# design 1

Design 1, met4 routing:
Bar = 20 um.
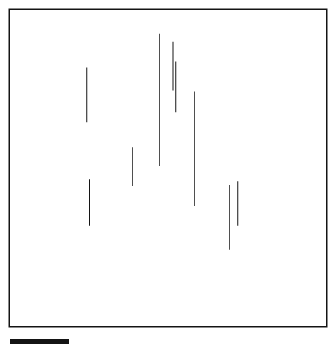

### src/rtl/ov7670_pixel_capture.sv
// OV7670 capture: oversampled camera bus to RGB565 frame-buffer writes.
// Ports: clk/reset; cam_pclk/vsync/href/data (async sensor bus);
//   capture_en (level, allow new frames); we_out/wAddr_out/wData_out
//   (one write per kept pixel); busy (frame active); frame_done/
//   frame_err (end-of-frame pulses); frame_cnt (count of good frames).
module ov7670_pixel_capture #(
    parameter int IMG_WIDTH  = 320,
    parameter int IMG_HEIGHT = 240,
    parameter bit DECIM_EN   = 1'b1
) (
    input  logic        clk,
    input  logic        reset,
    input  logic        cam_pclk,
    input  logic        cam_vsync,
    input  logic        cam_href,
    input  logic [7:0]  cam_data,
    input  logic        capture_en,
    output logic        we_out,
    output logic [16:0] wAddr_out,
    output logic [15:0] wData_out,
    output logic        busy,
    output logic        frame_done,
    output logic        frame_err,
    output logic [7:0]  frame_cnt
);

    localparam int SRC_W = DECIM_EN ? 2 * IMG_WIDTH : IMG_WIDTH;
    localparam int SRC_H = DECIM_EN ? 2 * IMG_HEIGHT : IMG_HEIGHT;
    localparam int TOTAL = IMG_WIDTH * IMG_HEIGHT;

    localparam logic [10:0] SRC_W_L   = 11'(SRC_W);
    localparam logic [9:0]  SRC_H_L   = 10'(SRC_H);
    localparam logic [16:0] TOTAL_L   = 17'(TOTAL);
    localparam logic [16:0] LAST_ADDR = 17'(TOTAL - 1);

    typedef enum logic [1:0] {
        S_IDLE,
        S_WAIT_VS,
        S_ACTIVE,
        S_END
    } state_t;

    state_t state_q;
    state_t state_d;

    // Index 0/1 form the synchronizer, index 2 is the edge-detect copy.
    logic [2:0] pclk_sync;
    logic [2:0] vsync_sync;
    logic [2:0] href_sync;
    logic [7:0] data_s1;
    logic [7:0] data_s2;

    logic strobe;
    logic href_s2;
    logic vsync_rise;
    logic vsync_fall;
    logic href_rise;
    logic href_fall;

    logic        phase;
    logic [7:0]  hi_byte;
    logic [9:0]  src_col;
    logic [8:0]  src_row;
    logic [16:0] addr;
    logic [16:0] pix_cnt;

    logic       start_frame;
    logic       byte_take;
    logic       phase_eff;
    logic [9:0] col_eff;
    logic       keep;

    always_ff @(posedge clk) begin
        if (reset) begin
            pclk_sync  <= '0;
            vsync_sync <= '0;
            href_sync  <= '0;
            data_s1    <= '0;
            data_s2    <= '0;
        end else begin
            pclk_sync  <= {pclk_sync[1:0], cam_pclk};
            vsync_sync <= {vsync_sync[1:0], cam_vsync};
            href_sync  <= {href_sync[1:0], cam_href};
            data_s1    <= cam_data;
            data_s2    <= data_s1;
        end
    end

    assign strobe     = pclk_sync[1] & ~pclk_sync[2];
    assign href_s2    = href_sync[1];
    assign vsync_rise = vsync_sync[1] & ~vsync_sync[2];
    assign vsync_fall = ~vsync_sync[1] & vsync_sync[2];
    assign href_rise  = href_sync[1] & ~href_sync[2];
    assign href_fall  = ~href_sync[1] & href_sync[2];

    always_ff @(posedge clk) begin
        if (reset) begin
            state_q <= S_IDLE;
        end else begin
            state_q <= state_d;
        end
    end

    always_comb begin
        state_d     = state_q;
        start_frame = 1'b0;
        byte_take   = 1'b0;
        unique case (state_q)
            S_IDLE: begin
                if (capture_en) begin
                    state_d = S_WAIT_VS;
                end
            end
            S_WAIT_VS: begin
                if (vsync_fall) begin
                    state_d     = S_ACTIVE;
                    start_frame = 1'b1;
                end
            end
            S_ACTIVE: begin
                // Frame end beats a coincident byte strobe.
                if (vsync_rise) begin
                    state_d = S_END;
                end else begin
                    byte_take = strobe & href_s2;
                end
            end
            S_END: begin
                state_d = capture_en ? S_WAIT_VS : S_IDLE;
            end
            default: begin
                state_d = S_IDLE;
            end
        endcase
    end

    // A line start in the same cycle as a byte makes that byte the
    // first (high) byte of column 0.
    assign phase_eff = href_rise ? 1'b0 : phase;
    assign col_eff   = href_rise ? '0 : src_col;

    assign keep = ({1'b0, col_eff} < SRC_W_L)
                & ({1'b0, src_row} < SRC_H_L)
                & (!DECIM_EN | (~col_eff[0] & ~src_row[0]));

    assign busy = (state_q == S_ACTIVE);

    always_ff @(posedge clk) begin
        if (reset) begin
            phase      <= 1'b0;
            hi_byte    <= '0;
            src_col    <= '0;
            src_row    <= '0;
            addr       <= '0;
            pix_cnt    <= '0;
            we_out     <= 1'b0;
            wAddr_out  <= '0;
            wData_out  <= '0;
            frame_done <= 1'b0;
            frame_err  <= 1'b0;
            frame_cnt  <= '0;
        end else begin
            we_out     <= 1'b0;
            frame_done <= 1'b0;
            frame_err  <= 1'b0;

            if (start_frame) begin
                phase   <= 1'b0;
                src_col <= '0;
                src_row <= '0;
                addr    <= '0;
                pix_cnt <= '0;
            end else if (state_q == S_ACTIVE) begin
                if (href_rise) begin
                    phase   <= 1'b0;
                    src_col <= '0;
                end
                if (href_fall && src_col != '0 && src_row != '1) begin
                    src_row <= src_row + 9'd1;
                end
                if (byte_take) begin
                    if (!phase_eff) begin
                        hi_byte <= data_s2;
                        phase   <= 1'b1;
                    end else begin
                        phase <= 1'b0;
                        if (col_eff != '1) begin
                            src_col <= col_eff + 10'd1;
                        end else begin
                            src_col <= col_eff;
                        end
                        if (keep) begin
                            we_out    <= 1'b1;
                            wAddr_out <= addr;
                            wData_out <= {hi_byte, data_s2};
                            if (addr != LAST_ADDR) begin
                                addr <= addr + 17'd1;
                            end
                            if (pix_cnt != '1) begin
                                pix_cnt <= pix_cnt + 17'd1;
                            end
                        end
                    end
                end
            end

            if (state_q == S_END) begin
                if (pix_cnt == TOTAL_L) begin
                    frame_done <= 1'b1;
                    frame_cnt  <= frame_cnt + 8'd1;
                end else begin
                    frame_err <= 1'b1;
                end
            end
        end
    end

endmodule
### config.mk
export PLATFORM = sky130hd
export DESIGN_NAME = ov7670_pixel_capture
export DESIGN_NICKNAME = d
export VERILOG_FILES = /design/src/rtl/ov7670_pixel_capture.sv
export SDC_FILE = /design/constraint.sdc
export NUM_CORES = 1
export LEC_CHECK = 0
export CAP_MARGIN = 10
export CORE_MARGIN = 4
export CORE_UTILIZATION = 56
export DETAILED_ROUTE_END_ITERATION = 8
export PLACE_DENSITY = 0.8
export SYNTH_ARGS = -nofsm -noshare
export SYNTH_HDL_FRONTEND = slang
export SYNTH_SLANG_ARGS = --single-unit
### constraint.sdc
create_clock -name clk -period 2.57 [get_ports clk]
set_input_delay 0.514 -clock clk [delete_from_list [all_inputs] [get_ports clk]]
set_output_delay 0.514 -clock clk [all_outputs]
set_load 0.005 [all_outputs]
# design 2

--- config.mk ---
export PLATFORM = sky130hd
export DESIGN_NAME = ras_stack_ctrl
export DESIGN_NICKNAME = d
export VERILOG_FILES = /design/src/rtl/ras_pkg.sv /design/src/rtl/ras_stack_ctrl_bram.sv /design/src/rtl/ras_stack_ctrl.sv
export SDC_FILE = /design/constraint.sdc
export NUM_CORES = 1
export LEC_CHECK = 0
export CORE_ASPECT_RATIO = 1.4
export CORE_MARGIN = 1.5
export CORE_UTILIZATION = 40
export CTS_CLUSTER_DIAMETER = 80
export DETAILED_ROUTE_END_ITERATION = 8
export HOLD_SLACK_MARGIN = 0.08
export PLACE_DENSITY_LB_ADDON = 0.05
export SLEW_MARGIN = 5
export SYNTH_ARGS = -nofsm -noshare
export SYNTH_HDL_FRONTEND = slang
export SYNTH_SLANG_ARGS = --single-unit
--- constraint.sdc ---
create_clock -name clk -period 9.8 [get_ports clk]
set_input_delay 0.98 -clock clk [delete_from_list [all_inputs] [get_ports clk]]
set_output_delay 0.98 -clock clk [all_outputs]
set_load 0.02 [all_outputs]
--- src/rtl/ras_pkg.sv ---
// Shared types and defaults for the return-address-stack controller.
package ras_pkg;

    localparam int unsigned ADDR_DEFAULT  = 4;
    localparam int unsigned WIDTH_DEFAULT = 32;

    typedef enum logic [1:0] {
        StInit   = 2'd0,
        StIdle   = 2'd1,
        StRefill = 2'd2
    } ras_state_e;

    typedef struct packed {
        logic [WIDTH_DEFAULT-1:0] data;
        logic [ADDR_DEFAULT-1:0]  link;
    } ras_node_t;

endpackage

--- src/rtl/ras_stack_ctrl_bram.sv ---
// Simple dual-port RAM: one write port, one registered read port (latency 1).
module ras_stack_ctrl_bram #(
    parameter int unsigned ADDR  = 4,
    parameter int unsigned DEPTH = 16,
    parameter int unsigned DW    = 36
) (
    input  logic            clk,
    input  logic            we,
    input  logic [ADDR-1:0] waddr,
    input  logic [DW-1:0]   wdata,
    input  logic            re,
    input  logic [ADDR-1:0] raddr,
    output logic [DW-1:0]   rdata
);

    logic [DW-1:0] mem [DEPTH];

    always_ff @(posedge clk) begin
        if (we) begin
            mem[waddr] <= wdata;
        end
        if (re) begin
            rdata <= mem[raddr];
        end
    end

endmodule

--- src/rtl/ras_stack_ctrl.sv ---
// Linked-list return-address stack: top entry cached in registers, remaining
// entries kept as {data, link} nodes in BRAM, nodes supplied by an external allocator.
module ras_stack_ctrl
    import ras_pkg::*;
#(
    parameter int unsigned ADDR  = ADDR_DEFAULT,
    parameter int unsigned DEPTH = 2 ** ADDR,
    parameter int unsigned WIDTH = WIDTH_DEFAULT
) (
    input  logic             clk,
    input  logic             rst,
    input  logic             push,
    input  logic [WIDTH-1:0] push_data,
    input  logic             pop,
    output logic             ready,
    output logic [WIDTH-1:0] pop_data,
    output logic             pop_valid,
    output logic [ADDR:0]    count,
    output logic             empty,
    output logic             full,
    output logic             alloc,
    output logic             de_alloc,
    output logic [ADDR-1:0]  last_alloc_addr,
    output logic             alloc_reset,
    output logic [ADDR-1:0]  alloc_reset_addr,
    input  logic [ADDR-1:0]  alloc_addr
);

    typedef struct packed {
        logic [WIDTH-1:0] data;
        logic [ADDR-1:0]  link;
    } node_t;

    localparam logic [ADDR:0] FullCnt = (ADDR + 1)'(DEPTH);
    localparam logic [ADDR:0] OneCnt  = (ADDR + 1)'(1);

    ras_state_e       state_q, state_d;
    logic [ADDR:0]    count_q, count_d;
    logic [ADDR-1:0]  top_addr_q, top_addr_d;
    logic [WIDTH-1:0] top_data_q, top_data_d;
    logic [ADDR-1:0]  top_link_q, top_link_d;

    logic             mem_we;
    logic [ADDR-1:0]  mem_waddr;
    node_t            mem_wdata;
    logic             mem_re;
    logic [ADDR-1:0]  mem_raddr;
    node_t            mem_rdata;

    ras_stack_ctrl_bram #(
        .ADDR  (ADDR),
        .DEPTH (DEPTH),
        .DW    (WIDTH + ADDR)
    ) u_bram (
        .clk   (clk),
        .we    (mem_we),
        .waddr (mem_waddr),
        .wdata (mem_wdata),
        .re    (mem_re),
        .raddr (mem_raddr),
        .rdata (mem_rdata)
    );

    assign empty            = (count_q == '0);
    assign full             = (count_q == FullCnt);
    assign count            = count_q;
    assign pop_data         = top_data_q;
    assign last_alloc_addr  = top_addr_q;
    assign alloc_reset_addr = '0;

    always_ff @(posedge clk or posedge rst) begin
        if (rst) begin
            state_q    <= StInit;
            count_q    <= '0;
            top_addr_q <= '0;
            top_data_q <= '0;
            top_link_q <= '0;
        end else begin
            state_q    <= state_d;
            count_q    <= count_d;
            top_addr_q <= top_addr_d;
            top_data_q <= top_data_d;
            top_link_q <= top_link_d;
        end
    end

    always_comb begin
        state_d     = state_q;
        count_d     = count_q;
        top_addr_d  = top_addr_q;
        top_data_d  = top_data_q;
        top_link_d  = top_link_q;
        ready       = 1'b0;
        alloc       = 1'b0;
        de_alloc    = 1'b0;
        pop_valid   = 1'b0;
        alloc_reset = 1'b0;
        mem_we      = 1'b0;
        mem_waddr   = alloc_addr;
        mem_wdata   = '0;
        mem_re      = 1'b0;
        mem_raddr   = top_link_q;

        // Outputs stay quiet while reset is held, even though state is already INIT.
        if (!rst) begin
            unique case (state_q)
                StInit: begin
                    alloc_reset = 1'b1;
                    state_d     = StIdle;
                end
                StIdle: begin
                    ready = 1'b1;
                    if (pop && !empty) begin
                        pop_valid = 1'b1;
                        if (push) begin
                            // Replace top in place: node keeps its address and link.
                            mem_we     = 1'b1;
                            mem_waddr  = top_addr_q;
                            mem_wdata  = '{data: push_data, link: top_link_q};
                            top_data_d = push_data;
                        end else begin
                            de_alloc = 1'b1;
                            count_d  = count_q - OneCnt;
                            if (count_q != OneCnt) begin
                                mem_re  = 1'b1;
                                state_d = StRefill;
                            end
                        end
                    end else if (push && !full) begin
                        alloc      = 1'b1;
                        mem_we     = 1'b1;
                        mem_waddr  = alloc_addr;
                        mem_wdata  = '{data: push_data, link: top_addr_q};
                        top_addr_d = alloc_addr;
                        top_data_d = push_data;
                        top_link_d = top_addr_q;
                        count_d    = count_q + OneCnt;
                    end
                end
                StRefill: begin
                    top_addr_d = top_link_q;
                    top_data_d = mem_rdata.data;
                    top_link_d = mem_rdata.link;
                    state_d    = StIdle;
                end
                default: begin
                    state_d = StInit;
                end
            endcase
        end
    end

endmodule

# design 3

===== config.mk =====
export PLATFORM = sky130hd
export DESIGN_NAME = lifo_stack
export DESIGN_NICKNAME = d
export VERILOG_FILES = /design/src/rtl/lifo_pkg.sv /design/src/rtl/lifo_ram.sv /design/src/rtl/lifo_stack.sv
export SDC_FILE = /design/constraint.sdc
export NUM_CORES = 1
export LEC_CHECK = 0
export ABC_CLOCK_PERIOD_IN_PS = 3150
export CORE_ASPECT_RATIO = 0.9
export CORE_MARGIN = 2
export CORE_UTILIZATION = 50
export DETAILED_ROUTE_END_ITERATION = 7
export PLACE_DENSITY = 0.8
export SKIP_CTS_REPAIR_TIMING = 1
export SLEW_MARGIN = 0
export SYNTH_ARGS = -nofsm -noshare
export SYNTH_HDL_FRONTEND = slang
export SYNTH_SLANG_ARGS = --single-unit
export TNS_END_PERCENT = 20

===== constraint.sdc =====
create_clock -name clk -period 3.15 [get_ports clk]
set_input_delay 0.63 -clock clk [delete_from_list [all_inputs] [get_ports clk]]
set_output_delay 0.63 -clock clk [all_outputs]
set_load 0.02 [all_outputs]

===== src/rtl/lifo_pkg.sv =====
// -----------------------------------------------------------------------------
// lifo_pkg
// Shared definitions for the stack and future FIFO/stack variants.
//   OP_* : decoded {push, pop} operation codes (after chip-select gating)
//   lifo_clog2 : ceiling log2, used for count and address widths
// -----------------------------------------------------------------------------
package lifo_pkg;

    localparam logic [1:0] OP_IDLE = 2'b00;
    localparam logic [1:0] OP_POP  = 2'b01;
    localparam logic [1:0] OP_PUSH = 2'b10;
    localparam logic [1:0] OP_SWAP = 2'b11;

    function automatic int lifo_clog2(input int n);
        int r;
        r = 0;
        while ((1 << r) < n) begin
            r = r + 1;
        end
        return r;
    endfunction

endpackage


===== src/rtl/lifo_ram.sv =====
// -----------------------------------------------------------------------------
// lifo_ram
// WIDTH x DEPTH storage array for the stack. Contents are not reset.
// Ports:
//   clk   in  : write clock
//   we    in  : write enable
//   waddr in  : write address
//   wdata in  : write data
//   raddr in  : asynchronous read address
//   rdata out : asynchronous read data
// -----------------------------------------------------------------------------
module lifo_ram
    import lifo_pkg::*;
#(
    parameter  int WIDTH = 8,
    parameter  int DEPTH = 4,
    localparam int AW    = lifo_clog2(DEPTH)
) (
    input  logic             clk,
    input  logic             we,
    input  logic [AW-1:0]    waddr,
    input  logic [WIDTH-1:0] wdata,
    input  logic [AW-1:0]    raddr,
    output logic [WIDTH-1:0] rdata
);

    logic [WIDTH-1:0] mem [DEPTH];

    always_ff @(posedge clk) begin
        if (we) begin
            mem[waddr] <= wdata;
        end
    end

    assign rdata = mem[raddr];

endmodule


===== src/rtl/lifo_stack.sv =====
// -----------------------------------------------------------------------------
// lifo_stack
// Parametrised chip-select gated LIFO with simultaneous push/pop (swap),
// registered pop data, occupancy status and one-cycle error pulses.
// Optional macro LIFO_PEEK_EN adds the combinational 'top' output.
// Ports:
//   clk        in  : clock
//   reset      in  : asynchronous active-low reset
//   cs         in  : chip select, gates push/pop
//   push, pop  in  : operation strobes
//   datain     in  : push data
//   dataout    out : registered pop data
//   dout_valid out : dataout updated this cycle
//   count      out : occupancy 0..DEPTH
//   full/empty out : decoded from count
//   overflow   out : push dropped while full (pulse)
//   underflow  out : pop rejected while empty (pulse)
//   top        out : current top of stack, 0 when empty (LIFO_PEEK_EN only)
// -----------------------------------------------------------------------------
module lifo_stack
    import lifo_pkg::*;
#(
    parameter  int WIDTH = 8,
    parameter  int DEPTH = 4,
    localparam int CW    = lifo_clog2(DEPTH + 1)
) (
    input  logic             clk,
    input  logic             reset,
    input  logic             cs,
    input  logic             push,
    input  logic             pop,
    input  logic [WIDTH-1:0] datain,
    output logic [WIDTH-1:0] dataout,
    output logic             dout_valid,
    output logic [CW-1:0]    count,
`ifdef LIFO_PEEK_EN
    output logic [WIDTH-1:0] top,
`endif
    output logic             full,
    output logic             empty,
    output logic             overflow,
    output logic             underflow
);

    localparam int AW = lifo_clog2(DEPTH);

    logic [1:0]       op;
    logic             we;
    logic [AW-1:0]    push_idx;
    logic [AW-1:0]    top_idx;
    logic [AW-1:0]    waddr;
    logic [WIDTH-1:0] rdata;

    assign op       = {cs & push, cs & pop};
    assign full     = (count == CW'(DEPTH));
    assign empty    = (count == '0);
    assign push_idx = AW'(count);
    // Wraps to the last index when empty; the read is then unused.
    assign top_idx  = AW'(count - CW'(1));

    // Plain push writes above the top; swap overwrites the top in place.
    always_comb begin
        we    = 1'b0;
        waddr = push_idx;
        case (op)
            OP_PUSH: begin
                we    = ~full;
                waddr = push_idx;
            end
            OP_SWAP: begin
                we    = ~empty;
                waddr = top_idx;
            end
            default: begin
                we    = 1'b0;
                waddr = push_idx;
            end
        endcase
    end

    lifo_ram #(
        .WIDTH (WIDTH),
        .DEPTH (DEPTH)
    ) u_ram (
        .clk   (clk),
        .we    (we),
        .waddr (waddr),
        .wdata (datain),
        .raddr (top_idx),
        .rdata (rdata)
    );

    always_ff @(posedge clk or negedge reset) begin
        if (!reset) begin
            count      <= '0;
            dataout    <= '0;
            dout_valid <= 1'b0;
            overflow   <= 1'b0;
            underflow  <= 1'b0;
        end else begin
            dout_valid <= 1'b0;
            overflow   <= 1'b0;
            underflow  <= 1'b0;
            case (op)
                OP_PUSH: begin
                    if (full) begin
                        overflow <= 1'b1;
                    end else begin
                        count <= count + CW'(1);
                    end
                end
                OP_POP: begin
                    if (empty) begin
                        underflow <= 1'b1;
                    end else begin
                        dataout    <= rdata;
                        dout_valid <= 1'b1;
                        count      <= count - CW'(1);
                    end
                end
                OP_SWAP: begin
                    // Empty swap bypasses storage entirely.
                    dataout    <= empty ? datain : rdata;
                    dout_valid <= 1'b1;
                end
                default: begin
                end
            endcase
        end
    end

`ifdef LIFO_PEEK_EN
    assign top = empty ? '0 : rdata;
`endif

endmodule


# design 4

### src/rtl/rx_extract_ctrl_pkg.sv
// Shared definitions for the radix-4 extractor sequencer and its neighbouring
// ACS/traceback controllers: state encoding, symbol geometry, handshake helper.
package rx_extract_ctrl_pkg;

  typedef enum logic [2:0] {
    IDLE,
    WAIT_WORD,
    EXTRACT,
    DRAIN,
    TRACEBACK
  } ctrl_state_e;

  localparam int SYMS_PER_WORD = 8;
  localparam int DEF_DATA_W    = 16;
  localparam int DEF_SYM_W     = DEF_DATA_W / SYMS_PER_WORD;

  // Enable level shared by the extractor, ACS and traceback strobes.
  localparam logic EN_ON = 1'b1;

  function automatic int idx_width(input int frame_words, input int syms_per_word);
    int n;
    n = frame_words * syms_per_word;
    return (n > 1) ? $clog2(n) : 1;
  endfunction

  function automatic logic hs_fire(input logic valid, input logic ready);
    return valid & ready;
  endfunction

endpackage

### src/rtl/rx_word_skid.sv
// One-entry holding register for the next received word; used by
// rx_extract_ctrl only when RX_PREFETCH_EN is defined.
module rx_word_skid
  import rx_extract_ctrl_pkg::*;
#(
  parameter int DATA_W = DEF_DATA_W
) (
  input  logic              clk,
  input  logic              rst,
  input  logic              i_load,
  input  logic [DATA_W-1:0] i_data,
  input  logic              i_take,
  output logic              o_full,
  output logic [DATA_W-1:0] o_data
);

  always_ff @(posedge clk or negedge rst) begin
    if (!rst) begin
      o_full <= 1'b0;
      o_data <= '0;
    end else if (i_load) begin
      o_full <= 1'b1;
      o_data <= i_data;
    end else if (i_take) begin
      o_full <= 1'b0;
    end
  end

endmodule

### src/rtl/rx_extract_ctrl.sv
// Sequencer for the radix-4 bit extractor: word handshake, 8-cycle extract
// enable, ACS qualifiers and traceback hand-off. RX_PREFETCH_EN adds a skid word.
module rx_extract_ctrl
  import rx_extract_ctrl_pkg::*;
#(
  parameter int  DATA_W      = DEF_DATA_W,
  parameter int  SYM_W       = DEF_SYM_W,
  parameter int  FRAME_WORDS = 4,
  localparam int IDX_W       = idx_width(FRAME_WORDS, DATA_W / SYM_W)
) (
  input  logic              clk,
  input  logic              rst,
  input  logic              i_start,
  input  logic [DATA_W-1:0] i_data,
  input  logic              i_valid,
  output logic              o_ready,
  output logic [DATA_W-1:0] o_word,
  output logic              o_en_extract,
  output logic              o_en_acs,
  output logic [IDX_W-1:0]  o_sym_idx,
  output logic              o_frame_end,
  output logic              o_en_tb,
  input  logic              i_tb_done,
  output logic              o_busy
);

  localparam int SPW    = DATA_W / SYM_W;
  localparam int SUB_W  = (SPW > 1) ? $clog2(SPW) : 1;
  localparam int WCNT_W = (FRAME_WORDS > 1) ? $clog2(FRAME_WORDS) : 1;

  localparam logic [SUB_W-1:0]  SUB_LAST  = SUB_W'(SPW - 1);
  localparam logic [WCNT_W-1:0] WORD_LAST = WCNT_W'(FRAME_WORDS - 1);
  localparam logic [IDX_W-1:0]  IDX_LAST  = IDX_W'(FRAME_WORDS * SPW - 1);

`ifdef RX_PREFETCH_EN
  localparam logic PREFETCH = 1'b1;
`else
  localparam logic PREFETCH = 1'b0;
`endif

  ctrl_state_e       state;
  logic [SUB_W-1:0]  sub_cnt;
  logic [WCNT_W-1:0] word_cnt;
  logic [WCNT_W-1:0] word_cnt_inc;
  logic              fire;
  logic              sub_last;
  logic              word_last;
  logic              have_next;
  logic [DATA_W-1:0] next_word;

  assign fire         = hs_fire(i_valid, o_ready);
  assign sub_last     = (sub_cnt == SUB_LAST);
  assign word_last    = (word_cnt == WORD_LAST);
  assign word_cnt_inc = word_cnt + 1'b1;

`ifdef RX_PREFETCH_EN
  logic              skid_full;
  logic              skid_load;
  logic              skid_take;
  logic [DATA_W-1:0] skid_data;

  // A word arriving on the last extract cycle bypasses the skid straight into o_word.
  assign skid_load = fire && (state == EXTRACT) && !sub_last;
  assign skid_take = (state == EXTRACT) && sub_last && skid_full;
  assign have_next = skid_full || (fire && (state == EXTRACT));
  assign next_word = skid_full ? skid_data : i_data;

  rx_word_skid #(.DATA_W(DATA_W)) u_skid (
    .clk    (clk),
    .rst    (rst),
    .i_load (skid_load),
    .i_data (i_data),
    .i_take (skid_take),
    .o_full (skid_full),
    .o_data (skid_data)
  );
`else
  assign have_next = 1'b0;
  assign next_word = i_data;
`endif

  always_ff @(posedge clk or negedge rst) begin
    if (!rst) begin
      state        <= IDLE;
      sub_cnt      <= '0;
      word_cnt     <= '0;
      o_ready      <= 1'b0;
      o_word       <= '0;
      o_en_extract <= 1'b0;
      o_en_acs     <= 1'b0;
      o_sym_idx    <= '0;
      o_frame_end  <= 1'b0;
      o_en_tb      <= 1'b0;
      o_busy       <= 1'b0;
    end else begin
      // The extractor registers o_Rx, so ACS qualifiers trail the enable by one cycle.
      o_en_acs    <= o_en_extract;
      o_frame_end <= 1'b0;
      if (o_en_acs) begin
        o_sym_idx <= (o_sym_idx == IDX_LAST) ? '0 : o_sym_idx + 1'b1;
      end

      case (state)
        IDLE: begin
          if (i_start) begin
            state     <= WAIT_WORD;
            word_cnt  <= '0;
            o_sym_idx <= '0;
            o_ready   <= 1'b1;
            o_busy    <= 1'b1;
          end
        end

        WAIT_WORD: begin
          if (fire) begin
            state        <= EXTRACT;
            o_word       <= i_data;
            sub_cnt      <= '0;
            o_en_extract <= EN_ON;
            o_ready      <= PREFETCH && !word_last;
          end
        end

        EXTRACT: begin
          if (!sub_last) begin
            sub_cnt <= sub_cnt + 1'b1;
            o_ready <= PREFETCH && !have_next && !word_last;
          end else begin
            sub_cnt <= '0;
            if (word_last) begin
              state        <= DRAIN;
              o_en_extract <= 1'b0;
              o_ready      <= 1'b0;
              o_frame_end  <= 1'b1;
            end else if (have_next) begin
              word_cnt <= word_cnt_inc;
              o_word   <= next_word;
              o_ready  <= PREFETCH && (word_cnt_inc != WORD_LAST);
            end else begin
              state        <= WAIT_WORD;
              word_cnt     <= word_cnt_inc;
              o_en_extract <= 1'b0;
              o_ready      <= 1'b1;
            end
          end
        end

        DRAIN: begin
          state   <= TRACEBACK;
          o_en_tb <= EN_ON;
        end

        TRACEBACK: begin
          if (i_tb_done) begin
            state   <= IDLE;
            o_en_tb <= 1'b0;
            o_busy  <= 1'b0;
          end
        end

        default: state <= IDLE;
      endcase
    end
  end

endmodule

### config.mk
export PLATFORM = sky130hd
export DESIGN_NAME = rx_extract_ctrl
export DESIGN_NICKNAME = d
export VERILOG_FILES = /design/src/rtl/rx_extract_ctrl_pkg.sv /design/src/rtl/rx_word_skid.sv /design/src/rtl/rx_extract_ctrl.sv
export SDC_FILE = /design/constraint.sdc
export NUM_CORES = 1
export LEC_CHECK = 0
export ABC_AREA = 1
export ABC_CLOCK_PERIOD_IN_PS = 1700
export CORE_UTILIZATION = 30
export CTS_BUF_LIST = sky130_fd_sc_hd__clkbuf_16
export DETAILED_ROUTE_END_ITERATION = 10
export SLEW_MARGIN = 20
export SYNTH_ARGS = -nofsm -noshare
export SYNTH_HDL_FRONTEND = slang
export SYNTH_SLANG_ARGS = --single-unit
export TNS_END_PERCENT = 5
### constraint.sdc
create_clock -name clk -period 1.7 [get_ports clk]
set_input_delay 0.51 -clock clk [delete_from_list [all_inputs] [get_ports clk]]
set_output_delay 0.51 -clock clk [all_outputs]
set_load 0.02 [all_outputs]

==> layout pictures side by side <==
Wiring by layer.
panel A
Bar = 50 um.
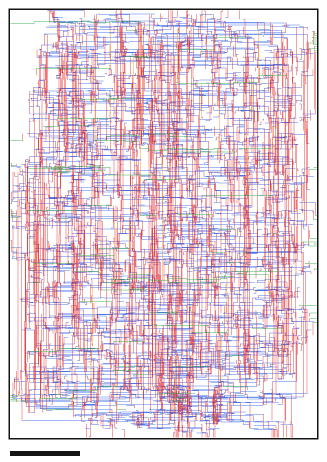
panel B
Bar = 20 um.
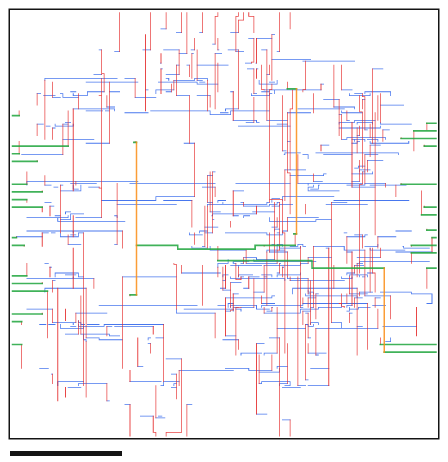
panel C
Bar = 20 um.
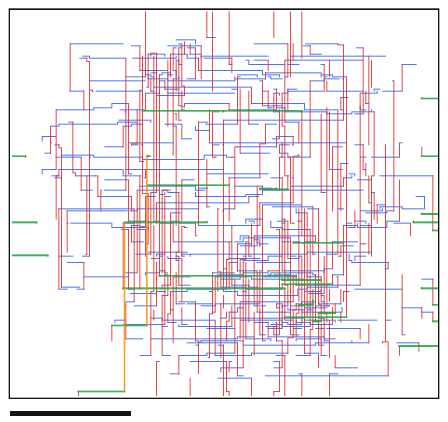
panel D
Bar = 20 um.
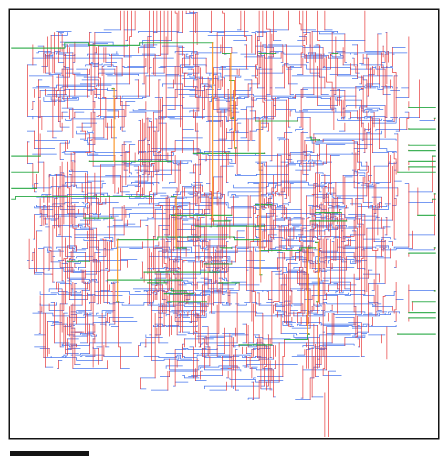
Panel D is design 1.
Panel B is design 4.
Panel A is design 2.
Panel C is design 3.
Of these, least wire: panel B

Design 4, placement by cell class:
Bar = 20 um. Fill, decap, tap and diode cells in grey.
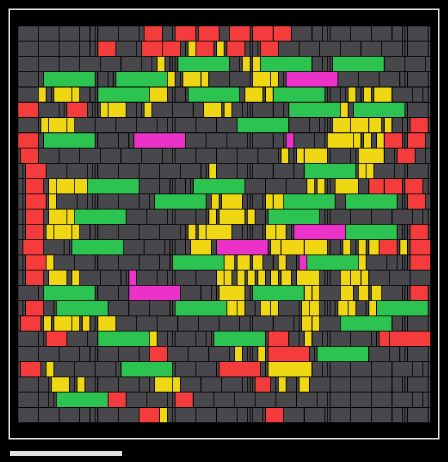
class	colour	cells	share of their area
remaining logic cells	yellow	129	32%
clock drivers and dummy loads	magenta	8	6.1%
registers	green	35	39%
remaining buffers and delay cells	red	52	23%

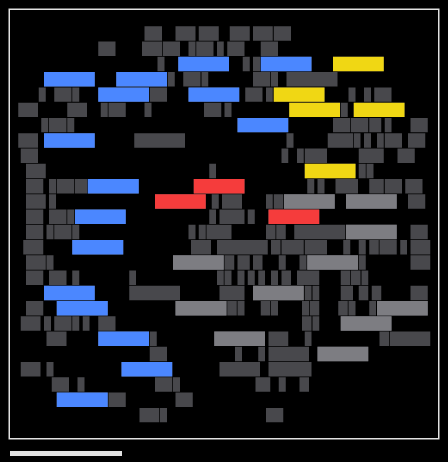
Design 4: where the registers sit
Bar = 20 um.
name in the netlist	colour	flops
`o_sym_idx`	yellow	5
`o_word`	blue	16
`sub_cnt`	red	3
not coloured	11

==> results.cfg, design 4 <==
; generated from flow reports
[global_route]
grt_pass1_vias = 1136
grtUsageMet3_pct = 3.47
grtUsageMet2_pct = 17.3
grt.overflow.total = 0
grtUsageTotal_pct = 11.3
grt_pass1_wl_um = 5180
busiest_layer = met2

[critical_path]
crit_fanout = 4
worstSetupStartpoint = o_sym_idx[1]
worstReg2RegStart = o_sym_idx[0]
rrSetupSlack_ps = 250
critical_path_buf_inv_count = 1
critPathKind = reg -> out
r2r-end = o_sym_idx[4]
end_kind = primary output
r2r_cells = 7
cpPeakStageDelay_ps = 410
critPathSlowestCell = dfrtp_1
crit_end = o_sym_idx[1]

[synthesis]
synthMuxAreaShare_pct = 1.36
synthArstFlopShare_pct = 100
synthSimpleGateAreaFrac_pct = 20.5
synth_area_sq_um = 1660
yosys_warnings = 0
most_common_cell = nand2_1

[pwr]
p_total_mw = 4.14
p_seq_mw = 1.47
vdd_drop_max_mv = 0.591
power.share.sequential_pct = 35.4
p_clk_uw = 836
p_comb_mw = 1.84
p_switching_mw = 1.64

[cells_and_area]
area_growth_pct = 40.7
nFillCells = 552
nets = 249
seq_area_share_pct = 37.6
regMostFlops = o_word
final_cell_area_sq_um = 2330
seqCellArea_sq_um = 876
layout_top_cell = nand2_1
final-clk-cell-share_pct = 5.85
inv_count = 26
fin_util_pct = 44.8
antennaDiodeCount = 0
logic_area_sq_um = 626

[clock_tree]
h-tree-depth = 2
numCtsBuffers = 5
cts_sinks = 35

[place]
place.gp.congestion = 0.711
numPlacedInstances = 286

[route]
drc = 0
wl_per_cell_um = 9.81
drtAntennaViolNets = 0

[final_timing]
min_period_ps = 1520
worst_pin_slew_ps = 353
slew_headroom_pct = 76.4
max_freq_ghz = 0.656
setup_viol = 0
holdWs_ps = 186
finClkSkew_ps = 3.52
setup_tns_ps = 0

[floorplan]
nWellTaps = 70
core_sq_um = 5200
chipArea_sq_um = 5820
dieHeight_um = 76.3

[outcome]
status = finished clean
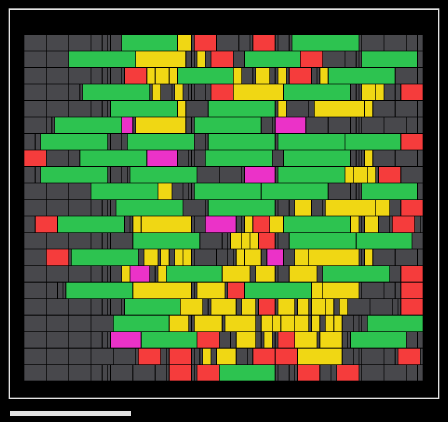
Design 3: placement by cell class
Bar = 20 um. Fill, decap, tap and diode cells in grey.
class	colour	cells	share of their area
clock drivers and dummy loads	magenta	8	3.8%
remaining logic cells	yellow	80	27%
remaining buffers and delay cells	red	33	14%
registers	green	46	56%
standard-cell rows: 21
Finished Cell Area: 2400 sq um
flop share of the area: 54.5%
final core utilization: 64.0%

==> results.cfg, design 3 <==
; generated from flow reports
[outcome]
status = finished clean

[global_route]
grtUsageTotal_pct = 18.9
grt_pass1_wl_um = 6270

[synthesis]
synth_area_sq_um = 1990
most_common_cell = edfxtp_1

[critical_path]
crit_end = full
cpPeakStageDelay_ps = 640
end_kind = primary output

[route]
drc = 0
dr.pass1.iters = 4
vias = 1216

[cells_and_area]
seqCellArea_sq_um = 1310
largest_register_ffs = 32

[pwr]
p_seq_uw = 814
p_per_area_nw_per_um2 = 843
pwr-share-clk_pct = 17.5
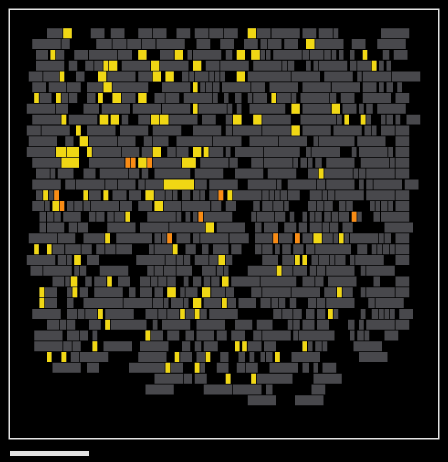
Design 1: selected gate families
Bar = 20 um.
family	colour	cells	most used
nor cells	yellow	103	nor2_1
inv cells	orange	11	inv_1

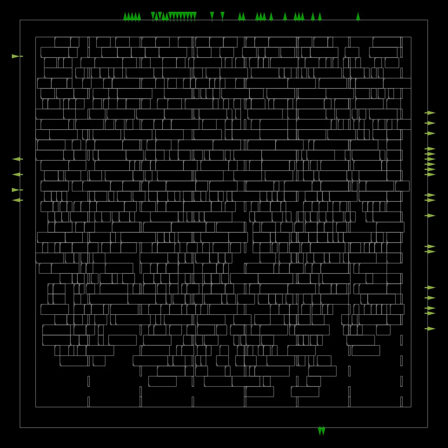
Design 1: cell outlines without signal wires
Finished Layout Cells: 842
standard-cell rows: 36
final core utilization: 71.2%

Notes on 'met4 routing' of design 1 above:
share of all routed wire	1.7%
main direction	vertical
wire length on this layer	201 um
longest straight run	44.9 um
nets with wire on the layer	6
Post-Route WL: 12100 um
DR vias: 4669

==> results.cfg, design 1 <==
; generated from flow reports
[outcome]
status = finished clean

[cells_and_area]
logic_gates = 460
comb_share_pct = 40.0
clockBufferCount = 17
num-nonclk-buffers = 73
inv_count = 11
seq_area_share_pct = 38.4
logic_area_sq_um = 2770
final_layout_size_suffix_gt1_share_pct = 9.03
nets = 723

[route]
wl_met3_um = 483
met1_length_um = 5180
wl_per_cell_um = 14.3
drtAntennaViolNets = 0

[critical_path]
crit_fanout = 11
crit_family = buffers and inverters
crit_cells = 4
cpPeakStageDelay_ps = 550
r2r-end = addr[6]
worstSetupStartpoint = state_q[0]
critPathSlowestCell = clkdlybuf4s50_1
required_ps = 2060

[synthesis]
logic_family = simple AND/OR/NAND/NOR gates
synthMuxAreaShare_pct = 3.34
numSynthFlops = 133
ys_cells = 632
netlist_instances = 632
ys_sh_xor_pct = 4.86
yosys_warnings = 0
ys_sh_aoi_pct = 9.66
ys_area_sq_um = 5590
syn_area_per_cell_sq_um = 8.84
synthDistinctLibCells = 55
fp_nets = 659

[worst_hold_path]
hp-class = reg -> reg
hold_depth = 1

[clock_tree]
cts_setup_buffers = 0
h-tree-depth = 4
cts_tree = yes
clk_pin_slew_worst_paths_ps = 60
clock_path_buffers = 2
clkLatencyLatePin_ps = 520

[global_route]
gr-usage-met1_pct = 25.6
busiest_layer = met2
grtUsageMet3_pct = 5.64
grt.overflow.total = 0

[final_timing]
finalWorstSetupSlack_ps = 140
max_freq_ghz = 0.412
holdWs_ps = 438
setup_viol = 0
slew_headroom_pct = 62.0
finClkSkew_ps = 11.3

[place]
numPlacedInstances = 809
place.gp.congestion = 0.889
portBuffers = 58

[pwr]
swShare_pct = 24.8
p_seq_mw = 2.12
p_comb_uw = 264
top_power_group = the clock network
p_per_area_nw_per_um2 = 679

[floorplan]
chipArea_sq_um = 11600
fp_util_pct = 57.4
core_sq_um = 9730
dieHeight_um = 108

[job]
tool_warnings = 31
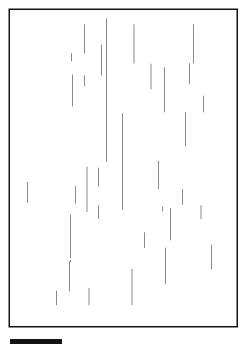
Design 2: met4 routing
Bar = 50 um.
main direction	vertical
nets with wire on the layer	10
longest straight run	137 um
wire length on this layer	955 um

==> results.cfg, design 2 <==
; generated from flow reports
[outcome]
status = finished clean

[pwr]
power.share.sequential_pct = 43.7
swShare_pct = 27.4
p_comb_mw = 2.02

[synthesis]
ys_sh_adder_pct = 0.435
synth-seq-area-share_pct = 75.6
logic_family = multiplexers

[floorplan]
core.rowCount = 110
nWellTaps = 840
die_x_um = 218
ios = 92

[critical_path]
crit_arrival_ps = 3010
critPathKind = reg -> out
crit_cells = 6
crit_path_frequent_cell = inv_1
start_kind = flop

[route]
vias = 11800
wl_met3_um = 1980
drt_iter0_drc = 886
met1_length_um = 25500

[cells_and_area]
largest_register_ffs = 576
logic_gates = 400
nFillCells = 5448
inv_count = 14
post_layout_nonfiller_instances = 2143

[job]
tool_warnings = 33

[final_timing]
rsz0062_at_grt = no
finalWorstSetupSlack_ps = 5810
finClkSkew_ps = 22.5

[clock_tree]
cts_root_buf = clkbuf_16
cts_setup_buffers = 0
clk_pin_slew_worst_paths_ps = 60

[place]
portBuffers = 87

# design 5

Design 5, placement by cell class:
Bar = 20 um. Fill, decap, tap and diode cells in grey.
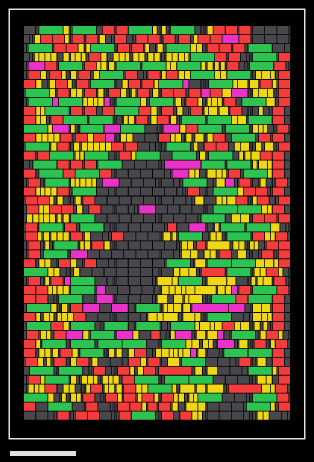

## src/rtl/wb_manager_if.sv

```systemverilog
// Client command/response channel and Wishbone manager port of wb_manager.
// master is the wb_manager view; slave is the client/arbitrator view.
interface wb_manager_if;
   localparam int unsigned ADR_W = 32;
   localparam int unsigned DAT_W = 32;
   localparam int unsigned SEL_W = 4;

   logic             cmd_valid_i;
   logic             cmd_ready_o;
   logic             cmd_we_i;
   logic [ADR_W-1:0] cmd_adr_i;
   logic [DAT_W-1:0] cmd_dat_i;
   logic [SEL_W-1:0] cmd_sel_i;

   logic             rsp_valid_o;
   logic             rsp_ready_i;
   logic [DAT_W-1:0] rsp_dat_o;
   logic             rsp_err_o;

   logic [ADR_W-1:0] wbm_adr_o;
   logic [DAT_W-1:0] wbm_dat_o;
   logic [SEL_W-1:0] wbm_sel_o;
   logic             wbm_we_o;
   logic             wbm_stb_o;
   logic             wbm_cyc_o;
   logic [DAT_W-1:0] wbm_dat_i;
   logic             wbm_ack_i;

   modport master (
      input  cmd_valid_i, cmd_we_i, cmd_adr_i, cmd_dat_i, cmd_sel_i,
      input  rsp_ready_i, wbm_dat_i, wbm_ack_i,
      output cmd_ready_o, rsp_valid_o, rsp_dat_o, rsp_err_o,
      output wbm_adr_o, wbm_dat_o, wbm_sel_o, wbm_we_o, wbm_stb_o, wbm_cyc_o
   );

   modport slave (
      output cmd_valid_i, cmd_we_i, cmd_adr_i, cmd_dat_i, cmd_sel_i,
      output rsp_ready_i, wbm_dat_i, wbm_ack_i,
      input  cmd_ready_o, rsp_valid_o, rsp_dat_o, rsp_err_o,
      input  wbm_adr_o, wbm_dat_o, wbm_sel_o, wbm_we_o, wbm_stb_o, wbm_cyc_o
   );
endinterface

```

## src/rtl/wb_manager.sv

```systemverilog
// Single-outstanding Wishbone manager: turns one client command into one bus
// cycle with an ack timeout, then holds the response until the client takes it.
module wb_manager #(
   parameter int unsigned TIMEOUT = 255
) (
   input  logic          wb_clk_i,
   input  logic          wb_rst_i,
   wb_manager_if.master  bus
);
   localparam int unsigned ADR_W = 32;
   localparam int unsigned DAT_W = 32;
   localparam int unsigned SEL_W = 4;
   localparam int unsigned TMR_W = 8;
   localparam logic [TMR_W-1:0] TMR_LAST = TMR_W'(TIMEOUT - 1);

   typedef enum logic [1:0] {IDLE, BUS, RESP} state_t;

   state_t           state_q, state_d;
   logic [TMR_W-1:0] timer_q, timer_d;
   logic             cmd_ready_q, cmd_ready_d;
   logic             rsp_valid_q, rsp_valid_d;
   logic [DAT_W-1:0] rsp_dat_q, rsp_dat_d;
   logic             rsp_err_q, rsp_err_d;
   logic [ADR_W-1:0] adr_q, adr_d;
   logic [DAT_W-1:0] dat_q, dat_d;
   logic [SEL_W-1:0] sel_q, sel_d;
   logic             we_q, we_d;
   logic             cyc_q, cyc_d;

   // State and registered outputs
   always_ff @(posedge wb_clk_i) begin
      if (wb_rst_i) begin
         state_q     <= IDLE;
         timer_q     <= '0;
         cmd_ready_q <= 1'b0;
         rsp_valid_q <= 1'b0;
         rsp_dat_q   <= '0;
         rsp_err_q   <= 1'b0;
         adr_q       <= '0;
         dat_q       <= '0;
         sel_q       <= '0;
         we_q        <= 1'b0;
         cyc_q       <= 1'b0;
      end else begin
         state_q     <= state_d;
         timer_q     <= timer_d;
         cmd_ready_q <= cmd_ready_d;
         rsp_valid_q <= rsp_valid_d;
         rsp_dat_q   <= rsp_dat_d;
         rsp_err_q   <= rsp_err_d;
         adr_q       <= adr_d;
         dat_q       <= dat_d;
         sel_q       <= sel_d;
         we_q        <= we_d;
         cyc_q       <= cyc_d;
      end
   end

   // Next state and next output values
   always_comb begin
      state_d     = state_q;
      timer_d     = timer_q;
      cmd_ready_d = cmd_ready_q;
      rsp_valid_d = rsp_valid_q;
      rsp_dat_d   = rsp_dat_q;
      rsp_err_d   = rsp_err_q;
      adr_d       = adr_q;
      dat_d       = dat_q;
      sel_d       = sel_q;
      we_d        = we_q;
      cyc_d       = cyc_q;

      unique case (state_q)
         IDLE: begin
            // ready_q gates acceptance so the first cycle after reset is not taken
            if (cmd_ready_q && bus.cmd_valid_i) begin
               state_d     = BUS;
               timer_d     = '0;
               cmd_ready_d = 1'b0;
               cyc_d       = 1'b1;
               we_d        = bus.cmd_we_i;
               adr_d       = bus.cmd_adr_i;
               dat_d       = bus.cmd_we_i ? bus.cmd_dat_i : '0;
               sel_d       = bus.cmd_sel_i;
            end else begin
               cmd_ready_d = 1'b1;
            end
         end
         BUS: begin
            if (bus.wbm_ack_i || (timer_q == TMR_LAST)) begin
               state_d     = RESP;
               rsp_valid_d = 1'b1;
               rsp_err_d   = !bus.wbm_ack_i;
               rsp_dat_d   = (bus.wbm_ack_i && !we_q) ? bus.wbm_dat_i : '0;
               cyc_d       = 1'b0;
               we_d        = 1'b0;
               adr_d       = '0;
               dat_d       = '0;
               sel_d       = '0;
            end else begin
               timer_d = timer_q + TMR_W'(1);
            end
         end
         RESP: begin
            if (bus.rsp_ready_i) begin
               state_d     = IDLE;
               cmd_ready_d = 1'b1;
               rsp_valid_d = 1'b0;
               rsp_dat_d   = '0;
               rsp_err_d   = 1'b0;
            end
         end
         default: state_d = IDLE;
      endcase
   end

   assign bus.cmd_ready_o = cmd_ready_q;
   assign bus.rsp_valid_o = rsp_valid_q;
   assign bus.rsp_dat_o   = rsp_dat_q;
   assign bus.rsp_err_o   = rsp_err_q;
   assign bus.wbm_adr_o   = adr_q;
   assign bus.wbm_dat_o   = dat_q;
   assign bus.wbm_sel_o   = sel_q;
   assign bus.wbm_we_o    = we_q;
   assign bus.wbm_stb_o   = cyc_q;
   assign bus.wbm_cyc_o   = cyc_q;
endmodule
```

## src/flat_wrapper.sv

```systemverilog
// flat-port wrapper written by rule: the top's interface ports become plain ports
module wb_manager_flat 
#(
   parameter int unsigned TIMEOUT = 255
)
  (wb_clk_i, wb_rst_i, bus_cmd_valid_i, bus_cmd_we_i, bus_cmd_adr_i, bus_cmd_dat_i, bus_cmd_sel_i, bus_rsp_ready_i, bus_wbm_dat_i, bus_wbm_ack_i, bus_cmd_ready_o, bus_rsp_valid_o, bus_rsp_dat_o, bus_rsp_err_o, bus_wbm_adr_o, bus_wbm_dat_o, bus_wbm_sel_o, bus_wbm_we_o, bus_wbm_stb_o, bus_wbm_cyc_o);
  wb_manager_if bus_i ();
  input  logic wb_clk_i;
  input  logic wb_rst_i;
  input wire logic [$bits(bus_i.cmd_valid_i)-1:0] bus_cmd_valid_i;
  input wire logic [$bits(bus_i.cmd_we_i)-1:0] bus_cmd_we_i;
  input wire logic [$bits(bus_i.cmd_adr_i)-1:0] bus_cmd_adr_i;
  input wire logic [$bits(bus_i.cmd_dat_i)-1:0] bus_cmd_dat_i;
  input wire logic [$bits(bus_i.cmd_sel_i)-1:0] bus_cmd_sel_i;
  input wire logic [$bits(bus_i.rsp_ready_i)-1:0] bus_rsp_ready_i;
  input wire logic [$bits(bus_i.wbm_dat_i)-1:0] bus_wbm_dat_i;
  input wire logic [$bits(bus_i.wbm_ack_i)-1:0] bus_wbm_ack_i;
  output wire logic [$bits(bus_i.cmd_ready_o)-1:0] bus_cmd_ready_o;
  output wire logic [$bits(bus_i.rsp_valid_o)-1:0] bus_rsp_valid_o;
  output wire logic [$bits(bus_i.rsp_dat_o)-1:0] bus_rsp_dat_o;
  output wire logic [$bits(bus_i.rsp_err_o)-1:0] bus_rsp_err_o;
  output wire logic [$bits(bus_i.wbm_adr_o)-1:0] bus_wbm_adr_o;
  output wire logic [$bits(bus_i.wbm_dat_o)-1:0] bus_wbm_dat_o;
  output wire logic [$bits(bus_i.wbm_sel_o)-1:0] bus_wbm_sel_o;
  output wire logic [$bits(bus_i.wbm_we_o)-1:0] bus_wbm_we_o;
  output wire logic [$bits(bus_i.wbm_stb_o)-1:0] bus_wbm_stb_o;
  output wire logic [$bits(bus_i.wbm_cyc_o)-1:0] bus_wbm_cyc_o;
  assign bus_i.cmd_valid_i = bus_cmd_valid_i;
  assign bus_i.cmd_we_i = bus_cmd_we_i;
  assign bus_i.cmd_adr_i = bus_cmd_adr_i;
  assign bus_i.cmd_dat_i = bus_cmd_dat_i;
  assign bus_i.cmd_sel_i = bus_cmd_sel_i;
  assign bus_i.rsp_ready_i = bus_rsp_ready_i;
  assign bus_i.wbm_dat_i = bus_wbm_dat_i;
  assign bus_i.wbm_ack_i = bus_wbm_ack_i;
  assign bus_cmd_ready_o = bus_i.cmd_ready_o;
  assign bus_rsp_valid_o = bus_i.rsp_valid_o;
  assign bus_rsp_dat_o = bus_i.rsp_dat_o;
  assign bus_rsp_err_o = bus_i.rsp_err_o;
  assign bus_wbm_adr_o = bus_i.wbm_adr_o;
  assign bus_wbm_dat_o = bus_i.wbm_dat_o;
  assign bus_wbm_sel_o = bus_i.wbm_sel_o;
  assign bus_wbm_we_o = bus_i.wbm_we_o;
  assign bus_wbm_stb_o = bus_i.wbm_stb_o;
  assign bus_wbm_cyc_o = bus_i.wbm_cyc_o;
  wb_manager #(.TIMEOUT(TIMEOUT)) u_core (.wb_clk_i(wb_clk_i), .wb_rst_i(wb_rst_i), .bus(bus_i));
endmodule
```

## config.mk

```make
export PLATFORM = sky130hd
export DESIGN_NAME = wb_manager_flat
export DESIGN_NICKNAME = d
export VERILOG_FILES = /design/src/rtl/wb_manager_if.sv /design/src/rtl/wb_manager.sv /design/src/flat_wrapper.sv
export SDC_FILE = /design/constraint.sdc
export NUM_CORES = 1
export LEC_CHECK = 0
export CAP_MARGIN = 20
export CORE_ASPECT_RATIO = 1.5
export CORE_MARGIN = 4
export CORE_UTILIZATION = 45
export CTS_BUF_LIST = sky130_fd_sc_hd__clkbuf_2 sky130_fd_sc_hd__clkbuf_4 sky130_fd_sc_hd__clkbuf_8
export DETAILED_ROUTE_END_ITERATION = 8
export PLACE_DENSITY = 0.92
export SYNTH_ARGS = -nofsm -noshare
export SYNTH_HDL_FRONTEND = slang
export SYNTH_SLANG_ARGS = --single-unit
```

## constraint.sdc

```tcl
create_clock -name wb_clk_i -period 3 [get_ports wb_clk_i]
set_input_delay 0.45 -clock wb_clk_i [delete_from_list [all_inputs] [get_ports wb_clk_i]]
set_output_delay 0.45 -clock wb_clk_i [all_outputs]
set_load 0.05 [all_outputs]
```

# design 6

**config.mk**
```make
export PLATFORM = sky130hd
export DESIGN_NAME = mem_bist_ctrl
export DESIGN_NICKNAME = d
export VERILOG_FILES = /design/src/rtl/mem_bist_ctrl.sv
export SDC_FILE = /design/constraint.sdc
export NUM_CORES = 1
export LEC_CHECK = 0
export CAP_MARGIN = 5
export CORE_UTILIZATION = 50
export DETAILED_ROUTE_END_ITERATION = 6
export GPL_TIMING_DRIVEN = 0
export PLACE_DENSITY = 0.78
export SYNTH_ARGS = -nofsm -noshare
export SYNTH_HDL_FRONTEND = slang
export SYNTH_SLANG_ARGS = --single-unit
```
**constraint.sdc**
```tcl
create_clock -name clk -period 3.8 [get_ports clk]
set_input_delay 0.95 -clock clk [delete_from_list [all_inputs] [get_ports clk]]
set_output_delay 0.95 -clock clk [all_outputs]
set_load 0.1 [all_outputs]
```
**src/rtl/mem_bist_ctrl.sv**
```systemverilog
// Memory built-in self-test master for the single-port mem block.
// Each run writes a linear pattern to NUM_WORDS words, reads them back and compares.
// Pass/fail, a saturating error count and the first failing address are reported.
// A request left waiting for ready for TIMEOUT cycles aborts the run.
module mem_bist_ctrl #(
  parameter int unsigned WIDTH      = 16,
  parameter int unsigned ADDR_WIDTH = 8,
  parameter int unsigned NUM_WORDS  = 16,
  parameter int unsigned BASE_ADDR  = 0,
  parameter int unsigned PAT_MULT   = 10,
  parameter int unsigned PAT_SEED   = 0,
  parameter int unsigned TIMEOUT    = 64,
  parameter int unsigned CNT_W      = 8
) (
  input  logic                  clk,
  input  logic                  res,
  input  logic                  start,
  output logic                  busy,
  output logic                  done,
  output logic                  pass,
  output logic                  timeout,
  output logic [CNT_W-1:0]      err_count,
  output logic [ADDR_WIDTH-1:0] first_err_addr,
  output logic                  mem_valid,
  output logic                  mem_wr_rd,
  output logic [ADDR_WIDTH-1:0] mem_addr,
  output logic [WIDTH-1:0]      mem_wdata,
  input  logic [WIDTH-1:0]      mem_rdata,
  input  logic                  mem_ready
);

  // Timer only has to reach TIMEOUT-1 before the abort fires.
  localparam int unsigned TmrW = (TIMEOUT > 1) ? $clog2(TIMEOUT) : 1;
  localparam logic [TmrW-1:0]       TmrLast = TmrW'(TIMEOUT - 1);
  localparam logic [ADDR_WIDTH-1:0] LastIdx = ADDR_WIDTH'(NUM_WORDS - 1);

  typedef enum logic [2:0] {
    StIdle, StWrReq, StWrGap, StRdReq, StRdGap, StDone
  } state_e;

  state_e                state;
  logic [ADDR_WIDTH-1:0] idx;
  logic [TmrW-1:0]       timer;

  // Address wraps naturally in ADDR_WIDTH bits.
  function automatic logic [ADDR_WIDTH-1:0] addr_of(input logic [ADDR_WIDTH-1:0] i);
    return ADDR_WIDTH'(BASE_ADDR) + i;
  endfunction

  // Pattern arithmetic is done modulo 2**WIDTH.
  function automatic logic [WIDTH-1:0] pat_of(input logic [ADDR_WIDTH-1:0] i);
    return WIDTH'(i) * WIDTH'(PAT_MULT) + WIDTH'(PAT_SEED);
  endfunction

  // Sequencer: all status and memory request outputs are registered here.
  always_ff @(posedge clk or negedge res) begin
    if (!res) begin
      state          <= StIdle;
      idx            <= '0;
      timer          <= '0;
      busy           <= 1'b0;
      done           <= 1'b0;
      pass           <= 1'b0;
      timeout        <= 1'b0;
      err_count      <= '0;
      first_err_addr <= '0;
      mem_valid      <= 1'b0;
      mem_wr_rd      <= 1'b0;
      mem_addr       <= '0;
      mem_wdata      <= '0;
    end else begin
      unique case (state)
        StIdle, StDone: begin
          if (start) begin
            done           <= 1'b0;
            pass           <= 1'b0;
            timeout        <= 1'b0;
            err_count      <= '0;
            first_err_addr <= '0;
            idx            <= '0;
            timer          <= '0;
            busy           <= 1'b1;
            mem_valid      <= 1'b1;
            mem_wr_rd      <= 1'b1;
            mem_addr       <= addr_of('0);
            mem_wdata      <= pat_of('0);
            state          <= StWrReq;
          end
        end
        StWrReq, StRdReq: begin
          if (mem_ready) begin
            if (state == StRdReq && mem_rdata != pat_of(idx)) begin
              if (err_count != {CNT_W{1'b1}}) err_count <= err_count + 1'b1;
              if (err_count == '0) first_err_addr <= mem_addr;
            end
            mem_valid <= 1'b0;
            state     <= (state == StWrReq) ? StWrGap : StRdGap;
          end else if (timer == TmrLast) begin
            mem_valid <= 1'b0;
            busy      <= 1'b0;
            done      <= 1'b1;
            timeout   <= 1'b1;
            pass      <= 1'b0;
            state     <= StDone;
          end else begin
            timer <= timer + 1'b1;
          end
        end
        StWrGap: begin
          mem_valid <= 1'b1;
          timer     <= '0;
          if (idx == LastIdx) begin
            idx       <= '0;
            mem_wr_rd <= 1'b0;
            mem_addr  <= addr_of('0);
            mem_wdata <= pat_of('0);
            state     <= StRdReq;
          end else begin
            idx       <= idx + 1'b1;
            mem_addr  <= addr_of(idx + 1'b1);
            mem_wdata <= pat_of(idx + 1'b1);
            state     <= StWrReq;
          end
        end
        StRdGap: begin
          if (idx == LastIdx) begin
            busy  <= 1'b0;
            done  <= 1'b1;
            pass  <= (err_count == '0);
            state <= StDone;
          end else begin
            idx       <= idx + 1'b1;
            timer     <= '0;
            mem_valid <= 1'b1;
            mem_addr  <= addr_of(idx + 1'b1);
            mem_wdata <= pat_of(idx + 1'b1);
            state     <= StRdReq;
          end
        end
        default: state <= StIdle;
      endcase
    end
  end

endmodule

```
Design 5, cell outlines without signal wires:
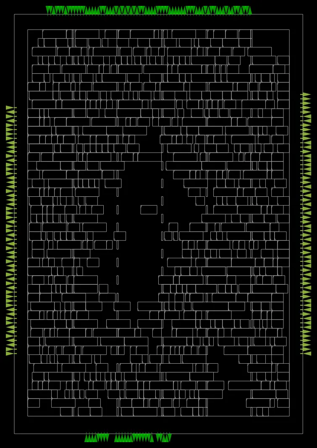
Finished Layout Cells: 851
# Taps: 115
standard-cell rows: 44

About 'placement by cell class' of design 5:
class	colour	cells	share of their area
remaining logic cells	yellow	372	28%
clock drivers and dummy loads	magenta	32	5.7%
remaining buffers and delay cells	red	217	32%
registers	green	115	34%

==> results.cfg, design 5 <==
; generated from flow reports
[cells_and_area]
nFillCells = 700
nets = 831
largestClassByArea = sequential cells
lay_top_cells = clkdlybuf4s50_1 (210), dfxtp_1 (115), a21oi_1 (108)
fin_util_pct = 72.1

[critical_path]
critPathSlowestCell = clkdlybuf4s50_1
r2r_cells = 4
crit_cells = 1
start_kind = flop
crit_fanout = 3
worstReg2RegStart = u_core.state_q[0]
worstSetupStartpoint = u_core.bus.wbm_we_o

[route]
wl_um = 14100
via_per_inst = 5.48
drtAntennaViolNets = 0

[pwr]
swShare_pct = 29.1
p_comb_uw = 739

[global_route]
busiest_layer = met2
grt_pass1_vias = 4605
grtUsageTotal_pct = 23.6
grtUsageMet3_pct = 9.10
grtUsageMet2_pct = 40.3

[final_timing]
finalWorstSetupSlack_ps = 877
slew_headroom_pct = 28.7

[synthesis]
ys_cells = 540
ys_sh_aoi_pct = 27.6
most_common_cell = dfxtp_1
synthSimpleGateAreaFrac_pct = 14.3
ys_sh_xor_pct = 0

[place]
place_area_sq_um = 6540

[clock_tree]
cts_setup_buffers = 0

[floorplan]
dieHeight_um = 130

[outcome]
status = finished clean
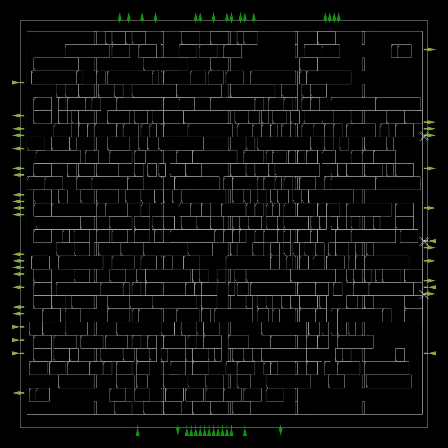
Design 6: cell outlines without signal wires
Core ar.: 6420 sq um
Finished Layout Cells: 516
flip-flops: 48
standard-cell rows: 29

==> results.cfg, design 6 <==
; generated from flow reports
[route]
dr_wl_met2_um = 4080
drt_iter0_drc = 212
vias = 3084
wl_um = 8300
drc = 6
drtAntennaViolNets = 0

[cells_and_area]
layout.nonclk_buf_share_pct = 17.7
comb_share_pct = 47.3
seqCellArea_sq_um = 1200
antennaDiodeCount = 0
fin_util_pct = 65.4
seq_area_share_pct = 28.6
num-nonclk-buffers = 84
logic_gates = 286
lay_top_cells = clkdlybuf4s50_1 (59), dfrtp_1 (48), o21ai_0 (32)
regMostFlops = mem_wdata
inv_count = 13
area_growth_pct = 25.3

[synthesis]
topCellsByArea = dfrtp_1 (36%), ha_1 (10%), o21ai_0 (4.8%), a22o_1 (4.4%), xnor2_1 (4.4%)
synth-seq-area-share_pct = 35.8
top_cells_by_count = dfrtp_1 (48), o21ai_0 (32), nand2_1 (31)
ys_cells = 366
ys_sh_aoi_pct = 22.9
ys_sh_xor_pct = 7.32
yosys_warnings = 0

[final_timing]
hold_viol_final = 0
min_period_ps = 3380
slew_headroom_pct = 35.0
setup_tns_ps = 0
rsz0062_at_grt = no
holdWs_ps = 482
setup_viol = 0
post-route-period-util_pct = 88.9

[outcome]
status = complete, but fails checks
violations = design-rule violations

[critical_path]
rrSetupSlack_ps = 420
start_kind = flop
crit_end = first_err_addr[1]
path_cells = ha_1, ha_1, fa_1, xnor2_1, nand3_1, a211oi_1, nand4_1, nor4_4, nor2_1, a22o_1
crit_family = adder cells
required_ps = 3990

[pwr]
p_total_mw = 2.75
top_power_group = combinational logic
p_comb_mw = 1.63
p_switching_mw = 1.47

[worst_hold_path]
hold_start = timer[5]

[clock_tree]
clock_path_buffers = 2
cts_tree = yes
numCtsBuffers = 5
cts_root_buf = clkbuf_8

[global_route]
gr-usage-met1_pct = 32.9
grtUsageMet2_pct = 44.0
grt_max_degree = 30
grt_pass1_vias = 3046
grt_pass1_wl_um = 14400

[job]
cap_violations = 0

# design 7

### config.mk
export PLATFORM = sky130hd
export DESIGN_NAME = systolic_feeder
export DESIGN_NICKNAME = d
export VERILOG_FILES = /design/src/rtl/systolic_feeder.sv
export SDC_FILE = /design/constraint.sdc
export NUM_CORES = 1
export LEC_CHECK = 0
export CAP_MARGIN = 20
export CORE_MARGIN = 1
export CORE_UTILIZATION = 36
export CTS_CLUSTER_DIAMETER = 60
export DETAILED_ROUTE_END_ITERATION = 7
export SLEW_MARGIN = 10
export SYNTH_ARGS = -nofsm -noshare
export SYNTH_HDL_FRONTEND = slang
export SYNTH_SLANG_ARGS = --single-unit
### constraint.sdc
create_clock -name clk -period 7.53 [get_ports clk]
set_input_delay 1.1295 -clock clk [delete_from_list [all_inputs] [get_ports clk]]
set_output_delay 1.1295 -clock clk [all_outputs]
set_load 0.02 [all_outputs]
### src/rtl/systolic_feeder.sv
`default_nettype none
// ============================================================================
//  Module   : systolic_feeder
//  Brief    : Buffers one NxN weight tile and one NxN activation tile, then
//             pushes weights, skews activations and flushes for systolic_array.
//  Revision : 1.0
// ============================================================================
module systolic_feeder #(
    parameter int N         = 4,
    parameter int DW        = 8,
    parameter int FLUSH_CYC = 3
) (
    input  logic            clk,
    input  logic            reset,
    input  logic            in_valid,
    output logic            in_ready,
    input  logic [N*DW-1:0] in_data,
    output logic [N*DW-1:0] weightin,
    output logic [N*DW-1:0] datain,
    output logic            w_load,
    output logic            busy,
    output logic            tile_done
);
    localparam int c_WW     = N * DW;
    localparam int c_BW     = $clog2(2 * N);
    localparam int c_PH_MAX = (FLUSH_CYC > 2 * N - 1) ? FLUSH_CYC : 2 * N - 1;
    localparam int c_PW     = (c_PH_MAX > 1) ? $clog2(c_PH_MAX) : 1;

    typedef enum logic [2:0] {
        S_IDLE  = 3'd0,
        S_LOAD  = 3'd1,
        S_WPUSH = 3'd2,
        S_DFEED = 3'd3,
        S_FLUSH = 3'd4
    } state_t;

    state_t           r_state;
    logic [c_BW-1:0]  r_beat;
    logic [c_PW-1:0]  r_phase;
    logic [c_WW-1:0]  r_wbuf [N];
    logic [c_WW-1:0]  r_abuf [N];
    logic             r_in_ready;
    logic             r_busy;
    logic             r_w_load;
    logic             r_tile_done;
    logic [c_WW-1:0]  r_weightin;
    logic [c_WW-1:0]  r_datain;

    logic [c_WW-1:0]  w_wrow_next;
    logic [c_WW-1:0]  w_skew_next;
    int               w_skew_t;

    assign in_ready  = r_in_ready;
    assign busy      = r_busy;
    assign w_load    = r_w_load;
    assign tile_done = r_tile_done;
    assign weightin  = r_weightin;
    assign datain    = r_datain;

    // Weight row for the next WPUSH cycle: rows leave in reverse order.
    always_comb begin
        w_wrow_next = '0;
        for (int r = 0; r < N; r++) begin
            if (r == N - 2 - int'(r_phase)) w_wrow_next = r_wbuf[r];
        end
    end

    // Skewed activation word for the next DFEED cycle (t=0 when leaving WPUSH).
    assign w_skew_t = (r_state == S_DFEED) ? int'(r_phase) + 1 : 0;

    always_comb begin
        w_skew_next = '0;
        for (int k = 0; k < N; k++) begin
            for (int v = 0; v < N; v++) begin
                if (v == w_skew_t - k) w_skew_next[k*DW +: DW] = r_abuf[v][k*DW +: DW];
            end
        end
    end

    always_ff @(posedge clk or negedge reset) begin
        if (!reset) begin
            r_state     <= S_IDLE;
            r_beat      <= '0;
            r_phase     <= '0;
            r_in_ready  <= 1'b1;
            r_busy      <= 1'b0;
            r_w_load    <= 1'b0;
            r_tile_done <= 1'b0;
            r_weightin  <= '0;
            r_datain    <= '0;
            for (int i = 0; i < N; i++) begin
                r_wbuf[i] <= '0;
                r_abuf[i] <= '0;
            end
        end else begin
            r_tile_done <= 1'b0;
            case (r_state)
                S_IDLE, S_LOAD: begin
                    if (in_valid && r_in_ready) begin
                        for (int i = 0; i < N; i++) begin
                            if (int'(r_beat) == i)     r_wbuf[i] <= in_data;
                            if (int'(r_beat) == N + i) r_abuf[i] <= in_data;
                        end
                        // Last beat is always an activation, so wbuf is complete here.
                        if (int'(r_beat) == 2 * N - 1) begin
                            r_state    <= S_WPUSH;
                            r_beat     <= '0;
                            r_phase    <= '0;
                            r_in_ready <= 1'b0;
                            r_busy     <= 1'b1;
                            r_w_load   <= 1'b1;
                            r_weightin <= r_wbuf[N-1];
                        end else begin
                            r_state <= S_LOAD;
                            r_beat  <= r_beat + 1'b1;
                        end
                    end
                end
                S_WPUSH: begin
                    if (int'(r_phase) == N - 1) begin
                        r_state    <= S_DFEED;
                        r_phase    <= '0;
                        r_w_load   <= 1'b0;
                        r_weightin <= '0;
                        r_datain   <= w_skew_next;
                    end else begin
                        r_phase    <= r_phase + 1'b1;
                        r_weightin <= w_wrow_next;
                    end
                end
                S_DFEED: begin
                    if (int'(r_phase) == 2 * N - 2) begin
                        r_datain <= '0;
                        r_phase  <= '0;
                        if (FLUSH_CYC == 0) begin
                            r_state     <= S_IDLE;
                            r_busy      <= 1'b0;
                            r_in_ready  <= 1'b1;
                            r_tile_done <= 1'b1;
                        end else begin
                            r_state <= S_FLUSH;
                        end
                    end else begin
                        r_phase  <= r_phase + 1'b1;
                        r_datain <= w_skew_next;
                    end
                end
                S_FLUSH: begin
                    if (int'(r_phase) == FLUSH_CYC - 1) begin
                        r_state     <= S_IDLE;
                        r_phase     <= '0;
                        r_busy      <= 1'b0;
                        r_in_ready  <= 1'b1;
                        r_tile_done <= 1'b1;
                    end else begin
                        r_phase <= r_phase + 1'b1;
                    end
                end
                default: begin
                    r_state <= S_IDLE;
                end
            endcase
        end
    end
endmodule
`default_nettype wire
# design 8

**config.mk**
```make
export PLATFORM = sky130hd
export DESIGN_NAME = local_bias_ctrl
export DESIGN_NICKNAME = d
export VERILOG_FILES = /design/src/rtl/local_bias_ctrl.sv
export SDC_FILE = /design/constraint.sdc
export NUM_CORES = 1
export LEC_CHECK = 0
export CORE_MARGIN = 4
export CORE_UTILIZATION = 55
export CTS_CLUSTER_SIZE = 30
export DETAILED_ROUTE_END_ITERATION = 8
export GPL_TIMING_DRIVEN = 1
export PLACE_DENSITY = 0.86
export SYNTH_ARGS = -nofsm -noshare
export SYNTH_HDL_FRONTEND = slang
export SYNTH_SLANG_ARGS = --single-unit
```
**constraint.sdc**
```tcl
create_clock -name clk_i -period 3.2 [get_ports clk_i]
set_input_delay 0.64 -clock clk_i [delete_from_list [all_inputs] [get_ports clk_i]]
set_output_delay 0.64 -clock clk_i [all_outputs]
set_load 0.02 [all_outputs]
```
**src/rtl/local_bias_ctrl.sv**
```systemverilog
// Bias-cell power sequencer: OFF/SETTLE/ON/FAULT FSM with supply-fault filtering
// and a four-phase analog testbus select handshake. All outputs are registered.
module local_bias_ctrl #(
    parameter int unsigned SETTLE_CYCLES = 64,
    parameter int unsigned FILT_CYCLES   = 4
) (
    input  logic       clk_i,
    input  logic       rstb_i,
    input  logic       en_i,
    input  logic       supply_ok_i,
    input  logic       atb_req_i,
    input  logic [1:0] atb_sel_i,
    output logic       atb_ack_o,
    output logic       pdb_o,
    output logic [1:0] atb_ena_o,
    output logic       bias_ready_o,
    output logic       fault_o,
    output logic [7:0] fault_cnt_o
);

    localparam logic [1:0] StOff    = 2'd0;
    localparam logic [1:0] StSettle = 2'd1;
    localparam logic [1:0] StOn     = 2'd2;
    localparam logic [1:0] StFault  = 2'd3;

    localparam logic [9:0] SettleLast = 10'(SETTLE_CYCLES - 1);
    localparam logic [3:0] FiltLast   = 4'(FILT_CYCLES - 1);

    logic [1:0] rst_sync_q;
    logic [1:0] state_q, state_d;
    logic [9:0] settle_cnt_q, settle_cnt_d;
    logic [3:0] filt_cnt_q, filt_cnt_d;
    logic [1:0] atb_q, atb_d;
    logic       atb_ack_q, atb_ack_d;
    logic       pdb_q, pdb_d;
    logic [1:0] atb_ena_q, atb_ena_d;
    logic       bias_ready_q, bias_ready_d;
    logic       fault_q, fault_d;
    logic [7:0] fault_cnt_q, fault_cnt_d;
    logic       filt_expire;

    // The FSM may leave OFF only once the synchronized release has propagated.
    always_ff @(posedge clk_i or negedge rstb_i) begin
        if (!rstb_i) begin
            rst_sync_q <= 2'b00;
        end else begin
            rst_sync_q <= {rst_sync_q[0], 1'b1};
        end
    end

    assign filt_expire = !supply_ok_i && (filt_cnt_q == FiltLast);

    always_comb begin
        state_d      = state_q;
        settle_cnt_d = settle_cnt_q;
        filt_cnt_d   = '0;
        unique case (state_q)
            StOff: begin
                if (rst_sync_q[1] && en_i && supply_ok_i) begin
                    state_d      = StSettle;
                    settle_cnt_d = '0;
                end
            end
            StSettle, StOn: begin
                if (!supply_ok_i) filt_cnt_d = filt_cnt_q + 4'd1;
                // A filter expiry outranks a simultaneous en drop.
                if (filt_expire) begin
                    state_d = StFault;
                end else if (!en_i) begin
                    state_d = StOff;
                end else if (state_q == StSettle) begin
                    if (settle_cnt_q == SettleLast) begin
                        state_d = StOn;
                    end else begin
                        settle_cnt_d = settle_cnt_q + 10'd1;
                    end
                end
            end
            StFault: begin
                if (!en_i) state_d = StOff;
            end
            default: state_d = StOff;
        endcase
    end

    always_comb begin
        atb_d     = atb_q;
        atb_ack_d = atb_ack_q;
        if (atb_req_i && !atb_ack_q) begin
            atb_d     = atb_sel_i;
            atb_ack_d = 1'b1;
        end else if (!atb_req_i) begin
            atb_ack_d = 1'b0;
        end
    end

    // Outputs decode the next state so they change on the same edge as the FSM.
    always_comb begin
        pdb_d        = (state_d == StSettle) || (state_d == StOn);
        bias_ready_d = (state_d == StOn);
        atb_ena_d    = (state_d == StOn) ? atb_d : 2'b00;
        fault_d      = (state_d == StFault);
        fault_cnt_d  = fault_cnt_q;
        if ((state_d == StFault) && (state_q != StFault) && (fault_cnt_q != 8'hFF)) begin
            fault_cnt_d = fault_cnt_q + 8'd1;
        end
    end

    always_ff @(posedge clk_i or negedge rstb_i) begin
        if (!rstb_i) begin
            state_q      <= StOff;
            settle_cnt_q <= '0;
            filt_cnt_q   <= '0;
            atb_q        <= '0;
            atb_ack_q    <= 1'b0;
            pdb_q        <= 1'b0;
            atb_ena_q    <= '0;
            bias_ready_q <= 1'b0;
            fault_q      <= 1'b0;
            fault_cnt_q  <= '0;
        end else begin
            state_q      <= state_d;
            settle_cnt_q <= settle_cnt_d;
            filt_cnt_q   <= filt_cnt_d;
            atb_q        <= atb_d;
            atb_ack_q    <= atb_ack_d;
            pdb_q        <= pdb_d;
            atb_ena_q    <= atb_ena_d;
            bias_ready_q <= bias_ready_d;
            fault_q      <= fault_d;
            fault_cnt_q  <= fault_cnt_d;
        end
    end

    assign atb_ack_o    = atb_ack_q;
    assign pdb_o        = pdb_q;
    assign atb_ena_o    = atb_ena_q;
    assign bias_ready_o = bias_ready_q;
    assign fault_o      = fault_q;
    assign fault_cnt_o  = fault_cnt_q;

endmodule
```
Design 7, wiring by layer:
Bar = 50 um.
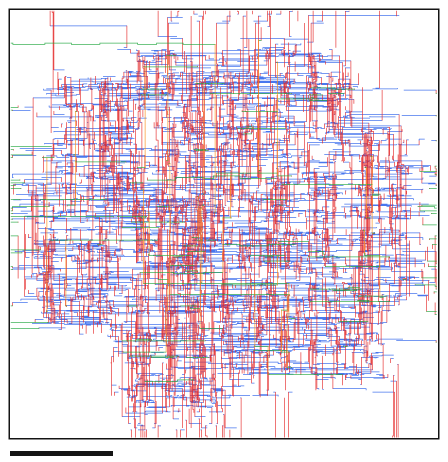
layer	colour	wire length
M2	red	17700 um
M1	blue	18800 um
M3	green	1800 um
M4	orange	1060 um
Tot GR Track Use: 18.3%
WL/cell: 20.9 um
DR vias: 10.3k

==> results.cfg, design 7 <==
; generated from flow reports
[critical_path]
crit_family = simple AND/OR/NAND/NOR gates
worstReg2RegStart = r_phase[0]
worstSetupStartpoint = r_phase[0]
crit_path_frequent_cell = inv_1
crit_arrival_ps = 4280
critPathKind = reg -> reg

[route]
via_per_inst = 5.48
dr.pass1.iters = 5

[clock_tree]
clk_pin_slew_worst_paths_ps = 60
numCtsBuffers = 37
cts_resized = 0
holdBufCountCts = 0

[synthesis]
yosys_warnings = 0
synthSimpleGateAreaFrac_pct = 7.12
ys_area_sq_um = 15300
ys_sh_xor_pct = 0

[cells_and_area]
fin_util_pct = 42.7
antennaDiodeCount = 0
post_layout_nonfiller_instances = 1885
inv_count = 102
seq_area_share_pct = 46.5
comb_share_pct = 34.2
layout_top_cell = dfrtp_1

[pwr]
pwr-share-clk_pct = 22.8

[worst_hold_path]
hold_depth = 2

[job]
tool_warnings = 39

[outcome]
status = finished clean

[floorplan]
die_x_um = 208

[final_timing]
holdWs_ps = 483
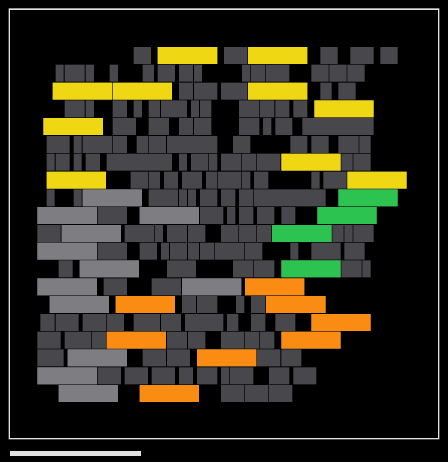
Design 8: where the registers sit
Bar = 20 um.
name in the netlist	colour	flops
`settle_cnt_q`	yellow	10
`fault_cnt_o`	orange	8
`filt_cnt_q`	green	4
not coloured	12

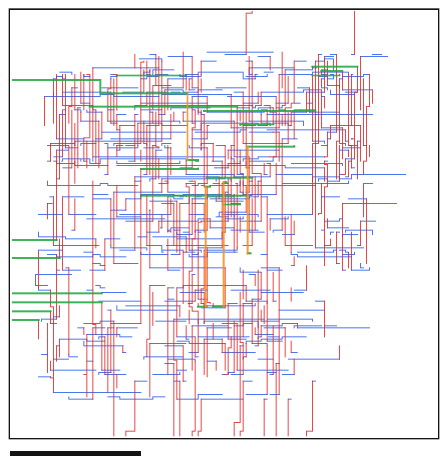
Design 8: wiring by layer
Bar = 20 um.
layer	colour	wire length
M2	red	1870 um
M1	blue	1650 um
M3	green	196 um
M4	orange	63.9 um
Tot GR Track Use: 20.8%
DR vias: 1425

==> results.cfg, design 8 <==
; generated from flow reports
[clock_tree]
clock_path_buffers = 2
cts_root_buf = clkbuf_4

[job]
tool_warnings = 30

[outcome]
status = finished clean

[global_route]
grtUsageMet3_pct = 5.13

[cells_and_area]
largest_register_ffs = 10
comb_share_pct = 41.6
regMostFlops = settle_cnt_q
inv_count = 4

[synthesis]
synthDistinctLibCells = 46

[final_timing]
rsz0062_at_grt = no
slew_headroom_pct = 53.1
post-route-period-util_pct = 88.8

[critical_path]
crit_cells = 11

[floorplan]
ios = 21
fp_util_pct = 58.5

[route]
dr.pass1.iters = 4

## Gallery

Placement by cell class.
Plate I
Bar = 50 um. Fill, decap, tap and diode cells in grey.
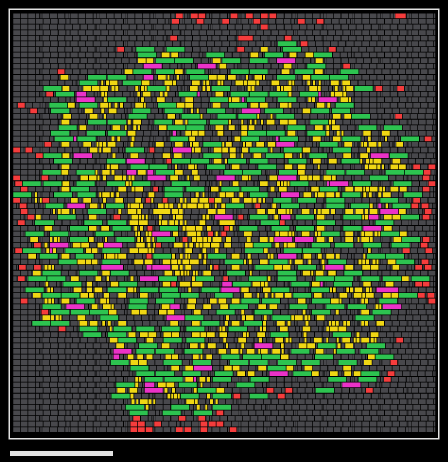
Plate II
Bar = 20 um. Fill, decap, tap and diode cells in grey.
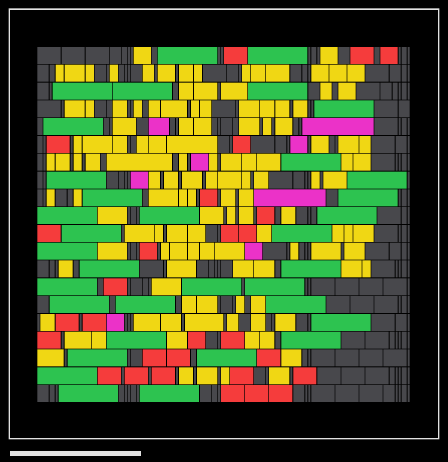
Plate I comes from design 7.
Plate II comes from design 8.
- largest die: Plate I


# design 9

Design 9, selected gate families:
Bar = 50 um.
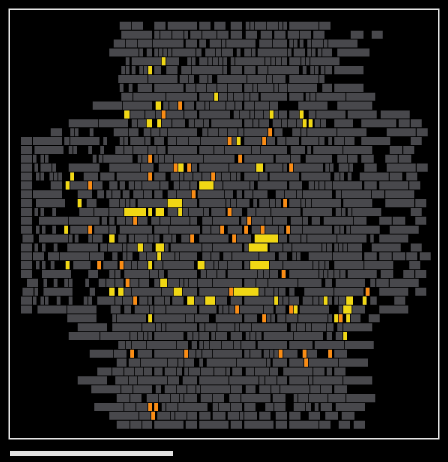

==> src/rtl/raycast_pkg.sv <==
// Shared definitions for the ray-march path.
//   - default geometry and distance widths
//   - controller state encoding
//   - grid address packing {y, x}
//   - saturating unsigned add
package raycast_pkg;

    localparam int unsigned DEF_GRID_BITS = 6;
    localparam int unsigned DEF_DIST_W    = 16;
    localparam int unsigned DEF_MAX_STEPS = 64;

    typedef enum logic [1:0] {
        StIdle  = 2'd0,
        StStep  = 2'd1,
        StProbe = 2'd2,
        StDone  = 2'd3
    } state_t;

    // Packs a cell into a grid2D address. w is the per-coordinate width.
    function automatic logic [31:0] grid_addr(input logic [31:0] x, input logic [31:0] y,
                                              input int unsigned w);
        return (y << w) | x;
    endfunction

    // Unsigned a + b clamped to 2^w - 1. Operands must already fit in w bits.
    function automatic logic [31:0] sat_add(input logic [31:0] a, input logic [31:0] b,
                                            input int unsigned w);
        logic [32:0] sum;
        logic [32:0] lim;
        sum = {1'b0, a} + {1'b0, b};
        lim = (33'd1 << w) - 33'd1;
        if (sum > lim) begin
            return lim[31:0];
        end
        return sum[31:0];
    endfunction

endpackage

==> src/rtl/ray_dda_step.sv <==
// One DDA step, purely combinational.
//   i_cell_x/y, i_neg_x/y   : current cell and step directions
//   i_side_x/y, i_delta_x/y : running side distances and per-line increments
//   o_cell_x/y              : cell after the step (wraps mod 2^GRID_BITS)
//   o_side_x/y              : side distances after the step (saturating)
//   o_dist                  : side distance consumed by this step
//   o_side                  : 0 = x line crossed, 1 = y line crossed
module ray_dda_step
    import raycast_pkg::*;
#(
    parameter int unsigned GRID_BITS = DEF_GRID_BITS,
    parameter int unsigned DIST_W    = DEF_DIST_W
) (
    input  logic [GRID_BITS-1:0] i_cell_x,
    input  logic [GRID_BITS-1:0] i_cell_y,
    input  logic                 i_neg_x,
    input  logic                 i_neg_y,
    input  logic [DIST_W-1:0]    i_side_x,
    input  logic [DIST_W-1:0]    i_side_y,
    input  logic [DIST_W-1:0]    i_delta_x,
    input  logic [DIST_W-1:0]    i_delta_y,
    output logic [GRID_BITS-1:0] o_cell_x,
    output logic [GRID_BITS-1:0] o_cell_y,
    output logic [DIST_W-1:0]    o_side_x,
    output logic [DIST_W-1:0]    o_side_y,
    output logic [DIST_W-1:0]    o_dist,
    output logic                 o_side
);

    logic                 w_take_x;
    logic [GRID_BITS-1:0] w_nxt_x;
    logic [GRID_BITS-1:0] w_nxt_y;
    logic [DIST_W-1:0]    w_sum_x;
    logic [DIST_W-1:0]    w_sum_y;

    // Ties go to the x axis.
    assign w_take_x = (i_side_x <= i_side_y);

    assign w_nxt_x = i_neg_x ? (i_cell_x - GRID_BITS'(1)) : (i_cell_x + GRID_BITS'(1));
    assign w_nxt_y = i_neg_y ? (i_cell_y - GRID_BITS'(1)) : (i_cell_y + GRID_BITS'(1));

    assign w_sum_x = DIST_W'(sat_add(32'(i_side_x), 32'(i_delta_x), DIST_W));
    assign w_sum_y = DIST_W'(sat_add(32'(i_side_y), 32'(i_delta_y), DIST_W));

    always_comb begin
        o_cell_x = i_cell_x;
        o_cell_y = i_cell_y;
        o_side_x = i_side_x;
        o_side_y = i_side_y;
        o_dist   = i_side_x;
        o_side   = 1'b0;
        if (w_take_x) begin
            o_cell_x = w_nxt_x;
            o_side_x = w_sum_x;
        end else begin
            o_cell_y = w_nxt_y;
            o_side_y = w_sum_y;
            o_dist   = i_side_y;
            o_side   = 1'b1;
        end
    end

endmodule

==> src/rtl/ray_march_ctrl.sv <==
// DDA ray-march controller: walks one ray across the grid, probing grid2D once per
// step, until a wall is found or MAX_STEPS probes have been made.
//   clk, resetn               : clock, asynchronous active-low reset
//   start + ray setup inputs  : start cell, step directions, initial/delta side distances
//   grid_address / grid_in    : registered {cell_y, cell_x} out, combinational wall bit in
//   busy, done                : busy from STEP through DONE; done is a one-cycle pulse
//   hit_*                     : result of the last probe, held until the next result
module ray_march_ctrl
    import raycast_pkg::*;
#(
    parameter int unsigned GRID_BITS = DEF_GRID_BITS,
    parameter int unsigned DIST_W    = DEF_DIST_W,
    parameter int unsigned MAX_STEPS = DEF_MAX_STEPS
) (
    input  logic                   clk,
    input  logic                   resetn,
    input  logic                   start,
    input  logic [GRID_BITS-1:0]   start_cell_x,
    input  logic [GRID_BITS-1:0]   start_cell_y,
    input  logic                   step_x_neg,
    input  logic                   step_y_neg,
    input  logic [DIST_W-1:0]      side_dist_x0,
    input  logic [DIST_W-1:0]      side_dist_y0,
    input  logic [DIST_W-1:0]      delta_dist_x,
    input  logic [DIST_W-1:0]      delta_dist_y,
    output logic [2*GRID_BITS-1:0] grid_address,
    input  logic                   grid_in,
    output logic                   busy,
    output logic                   done,
    output logic                   hit_valid,
    output logic [GRID_BITS-1:0]   hit_x,
    output logic [GRID_BITS-1:0]   hit_y,
    output logic                   hit_side,
    output logic [DIST_W-1:0]      hit_dist
);

    localparam int unsigned CNT_W = $clog2(MAX_STEPS + 1);

    state_t r_state;
    state_t w_state_d;

    logic [GRID_BITS-1:0] r_cell_x;
    logic [GRID_BITS-1:0] r_cell_y;
    logic [DIST_W-1:0]    r_side_x;
    logic [DIST_W-1:0]    r_side_y;
    logic [DIST_W-1:0]    r_delta_x;
    logic [DIST_W-1:0]    r_delta_y;
    logic                 r_neg_x;
    logic                 r_neg_y;
    logic [CNT_W-1:0]     r_cnt;
    logic [DIST_W-1:0]    r_dist;
    logic                 r_side;

    logic                 r_hit_valid;
    logic [GRID_BITS-1:0] r_hit_x;
    logic [GRID_BITS-1:0] r_hit_y;
    logic                 r_hit_side;
    logic [DIST_W-1:0]    r_hit_dist;

    logic                 w_load;
    logic                 w_step;
    logic                 w_latch;
    logic [GRID_BITS-1:0] w_cell_x;
    logic [GRID_BITS-1:0] w_cell_y;
    logic [DIST_W-1:0]    w_side_x;
    logic [DIST_W-1:0]    w_side_y;
    logic [DIST_W-1:0]    w_dist;
    logic                 w_side;

    ray_dda_step #(
        .GRID_BITS (GRID_BITS),
        .DIST_W    (DIST_W)
    ) u_step (
        .i_cell_x  (r_cell_x),
        .i_cell_y  (r_cell_y),
        .i_neg_x   (r_neg_x),
        .i_neg_y   (r_neg_y),
        .i_side_x  (r_side_x),
        .i_side_y  (r_side_y),
        .i_delta_x (r_delta_x),
        .i_delta_y (r_delta_y),
        .o_cell_x  (w_cell_x),
        .o_cell_y  (w_cell_y),
        .o_side_x  (w_side_x),
        .o_side_y  (w_side_y),
        .o_dist    (w_dist),
        .o_side    (w_side)
    );

    always_ff @(posedge clk or negedge resetn) begin
        if (!resetn) begin
            r_state <= StIdle;
        end else begin
            r_state <= w_state_d;
        end
    end

    always_comb begin
        w_state_d = r_state;
        w_load    = 1'b0;
        w_step    = 1'b0;
        w_latch   = 1'b0;
        unique case (r_state)
            StIdle: begin
                if (start) begin
                    w_load    = 1'b1;
                    w_state_d = StStep;
                end
            end
            StStep: begin
                w_step    = 1'b1;
                w_state_d = StProbe;
            end
            StProbe: begin
                // The counter already includes the step being probed now.
                if (grid_in || (r_cnt == CNT_W'(MAX_STEPS))) begin
                    w_latch   = 1'b1;
                    w_state_d = StDone;
                end else begin
                    w_state_d = StStep;
                end
            end
            StDone: begin
                w_state_d = StIdle;
            end
            default: begin
                w_state_d = StIdle;
            end
        endcase
    end

    // Ray walk registers.
    always_ff @(posedge clk or negedge resetn) begin
        if (!resetn) begin
            r_cell_x  <= '0;
            r_cell_y  <= '0;
            r_side_x  <= '0;
            r_side_y  <= '0;
            r_delta_x <= '0;
            r_delta_y <= '0;
            r_neg_x   <= 1'b0;
            r_neg_y   <= 1'b0;
            r_cnt     <= '0;
            r_dist    <= '0;
            r_side    <= 1'b0;
        end else if (w_load) begin
            r_cell_x  <= start_cell_x;
            r_cell_y  <= start_cell_y;
            r_side_x  <= side_dist_x0;
            r_side_y  <= side_dist_y0;
            r_delta_x <= delta_dist_x;
            r_delta_y <= delta_dist_y;
            r_neg_x   <= step_x_neg;
            r_neg_y   <= step_y_neg;
            r_cnt     <= '0;
        end else if (w_step) begin
            r_cell_x  <= w_cell_x;
            r_cell_y  <= w_cell_y;
            r_side_x  <= w_side_x;
            r_side_y  <= w_side_y;
            r_dist    <= w_dist;
            r_side    <= w_side;
            r_cnt     <= r_cnt + CNT_W'(1);
        end
    end

    // Result registers, updated only when a ray resolves.
    always_ff @(posedge clk or negedge resetn) begin
        if (!resetn) begin
            r_hit_valid <= 1'b0;
            r_hit_x     <= '0;
            r_hit_y     <= '0;
            r_hit_side  <= 1'b0;
            r_hit_dist  <= '0;
        end else if (w_latch) begin
            r_hit_valid <= grid_in;
            r_hit_x     <= r_cell_x;
            r_hit_y     <= r_cell_y;
            r_hit_side  <= r_side;
            r_hit_dist  <= r_dist;
        end
    end

    assign grid_address = (2*GRID_BITS)'(grid_addr(32'(r_cell_x), 32'(r_cell_y), GRID_BITS));
    assign busy         = (r_state != StIdle);
    assign done         = (r_state == StDone);
    assign hit_valid    = r_hit_valid;
    assign hit_x        = r_hit_x;
    assign hit_y        = r_hit_y;
    assign hit_side     = r_hit_side;
    assign hit_dist     = r_hit_dist;

endmodule

==> config.mk <==
export PLATFORM = sky130hd
export DESIGN_NAME = ray_march_ctrl
export DESIGN_NICKNAME = d
export VERILOG_FILES = /design/src/rtl/raycast_pkg.sv /design/src/rtl/ray_dda_step.sv /design/src/rtl/ray_march_ctrl.sv
export SDC_FILE = /design/constraint.sdc
export NUM_CORES = 1
export LEC_CHECK = 0
export ABC_CLOCK_PERIOD_IN_PS = 2500
export CAP_MARGIN = 5
export CORE_MARGIN = 2
export CORE_UTILIZATION = 49
export CTS_BUF_LIST = sky130_fd_sc_hd__clkbuf_4 sky130_fd_sc_hd__clkbuf_8 sky130_fd_sc_hd__clkbuf_16
export DETAILED_ROUTE_END_ITERATION = 10
export GPL_TIMING_DRIVEN = 0
export MAX_ROUTING_LAYER = met4
export PLACE_DENSITY = 0.89
export SKIP_CTS_REPAIR_TIMING = 1
export SYNTH_ARGS = -nofsm -noshare
export SYNTH_HDL_FRONTEND = slang
export SYNTH_SLANG_ARGS = --single-unit
==> constraint.sdc <==
create_clock -name clk -period 2.5 [get_ports clk]
set_clock_uncertainty 0.1 [all_clocks]
set_input_delay 0.5 -clock clk [delete_from_list [all_inputs] [get_ports clk]]
set_output_delay 0.5 -clock clk [all_outputs]
set_load 0.02 [all_outputs]
# design 10

File: src/rtl/game_tick_scheduler_pkg.sv
// Shared defaults for the tick scheduler: channel count, divisor width, reset divisor.
package game_tick_scheduler_pkg;
  localparam int N_CH_DEF        = 4;
  localparam int DIV_W_DEF       = 8;
  localparam int DEFAULT_DIV_DEF = 15;

  // Channel-select width; a single channel still gets a 1-bit select.
  function automatic int ch_w(input int n);
    return (n > 1) ? $clog2(n) : 1;
  endfunction
endpackage

File: src/rtl/game_tick_scheduler_tick_channel.sv
// One tick channel: down-counter with reload, registered one-cycle strobe at zero.
module game_tick_scheduler_tick_channel
  import game_tick_scheduler_pkg::*;
#(
  parameter int DIV_W       = DIV_W_DEF,
  parameter int DEFAULT_DIV = DEFAULT_DIV_DEF
) (
  input  logic             clk,
  input  logic             reset,
  input  logic             adv,
  input  logic             reload,
  input  logic             load,
  input  logic [DIV_W-1:0] load_div,
  input  logic             load_en,
  output logic             tick,
  output logic             en
);
  logic [DIV_W-1:0] cnt, div;

  // Priority: config apply > sync reload > normal counting.
  always_ff @(posedge clk or negedge reset) begin
    if (!reset) begin
      cnt  <= DIV_W'(DEFAULT_DIV);
      div  <= DIV_W'(DEFAULT_DIV);
      en   <= 1'b0;
      tick <= 1'b0;
    end else if (load) begin
      div  <= load_div;
      en   <= load_en;
      cnt  <= load_div;
      tick <= 1'b0;
    end else if (reload) begin
      cnt  <= div;
      tick <= 1'b0;
    end else if (en && adv) begin
      if (cnt == '0) begin
        tick <= 1'b1;
        cnt  <= div;
      end else begin
        tick <= 1'b0;
        cnt  <= cnt - 1'b1;
      end
    end else begin
      tick <= 1'b0;
    end
  end
endmodule

File: src/rtl/game_tick_scheduler.sv
// Programmable tick scheduler: per-channel enable strobes, two-phase config write,
// global pause/step/sync.
module game_tick_scheduler
  import game_tick_scheduler_pkg::*;
#(
  parameter  int N_CH        = N_CH_DEF,
  parameter  int DIV_W       = DIV_W_DEF,
  parameter  int DEFAULT_DIV = DEFAULT_DIV_DEF,
  localparam int CH_W        = ch_w(N_CH)
) (
  input  logic             clk,
  input  logic             reset,
  input  logic             cfg_valid,
  output logic             cfg_ready,
  input  logic [CH_W-1:0]  cfg_ch,
  input  logic [DIV_W-1:0] cfg_div,
  input  logic             cfg_en,
  input  logic             pause,
  input  logic             step,
  input  logic             sync,
  output logic [N_CH-1:0]  tick,
  output logic [N_CH-1:0]  ch_en
);
  typedef struct packed {
    logic [CH_W-1:0]  ch;
    logic [DIV_W-1:0] div;
    logic             en;
  } cfg_req_t;

  cfg_req_t        hold;
  logic            apply, adv;
  logic [N_CH-1:0] load;

  // cfg_ready low marks the apply cycle of the held write.
  always_ff @(posedge clk or negedge reset) begin
    if (!reset) begin
      cfg_ready <= 1'b1;
      hold      <= '0;
    end else if (cfg_ready) begin
      if (cfg_valid) begin
        hold      <= '{ch: cfg_ch, div: cfg_div, en: cfg_en};
        cfg_ready <= 1'b0;
      end
    end else begin
      cfg_ready <= 1'b1;
    end
  end

  assign apply = !cfg_ready;
  assign adv   = !pause || step;

  always_comb begin
    load = '0;
    if (apply) load[hold.ch] = 1'b1;
  end

  for (genvar i = 0; i < N_CH; i++) begin : g_ch
    game_tick_scheduler_tick_channel #(
      .DIV_W      (DIV_W),
      .DEFAULT_DIV(DEFAULT_DIV)
    ) u_ch (
      .clk     (clk),
      .reset   (reset),
      .adv     (adv),
      .reload  (sync),
      .load    (load[i]),
      .load_div(hold.div),
      .load_en (hold.en),
      .tick    (tick[i]),
      .en      (ch_en[i])
    );
  end
endmodule
File: config.mk
export PLATFORM = sky130hd
export DESIGN_NAME = game_tick_scheduler
export DESIGN_NICKNAME = d
export VERILOG_FILES = /design/src/rtl/game_tick_scheduler_pkg.sv /design/src/rtl/game_tick_scheduler_tick_channel.sv /design/src/rtl/game_tick_scheduler.sv
export SDC_FILE = /design/constraint.sdc
export NUM_CORES = 1
export LEC_CHECK = 0
export CORE_MARGIN = 8
export CORE_UTILIZATION = 52
export CTS_CLUSTER_DIAMETER = 200
export CTS_CLUSTER_SIZE = 24
export DETAILED_ROUTE_END_ITERATION = 7
export PLACE_DENSITY = 0.75
export SLEW_MARGIN = 40
export SYNTH_ARGS = -nofsm -noshare
export SYNTH_HDL_FRONTEND = slang
export SYNTH_SLANG_ARGS = --single-unit
export TNS_END_PERCENT = 1
File: constraint.sdc
create_clock -name clk -period 4 [get_ports clk]
set_input_delay 0.8 -clock clk [delete_from_list [all_inputs] [get_ports clk]]
set_output_delay 0.8 -clock clk [all_outputs]
set_load 0.01 [all_outputs]
# design 11

==> src/rtl/mem_if_pkg.sv <==
// Shared types and helpers for the MAR/MDR-to-byte-RAM sequencer.
package mem_if_pkg;

  typedef enum logic [1:0] {
    IDLE = 2'd0,
    BEAT = 2'd1,
    DONE = 2'd2
  } state_t;

  localparam logic [1:0] SZ_BYTE = 2'b00;
  localparam logic [1:0] SZ_HALF = 2'b01;
  localparam logic [1:0] SZ_WORD = 2'b10;

  // Number of byte beats for a size code; the reserved code behaves as a word.
  function automatic logic [2:0] beats_for_size(input logic [1:0] sz);
    case (sz)
      SZ_BYTE: return 3'd1;
      SZ_HALF: return 3'd2;
      default: return 3'd4;
    endcase
  endfunction

  // Byte lane sel of a 32-bit word, lane 0 being the least significant byte.
  function automatic logic [7:0] pick_byte(input logic [31:0] w, input logic [1:0] sel);
    return w[{sel, 3'b000} +: 8];
  endfunction

endpackage

==> src/rtl/mem_read_assembler.sv <==
// Collects read bytes most-significant first and extends them to 32 bits.
module mem_read_assembler
  import mem_if_pkg::*;
(
  input  logic        clk,
  input  logic        rst_n,
  input  logic        clear,
  input  logic        shift,
  input  logic [7:0]  rdata,
  input  logic [2:0]  nbeats,
  input  logic        sext,
  output logic [31:0] data
);

  logic [31:0] asm_q;

  // Shift register: cleared at request acceptance, one byte in per read beat.
  always_ff @(posedge clk or negedge rst_n) begin
    if (!rst_n) begin
      asm_q <= '0;
    end else if (clear) begin
      asm_q <= '0;
    end else if (shift) begin
      asm_q <= {asm_q[23:0], rdata};
    end
  end

  // Zero/sign extension from the top bit of the assembled width.
  always_comb begin
    data = asm_q;
    case (nbeats)
      3'd1:    data = {{24{sext & asm_q[7]}},  asm_q[7:0]};
      3'd2:    data = {{16{sext & asm_q[15]}}, asm_q[15:0]};
      default: data = asm_q;
    endcase
  end

endmodule

==> src/rtl/mem_access_ctrl.sv <==
// Splits word/halfword/byte transfers into big-endian byte beats with
// programmable wait states and returns MOC when the transfer is complete.
//
// state | meaning
// IDLE  | waiting for MOV; RAM strobes low
// BEAT  | driving byte beat k for WAIT_CYCLES+1 cycles
// DONE  | first cycle raises MOC, then hold MOC until MOV drops
module mem_access_ctrl
  import mem_if_pkg::*;
#(
  parameter int WAIT_CYCLES = 1,
  parameter int ADDR_BITS   = 8
) (
  input  logic                 CLK,
  input  logic                 RST_N,
  input  logic                 MOV,
  input  logic                 RW,
  input  logic [2:0]           MS,
  input  logic [31:0]          ADDR,
  input  logic [31:0]          DATA_IN,
  output logic                 MOC,
  output logic                 ALIGN_ERR,
  output logic [31:0]          DATA_OUT,
  output logic                 MEM_EN,
  output logic                 MEM_WE,
  output logic [ADDR_BITS-1:0] MEM_ADDR,
  output logic [7:0]           MEM_WDATA,
  input  logic [7:0]           MEM_RDATA
);

  localparam logic [2:0] WAIT_LD = 3'(WAIT_CYCLES);

  state_t         state, state_nxt;
  logic [2:0]     wait_cnt;
  logic [1:0]     beat_idx;
  logic [1:0]     last_idx;
  logic [2:0]     nbeats;
  logic [31:0]    wdata_q;
  logic           rw_q;
  logic           sext_q;

  logic           accept, beat_end, last_beat, done_set, done_clr;
  logic [2:0]     req_beats;
  logic [ADDR_BITS-1:0] req_base;
  logic           req_misalign;
  logic [31:0]    asm_data;

  // Upper MAR bits do not reach the 256-byte RAM.
  logic unused_addr_hi;
  assign unused_addr_hi = ^ADDR[31:ADDR_BITS];

  assign last_idx = 2'(nbeats - 3'd1);

  // Request decode: beat count, aligned base address and misalignment flag.
  always_comb begin
    req_beats    = beats_for_size(MS[1:0]);
    req_base     = ADDR[ADDR_BITS-1:0];
    req_misalign = 1'b0;
    if (req_beats == 3'd4) begin
      req_misalign = |ADDR[1:0];
      req_base[1:0] = 2'b00;
    end else if (req_beats == 3'd2) begin
      req_misalign = ADDR[0];
      req_base[0]  = 1'b0;
    end
  end

  // State register.
  always_ff @(posedge CLK or negedge RST_N) begin
    if (!RST_N) state <= IDLE;
    else        state <= state_nxt;
  end

  // Next-state logic and per-cycle control strobes.
  always_comb begin
    state_nxt = state;
    accept    = 1'b0;
    beat_end  = 1'b0;
    last_beat = 1'b0;
    done_set  = 1'b0;
    done_clr  = 1'b0;
    case (state)
      IDLE: begin
        if (MOV) begin
          accept    = 1'b1;
          state_nxt = BEAT;
        end
      end
      BEAT: begin
        if (wait_cnt == 3'd0) begin
          beat_end = 1'b1;
          if (beat_idx == last_idx) begin
            last_beat = 1'b1;
            state_nxt = DONE;
          end
        end
      end
      DONE: begin
        // MOC is raised unconditionally so a dropped MOV still sees one pulse.
        if (!MOC) begin
          done_set = 1'b1;
        end else if (!MOV) begin
          done_clr  = 1'b1;
          state_nxt = IDLE;
        end
      end
      default: state_nxt = IDLE;
    endcase
  end

  // Request latches, beat/wait counters and registered RAM-side outputs.
  always_ff @(posedge CLK or negedge RST_N) begin
    if (!RST_N) begin
      wait_cnt  <= '0;
      beat_idx  <= '0;
      nbeats    <= 3'd1;
      wdata_q   <= '0;
      rw_q      <= 1'b0;
      sext_q    <= 1'b0;
      ALIGN_ERR <= 1'b0;
      MEM_EN    <= 1'b0;
      MEM_WE    <= 1'b0;
      MEM_ADDR  <= '0;
      MEM_WDATA <= '0;
    end else if (accept) begin
      wait_cnt  <= WAIT_LD;
      beat_idx  <= '0;
      nbeats    <= req_beats;
      wdata_q   <= DATA_IN;
      rw_q      <= RW;
      sext_q    <= MS[2];
      ALIGN_ERR <= req_misalign;
      MEM_EN    <= 1'b1;
      MEM_WE    <= ~RW;
      MEM_ADDR  <= req_base;
      MEM_WDATA <= pick_byte(DATA_IN, 2'(req_beats - 3'd1));
    end else if (beat_end) begin
      wait_cnt <= WAIT_LD;
      if (last_beat) begin
        beat_idx <= '0;
        MEM_EN   <= 1'b0;
        MEM_WE   <= 1'b0;
      end else begin
        beat_idx  <= beat_idx + 2'd1;
        MEM_ADDR  <= MEM_ADDR + ADDR_BITS'(1);
        MEM_WDATA <= pick_byte(wdata_q, 2'(nbeats - 3'd2 - {1'b0, beat_idx}));
      end
    end else if (state == BEAT) begin
      wait_cnt <= wait_cnt - 3'd1;
    end
  end

  // Completion handshake and read-data capture.
  always_ff @(posedge CLK or negedge RST_N) begin
    if (!RST_N) begin
      MOC      <= 1'b0;
      DATA_OUT <= '0;
    end else if (done_set) begin
      MOC <= 1'b1;
      if (rw_q) DATA_OUT <= asm_data;
    end else if (done_clr) begin
      MOC <= 1'b0;
    end
  end

  mem_read_assembler u_asm (
    .clk    (CLK),
    .rst_n  (RST_N),
    .clear  (accept),
    .shift  (beat_end & rw_q),
    .rdata  (MEM_RDATA),
    .nbeats (nbeats),
    .sext   (sext_q),
    .data   (asm_data)
  );

endmodule

==> config.mk <==
export PLATFORM = sky130hd
export DESIGN_NAME = mem_access_ctrl
export DESIGN_NICKNAME = d
export VERILOG_FILES = /design/src/rtl/mem_if_pkg.sv /design/src/rtl/mem_read_assembler.sv /design/src/rtl/mem_access_ctrl.sv
export SDC_FILE = /design/constraint.sdc
export NUM_CORES = 1
export LEC_CHECK = 0
export ABC_AREA = 1
export CAP_MARGIN = 0
export CORE_ASPECT_RATIO = 2
export CORE_UTILIZATION = 55
export CTS_CLUSTER_SIZE = 40
export DETAILED_ROUTE_END_ITERATION = 12
export GPL_ROUTABILITY_DRIVEN = 0
export PLACE_DENSITY = 0.86
export SLEW_MARGIN = 30
export SYNTH_ARGS = -nofsm -noshare
export SYNTH_HDL_FRONTEND = slang
export SYNTH_SLANG_ARGS = --single-unit
==> constraint.sdc <==
create_clock -name CLK -period 3.1 [get_ports CLK]
set_clock_uncertainty 0.15 [all_clocks]
set_input_delay 0.93 -clock CLK [delete_from_list [all_inputs] [get_ports CLK]]
set_output_delay 0.93 -clock CLK [all_outputs]
set_load 0.01 [all_outputs]
Design 11, wiring by layer:
Bar = 20 um.
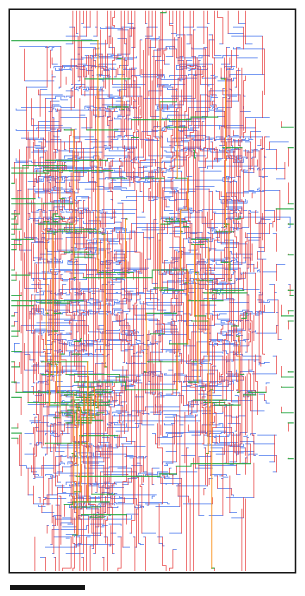
layer	colour	wire length
M1	blue	5400 um
M3	green	876 um
M2	red	9190 um
M4	orange	794 um

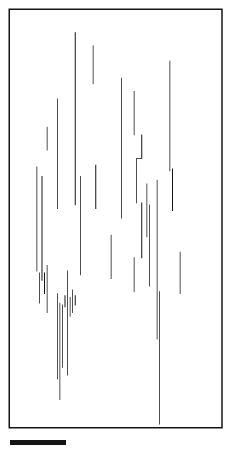
Design 11: met4 routing
Bar = 20 um.
share of all routed wire	4.9%
wire length on this layer	794 um
main direction	vertical
longest straight run	61.9 um
DR vias: 5565
Post-Route WL: 16300 um

==> results.cfg, design 11 <==
; generated from flow reports
[synthesis]
topCellsByArea = dfrtp_1 (53%), nand2_1 (14%), nand3_1 (6.9%), nor2_1 (6.4%), o21ai_0 (5.2%)
ys_sh_xor_pct = 0.582
synth-main-ff-cell = dfrtp_1
most_common_cell = nand2_1
ys_cells = 759
numSynthFlops = 128
netlist_instances = 759
yosys_warnings = 0
synthDistinctLibCells = 34
ys_area_sq_um = 6020
synth-seq-area-share_pct = 53.2
synth_area_sq_um = 6020

[cells_and_area]
nets = 948
area_growth_pct = 29.8
final-clk-cell-share_pct = 7.96
lay_top_cells = nand2_1 (231), dfrtp_1 (127), clkdlybuf4s50_1 (105)
inv_count = 65
nFillCells = 731
seqCellArea_sq_um = 3200
clockBufferCount = 21
antennaDiodeCount = 0
comb_share_pct = 30.5
seq_area_share_pct = 41.0

[final_timing]
final_max_slew_viol_count = 0
min_period_ps = 2670
hold_viol_final = 0
finalWorstSetupSlack_ps = 429
worst_pin_slew_ps = 745
rsz0062_at_grt = no
post-route-period-util_pct = 86.2
setup_viol = 0

[route]
wl_per_cell_um = 16.1
dr_wl_met2_um = 9190
highest_layer = met4
drtAntennaViolNets = 0
met1_length_um = 5400

[clock_tree]
h-tree-depth = 4
numCtsBuffers = 17
cts_setup_buffers = 0

[floorplan]
die_x_um = 76.0
core.rowCount = 53
fp_util_pct = 57.1
core_sq_um = 10500

[global_route]
gr-usage-met1_pct = 30.9
busiest_layer = met2
grt.overflow.total = 0
grtUsageTotal_pct = 30.7
antenna_found_initial = 0
grt_max_degree = 46
grtUsageMet3_pct = 7.20

[critical_path]
critical_path_buf_inv_count = 2
path_cells = inv_1, ha_1, a21oi_1, nand3_2, nand2_2, inv_1, nand2_1, nand2_1
critPathSlowestCell = dfstp_2
critPathKind = reg -> reg

[job]
cap_violations = 0

[outcome]
status = finished clean
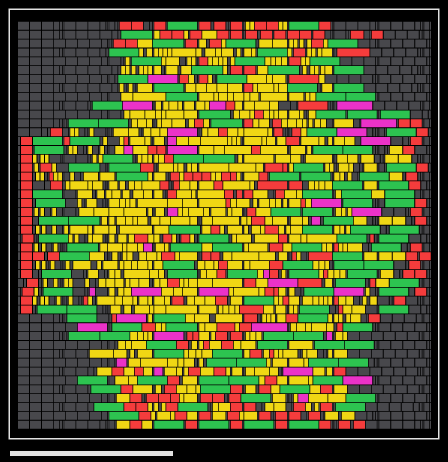
Design 9: placement by cell class
Bar = 50 um. Fill, decap, tap and diode cells in grey.
class	colour	cells	share of their area
remaining logic cells	yellow	663	45%
registers	green	134	31%
clock drivers and dummy loads	magenta	32	5.6%
remaining buffers and delay cells	red	212	18%
Core ar.: 15900 sq um
final core utilization: 70.4%
Finished Cell Area: 11200 sq um

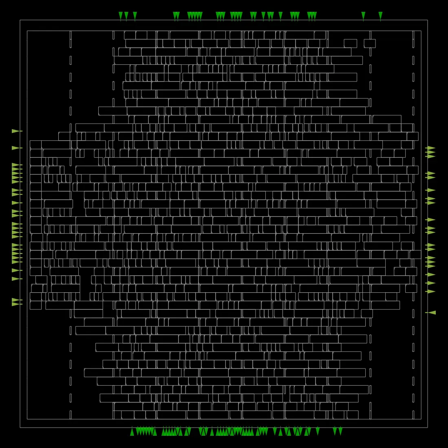
Design 9: cell outlines without signal wires
fill count: 1028
standard-cell rows: 46
# Taps: 216
flip-flops: 134

## Picture notes: 'selected gate families' of design 9
family	colour	cells	most used
inv cells	orange	45	inv_1
nor cells	yellow	51	nor2_1

==> results.cfg, design 9 <==
; generated from flow reports
[synthesis]
ys_area_sq_um = 7950
synth-main-ff-cell = dfrtp_1
ys_sh_adder_pct = 10.1
synthMuxAreaShare_pct = 8.31
topCellsByArea = dfrtp_1 (42%), ha_1 (9.1%), nand2_1 (7.7%), o21ai_0 (4.5%), mux2_2 (4.5%)
synthDistinctLibCells = 64
logic_family = AND-OR/OR-AND gates
most_common_cell = nand2_1

[job]
cap_violations = 0

[critical_path]
rrSetupSlack_ps = -660
crit_arrival_ps = 3340
crit_family = AND-OR/OR-AND gates
cpPeakStageDelay_ps = 520
r2r_cells = 11
end_kind = flop
start_kind = flop
required_ps = 2680

[global_route]
grtUsageMet3_pct = 5.13
busiest_layer = met2
grtUsageMet2_pct = 42.3
gr-usage-met1_pct = 32.0
grt_pass1_vias = 6814

[final_timing]
finalWorstSetupSlack_ps = -660
post-route-period-util_pct = 126
holdWs_ps = 388
rsz0062_at_grt = yes
final_max_slew_viol_count = 0
setup_viol = 61
setup_tns_ps = -32060
max_freq_ghz = 0.317

[cells_and_area]
post_layout_nonfiller_instances = 1257
final-clk-cell-share_pct = 5.44
seq_area_share_pct = 30.2
nets = 1172
num-nonclk-buffers = 212
layout.nonclk_buf_share_pct = 17.8
comb_share_pct = 42.6
area_growth_pct = 40.8

[clock_tree]
clock_path_buffers = 2
cts_root_buf = clkbuf_16
numCtsBuffers = 17
clk_pin_slew_worst_paths_ps = 60

[route]
dr.pass1.iters = 6
drc = 0
wl_met3_um = 2750
highest_layer = met4
met1_length_um = 10300
vias = 7894

[outcome]
violations = negative setup slack
status = complete, but fails checks

[floorplan]
chipArea_sq_um = 17200

[place]
numPlacedInstances = 1173

[worst_hold_path]
hp-class = reg -> reg
hold_start = r_delta_y[11]
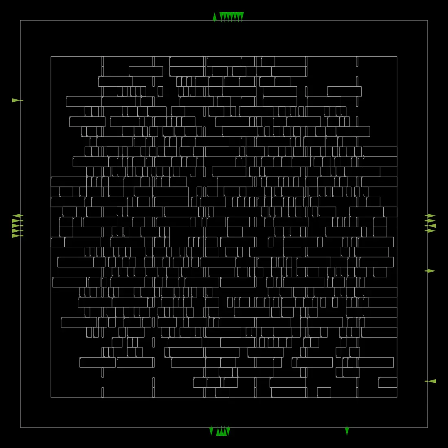
Design 10: cell outlines without signal wires
final core utilization: 58.3%
# Taps: 108

==> results.cfg, design 10 <==
; generated from flow reports
[outcome]
status = finished clean

[route]
wl_um = 11200
via_per_inst = 6.10
met1_length_um = 4960
highest_layer = met4
vias = 3882
dr.pass1.iters = 4

[cells_and_area]
layout.nonclk_buf_share_pct = 5.31
clockBufferCount = 10
final-clk-cell-share_pct = 3.93
layout_top_cell = nand2_1
final_layout_size_suffix_gt1_share_pct = 15.5
area_growth_pct = 9.20

[critical_path]
crit_family = buffers and inverters
required_ps = 4290
r2r_cells = 5
cpPeakStageDelay_ps = 660
crit_end = g_ch[3].u_ch.cnt[0]
start_kind = input pin

[synthesis]
synth_area_sq_um = 4640
topCellsByArea = dfrtp_1 (28%), dfstp_2 (19%), nand2_1 (11%), mux2_2 (2.9%), nor2_1 (2.8%)
numSynthFlops = 84
fp_nets = 540
synthMuxAreaShare_pct = 2.91
logic_family = simple AND/OR/NAND/NOR gates
synth.top_cell.area_share_pct = 27.5
netlist_instances = 515
ys_area_sq_um = 4640

[final_timing]
finClkSkew_ps = 15.5
hold_viol_final = 0
max_freq_ghz = 0.392

[place]
portBuffers = 25
numPlacedInstances = 620

[global_route]
gr-usage-met1_pct = 24.6
busiest_layer = met2
grt_max_degree = 85

[worst_hold_path]
hp-class = in -> async

[clock_tree]
numCtsBuffers = 9
clk_pin_slew_worst_paths_ps = 100
cts_tree = yes
cts_resized = 0
cts_sinks = 84

[floorplan]
fp_util_pct = 53.4
dieHeight_um = 110

[job]
cap_violations = 0

# design 12

Design 12, wiring by layer:
Bar = 20 um.
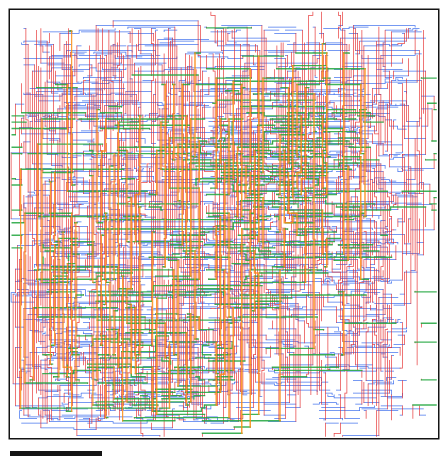

===== src/rtl/tinyalu_pkg.sv =====
// ============================================================================
// tinyalu_pkg : shared operation codes, FSM states and op classification
// Rev 1.0 - initial release
// ============================================================================
`default_nettype none

package tinyalu_pkg;

    typedef enum logic [2:0] {
        no_op  = 3'b000,
        add_op = 3'b001,
        and_op = 3'b010,
        xor_op = 3'b011,
        mul_op = 3'b100,
        sub_op = 3'b101,
        rsv_op = 3'b110,
        rst_op = 3'b111
    } operation_t;

    typedef enum logic [0:0] {
        IDLE = 1'b0,
        MUL  = 1'b1
    } state_t;

    function automatic logic is_single_cycle(input operation_t op);
        return op inside {add_op, and_op, xor_op, sub_op, rst_op};
    endfunction

endpackage

`default_nettype wire


===== src/rtl/tinyalu_mul_pipe.sv =====
// ============================================================================
// tinyalu_mul_pipe : WIDTH x WIDTH unsigned multiplier, STAGES register stages,
//                    valid pipeline and asynchronous active-low clear
// Rev 1.0 - initial release
// ============================================================================
`default_nettype none

module tinyalu_mul_pipe #(
    parameter int WIDTH  = 8,
    parameter int STAGES = 2
) (
    input  logic                 clk,
    input  logic                 clr_n,
    input  logic                 valid_i,
    input  logic [WIDTH-1:0]     a_i,
    input  logic [WIDTH-1:0]     b_i,
    output logic                 valid_o,
    output logic [2*WIDTH-1:0]   prod_o
);

    logic [2*WIDTH-1:0] prod_w;
    assign prod_w = {{WIDTH{1'b0}}, a_i} * {{WIDTH{1'b0}}, b_i};

    generate
        if (STAGES == 0) begin : g_comb
            logic unused_clk_w;
            assign unused_clk_w = clk ^ clr_n;
            assign valid_o      = valid_i;
            assign prod_o       = prod_w;
        end else begin : g_pipe
            logic [2*WIDTH-1:0] prod_q [STAGES];
            logic [STAGES-1:0]  vld_q;

            always_ff @(posedge clk or negedge clr_n) begin
                if (!clr_n) begin
                    vld_q <= '0;
                    for (int i = 0; i < STAGES; i++) prod_q[i] <= '0;
                end else begin
                    vld_q[0]  <= valid_i;
                    prod_q[0] <= prod_w;
                    for (int i = 1; i < STAGES; i++) begin
                        vld_q[i]  <= vld_q[i-1];
                        prod_q[i] <= prod_q[i-1];
                    end
                end
            end

            assign valid_o = vld_q[STAGES-1];
            assign prod_o  = prod_q[STAGES-1];
        end
    endgenerate

endmodule

`default_nettype wire


===== src/rtl/tinyalu_param.sv =====
// ============================================================================
// tinyalu_param : start/done handshaked ALU, parametrised width and mul latency
// Optional feature macro: TINYALU_FLAGS_EN (adds registered zero/carry flags)
// Rev 1.0 - initial release
// ============================================================================
`default_nettype none

module tinyalu_param
    import tinyalu_pkg::*;
#(
    parameter int WIDTH      = 8,
    parameter int MUL_STAGES = 3
) (
    input  logic                 clk,
    input  logic                 reset_n,
    input  logic [WIDTH-1:0]     A,
    input  logic [WIDTH-1:0]     B,
    input  operation_t           op,
    input  logic                 start,
    output logic                 busy,
    output logic                 done,
    output logic [2*WIDTH-1:0]   result
`ifdef TINYALU_FLAGS_EN
    ,
    output logic                 zero,
    output logic                 carry
`endif
);

    localparam int RW    = 2 * WIDTH;
    localparam int CNT_W = (MUL_STAGES > 2) ? $clog2(MUL_STAGES - 1) : 1;
    localparam logic [CNT_W-1:0] CNT_INIT = (MUL_STAGES > 2) ? CNT_W'(MUL_STAGES - 2) : '0;

    generate
        if (WIDTH < 2) begin : g_chk_width
            $error("tinyalu_param: WIDTH must be at least 2");
        end
        if (MUL_STAGES < 1) begin : g_chk_stages
            $error("tinyalu_param: MUL_STAGES must be at least 1");
        end
    endgenerate

    state_t            state_q;
    logic [CNT_W-1:0]  cnt_q;
    logic              busy_q;
    logic              done_q;
    logic [RW-1:0]     result_q;

    logic              acc_single_w;
    logic              acc_mul_w;
    logic [RW-1:0]     a_ext_w;
    logic [RW-1:0]     b_ext_w;
    logic [RW-1:0]     single_res_w;
    logic              mul_vld_w;
    logic [RW-1:0]     mul_prod_w;
    logic              done_d;
    logic [RW-1:0]     result_d;

    assign acc_single_w = start && !busy_q && is_single_cycle(op);
    assign acc_mul_w    = start && !busy_q && (op == mul_op);
    assign a_ext_w      = {{WIDTH{1'b0}}, A};
    assign b_ext_w      = {{WIDTH{1'b0}}, B};

    always_comb begin
        single_res_w = '0;
        case (op)
            add_op:  single_res_w = a_ext_w + b_ext_w;
            and_op:  single_res_w = a_ext_w & b_ext_w;
            xor_op:  single_res_w = a_ext_w ^ b_ext_w;
            sub_op:  single_res_w = a_ext_w - b_ext_w;
            default: single_res_w = '0;
        endcase
    end

    // The result register is the last of the MUL_STAGES stages, so the pipe holds one fewer.
    tinyalu_mul_pipe #(
        .WIDTH  (WIDTH),
        .STAGES (MUL_STAGES - 1)
    ) u_mul_pipe (
        .clk     (clk),
        .clr_n   (reset_n),
        .valid_i (acc_mul_w),
        .a_i     (A),
        .b_i     (B),
        .valid_o (mul_vld_w),
        .prod_o  (mul_prod_w)
    );

    assign done_d   = acc_single_w | mul_vld_w;
    assign result_d = mul_vld_w ? mul_prod_w : single_res_w;

    always_ff @(posedge clk or negedge reset_n) begin
        if (!reset_n) begin
            state_q  <= IDLE;
            cnt_q    <= '0;
            busy_q   <= 1'b0;
            done_q   <= 1'b0;
            result_q <= '0;
        end else begin
            done_q <= done_d;
            if (done_d) result_q <= result_d;
            case (state_q)
                IDLE: begin
                    if (acc_mul_w && (MUL_STAGES > 1)) begin
                        state_q <= MUL;
                        busy_q  <= 1'b1;
                        cnt_q   <= CNT_INIT;
                    end
                end
                MUL: begin
                    if (cnt_q == '0) begin
                        state_q <= IDLE;
                        busy_q  <= 1'b0;
                    end else begin
                        cnt_q <= cnt_q - 1'b1;
                    end
                end
                default: begin
                    state_q <= IDLE;
                    busy_q  <= 1'b0;
                end
            endcase
        end
    end

    assign busy   = busy_q;
    assign done   = done_q;
    assign result = result_q;

`ifdef TINYALU_FLAGS_EN
    logic zero_q;
    logic carry_q;
    logic carry_d;

    // Single-cycle carries use the operands live at acceptance; mul uses its product.
    always_comb begin
        carry_d = 1'b0;
        if (mul_vld_w) begin
            carry_d = |mul_prod_w[RW-1:WIDTH];
        end else if (acc_single_w) begin
            case (op)
                add_op:  carry_d = single_res_w[WIDTH];
                sub_op:  carry_d = (A < B);
                default: carry_d = 1'b0;
            endcase
        end
    end

    always_ff @(posedge clk or negedge reset_n) begin
        if (!reset_n) begin
            zero_q  <= 1'b0;
            carry_q <= 1'b0;
        end else if (done_d) begin
            zero_q  <= (result_d == '0);
            carry_q <= carry_d;
        end
    end

    assign zero  = zero_q;
    assign carry = carry_q;
`endif

endmodule

`default_nettype wire


===== config.mk =====
export PLATFORM = sky130hd
export DESIGN_NAME = tinyalu_param
export DESIGN_NICKNAME = d
export VERILOG_FILES = /design/src/rtl/tinyalu_pkg.sv /design/src/rtl/tinyalu_mul_pipe.sv /design/src/rtl/tinyalu_param.sv
export SDC_FILE = /design/constraint.sdc
export NUM_CORES = 1
export LEC_CHECK = 0
export CORE_MARGIN = 2
export CORE_UTILIZATION = 60
export CTS_BUF_LIST = sky130_fd_sc_hd__clkbuf_4
export CTS_CLUSTER_DIAMETER = 50
export DETAILED_ROUTE_END_ITERATION = 6
export PLACE_DENSITY = 0.82
export SLEW_MARGIN = 20
export SYNTH_ARGS = -nofsm -noshare
export SYNTH_HDL_FRONTEND = slang
export SYNTH_SLANG_ARGS = --single-unit

===== constraint.sdc =====
create_clock -name clk -period 1.8 [get_ports clk]
set_input_delay 0.27 -clock clk [delete_from_list [all_inputs] [get_ports clk]]
set_output_delay 0.27 -clock clk [all_outputs]
set_load 0.01 [all_outputs]

# design 13

===== config.mk =====
export PLATFORM = sky130hd
export DESIGN_NAME = clk_div_bank
export DESIGN_NICKNAME = d
export VERILOG_FILES = /design/src/rtl/clk_div_pkg.sv /design/src/rtl/clk_div_chan.sv /design/src/rtl/clk_div_bank.sv
export SDC_FILE = /design/constraint.sdc
export NUM_CORES = 1
export LEC_CHECK = 0
export CORE_UTILIZATION = 55
export DETAILED_ROUTE_END_ITERATION = 12
export DONT_BUFFER_PORTS = 1
export PLACE_DENSITY_LB_ADDON = 0.25
export SYNTH_ARGS = -nofsm -noshare
export SYNTH_HDL_FRONTEND = slang
export SYNTH_SLANG_ARGS = --single-unit

===== constraint.sdc =====
create_clock -name CLK_I -period 15.1 [get_ports CLK_I]
set_clock_uncertainty 0.05 [all_clocks]
set_input_delay 4.53 -clock CLK_I [delete_from_list [all_inputs] [get_ports CLK_I]]
set_output_delay 4.53 -clock CLK_I [all_outputs]
set_load 0.02 [all_outputs]

===== src/rtl/clk_div_pkg.sv =====
// rtl/clk_div_pkg.sv - shared constants, config struct and frequency helper for the clock divider bank
package clk_div_pkg;

  localparam int unsigned SYS_CLK_HZ    = 100_000_000;
  localparam int unsigned DEFAULT_CNT_W = 27;

  typedef struct packed {
    logic [DEFAULT_CNT_W-1:0] half;
  } ch_cfg_t;

  // Half-period in CLK_I cycles for a requested output frequency
  function automatic int unsigned half_of(input int unsigned freq_hz);
    return SYS_CLK_HZ / (2 * freq_hz);
  endfunction

  localparam int unsigned DEFAULT_HALF = half_of(500);

endpackage


===== src/rtl/clk_div_chan.sv =====
// rtl/clk_div_chan.sv - one divider channel: half-period counter, shadow/active registers, toggle and tick
module clk_div_chan
  import clk_div_pkg::*;
#(
  parameter int unsigned CNT_W    = DEFAULT_CNT_W,
  parameter int unsigned DEF_HALF = DEFAULT_HALF
) (
  input  logic             CLK_I,
  input  logic             rst,
  input  logic             en_i,
  input  logic             sync_i,
  input  logic             wr_i,
  input  logic [CNT_W-1:0] half_i,
  output logic             clk_o,
  output logic             tick_o
);

  localparam logic [CNT_W-1:0] HALF_RST = CNT_W'(DEF_HALF);

  logic [CNT_W-1:0] cnt_q, cnt_d;
  logic [CNT_W-1:0] shadow_q, shadow_d;
  logic [CNT_W-1:0] active_q, active_d;
  logic [CNT_W-1:0] last_cnt;
  logic             clk_q, clk_d;
  logic             tick_q, tick_d;

  // A zero half-period compares against 0, so it behaves exactly like 1
  assign last_cnt = (active_q == '0) ? '0 : active_q - CNT_W'(1);

  always_comb begin
    shadow_d = wr_i ? half_i : shadow_q;
    cnt_d    = cnt_q + CNT_W'(1);
    clk_d    = clk_q;
    active_d = active_q;
    tick_d   = 1'b0;
    // Idle and realign share one path: counting restarts at 0 with the shadow value
    if (!en_i || sync_i) begin
      cnt_d    = '0;
      clk_d    = 1'b0;
      active_d = shadow_q;
    end else if (cnt_q == last_cnt) begin
      cnt_d    = '0;
      clk_d    = ~clk_q;
      active_d = shadow_q;
      tick_d   = ~clk_q;
    end
  end

  always_ff @(posedge CLK_I or posedge rst) begin
    if (rst) begin
      cnt_q    <= '0;
      shadow_q <= HALF_RST;
      active_q <= HALF_RST;
      clk_q    <= 1'b0;
      tick_q   <= 1'b0;
    end else begin
      cnt_q    <= cnt_d;
      shadow_q <= shadow_d;
      active_q <= active_d;
      clk_q    <= clk_d;
      tick_q   <= tick_d;
    end
  end

  assign clk_o  = clk_q;
  assign tick_o = tick_q;

endmodule


===== src/rtl/clk_div_bank.sv =====
// rtl/clk_div_bank.sv - N-channel programmable clock divider bank; CLK_DIV_BANK_SYNC_EN adds sync_i phase realign
module clk_div_bank
  import clk_div_pkg::*;
#(
  parameter  int unsigned SYS_CLK  = SYS_CLK_HZ,
  parameter  int unsigned N_CH     = 4,
  parameter  int unsigned CNT_W    = DEFAULT_CNT_W,
  parameter  int unsigned DEF_HALF = SYS_CLK / (2 * 500),
  localparam int unsigned CH_W     = (N_CH > 1) ? $clog2(N_CH) : 1
) (
  input  logic             CLK_I,
  input  logic             rst,
`ifdef CLK_DIV_BANK_SYNC_EN
  input  logic             sync_i,
`endif
  input  logic [N_CH-1:0]  ch_en,
  input  logic             cfg_wr,
  input  logic [CH_W-1:0]  cfg_ch,
  input  logic [CNT_W-1:0] cfg_half,
  output logic             cfg_ack,
  output logic [N_CH-1:0]  clk_o,
  output logic [N_CH-1:0]  tick_o
);

  logic sync_w;
  logic cfg_ack_q;

`ifdef CLK_DIV_BANK_SYNC_EN
  assign sync_w = sync_i;
`else
  assign sync_w = 1'b0;
`endif

  // Out-of-range channel indices match no instance but are still acknowledged
  for (genvar i = 0; i < int'(N_CH); i++) begin : g_ch
    clk_div_chan #(
      .CNT_W    (CNT_W),
      .DEF_HALF (DEF_HALF)
    ) u_chan (
      .CLK_I  (CLK_I),
      .rst    (rst),
      .en_i   (ch_en[i]),
      .sync_i (sync_w),
      .wr_i   (cfg_wr && (int'(cfg_ch) == i)),
      .half_i (cfg_half),
      .clk_o  (clk_o[i]),
      .tick_o (tick_o[i])
    );
  end

  always_ff @(posedge CLK_I or posedge rst) begin
    if (rst) begin
      cfg_ack_q <= 1'b0;
    end else begin
      cfg_ack_q <= cfg_wr;
    end
  end

  assign cfg_ack = cfg_ack_q;

endmodule



==> screenshots <==
Selected gate families.
shot_01.png
Bar = 20 um.
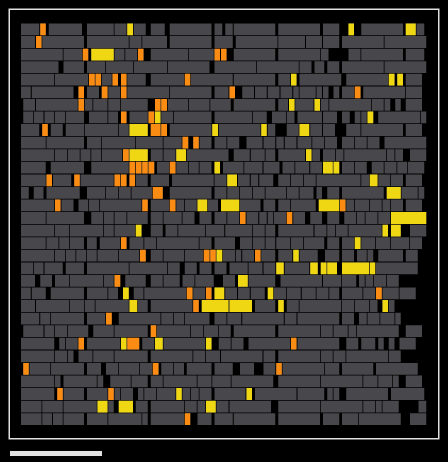
shot_02.png
Bar = 50 um.
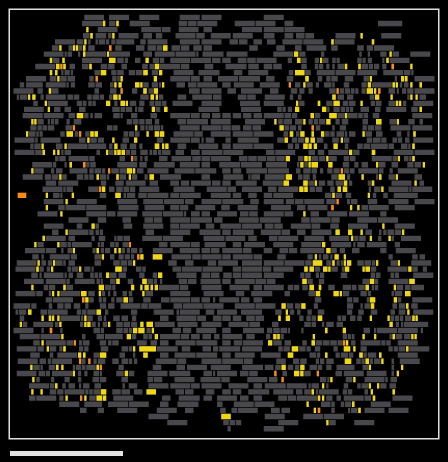
- largest die: shot_02.png
- most cells: shot_02.png
For design 13, see shot_02.png.
For design 12, see shot_01.png.

Design 12, cell outlines without signal wires:
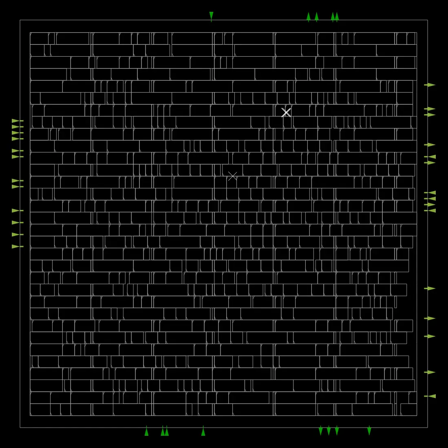
standard-cell rows: 32
flop share of the area: 18.8%

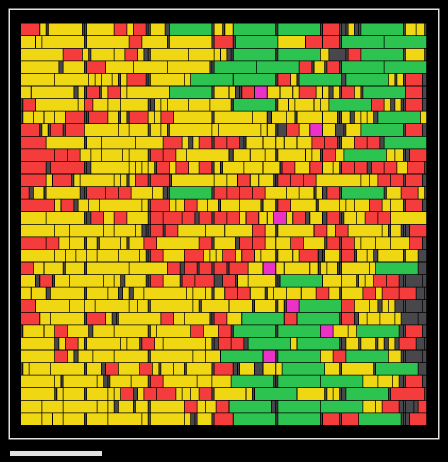
Design 12: placement by cell class
Bar = 20 um. Fill, decap, tap and diode cells in grey.
class	colour	cells	share of their area
remaining logic cells	yellow	432	58%
remaining buffers and delay cells	red	183	23%
registers	green	54	19%
clock drivers and dummy loads	magenta	7	0.74%

## Picture notes: 'wiring by layer' of design 12
layer	colour	wire length
M4	orange	2390 um
M2	red	9620 um
M1	blue	6790 um
M3	green	2470 um

==> results.cfg, design 12 <==
; generated from flow reports
[critical_path]
worstSetupStartpoint = B[6]
crit_cells = 20

[global_route]
grt_pass1_vias = 5109

[final_timing]
finalWorstSetupSlack_ps = -2190
hold_viol_final = 0
setup_viol = 27

[cells_and_area]
antennaDiodeCount = 0
inv_count = 65
logic_gates = 367
lay_top_cells = buf_4 (123), dfrtp_1 (54), inv_1 (44)

[synthesis]
synth_area_leader_cell = dfrtp_1
synthDistinctLibCells = 57
syn_area_per_cell_sq_um = 9.46

[job]
cap_violations = 0

[pwr]
top_power_group = combinational logic
p_clk_uw = 543
p_switching_mw = 3.40
p_per_area_nw_per_um2 = 1090

[worst_hold_path]
hp-class = in -> async

[outcome]
status = complete, but fails checks
violations = design-rule violations, negative setup slack

[route]
dr_wl_met2_um = 9620
drc = 6
drt_iter0_drc = 665

[clock_tree]
cts_resized = 178
cts_sinks = 54

[floorplan]
die_x_um = 92.6
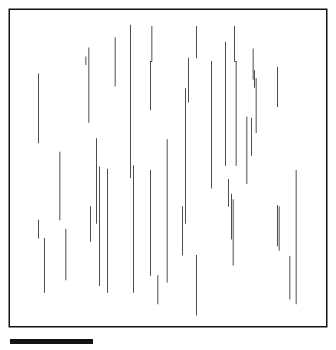
Design 13: met4 routing
Bar = 50 um.
wire length on this layer	1650 um
main direction	vertical
longest straight run	91.8 um
share of all routed wire	3.6%
Post-Route WL: 45900 um
DR vias: 14.4k

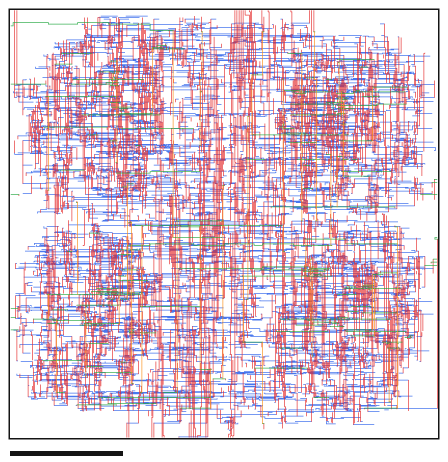
Design 13: wiring by layer
Bar = 50 um.
layer	colour	wire length
M4	orange	1650 um
M2	red	21.1 mm
M1	blue	21.1 mm
M3	green	2070 um

==> results.cfg, design 13 <==
; generated from flow reports
[cells_and_area]
final_layout_size_suffix_gt1_share_pct = 16.3
reg_top3 = g_ch.u_chan.active_q: 108 flops, g_ch.u_chan.cnt_q: 108 flops, g_ch.u_chan.shadow_q: 108 flops
clockBufferCount = 52
final_cell_area_sq_um = 20700
nFillCells = 2920
comb_share_pct = 49.6
layout.nonclk_buf_share_pct = 0.543
lay_top_cells = dfrtp_1 (285), nor2_1 (219), mux2_2 (154)
fin_util_pct = 60.1
seqCellArea_sq_um = 8390
ff_count = 333
layout_top_cell = dfrtp_1

[synthesis]
synthDistinctLibCells = 88
synth_area_sq_um = 19300
topCellsByArea = dfrtp_1 (37%), mux2_2 (9.0%), dfstp_2 (6.5%), xnor2_1 (4.5%), xor2_1 (4.5%)
synth-seq-area-share_pct = 43.4
top_cells_by_count = dfrtp_1 (285), nor2_1 (219), mux2_2 (154)
logic_family = simple AND/OR/NAND/NOR gates
syn_area_per_cell_sq_um = 10.2
synth_area_leader_cell = dfrtp_1
ys_sh_adder_pct = 0.517
netlist_instances = 1902

[pwr]
intPower_mw = 1.85
swShare_pct = 29.8
p_clk_uw = 929
p_total_mw = 2.63
p_seq_mw = 1.21
combinationalPowerShare_pct = 18.7

[final_timing]
setup_viol = 0
holdWs_ps = 430
max_freq_ghz = 0.161
hold_viol_final = 0
min_period_ps = 6210
slew_headroom_pct = 29.5
post-route-period-util_pct = 41.1

[floorplan]
chipArea_sq_um = 35900
fp_util_pct = 56.0
die_x_um = 190

[clock_tree]
numCtsBuffers = 36
holdBufCountCts = 0
clock_path_buffers = 3
clkLatencyLatePin_ps = 550

[global_route]
grtUsageMet3_pct = 3.54
grtUsageMet2_pct = 41.7
grtUsageTotal_pct = 26.1

[route]
dr_wl_met2_um = 21100
met1_length_um = 21100
drtAntennaViolNets = 0
dr.pass1.iters = 5
drt_iter0_drc = 936
highest_layer = met4
drc = 0

[critical_path]
required_ps = 15640
end_kind = async pin
r2r_cells = 12
critical_path_buf_inv_count = 3
crit_path_frequent_cell = buf_4
critPathKind = in -> async
crit_cells = 3

[job]
tool_warnings = 29
cap_violations = 0

[place]
numPlacedInstances = 2264
place_area_sq_um = 19500
place.gp.congestion = 0.933

[worst_hold_path]
hold_path_end = g_ch[0].u_chan.active_q[3]
hold_start = g_ch[0].u_chan.shadow_q[3]

[outcome]
status = finished clean

# design 14

Design 14, selected gate families:
Bar = 50 um.
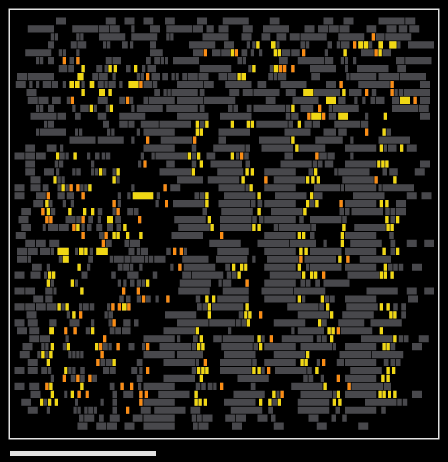

--- src/rtl/ver_encoder_if.sv ---
// Request/response stream bundle for ver_encoder.
// Slave side is the encoder; master side is the producer/consumer.
interface ver_encoder_if;
  logic        in_valid;
  logic        in_ready;
  logic [6:0]  in_opcode;
  logic [2:0]  in_funct3;
  logic [6:0]  in_funct7;
  logic [4:0]  in_rd;
  logic [4:0]  in_rs1;
  logic [4:0]  in_rs2;
  logic [31:0] in_imm;
  logic        out_valid;
  logic        out_ready;
  logic [31:0] out_word;
  logic        out_illegal;

  modport master (
    output in_valid, in_opcode, in_funct3, in_funct7,
    output in_rd, in_rs1, in_rs2, in_imm, out_ready,
    input  in_ready, out_valid, out_word, out_illegal
  );

  modport slave (
    input  in_valid, in_opcode, in_funct3, in_funct7,
    input  in_rd, in_rs1, in_rs2, in_imm, out_ready,
    output in_ready, out_valid, out_word, out_illegal
  );
endinterface

--- src/rtl/ver_encoder.sv ---
// RV32I field-to-word encoder with legality check and output FIFO.
// Define VER_ENCODER_M_EXT_EN to accept OP funct7=0000001 (M family).
module ver_encoder #(
  parameter int DEPTH     = 4,
  parameter int CNT_WIDTH = 16
) (
  input  logic                   clk,
  input  logic                   reset,
  ver_encoder_if.slave           bus,
  output logic [$clog2(DEPTH):0] level,
  output logic [CNT_WIDTH-1:0]   word_count,
  output logic [CNT_WIDTH-1:0]   err_count
);
  localparam int AW = $clog2(DEPTH);
  localparam logic [31:0] NOP = 32'h0000_0013;

  localparam logic [6:0] OP_LOAD   = 7'b0000011;
  localparam logic [6:0] OP_IMM    = 7'b0010011;
  localparam logic [6:0] OP_AUIPC  = 7'b0010111;
  localparam logic [6:0] OP_STORE  = 7'b0100011;
  localparam logic [6:0] OP_OP     = 7'b0110011;
  localparam logic [6:0] OP_LUI    = 7'b0110111;
  localparam logic [6:0] OP_BRANCH = 7'b1100011;
  localparam logic [6:0] OP_JALR   = 7'b1100111;
  localparam logic [6:0] OP_JAL    = 7'b1101111;
  localparam logic [6:0] OP_SYSTEM = 7'b1110011;

  logic [6:0]  op, f7;
  logic [2:0]  f3;
  logic [4:0]  rd, rs1, rs2;
  logic [31:0] imm;

  assign op  = bus.in_opcode;
  assign f3  = bus.in_funct3;
  assign f7  = bus.in_funct7;
  assign rd  = bus.in_rd;
  assign rs1 = bus.in_rs1;
  assign rs2 = bus.in_rs2;
  assign imm = bus.in_imm;

  logic [31:0] r_word, i_word, sh_word, s_word;
  logic [31:0] b_word, u_word, j_word;

  assign r_word  = {f7, rs2, rs1, f3, rd, op};
  assign i_word  = {imm[11:0], rs1, f3, rd, op};
  assign sh_word = {f7, imm[4:0], rs1, f3, rd, op};
  assign s_word  = {imm[11:5], rs2, rs1, f3, imm[4:0], op};
  assign b_word  = {imm[12], imm[10:5], rs2, rs1, f3,
                    imm[4:1], imm[11], op};
  assign u_word  = {imm[31:12], rd, op};
  assign j_word  = {imm[20], imm[10:1], imm[11],
                    imm[19:12], rd, op};

  // Range checks: upper bits must be a pure sign extension.
  logic i_ok, b_ok, j_ok, u_ok, is_sh, sh_ok, m_ok, op_ok;

  assign i_ok  = (&imm[31:11]) | ~(|imm[31:11]);
  assign b_ok  = ((&imm[31:12]) | ~(|imm[31:12])) & ~imm[0];
  assign j_ok  = ((&imm[31:20]) | ~(|imm[31:20])) & ~imm[0];
  assign u_ok  = ~(|imm[11:0]);
  assign is_sh = (f3 == 3'b001) | (f3 == 3'b101);
  assign sh_ok = ~(|imm[31:5]) &
                 ((f7 == 7'h00) |
                  ((f7 == 7'h20) & (f3 == 3'b101)));
`ifdef VER_ENCODER_M_EXT_EN
  assign m_ok  = (f7 == 7'h01);
`else
  assign m_ok  = 1'b0;
`endif
  assign op_ok = (f7 == 7'h00) | m_ok |
                 ((f7 == 7'h20) &
                  ((f3 == 3'b000) | (f3 == 3'b101)));

  logic [31:0] enc;
  logic        legal;

  always_comb begin
    enc   = '0;
    legal = 1'b0;
    unique case (op)
      OP_OP: begin
        enc   = r_word;
        legal = op_ok;
      end
      OP_IMM: begin
        enc   = is_sh ? sh_word : i_word;
        legal = is_sh ? sh_ok : i_ok;
      end
      OP_LOAD, OP_JALR, OP_SYSTEM: begin
        enc   = i_word;
        legal = i_ok;
      end
      OP_STORE: begin
        enc   = s_word;
        legal = i_ok;
      end
      OP_BRANCH: begin
        enc   = b_word;
        legal = b_ok;
      end
      OP_LUI, OP_AUIPC: begin
        enc   = u_word;
        legal = u_ok;
      end
      OP_JAL: begin
        enc   = j_word;
        legal = j_ok;
      end
      default: begin
        enc   = '0;
        legal = 1'b0;
      end
    endcase
  end

  logic [32:0]          mem_q [DEPTH];
  logic [AW-1:0]        rptr_q, rptr_d, wptr_q, wptr_d;
  logic [AW:0]          level_q, level_d;
  logic [CNT_WIDTH-1:0] wc_q, wc_d, ec_q, ec_d;
  logic                 push, pop;
  logic [32:0]          head;

  assign bus.in_ready  = level_q < (AW+1)'(DEPTH);
  assign bus.out_valid = level_q != '0;
  assign push = bus.in_valid & bus.in_ready;
  assign pop  = bus.out_valid & bus.out_ready;
  assign head = mem_q[rptr_q];

  assign bus.out_word    = bus.out_valid ? head[31:0] : NOP;
  assign bus.out_illegal = bus.out_valid & head[32];
  assign level      = level_q;
  assign word_count = wc_q;
  assign err_count  = ec_q;

  // Storage needs no reset: entries are only read below level.
  always_ff @(posedge clk) begin
    if (push) mem_q[wptr_q] <= legal ? {1'b0, enc} : {1'b1, NOP};
  end

  always_comb begin
    rptr_d  = rptr_q + AW'(pop);
    wptr_d  = wptr_q + AW'(push);
    level_d = level_q;
    if (push & ~pop) level_d = level_q + 1'b1;
    if (pop & ~push) level_d = level_q - 1'b1;
    wc_d = wc_q;
    ec_d = ec_q;
    if (push & ~(&wc_q)) wc_d = wc_q + 1'b1;
    if (push & ~legal & ~(&ec_q)) ec_d = ec_q + 1'b1;
  end

  always_ff @(posedge clk or posedge reset) begin
    if (reset) begin
      rptr_q  <= '0;
      wptr_q  <= '0;
      level_q <= '0;
      wc_q    <= '0;
      ec_q    <= '0;
    end else begin
      rptr_q  <= rptr_d;
      wptr_q  <= wptr_d;
      level_q <= level_d;
      wc_q    <= wc_d;
      ec_q    <= ec_d;
    end
  end
endmodule

--- src/flat_wrapper.sv ---
// flat-port wrapper written by rule: the top's interface ports become plain ports
module ver_encoder_flat 
#(
  parameter int DEPTH     = 4,
  parameter int CNT_WIDTH = 16
)
  (clk, reset, level, word_count, err_count, bus_in_valid, bus_in_opcode, bus_in_funct3, bus_in_funct7, bus_in_rd, bus_in_rs1, bus_in_rs2, bus_in_imm, bus_out_ready, bus_in_ready, bus_out_valid, bus_out_word, bus_out_illegal);
  ver_encoder_if bus_i ();
  input  logic clk;
  input  logic reset;
  output logic [$clog2(DEPTH):0] level;
  output logic [CNT_WIDTH-1:0] word_count;
  output logic [CNT_WIDTH-1:0] err_count;
  input wire logic [$bits(bus_i.in_valid)-1:0] bus_in_valid;
  input wire logic [$bits(bus_i.in_opcode)-1:0] bus_in_opcode;
  input wire logic [$bits(bus_i.in_funct3)-1:0] bus_in_funct3;
  input wire logic [$bits(bus_i.in_funct7)-1:0] bus_in_funct7;
  input wire logic [$bits(bus_i.in_rd)-1:0] bus_in_rd;
  input wire logic [$bits(bus_i.in_rs1)-1:0] bus_in_rs1;
  input wire logic [$bits(bus_i.in_rs2)-1:0] bus_in_rs2;
  input wire logic [$bits(bus_i.in_imm)-1:0] bus_in_imm;
  input wire logic [$bits(bus_i.out_ready)-1:0] bus_out_ready;
  output wire logic [$bits(bus_i.in_ready)-1:0] bus_in_ready;
  output wire logic [$bits(bus_i.out_valid)-1:0] bus_out_valid;
  output wire logic [$bits(bus_i.out_word)-1:0] bus_out_word;
  output wire logic [$bits(bus_i.out_illegal)-1:0] bus_out_illegal;
  assign bus_i.in_valid = bus_in_valid;
  assign bus_i.in_opcode = bus_in_opcode;
  assign bus_i.in_funct3 = bus_in_funct3;
  assign bus_i.in_funct7 = bus_in_funct7;
  assign bus_i.in_rd = bus_in_rd;
  assign bus_i.in_rs1 = bus_in_rs1;
  assign bus_i.in_rs2 = bus_in_rs2;
  assign bus_i.in_imm = bus_in_imm;
  assign bus_i.out_ready = bus_out_ready;
  assign bus_in_ready = bus_i.in_ready;
  assign bus_out_valid = bus_i.out_valid;
  assign bus_out_word = bus_i.out_word;
  assign bus_out_illegal = bus_i.out_illegal;
  ver_encoder #(.DEPTH(DEPTH), .CNT_WIDTH(CNT_WIDTH)) u_core (.clk(clk), .reset(reset), .bus(bus_i), .level(level), .word_count(word_count), .err_count(err_count));
endmodule
--- config.mk ---
export PLATFORM = sky130hd
export DESIGN_NAME = ver_encoder_flat
export DESIGN_NICKNAME = d
export VERILOG_FILES = /design/src/rtl/ver_encoder_if.sv /design/src/rtl/ver_encoder.sv /design/src/flat_wrapper.sv
export SDC_FILE = /design/constraint.sdc
export NUM_CORES = 1
export LEC_CHECK = 0
export ABC_AREA = 1
export CELL_PAD_IN_SITES_DETAIL_PLACEMENT = 0
export CELL_PAD_IN_SITES_GLOBAL_PLACEMENT = 1
export CORE_UTILIZATION = 41
export CTS_CLUSTER_SIZE = 20
export DETAILED_ROUTE_END_ITERATION = 16
export MAX_ROUTING_LAYER = met4
export PLACE_DENSITY_LB_ADDON = 0.1
export SLEW_MARGIN = 15
export SYNTH_ARGS = -nofsm -noshare
export SYNTH_HDL_FRONTEND = slang
export SYNTH_SLANG_ARGS = --single-unit
--- constraint.sdc ---
create_clock -name clk -period 4.65 [get_ports clk]
set_input_delay 0.93 -clock clk [delete_from_list [all_inputs] [get_ports clk]]
set_output_delay 0.93 -clock clk [all_outputs]
set_load 0.02 [all_outputs]
# design 15

## src/rtl/ball_motion_if.sv

```systemverilog
// Ball physics stage interface: frame/launch controls in, position history out.
interface ball_motion_if #(
  parameter int unsigned TRAIL = 10
);
  logic                  update;
  logic                  launch;
  logic [9:0]            Vel_x;
  logic [9:0]            Vel_y;
  logic [9:0]            ballX;
  logic [8:0]            ballY;
  logic [10*TRAIL-1:0]   trail_x;
  logic [9*TRAIL-1:0]    trail_y;
  logic                  busy;
  logic                  bounce;

  modport master (
    output update, launch, Vel_x, Vel_y,
    input  ballX, ballY, trail_x, trail_y, busy, bounce
  );

  modport slave (
    input  update, launch, Vel_x, Vel_y,
    output ballX, ballY, trail_x, trail_y, busy, bounce
  );
endinterface

```

## src/rtl/ball_motion.sv

```systemverilog
// Ball physics: launch, per-frame gravity, wall/ceiling reflection, damped floor
// bounces, settle phase, and a TRAIL-deep position history for the renderer.
module ball_motion #(
  parameter int unsigned SCREEN_W  = 640,
  parameter int unsigned SCREEN_H  = 480,
  parameter int unsigned BALL_SIZE = 10,
  parameter int unsigned GRAVITY   = 1,
  parameter int unsigned VMAX      = 31,
  parameter int unsigned START_X   = 20,
  parameter int unsigned START_Y   = 470,
  parameter int unsigned TRAIL     = 10
) (
  input  logic          clk,
  input  logic          rst,
  ball_motion_if.slave  bus
);

  localparam int unsigned CNT_W = (TRAIL > 1) ? $clog2(TRAIL) : 1;
  localparam logic [CNT_W-1:0] CNT_LAST = CNT_W'(TRAIL - 1);

  localparam logic signed [11:0] XMAX_S  = 12'(SCREEN_W - BALL_SIZE);
  localparam logic signed [11:0] FLOOR_S = 12'(SCREEN_H - BALL_SIZE);
  localparam logic signed [11:0] VMAX_S  = 12'(VMAX);
  localparam logic signed [11:0] GRAV_S  = 12'(GRAVITY);
  localparam logic signed [11:0] ONE_S   = 12'sd1;

  localparam logic [9:0] START_X_V = 10'(START_X);
  localparam logic [8:0] START_Y_V = 9'(START_Y);
  localparam logic [9:0] XMAX_V    = 10'(SCREEN_W - BALL_SIZE);
  localparam logic [8:0] FLOOR_V   = 9'(SCREEN_H - BALL_SIZE);

  typedef enum logic [1:0] {
    S_IDLE,
    S_FLIGHT,
    S_SETTLE
  } state_e;

  state_e                  state_q, state_d;
  logic [TRAIL-1:0][9:0]   tx_q, tx_d;
  logic [TRAIL-1:0][8:0]   ty_q, ty_d;
  logic signed [9:0]       vx_q, vx_d;
  logic signed [9:0]       vy_q, vy_d;
  logic                    bounce_q, bounce_d;
  logic [CNT_W-1:0]        cnt_q, cnt_d;

  // Motion datapath (evaluated every cycle, committed only on a FLIGHT update)
  logic signed [11:0]      vx_e, vy_e, nx, ny, vy_g, vy_abs, vy_half;
  logic signed [9:0]       vx_n, vy_n, vy_bnc, vx_next, vy_next;
  logic [9:0]              x_new;
  logic [8:0]              y_new;
  logic                    floor_hit, settle;
  logic [TRAIL-1:0][9:0]   tx_sh;
  logic [TRAIL-1:0][8:0]   ty_sh;

  // Next position/velocity from the current head of the trail.
  // One guard bit beyond 11 keeps extreme velocities from wrapping before clamping.
  always_comb begin
    vx_e    = {{2{vx_q[9]}}, vx_q};
    vy_e    = {{2{vy_q[9]}}, vy_q};
    nx      = $signed({2'b00, tx_q[0]}) + vx_e;
    ny      = $signed({3'b000, ty_q[0]}) + vy_e;
    vx_n    = -vx_q;
    vy_n    = -vy_q;
    vy_abs  = vy_e[11] ? -vy_e : vy_e;
    vy_half = vy_abs >>> 1;
    vy_bnc  = 10'(-vy_half);
    vy_g    = vy_e + GRAV_S;
    if (vy_g > VMAX_S) vy_g = VMAX_S;

    x_new     = nx[9:0];
    vx_next   = vx_q;
    if (nx < 0) begin
      x_new   = '0;
      vx_next = vx_n;
    end else if (nx > XMAX_S) begin
      x_new   = XMAX_V;
      vx_next = vx_n;
    end

    y_new     = ny[8:0];
    vy_next   = 10'(vy_g);
    floor_hit = 1'b0;
    settle    = 1'b0;
    if (ny < 0) begin
      y_new   = '0;
      vy_next = vy_n;
    end else if (ny >= FLOOR_S) begin
      y_new     = FLOOR_V;
      vy_next   = vy_bnc;
      floor_hit = 1'b1;
      settle    = (vy_half <= ONE_S);
    end
  end

  // Trail shifted by one entry; entry 0 is filled in by the FSM
  always_comb begin
    tx_sh    = tx_q;
    ty_sh    = ty_q;
    for (int unsigned k = 1; k < TRAIL; k++) begin
      tx_sh[k] = tx_q[k-1];
      ty_sh[k] = ty_q[k-1];
    end
  end

  // Next-state and register updates for IDLE / FLIGHT / SETTLE
  always_comb begin
    state_d  = state_q;
    tx_d     = tx_q;
    ty_d     = ty_q;
    vx_d     = vx_q;
    vy_d     = vy_q;
    bounce_d = 1'b0;
    cnt_d    = cnt_q;
    unique case (state_q)
      S_IDLE: begin
        if (bus.launch) begin
          vx_d    = $signed(bus.Vel_x);
          vy_d    = $signed(bus.Vel_y);
          cnt_d   = '0;
          state_d = S_FLIGHT;
          for (int unsigned k = 0; k < TRAIL; k++) begin
            tx_d[k] = START_X_V;
            ty_d[k] = START_Y_V;
          end
        end
      end
      S_FLIGHT: begin
        if (bus.update) begin
          tx_d     = tx_sh;
          ty_d     = ty_sh;
          tx_d[0]  = x_new;
          ty_d[0]  = y_new;
          vx_d     = vx_next;
          vy_d     = vy_next;
          bounce_d = floor_hit;
          if (settle) begin
            vx_d    = '0;
            vy_d    = '0;
            cnt_d   = '0;
            state_d = S_SETTLE;
          end
        end
      end
      S_SETTLE: begin
        if (bus.update) begin
          tx_d    = tx_sh;
          ty_d    = ty_sh;
          tx_d[0] = tx_q[0];
          ty_d[0] = ty_q[0];
          if (cnt_q == CNT_LAST) state_d = S_IDLE;
          else                   cnt_d   = cnt_q + 1'b1;
        end
      end
      default: state_d = S_IDLE;
    endcase
  end

  // State and datapath registers with synchronous active-low reset
  always_ff @(posedge clk) begin
    if (!rst) begin
      state_q  <= S_IDLE;
      vx_q     <= '0;
      vy_q     <= '0;
      bounce_q <= 1'b0;
      cnt_q    <= '0;
      for (int unsigned k = 0; k < TRAIL; k++) begin
        tx_q[k] <= START_X_V;
        ty_q[k] <= START_Y_V;
      end
    end else begin
      state_q  <= state_d;
      vx_q     <= vx_d;
      vy_q     <= vy_d;
      bounce_q <= bounce_d;
      cnt_q    <= cnt_d;
      tx_q     <= tx_d;
      ty_q     <= ty_d;
    end
  end

  assign bus.ballX   = tx_q[0];
  assign bus.ballY   = ty_q[0];
  assign bus.trail_x = tx_q;
  assign bus.trail_y = ty_q;
  assign bus.busy    = (state_q != S_IDLE);
  assign bus.bounce  = bounce_q;

endmodule

```

## src/flat_wrapper.sv

```systemverilog
// flat-port wrapper written by rule: the top's interface ports become plain ports
module ball_motion_flat 
#(
  parameter int unsigned SCREEN_W  = 640,
  parameter int unsigned SCREEN_H  = 480,
  parameter int unsigned BALL_SIZE = 10,
  parameter int unsigned GRAVITY   = 1,
  parameter int unsigned VMAX      = 31,
  parameter int unsigned START_X   = 20,
  parameter int unsigned START_Y   = 470,
  parameter int unsigned TRAIL     = 10
)
  (clk, rst, bus_update, bus_launch, bus_Vel_x, bus_Vel_y, bus_ballX, bus_ballY, bus_trail_x, bus_trail_y, bus_busy, bus_bounce);
  ball_motion_if #(.TRAIL(TRAIL)) bus_i ();
  input  logic clk;
  input  logic rst;
  input wire logic [$bits(bus_i.update)-1:0] bus_update;
  input wire logic [$bits(bus_i.launch)-1:0] bus_launch;
  input wire logic [$bits(bus_i.Vel_x)-1:0] bus_Vel_x;
  input wire logic [$bits(bus_i.Vel_y)-1:0] bus_Vel_y;
  output wire logic [$bits(bus_i.ballX)-1:0] bus_ballX;
  output wire logic [$bits(bus_i.ballY)-1:0] bus_ballY;
  output wire logic [$bits(bus_i.trail_x)-1:0] bus_trail_x;
  output wire logic [$bits(bus_i.trail_y)-1:0] bus_trail_y;
  output wire logic [$bits(bus_i.busy)-1:0] bus_busy;
  output wire logic [$bits(bus_i.bounce)-1:0] bus_bounce;
  assign bus_i.update = bus_update;
  assign bus_i.launch = bus_launch;
  assign bus_i.Vel_x = bus_Vel_x;
  assign bus_i.Vel_y = bus_Vel_y;
  assign bus_ballX = bus_i.ballX;
  assign bus_ballY = bus_i.ballY;
  assign bus_trail_x = bus_i.trail_x;
  assign bus_trail_y = bus_i.trail_y;
  assign bus_busy = bus_i.busy;
  assign bus_bounce = bus_i.bounce;
  ball_motion #(.SCREEN_W(SCREEN_W), .SCREEN_H(SCREEN_H), .BALL_SIZE(BALL_SIZE), .GRAVITY(GRAVITY), .VMAX(VMAX), .START_X(START_X), .START_Y(START_Y), .TRAIL(TRAIL)) u_core (.clk(clk), .rst(rst), .bus(bus_i));
endmodule
```

## config.mk

```make
export PLATFORM = sky130hd
export DESIGN_NAME = ball_motion_flat
export DESIGN_NICKNAME = d
export VERILOG_FILES = /design/src/rtl/ball_motion_if.sv /design/src/rtl/ball_motion.sv /design/src/flat_wrapper.sv
export SDC_FILE = /design/constraint.sdc
export NUM_CORES = 1
export LEC_CHECK = 0
export ABC_AREA = 1
export CAP_MARGIN = 0
export CELL_PAD_IN_SITES_DETAIL_PLACEMENT = 0
export CELL_PAD_IN_SITES_GLOBAL_PLACEMENT = 1
export CORE_MARGIN = 3
export CORE_UTILIZATION = 40
export CTS_BUF_LIST = sky130_fd_sc_hd__clkbuf_16
export DETAILED_ROUTE_END_ITERATION = 7
export GPL_ROUTABILITY_DRIVEN = 0
export PLACE_DENSITY = 0.95
export RECOVER_POWER = 50
export SLEW_MARGIN = 0
export SYNTH_ARGS = -nofsm -noshare
export SYNTH_HDL_FRONTEND = slang
export SYNTH_SLANG_ARGS = --single-unit
```

## constraint.sdc

```tcl
create_clock -name clk -period 5 [get_ports clk]
set_input_delay 1.5 -clock clk [delete_from_list [all_inputs] [get_ports clk]]
set_output_delay 1.5 -clock clk [all_outputs]
set_load 0.02 [all_outputs]
```


## Gallery

Met4 routing.
Bar = 50 um.
image #1
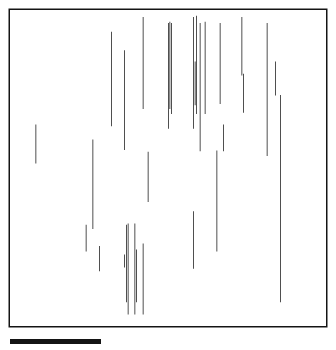
image #2
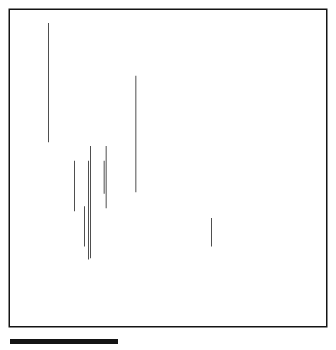
Of these, largest die: image #1
design 15: image #1
design 14: image #2

Key to image #2:
share of all routed wire	1.4%
wire length on this layer	304 um
longest straight run	55.1 um
main direction	vertical
nets with wire on the layer	8

Design 14, wiring by layer:
Bar = 50 um.
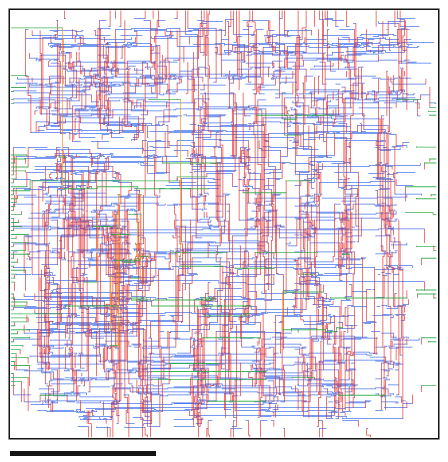
layer	colour	wire length
M4	orange	304 um
M1	blue	10600 um
M2	red	10400 um
M3	green	970 um

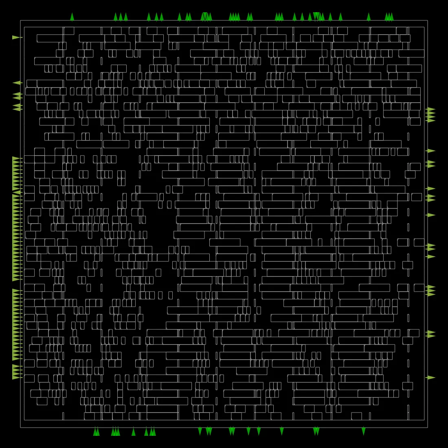
Design 14: cell outlines without signal wires
flip-flops: 171
standard-cell rows: 52
final core utilization: 53.1%
Finished Layout Cells: 1373
Core ar.: 20400 sq um

## Picture notes: 'selected gate families' of design 14
family	colour	cells	most used	where
nor cells	yellow	221	nor2_1	widely spread
inv cells	orange	97	inv_1	widely spread
logic gate fraction of the total cell area: 29.3%
most used logic cell in the final layout: nor2_1

==> results.cfg, design 14 <==
; generated from flow reports
[outcome]
status = finished clean

[route]
dr.pass1.iters = 5
dr_wl_met2_um = 10400

[synthesis]
edf_count = 132
synthDistinctLibCells = 43
logic_family = simple AND/OR/NAND/NOR gates
synthSimpleGateAreaFrac_pct = 23.5
synth_area_sq_um = 8570

[place]
dp_hpwl_um = 15500

[floorplan]
dieHeight_um = 147

[cells_and_area]
area_growth_pct = 26.1
lay_top_cells = nor2_1 (195), nand2_1 (176), clkdlybuf4s50_1 (137)
final_layout_size_suffix_gt1_share_pct = 6.89

[clock_tree]
cts_sinks = 171
cts_resized = 0
holdBufCountCts = 0

[final_timing]
min_period_ps = 3820
final_max_slew_viol_count = 0

[pwr]
p_seq_mw = 2.07
vdd_drop_max_mv = 0.267
pwr-share-clk_pct = 22.1

[global_route]
gr-usage-met1_pct = 30.1

[critical_path]
crit_cells = 4
critPathKind = reg -> out

[job]
cap_violations = 0
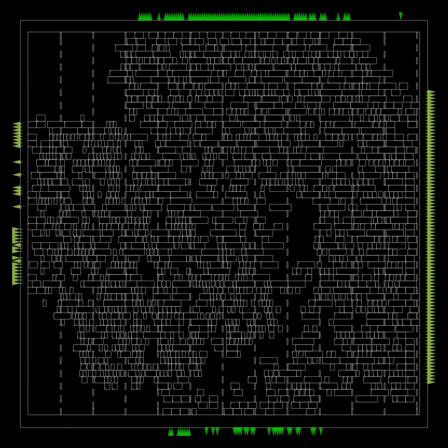
Design 15: cell outlines without signal wires
flip-flops: 217
standard-cell rows: 60
Core ar.: 27300 sq um

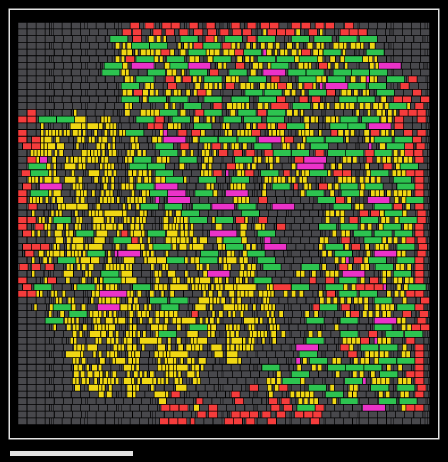
Design 15: placement by cell class
Bar = 50 um. Fill, decap, tap and diode cells in grey.
class	colour	cells	share of their area
remaining logic cells	yellow	1255	45%
clock drivers and dummy loads	magenta	44	5.8%
remaining buffers and delay cells	red	247	18%
registers	green	217	31%
final core utilization: 52.6%
Finished Cell Area: 14300 sq um

==> results.cfg, design 15 <==
; generated from flow reports
[pwr]
p_total_mw = 9.10
p_leak_nw = 5.94
p_switching_mw = 4.40
vdd_drop_max_mv = 0.504
swShare_pct = 48.4
combinationalPowerShare_pct = 53.0

[synthesis]
synth_area_leader_cell = dfxtp_1
synth-main-ff-cell = dfxtp_1
synth.top_cell.area_share_pct = 38.7
synth-seq-area-share_pct = 38.7
synthDistinctLibCells = 42
synth_area_sq_um = 11200
netlist_instances = 1605
top_cells_by_count = nand2_1 (341), a21oi_1 (293), dfxtp_1 (217)
synthSimpleGateAreaFrac_pct = 25.8
edf_count = 0
most_common_cell = nand2_1

[place]
place_ws_ps = 1070
dp_hpwl_um = 23600

[cells_and_area]
final_layout_size_suffix_gt1_share_pct = 5.22
nets = 1805
inv_count = 128
antennaDiodeCount = 0
lay_top_cells = nand2_1 (341), a21oi_1 (292), dfxtp_1 (217)
area_growth_pct = 27.7
logic_area_sq_um = 5780

[global_route]
gr-usage-met1_pct = 29.1
grtUsageMet3_pct = 2.58
busiest_layer = met2

[route]
dr_wl_met2_um = 15600
highest_layer = met4

[final_timing]
holdWs_ps = 454
max_freq_ghz = 0.268
finalWorstSetupSlack_ps = 1270
rsz0062_at_grt = no

[clock_tree]
h-tree-depth = 1
cts_sinks = 217
clk_pin_slew_worst_paths_ps = 60
cts_root_buf = clkbuf_16
clkLatencyLatePin_ps = 530

[critical_path]
required_ps = 5350
end_kind = flop
crit_path_frequent_cell = nand2_1
crit_end = u_core.cnt_q[3]
start_kind = flop

[floorplan]
chipArea_sq_um = 30100
ios = 235
die_x_um = 174

[outcome]
status = finished clean

[job]
tool_warnings = 36

[worst_hold_path]
hold_depth = 2

# design 16

Design 16, wiring by layer:
Bar = 20 um.
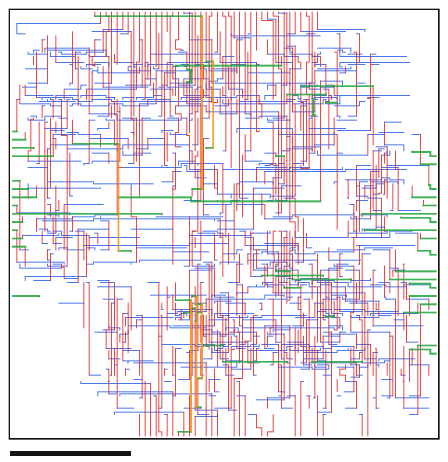

===== config.mk =====
export PLATFORM = sky130hd
export DESIGN_NAME = ex_mem_flag_stage
export DESIGN_NICKNAME = d
export VERILOG_FILES = /design/src/rtl/ex_mem_flag_stage.sv
export SDC_FILE = /design/constraint.sdc
export NUM_CORES = 1
export LEC_CHECK = 0
export CAP_MARGIN = 20
export CORE_MARGIN = 1
export CORE_UTILIZATION = 45
export DETAILED_ROUTE_END_ITERATION = 8
export PLACE_DENSITY = 0.94
export SYNTH_ARGS = -nofsm -noshare
export SYNTH_HDL_FRONTEND = slang
export SYNTH_SLANG_ARGS = --single-unit

===== constraint.sdc =====
create_clock -name clk -period 3.53 [get_ports clk]
set_input_delay 0.8825 -clock clk [delete_from_list [all_inputs] [get_ports clk]]
set_output_delay 0.8825 -clock clk [all_outputs]
set_load 0.1 [all_outputs]

===== src/rtl/ex_mem_flag_stage.sv =====
// ---------------------------------------------------------------------------
// ex_mem_flag_stage
//
// EX->MEM pipeline boundary of the 16-bit core.
//  * Registers the EX instruction (opcode, ALU result, destination, write
//    enable) into the MEM stage with one cycle of latency.
//  * Owns the architectural Z/V/N flag register. V is derived from the raw
//    operands because the ALU's ADD/SUB results are saturated and cannot
//    reveal overflow themselves.
//  * Evaluates the 3-bit branch condition for the branch currently in ID.
//  * Tracks a sticky halted state once HLT reaches MEM.
//
// Optional feature (compile-time macro FLAG_BYPASS_EN):
//  defined   : branches see the flags being produced by the EX instruction
//              in the same cycle; flag_hazard is tied low.
//  undefined : branches see only the registered flags; flag_hazard tells the
//              control unit to hold the branch in ID for a cycle.
//
// Ports
//  clk, rst_n                  clock (rising edge), async active-low reset
//  stall, flush                pipeline control (flush has priority)
//  ex_valid/opcode/a/b/alu_res/rd/wr_en   EX-stage instruction
//  br_valid, br_ccc            branch in ID and its condition code
//  mem_valid/opcode/result/rd/wr_en       MEM-stage registers
//  flag_z, flag_v, flag_n      architectural flags
//  br_taken                    branch condition satisfied
//  flag_hazard                 ID branch must stall (no-bypass build only)
//  halted                      sticky halt indication
// ---------------------------------------------------------------------------
module ex_mem_flag_stage #(
  parameter int DATA_W = 16,
  parameter int OPC_W  = 4,
  parameter int REG_W  = 4
) (
  input  logic              clk,
  input  logic              rst_n,
  input  logic              stall,
  input  logic              flush,
  input  logic              ex_valid,
  input  logic [OPC_W-1:0]  ex_opcode,
  input  logic [DATA_W-1:0] ex_a,
  input  logic [DATA_W-1:0] ex_b,
  input  logic [DATA_W-1:0] ex_alu_res,
  input  logic [REG_W-1:0]  ex_rd,
  input  logic              ex_wr_en,
  input  logic              br_valid,
  input  logic [2:0]        br_ccc,
  output logic              mem_valid,
  output logic [OPC_W-1:0]  mem_opcode,
  output logic [DATA_W-1:0] mem_result,
  output logic [REG_W-1:0]  mem_rd,
  output logic              mem_wr_en,
  output logic              flag_z,
  output logic              flag_v,
  output logic              flag_n,
  output logic              br_taken,
  output logic              flag_hazard,
  output logic              halted
);

  localparam logic [OPC_W-1:0] OP_ADD = OPC_W'(4'h0);
  localparam logic [OPC_W-1:0] OP_SUB = OPC_W'(4'h1);
  localparam logic [OPC_W-1:0] OP_XOR = OPC_W'(4'h2);
  localparam logic [OPC_W-1:0] OP_SLL = OPC_W'(4'h4);
  localparam logic [OPC_W-1:0] OP_SRA = OPC_W'(4'h5);
  localparam logic [OPC_W-1:0] OP_ROR = OPC_W'(4'h6);
  localparam logic [OPC_W-1:0] OP_HLT = OPC_W'(4'hF);

  typedef enum logic [2:0] {
    CC_NE   = 3'b000,
    CC_EQ   = 3'b001,
    CC_GT   = 3'b010,
    CC_LT   = 3'b011,
    CC_GTE  = 3'b100,
    CC_LTE  = 3'b101,
    CC_OVFL = 3'b110,
    CC_UNC  = 3'b111
  } ccc_e;

  logic              mem_valid_q, mem_wr_en_q;
  logic [OPC_W-1:0]  mem_opcode_q;
  logic [DATA_W-1:0] mem_result_q;
  logic [REG_W-1:0]  mem_rd_q;
  logic              flag_z_q, flag_v_q, flag_n_q;
  logic              flag_z_d, flag_v_d, flag_n_d;
  logic              halted_q;

  logic              acc;
  logic              writes_zvn, writes_z;
  logic [DATA_W:0]   sum_x, diff_x;
  logic              v_add, v_sub;
  logic              eff_z, eff_v, eff_n;
  logic              cond;

  // Instruction is accepted into MEM on this edge.
  assign acc = ex_valid & ~flush & ~stall & ~halted_q;

  // Overflow: the sign-extended (DATA_W+1)-bit result is not representable
  // in DATA_W bits exactly when its top two bits differ.
  always_comb begin
    sum_x  = {ex_a[DATA_W-1], ex_a} + {ex_b[DATA_W-1], ex_b};
    diff_x = {ex_a[DATA_W-1], ex_a} - {ex_b[DATA_W-1], ex_b};
    v_add  = (sum_x  != {sum_x[DATA_W-1],  sum_x[DATA_W-1:0]});
    v_sub  = (diff_x != {diff_x[DATA_W-1], diff_x[DATA_W-1:0]});
  end

  // Next-flag values. The defaults hold the register, so with acc=0 these
  // equal the registered flags.
  // NOTE: every always_comb output gets a default first so no path leaves it
  // unassigned, which would otherwise infer a latch.
  always_comb begin
    writes_zvn = (ex_opcode == OP_ADD) || (ex_opcode == OP_SUB);
    writes_z   = writes_zvn || (ex_opcode == OP_XOR) || (ex_opcode == OP_SLL) ||
                 (ex_opcode == OP_SRA) || (ex_opcode == OP_ROR);
    flag_z_d   = flag_z_q;
    flag_v_d   = flag_v_q;
    flag_n_d   = flag_n_q;
    if (acc && writes_z) begin
      flag_z_d = (ex_alu_res == '0);
    end
    if (acc && writes_zvn) begin
      flag_n_d = ex_alu_res[DATA_W-1];
      flag_v_d = (ex_opcode == OP_SUB) ? v_sub : v_add;
    end
  end

  // NOTE: sequential state uses non-blocking assignments so every register
  // samples pre-edge values regardless of statement order. All registers,
  // datapath included, are reset so the MEM outputs read zero after reset.
  always_ff @(posedge clk or negedge rst_n) begin
    if (!rst_n) begin
      mem_valid_q  <= 1'b0;
      mem_wr_en_q  <= 1'b0;
      mem_opcode_q <= '0;
      mem_result_q <= '0;
      mem_rd_q     <= '0;
      flag_z_q     <= 1'b0;
      flag_v_q     <= 1'b0;
      flag_n_q     <= 1'b0;
      halted_q     <= 1'b0;
    end else begin
      // acc already excludes flush and stall, so flags move only on acc edges.
      flag_z_q <= flag_z_d;
      flag_v_q <= flag_v_d;
      flag_n_q <= flag_n_d;
      if (acc && (ex_opcode == OP_HLT)) begin
        halted_q <= 1'b1;
      end
      if (flush || (!stall && !acc)) begin
        // Bubble; payload fields keep stale contents.
        mem_valid_q <= 1'b0;
        mem_wr_en_q <= 1'b0;
      end else if (acc) begin
        mem_valid_q  <= 1'b1;
        mem_wr_en_q  <= ex_wr_en;
        mem_opcode_q <= ex_opcode;
        mem_result_q <= ex_alu_res;
        mem_rd_q     <= ex_rd;
      end
    end
  end

`ifdef FLAG_BYPASS_EN
  assign eff_z       = flag_z_d;
  assign eff_v       = flag_v_d;
  assign eff_n       = flag_n_d;
  assign flag_hazard = 1'b0;
`else
  assign eff_z       = flag_z_q;
  assign eff_v       = flag_v_q;
  assign eff_n       = flag_n_q;
  // Raised regardless of stall/flush: the control unit decides what to hold.
  assign flag_hazard = br_valid & ex_valid & ~halted_q & writes_z;
`endif

  always_comb begin
    cond = 1'b0;
    case (ccc_e'(br_ccc))
      CC_NE:   cond = ~eff_z;
      CC_EQ:   cond = eff_z;
      CC_GT:   cond = ~eff_z & ~eff_n;
      CC_LT:   cond = eff_n;
      CC_GTE:  cond = eff_z | ~eff_n;
      CC_LTE:  cond = eff_z | eff_n;
      CC_OVFL: cond = eff_v;
      CC_UNC:  cond = 1'b1;
      default: cond = 1'b0;
    endcase
  end

  assign br_taken   = br_valid & cond;
  assign mem_valid  = mem_valid_q;
  assign mem_wr_en  = mem_wr_en_q & mem_valid_q;
  assign mem_opcode = mem_opcode_q;
  assign mem_result = mem_result_q;
  assign mem_rd     = mem_rd_q;
  assign flag_z     = flag_z_q;
  assign flag_v     = flag_v_q;
  assign flag_n     = flag_n_q;
  assign halted     = halted_q;

endmodule

# design 17

**src/rtl/writeback_stage_if.sv**
```systemverilog
// Memory-stage to writeback-stage bus: retiring instruction, pipeline control and register-file write port.
interface writeback_stage_if;
    logic        Stall;
    logic        Flush;
    logic        MemValid;
    logic        MemRegWrite;
    logic        MemToReg;
    logic [2:0]  MemLoadType;
    logic [1:0]  MemAddrLow;
    logic [31:0] MemReadData;
    logic [31:0] MemAluResult;
    logic [4:0]  MemWriteRegister;
    logic        RegWrite;
    logic [4:0]  WriteRegister;
    logic [31:0] WriteData;
    logic        WbValid;
    logic [31:0] RetireCount;
    logic        Trap;

    modport master (
        output Stall, Flush, MemValid, MemRegWrite, MemToReg, MemLoadType,
               MemAddrLow, MemReadData, MemAluResult, MemWriteRegister,
        input  RegWrite, WriteRegister, WriteData, WbValid, RetireCount, Trap
    );

    modport slave (
        input  Stall, Flush, MemValid, MemRegWrite, MemToReg, MemLoadType,
               MemAddrLow, MemReadData, MemAluResult, MemWriteRegister,
        output RegWrite, WriteRegister, WriteData, WbValid, RetireCount, Trap
    );
endinterface

```
**src/rtl/writeback_stage.sv**
```systemverilog
// MEM/WB pipeline register with sub-word load formatting, $zero suppression and retire counter.
// Optional sticky misaligned-load trap enabled by defining WB_MISALIGN_TRAP_EN.
module writeback_stage #(
    parameter logic [31:0] RESET_PC_COUNT = 32'd0
) (
    input logic              Clock,
    input logic              Reset_n,
    writeback_stage_if.slave bus
);
    localparam int unsigned DW = 32;
    localparam int unsigned RW = 5;

    typedef enum logic [2:0] {
        LD_LW  = 3'd0,
        LD_LH  = 3'd1,
        LD_LHU = 3'd2,
        LD_LB  = 3'd3,
        LD_LBU = 3'd4
    } load_e;

    logic          valid_q, valid_d;
    logic          reg_write_q, reg_write_d;
    logic [RW-1:0] write_reg_q, write_reg_d;
    logic [DW-1:0] write_data_q, write_data_d;
    logic [DW-1:0] retire_cnt_q, retire_cnt_d;

    logic [15:0]   half_c;
    logic [7:0]    byte_c;
    logic [DW-1:0] load_data_c;
    logic          trap_hit_c;

    // Big-endian lane select: lower address picks the more significant lane.
    always_comb begin
        half_c = bus.MemAddrLow[1] ? bus.MemReadData[15:0] : bus.MemReadData[31:16];
        case (bus.MemAddrLow)
            2'd0:    byte_c = bus.MemReadData[31:24];
            2'd1:    byte_c = bus.MemReadData[23:16];
            2'd2:    byte_c = bus.MemReadData[15:8];
            default: byte_c = bus.MemReadData[7:0];
        endcase
        case (bus.MemLoadType)
            LD_LH:   load_data_c = {{16{half_c[15]}}, half_c};
            LD_LHU:  load_data_c = {16'h0000, half_c};
            LD_LB:   load_data_c = {{24{byte_c[7]}}, byte_c};
            LD_LBU:  load_data_c = {24'h000000, byte_c};
            default: load_data_c = bus.MemReadData;
        endcase
    end

`ifdef WB_MISALIGN_TRAP_EN
    logic trap_q, trap_d;
    logic misaligned_c;

    always_comb begin
        case (bus.MemLoadType)
            LD_LH, LD_LHU: misaligned_c = bus.MemAddrLow[0];
            LD_LB, LD_LBU: misaligned_c = 1'b0;
            default:       misaligned_c = (bus.MemAddrLow != 2'd0);
        endcase
        trap_hit_c = bus.MemToReg & misaligned_c;
    end
`else
    assign trap_hit_c = 1'b0;
`endif

    // Next-state: capture when not stalled, otherwise hold everything.
    always_comb begin
        valid_d      = valid_q;
        reg_write_d  = reg_write_q;
        write_reg_d  = write_reg_q;
        write_data_d = write_data_q;
        retire_cnt_d = retire_cnt_q;
`ifdef WB_MISALIGN_TRAP_EN
        trap_d       = trap_q;
`endif
        if (!bus.Stall) begin
            valid_d      = bus.MemValid & ~bus.Flush;
            reg_write_d  = bus.MemValid & ~bus.Flush & bus.MemRegWrite
                         & (bus.MemWriteRegister != RW'(0)) & ~trap_hit_c;
            write_reg_d  = bus.MemWriteRegister;
            write_data_d = bus.MemToReg ? load_data_c : bus.MemAluResult;
            retire_cnt_d = retire_cnt_q + DW'(valid_q);
`ifdef WB_MISALIGN_TRAP_EN
            trap_d       = trap_q | (bus.MemValid & ~bus.Flush & trap_hit_c);
`endif
        end
    end

    always_ff @(posedge Clock or negedge Reset_n) begin
        if (!Reset_n) begin
            valid_q      <= 1'b0;
            reg_write_q  <= 1'b0;
            write_reg_q  <= '0;
            write_data_q <= '0;
            retire_cnt_q <= RESET_PC_COUNT;
`ifdef WB_MISALIGN_TRAP_EN
            trap_q       <= 1'b0;
`endif
        end else begin
            valid_q      <= valid_d;
            reg_write_q  <= reg_write_d;
            write_reg_q  <= write_reg_d;
            write_data_q <= write_data_d;
            retire_cnt_q <= retire_cnt_d;
`ifdef WB_MISALIGN_TRAP_EN
            trap_q       <= trap_d;
`endif
        end
    end

    assign bus.WbValid       = valid_q;
    assign bus.RegWrite      = reg_write_q;
    assign bus.WriteRegister = write_reg_q;
    assign bus.WriteData     = write_data_q;
    assign bus.RetireCount   = retire_cnt_q;
`ifdef WB_MISALIGN_TRAP_EN
    assign bus.Trap          = trap_q;
`else
    assign bus.Trap          = 1'b0;
`endif
endmodule

```
**src/flat_wrapper.sv**
```systemverilog
// flat-port wrapper written by rule: the top's interface ports become plain ports
module writeback_stage_flat 
#(
    parameter logic [31:0] RESET_PC_COUNT = 32'd0
)
  (Clock, Reset_n, bus_Stall, bus_Flush, bus_MemValid, bus_MemRegWrite, bus_MemToReg, bus_MemLoadType, bus_MemAddrLow, bus_MemReadData, bus_MemAluResult, bus_MemWriteRegister, bus_RegWrite, bus_WriteRegister, bus_WriteData, bus_WbValid, bus_RetireCount, bus_Trap);
  writeback_stage_if bus_i ();
  input logic Clock;
  input logic Reset_n;
  input wire logic [$bits(bus_i.Stall)-1:0] bus_Stall;
  input wire logic [$bits(bus_i.Flush)-1:0] bus_Flush;
  input wire logic [$bits(bus_i.MemValid)-1:0] bus_MemValid;
  input wire logic [$bits(bus_i.MemRegWrite)-1:0] bus_MemRegWrite;
  input wire logic [$bits(bus_i.MemToReg)-1:0] bus_MemToReg;
  input wire logic [$bits(bus_i.MemLoadType)-1:0] bus_MemLoadType;
  input wire logic [$bits(bus_i.MemAddrLow)-1:0] bus_MemAddrLow;
  input wire logic [$bits(bus_i.MemReadData)-1:0] bus_MemReadData;
  input wire logic [$bits(bus_i.MemAluResult)-1:0] bus_MemAluResult;
  input wire logic [$bits(bus_i.MemWriteRegister)-1:0] bus_MemWriteRegister;
  output wire logic [$bits(bus_i.RegWrite)-1:0] bus_RegWrite;
  output wire logic [$bits(bus_i.WriteRegister)-1:0] bus_WriteRegister;
  output wire logic [$bits(bus_i.WriteData)-1:0] bus_WriteData;
  output wire logic [$bits(bus_i.WbValid)-1:0] bus_WbValid;
  output wire logic [$bits(bus_i.RetireCount)-1:0] bus_RetireCount;
  output wire logic [$bits(bus_i.Trap)-1:0] bus_Trap;
  assign bus_i.Stall = bus_Stall;
  assign bus_i.Flush = bus_Flush;
  assign bus_i.MemValid = bus_MemValid;
  assign bus_i.MemRegWrite = bus_MemRegWrite;
  assign bus_i.MemToReg = bus_MemToReg;
  assign bus_i.MemLoadType = bus_MemLoadType;
  assign bus_i.MemAddrLow = bus_MemAddrLow;
  assign bus_i.MemReadData = bus_MemReadData;
  assign bus_i.MemAluResult = bus_MemAluResult;
  assign bus_i.MemWriteRegister = bus_MemWriteRegister;
  assign bus_RegWrite = bus_i.RegWrite;
  assign bus_WriteRegister = bus_i.WriteRegister;
  assign bus_WriteData = bus_i.WriteData;
  assign bus_WbValid = bus_i.WbValid;
  assign bus_RetireCount = bus_i.RetireCount;
  assign bus_Trap = bus_i.Trap;
  writeback_stage #(.RESET_PC_COUNT(RESET_PC_COUNT)) u_core (.Clock(Clock), .Reset_n(Reset_n), .bus(bus_i));
endmodule
```
**config.mk**
```make
export PLATFORM = sky130hd
export DESIGN_NAME = writeback_stage_flat
export DESIGN_NICKNAME = d
export VERILOG_FILES = /design/src/rtl/writeback_stage_if.sv /design/src/rtl/writeback_stage.sv /design/src/flat_wrapper.sv
export SDC_FILE = /design/constraint.sdc
export NUM_CORES = 1
export LEC_CHECK = 0
export CORE_MARGIN = 4
export CORE_UTILIZATION = 48
export DETAILED_ROUTE_END_ITERATION = 7
export PLACE_DENSITY = 0.83
export SYNTH_ARGS = -nofsm -noshare
export SYNTH_HDL_FRONTEND = slang
export SYNTH_SLANG_ARGS = --single-unit
```
**constraint.sdc**
```tcl
create_clock -name Clock -period 3.2 [get_ports Clock]
set_input_delay 0.64 -clock Clock [delete_from_list [all_inputs] [get_ports Clock]]
set_output_delay 0.64 -clock Clock [all_outputs]
set_load 0.05 [all_outputs]
```
# design 18

File: src/rtl/arbiter_burst.sv
// arbiter_burst: N-channel bus arbiter with run-time round-robin / fixed
// priority selection, a per-grant burst limit and per-channel lock.
// One owner at a time is granted the shared downstream interface.
module arbiter_burst #(
  parameter int N        = 8,
  parameter int MAXBURST = 0,
  parameter int IW       = $clog2(N)
) (
  input  logic          clk,
  input  logic          reset,
  input  logic          ifrdy,
  input  logic          rr_en,
  input  logic [N-1:0]  req,
  input  logic [N-1:0]  lock,
  output logic [N-1:0]  sel,
  output logic [N-1:0]  rdy,
  output logic [IW-1:0] gid,
  output logic          gvalid
);

  // Burst counter is at least one bit wide, even with an unlimited burst.
  localparam int            CW       = (MAXBURST > 0) ? $clog2(MAXBURST + 1) : 1;
  localparam logic [CW-1:0] CNT_LIM  = CW'((MAXBURST > 0) ? (MAXBURST - 1) : 0);
  localparam logic [CW-1:0] CNT_MAX  = {CW{1'b1}};
  localparam logic          BURST_EN = (MAXBURST != 0);

  logic [N-1:0]  sel_r;
  logic [IW-1:0] gid_r;
  logic          gvalid_r;
  logic [IW-1:0] ptr_r;
  logic [CW-1:0] cnt_r;

  logic          found_s;
  logic [IW-1:0] pick_s;
  logic [IW-1:0] ptr_nxt_s;
  logic          beat_s;
  logic          expire_s;
  logic          release_s;

  // First requester found scanning from 'start' (wrapping) in round-robin
  // mode, or from index 0 in fixed-priority mode. MSB flags a hit.
  function automatic logic [IW:0] find_req(input logic [N-1:0]  r,
                                           input logic [IW-1:0] start,
                                           input logic          rr);
    logic          found;
    logic [IW-1:0] idx;
    logic [IW-1:0] best;
    found = 1'b0;
    best  = {IW{1'b0}};
    for (int k = 0; k < N; k++) begin
      idx   = rr ? IW'((int'(start) + k) % N) : IW'(k);
      best  = (!found && r[idx]) ? idx : best;
      found = found | r[idx];
    end
    return {found, best};
  endfunction

  // One-hot decode of a channel index.
  function automatic logic [N-1:0] onehot(input logic [IW-1:0] i);
    logic [N-1:0] v;
    v    = {N{1'b0}};
    v[i] = 1'b1;
    return v;
  endfunction

  // Arbitration decision: candidate winner, beat detection and release.
  always_comb begin
    {found_s, pick_s} = find_req(req, ptr_r, rr_en);
    ptr_nxt_s = (pick_s == IW'(N - 1)) ? {IW{1'b0}} : (pick_s + IW'(1));
    beat_s    = gvalid_r & ifrdy & req[gid_r];
    // A counter pushed past the limit while locked expires on the next
    // unlocked beat, so the limit test is "reached or beyond".
    expire_s  = BURST_EN & ~lock[gid_r] & beat_s &
                ((cnt_r == CNT_LIM) | (cnt_r > CNT_LIM));
    release_s = ~gvalid_r | ~req[gid_r] | expire_s;
  end

  // Grant state: reset, stall hold, re-arbitrate on release, count beats.
  always_ff @(posedge clk) begin
    if (reset) begin
      sel_r    <= {N{1'b0}};
      gid_r    <= {IW{1'b0}};
      gvalid_r <= 1'b0;
      ptr_r    <= {IW{1'b0}};
      cnt_r    <= {CW{1'b0}};
    end else if (!ifrdy) begin
      // Stalled: a grant is never revoked while the interface is not ready.
      sel_r    <= sel_r;
      gid_r    <= gid_r;
      gvalid_r <= gvalid_r;
      ptr_r    <= ptr_r;
      cnt_r    <= cnt_r;
    end else if (release_s) begin
      if (found_s) begin
        sel_r    <= onehot(pick_s);
        gid_r    <= pick_s;
        gvalid_r <= 1'b1;
        ptr_r    <= ptr_nxt_s;
        cnt_r    <= {CW{1'b0}};
      end else begin
        // Idle: gid and ptr keep their last values.
        sel_r    <= {N{1'b0}};
        gvalid_r <= 1'b0;
        cnt_r    <= {CW{1'b0}};
      end
    end else if (beat_s && (cnt_r != CNT_MAX)) begin
      // Saturate rather than wrap so a long locked burst still expires.
      cnt_r <= cnt_r + CW'(1);
    end else begin
      cnt_r <= cnt_r;
    end
  end

  assign sel    = sel_r;
  assign gid    = gid_r;
  assign gvalid = gvalid_r;
  assign rdy    = sel_r & {N{ifrdy}};

endmodule

File: config.mk
export PLATFORM = sky130hd
export DESIGN_NAME = arbiter_burst
export DESIGN_NICKNAME = d
export VERILOG_FILES = /design/src/rtl/arbiter_burst.sv
export SDC_FILE = /design/constraint.sdc
export NUM_CORES = 1
export LEC_CHECK = 0
export ABC_AREA = 1
export CAP_MARGIN = 15
export CORE_ASPECT_RATIO = 0.75
export CORE_MARGIN = 2
export CORE_UTILIZATION = 38
export DETAILED_ROUTE_END_ITERATION = 10
export GPL_TIMING_DRIVEN = 0
export PLACE_DENSITY_LB_ADDON = 0.12
export SYNTH_ARGS = -nofsm -noshare
export SYNTH_HDL_FRONTEND = slang
export SYNTH_SLANG_ARGS = --single-unit
File: constraint.sdc
create_clock -name clk -period 2.6 [get_ports clk]
set_input_delay 0.26 -clock clk [delete_from_list [all_inputs] [get_ports clk]]
set_output_delay 0.26 -clock clk [all_outputs]
set_load 0.01 [all_outputs]
# design 19

`src/rtl/softmax_normalizer.sv`:
```
// Softmax normalizer: buffers one vector of S5.10 exponentials, divides 2^20 by their sum
// (restoring, 21 cycles) and emits min(1.0, x*recip>>10). Define SOFTMAX_ROUND_EN for round-half-up output.
module softmax_normalizer #(
    parameter int VEC_LEN = 16,
    parameter int DATA_W  = 16,
    parameter int SUM_W   = 24
) (
    input  logic              clk,
    input  logic              rst_n,
    input  logic              in_valid,
    input  logic [DATA_W-1:0] in_data,
    input  logic              in_last,
    output logic              in_ready,
    output logic              out_valid,
    output logic [DATA_W-1:0] out_data,
    output logic              out_last,
    input  logic              out_ready,
    output logic              busy,
    output logic              err_zero_sum
);

    localparam int IDX_W  = (VEC_LEN > 1) ? $clog2(VEC_LEN) : 1;
    localparam int CNT_W  = $clog2(VEC_LEN + 1);
    localparam int Q_W    = 21;
    localparam int PROD_W = DATA_W + Q_W;

    typedef enum logic [1:0] {ACCUM, DIVIDE, EMIT} state_e;

    state_e              state_q, state_d;
    logic [CNT_W-1:0]    count_q, count_d;
    logic [CNT_W-1:0]    len_q, len_d;
    logic [CNT_W-1:0]    rd_idx_q, rd_idx_d;
    logic [SUM_W-1:0]    sum_q, sum_d;
    logic [SUM_W-1:0]    rem_q, rem_d;
    logic [Q_W-1:0]      quot_q, quot_d;
    logic [4:0]          div_cnt_q, div_cnt_d;
    logic                out_valid_q, out_valid_d;
    logic [DATA_W-1:0]   out_data_q, out_data_d;
    logic                out_last_q, out_last_d;
    logic                busy_q, busy_d;
    logic                err_q, err_d;
    logic [DATA_W-1:0]   buf_mem_q [VEC_LEN];

    logic accept, close, out_fire, final_hs, load, div_done;

    assign accept   = in_valid && (state_q == ACCUM);
    assign close    = accept && (in_last || (count_q == CNT_W'(VEC_LEN - 1)));
    assign out_fire = out_valid_q && out_ready;
    assign final_hs = out_fire && out_last_q;
    assign load     = (state_q == EMIT) && (!out_valid_q || out_ready) && (rd_idx_q < len_q);
    assign div_done = (sum_q == '0) || (div_cnt_q == 5'd20);

    // One restoring step: the dividend 2^20 contributes a single 1 on the first step.
    logic [SUM_W:0]   trial;
    logic             trial_ge;
    logic [SUM_W-1:0] rem_next;
    assign trial    = {rem_q, div_cnt_q == 5'd0};
    assign trial_ge = trial >= {1'b0, sum_q};
    assign rem_next = trial_ge ? SUM_W'(trial - {1'b0, sum_q}) : trial[SUM_W-1:0];

    logic [DATA_W-1:0] elem;
    logic [PROD_W-1:0] prod, prod_adj, scaled;
    logic [DATA_W-1:0] prob;
    assign elem = buf_mem_q[rd_idx_q[IDX_W-1:0]];
    assign prod = PROD_W'(elem) * PROD_W'(quot_q);
`ifdef SOFTMAX_ROUND_EN
    assign prod_adj = prod + PROD_W'(512);
`else
    assign prod_adj = prod;
`endif
    assign scaled = prod_adj >> 10;
    assign prob   = (scaled > PROD_W'(1024)) ? DATA_W'(1024) : scaled[DATA_W-1:0];

    always_ff @(posedge clk or negedge rst_n) begin
        if (!rst_n) state_q <= ACCUM;
        else        state_q <= state_d;
    end

    // NOTE: every always_comb output gets a default first so no path leaves it unassigned (latch).
    always_comb begin
        state_d = state_q;
        case (state_q)
            ACCUM:   if (close)    state_d = DIVIDE;
            DIVIDE:  if (div_done) state_d = EMIT;
            EMIT:    if (final_hs) state_d = ACCUM;
            default:               state_d = ACCUM;
        endcase
    end

    always_comb begin
        count_d     = count_q;
        len_d       = len_q;
        rd_idx_d    = rd_idx_q;
        sum_d       = sum_q;
        rem_d       = rem_q;
        quot_d      = quot_q;
        div_cnt_d   = div_cnt_q;
        out_valid_d = out_valid_q;
        out_data_d  = out_data_q;
        out_last_d  = out_last_q;
        busy_d      = busy_q;
        err_d       = err_q;
        case (state_q)
            ACCUM: begin
                if (accept) begin
                    sum_d   = sum_q + SUM_W'(in_data);
                    count_d = count_q + CNT_W'(1);
                    busy_d  = 1'b1;
                end
                if (close) begin
                    len_d     = count_q + CNT_W'(1);
                    rem_d     = '0;
                    quot_d    = '0;
                    div_cnt_d = '0;
                    rd_idx_d  = '0;
                end
            end
            DIVIDE: begin
                if (sum_q == '0) begin
                    quot_d = '0;
                    err_d  = 1'b1;
                end else begin
                    rem_d     = rem_next;
                    quot_d    = {quot_q[Q_W-2:0], trial_ge};
                    div_cnt_d = div_cnt_q + 5'd1;
                end
            end
            EMIT: begin
                if (load) begin
                    out_valid_d = 1'b1;
                    out_data_d  = prob;
                    out_last_d  = (rd_idx_q + CNT_W'(1)) == len_q;
                    rd_idx_d    = rd_idx_q + CNT_W'(1);
                end else if (out_fire) begin
                    out_valid_d = 1'b0;
                    out_last_d  = 1'b0;
                end
                if (final_hs) begin
                    count_d  = '0;
                    sum_d    = '0;
                    busy_d   = 1'b0;
                    err_d    = 1'b0;
                    rd_idx_d = '0;
                end
            end
            default: ;
        endcase
    end

    // NOTE: state uses non-blocking assignments so every register samples pre-edge values.
    always_ff @(posedge clk or negedge rst_n) begin
        if (!rst_n) begin
            count_q     <= '0;
            len_q       <= '0;
            rd_idx_q    <= '0;
            sum_q       <= '0;
            rem_q       <= '0;
            quot_q      <= '0;
            div_cnt_q   <= '0;
            out_valid_q <= 1'b0;
            out_data_q  <= '0;
            out_last_q  <= 1'b0;
            busy_q      <= 1'b0;
            err_q       <= 1'b0;
        end else begin
            count_q     <= count_d;
            len_q       <= len_d;
            rd_idx_q    <= rd_idx_d;
            sum_q       <= sum_d;
            rem_q       <= rem_d;
            quot_q      <= quot_d;
            div_cnt_q   <= div_cnt_d;
            out_valid_q <= out_valid_d;
            out_data_q  <= out_data_d;
            out_last_q  <= out_last_d;
            busy_q      <= busy_d;
            err_q       <= err_d;
        end
    end

    // NOTE: the vector buffer has no reset; entries are always written before they are read.
    always_ff @(posedge clk) begin
        if (accept) buf_mem_q[count_q[IDX_W-1:0]] <= in_data;
    end

    assign in_ready     = (state_q == ACCUM);
    assign out_valid    = out_valid_q;
    assign out_data     = out_data_q;
    assign out_last     = out_last_q;
    assign busy         = busy_q;
    assign err_zero_sum = err_q;

endmodule

```
`config.mk`:
```
export PLATFORM = sky130hd
export DESIGN_NAME = softmax_normalizer
export DESIGN_NICKNAME = d
export VERILOG_FILES = /design/src/rtl/softmax_normalizer.sv
export SDC_FILE = /design/constraint.sdc
export NUM_CORES = 1
export LEC_CHECK = 0
export CORE_MARGIN = 4
export CORE_UTILIZATION = 58
export DETAILED_ROUTE_END_ITERATION = 10
export MAX_ROUTING_LAYER = met4
export PLACE_DENSITY_LB_ADDON = 0.15
export SYNTH_ARGS = -nofsm -noshare
export SYNTH_HDL_FRONTEND = slang
export SYNTH_SLANG_ARGS = --single-unit
export TNS_END_PERCENT = 20
```
`constraint.sdc`:
```
create_clock -name clk -period 8.02 [get_ports clk]
set_input_delay 2.005 -clock clk [delete_from_list [all_inputs] [get_ports clk]]
set_output_delay 2.005 -clock clk [all_outputs]
set_load 0.02 [all_outputs]
```
Design 19, cell outlines without signal wires:
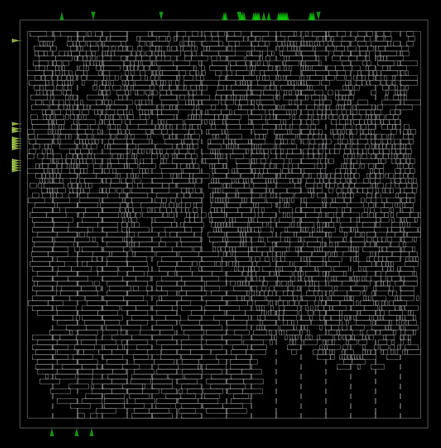
Core ar.: 47000 sq um
# Taps: 607

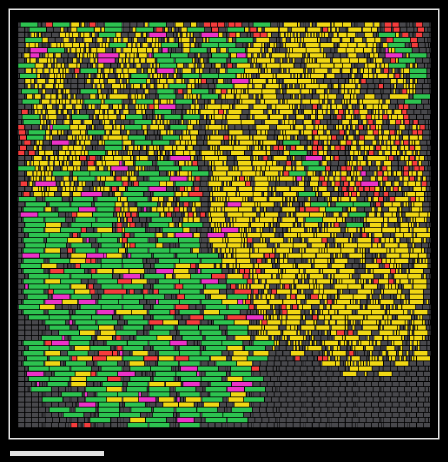
Design 19: placement by cell class
Bar = 50 um. Fill, decap, tap and diode cells in grey.
class	colour	cells	share of their area
remaining buffers and delay cells	red	241	7.0%
clock drivers and dummy loads	magenta	70	4.1%
registers	green	367	34%
remaining logic cells	yellow	1986	55%
standard-cell rows: 79
Finished Cell Area: 31700 sq um
flop share of the area: 33.0%

==> results.cfg, design 19 <==
; generated from flow reports
[outcome]
violations = negative setup slack
status = complete, but fails checks

[place]
portBuffers = 41
dp_hpwl_um = 50600

[synthesis]
ys_sh_aoi_pct = 7.91
synth_area_sq_um = 27700
ys_sh_xor_pct = 1.93
synthDistinctLibCells = 76
syn_area_per_cell_sq_um = 11.2

[route]
via_per_inst = 5.94
wl_um = 72200
drtAntennaViolNets = 0

[cells_and_area]
nets = 3080
post_layout_nonfiller_instances = 3271
clockBufferCount = 49
largest_register_ffs = 256
fin_util_pct = 67.5

[pwr]
p_seq_mw = 2.56
vdd_drop_max_mv = 0.287
swShare_pct = 42.1
top_power_group = combinational logic
p_leak_nw = 13.9

[global_route]
grtUsageTotal_pct = 29.8
grt.overflow.total = 0
grt_max_degree = 68
busiest_layer = met2

[clock_tree]
h-tree-depth = 2
cts_sinks = 367
clock_path_buffers = 3

[critical_path]
crit_end = out_data[3]
start_kind = flop
crit_fanout = 8

[final_timing]
setup_viol = 11
finalWorstSetupSlack_ps = -348
setup_tns_ps = -2920

[worst_hold_path]
hold_depth = 2
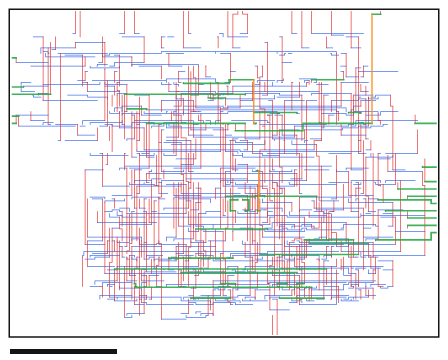
Design 18: wiring by layer
Bar = 20 um.
layer	colour	wire length
M2	red	2090 um
M3	green	390 um
M4	orange	36.0 um
M1	blue	2470 um
Tot GR Track Use: 20.2%
WL/cell: 13.1 um
Post-Route WL: 4990 um
DR vias: 1955

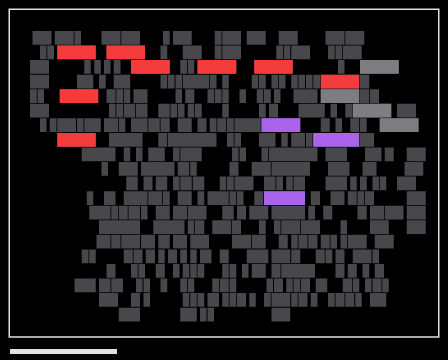
Design 18: where the registers sit
Bar = 20 um.
name in the netlist	colour	flops
`sel`	red	8
`ptr_r`	purple	3

==> results.cfg, design 18 <==
; generated from flow reports
[place]
place_area_sq_um = 2020
portBuffers = 30

[final_timing]
min_period_ps = 2520
slew_headroom_pct = 66.6
finClkSkew_ps = 5.48

[pwr]
p_seq_uw = 307
combinationalPowerShare_pct = 68.9
top_power_group = combinational logic
intPower_uw = 805
p_total_mw = 1.60

[synthesis]
ys_cells = 280
netlist_instances = 280
synthArstFlopShare_pct = 0
ys_sh_adder_pct = 2.28

[floorplan]
dieHeight_um = 61.0
fp_util_pct = 40.1
core.rowCount = 20
ios = 40

[cells_and_area]
logic_area_sq_um = 1310
layout.nonclk_buf_share_pct = 18.2
antennaDiodeCount = 0
fin_util_pct = 56.7

[global_route]
grt_pass1_vias = 1710

[clock_tree]
cts_resized = 22
clkLatencyLatePin_ps = 250
cts_tree = yes

[critical_path]
crit_cells = 23
cpPeakStageDelay_ps = 360
critPathSlowestCell = dfxtp_4
start_kind = flop

[outcome]
status = finished clean

[job]
cap_violations = 0

[route]
dr.pass1.iters = 5
via_per_inst = 5.12

[worst_hold_path]
hp-class = reg -> reg
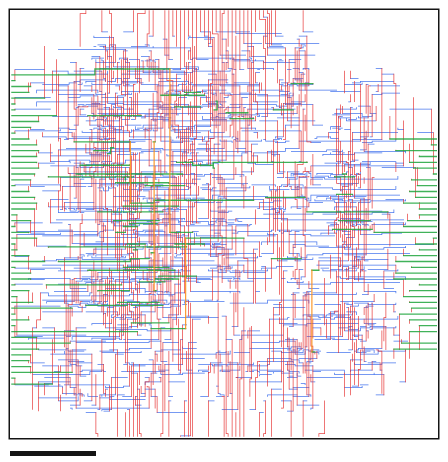
Design 17: wiring by layer
Bar = 20 um.
layer	colour	wire length
M1	blue	5100 um
M3	green	1060 um
M4	orange	127 um
M2	red	5640 um

==> results.cfg, design 17 <==
; generated from flow reports
[outcome]
status = finished clean

[synthesis]
fp_nets = 530
synth.top_cell.area_share_pct = 43.9
ys_sh_aoi_pct = 17.1
ys_sh_adder_pct = 0.619
synth_area_sq_um = 4040
syn_area_per_cell_sq_um = 9.04
synth-main-ff-cell = dfrtp_1
netlist_instances = 447
synth_area_leader_cell = dfrtp_1
edf_count = 0

[cells_and_area]
final_cell_area_sq_um = 5800
final-clk-cell-share_pct = 3.26
num-nonclk-buffers = 160
layout_top_cell = clkdlybuf4s50_1
ff_count = 71
lay_top_cells = clkdlybuf4s50_1 (149), dfrtp_1 (71), nor2_1 (62)
layout.nonclk_buf_share_pct = 27.1
logic_area_sq_um = 2110
comb_share_pct = 36.3

[clock_tree]
h-tree-depth = 3
cts_setup_buffers = 0
clock_path_buffers = 2
cts_resized = 0
cts_root_buf = clkbuf_8
holdBufCountCts = 0

[critical_path]
end_kind = flop
crit_family = buffers and inverters
start_kind = input pin
cpPeakStageDelay_ps = 720
critPathSlowestCell = clkdlybuf4s50_1

[final_timing]
finalWorstSetupSlack_ps = 782
setup_viol = 0
worst_pin_slew_ps = 885
slew_headroom_pct = 41.0
finClkSkew_ps = 9.07
holdWs_ps = 409

[pwr]
combinationalPowerShare_pct = 33.2
power.share.sequential_pct = 39.8
p_comb_uw = 875
p_clk_uw = 713
p_leak_nw = 2.46
swShare_pct = 36.3
p_per_area_nw_per_um2 = 455

[global_route]
grt_pass1_vias = 3922
grtUsageMet2_pct = 37.8
grt_max_degree = 72
gr-usage-met1_pct = 34.8
busiest_layer = met2
grt_pass1_wl_um = 19600

[route]
wl_per_cell_um = 17.1
dr.pass1.iters = 4
vias = 4000

[worst_hold_path]
hp-class = in -> async

[place]
place_ws_ps = 462
place_area_sq_um = 5610
portBuffers = 151

[floorplan]
fp_util_pct = 49.2
nWellTaps = 105
dieHeight_um = 99.8
core.rowCount = 33

[job]
tool_warnings = 26
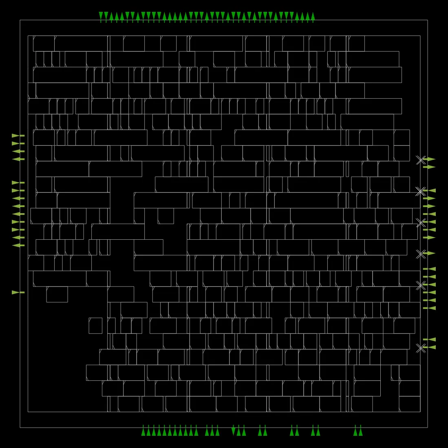
Design 16: cell outlines without signal wires
standard-cell rows: 24
Core ar.: 4440 sq um
flip-flops: 30
flop share of the area: 23.2%

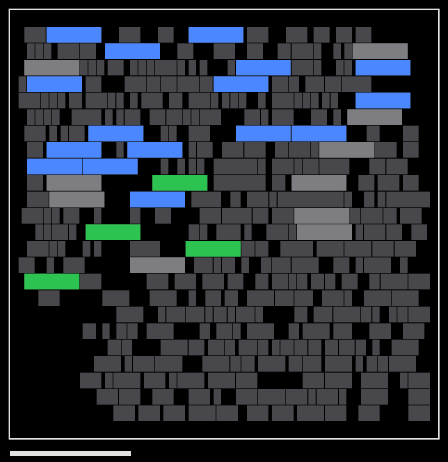
Design 16: where the registers sit
Bar = 20 um.
name in the netlist	colour	flops
`mem_result`	blue	16
`mem_opcode`	green	4
not coloured	10

## Picture notes: 'wiring by layer' of design 16
layer	colour	wire length
M4	orange	113 um
M2	red	2990 um
M3	green	319 um
M1	blue	2320 um
WL/cell: 14.2 um
Tot GR Track Use: 24.3%
Post-Route WL: 5730 um

==> results.cfg, design 16 <==
; generated from flow reports
[final_timing]
max_freq_ghz = 0.313
finalWorstSetupSlack_ps = 335
slew_headroom_pct = 67.0
min_period_ps = 3190

[route]
drc = 13

[global_route]
grt_pass1_vias = 2210
grtUsageMet3_pct = 4.84
grt.overflow.total = 0
gr-usage-met1_pct = 26.7
grt_max_degree = 31

[clock_tree]
h-tree-depth = 2
numCtsBuffers = 5
cts_tree = yes

[critical_path]
path_cells = clkdlybuf4s50_1, o311a_1, o311a_1, buf_12
end_kind = primary output
crit_path_frequent_cell = o311a_1
crit_cells = 4

[worst_hold_path]
hold_path_end = mem_result[7]

[synthesis]
numSynthFlops = 30
synth.top_cell.area_share_pct = 35.3
synthMuxAreaShare_pct = 1.18
most_common_cell = nand2_1
synth_area_leader_cell = dfrtp_1

[cells_and_area]
fin_util_pct = 72.7
largest_register_ffs = 16
final_layout_size_suffix_gt1_share_pct = 14.8
largestClassByArea = logic gates

[place]
place_ws_ps = 338
place_area_sq_um = 3120

[outcome]
status = complete, but fails checks
violations = design-rule violations

[pwr]
p_seq_uw = 435
top_power_group = combinational logic
vdd_drop_max_mv = 0.309

[floorplan]
nWellTaps = 52


==> gallery <==
Wiring by layer.
(a)
Bar = 20 um.
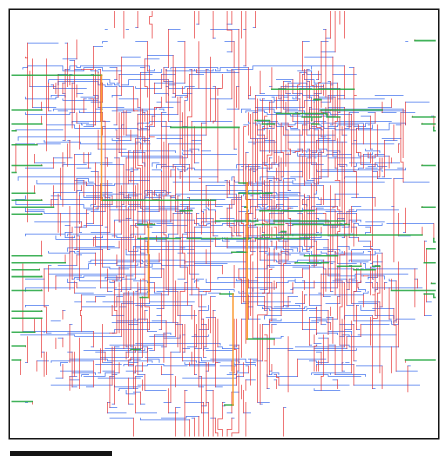
(b)
Bar = 50 um.
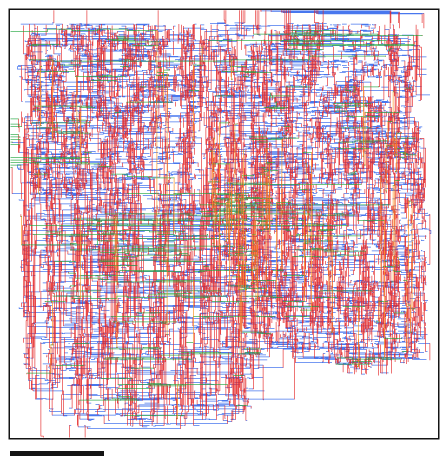
(c)
Bar = 20 um.
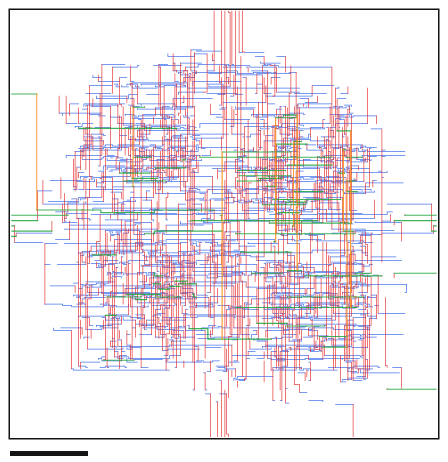
(d)
Bar = 50 um.
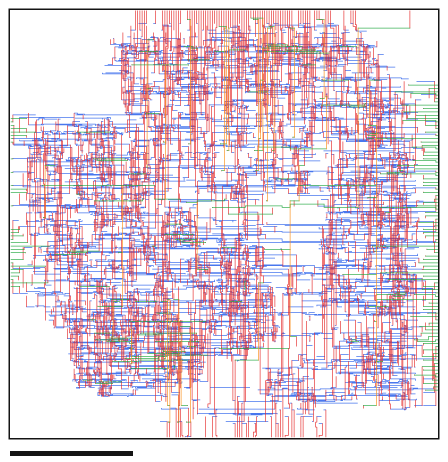
(e)
Bar = 50 um.
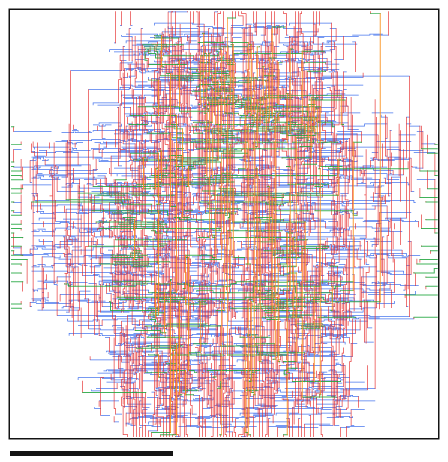
(f)
Bar = 20 um.
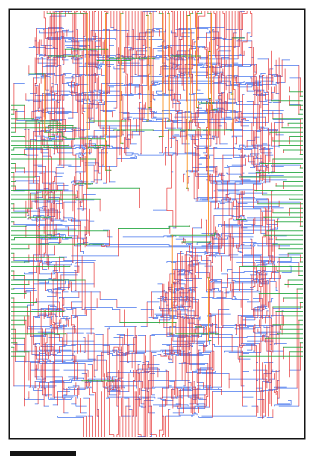
design 10 -> (c)
design 5 -> (f)
design 19 -> (b)
design 15 -> (d)
design 6 -> (a)
design 9 -> (e)

Key to (b):
layer	colour	wire length
M2	red	36.5 mm
M1	blue	28.1 mm
M4	orange	2650 um
M3	green	4990 um


==> screenshots <==
Cell outlines without signal wires.
picture 1
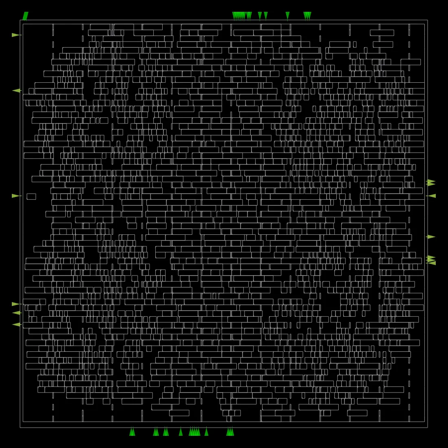
picture 2
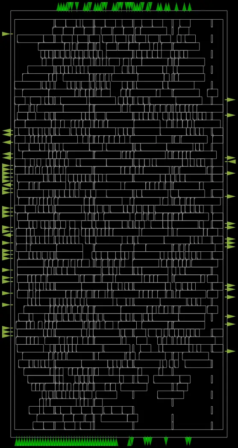
picture 3
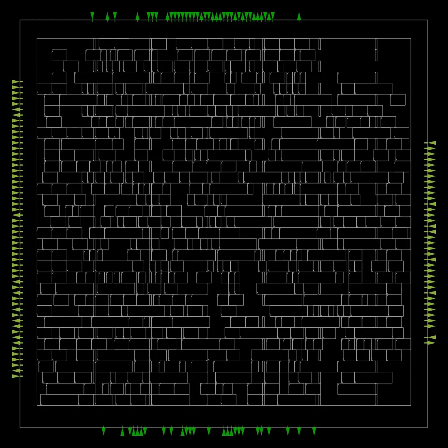
picture 4
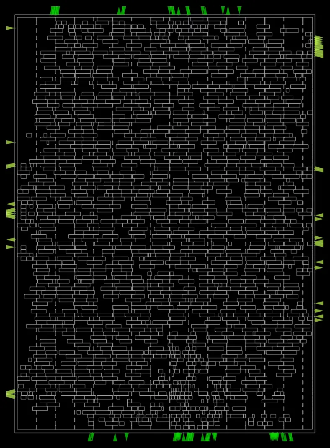
picture 5
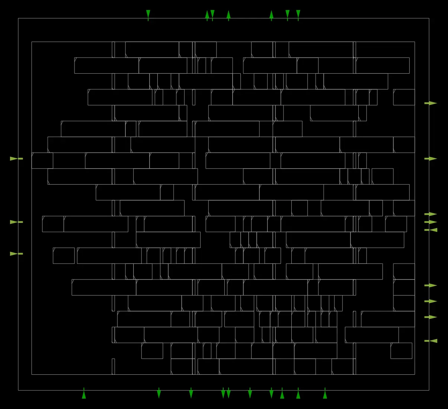
picture 6
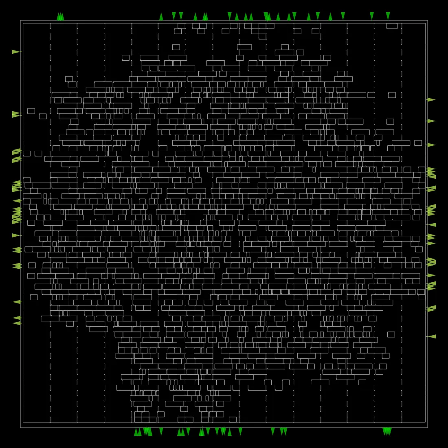
- design 13 = picture 1
- design 17 = picture 3
- design 11 = picture 2
- design 3 = picture 5
- design 7 = picture 6
- design 2 = picture 4

Power is estimated from default activity; no workload was simulated.
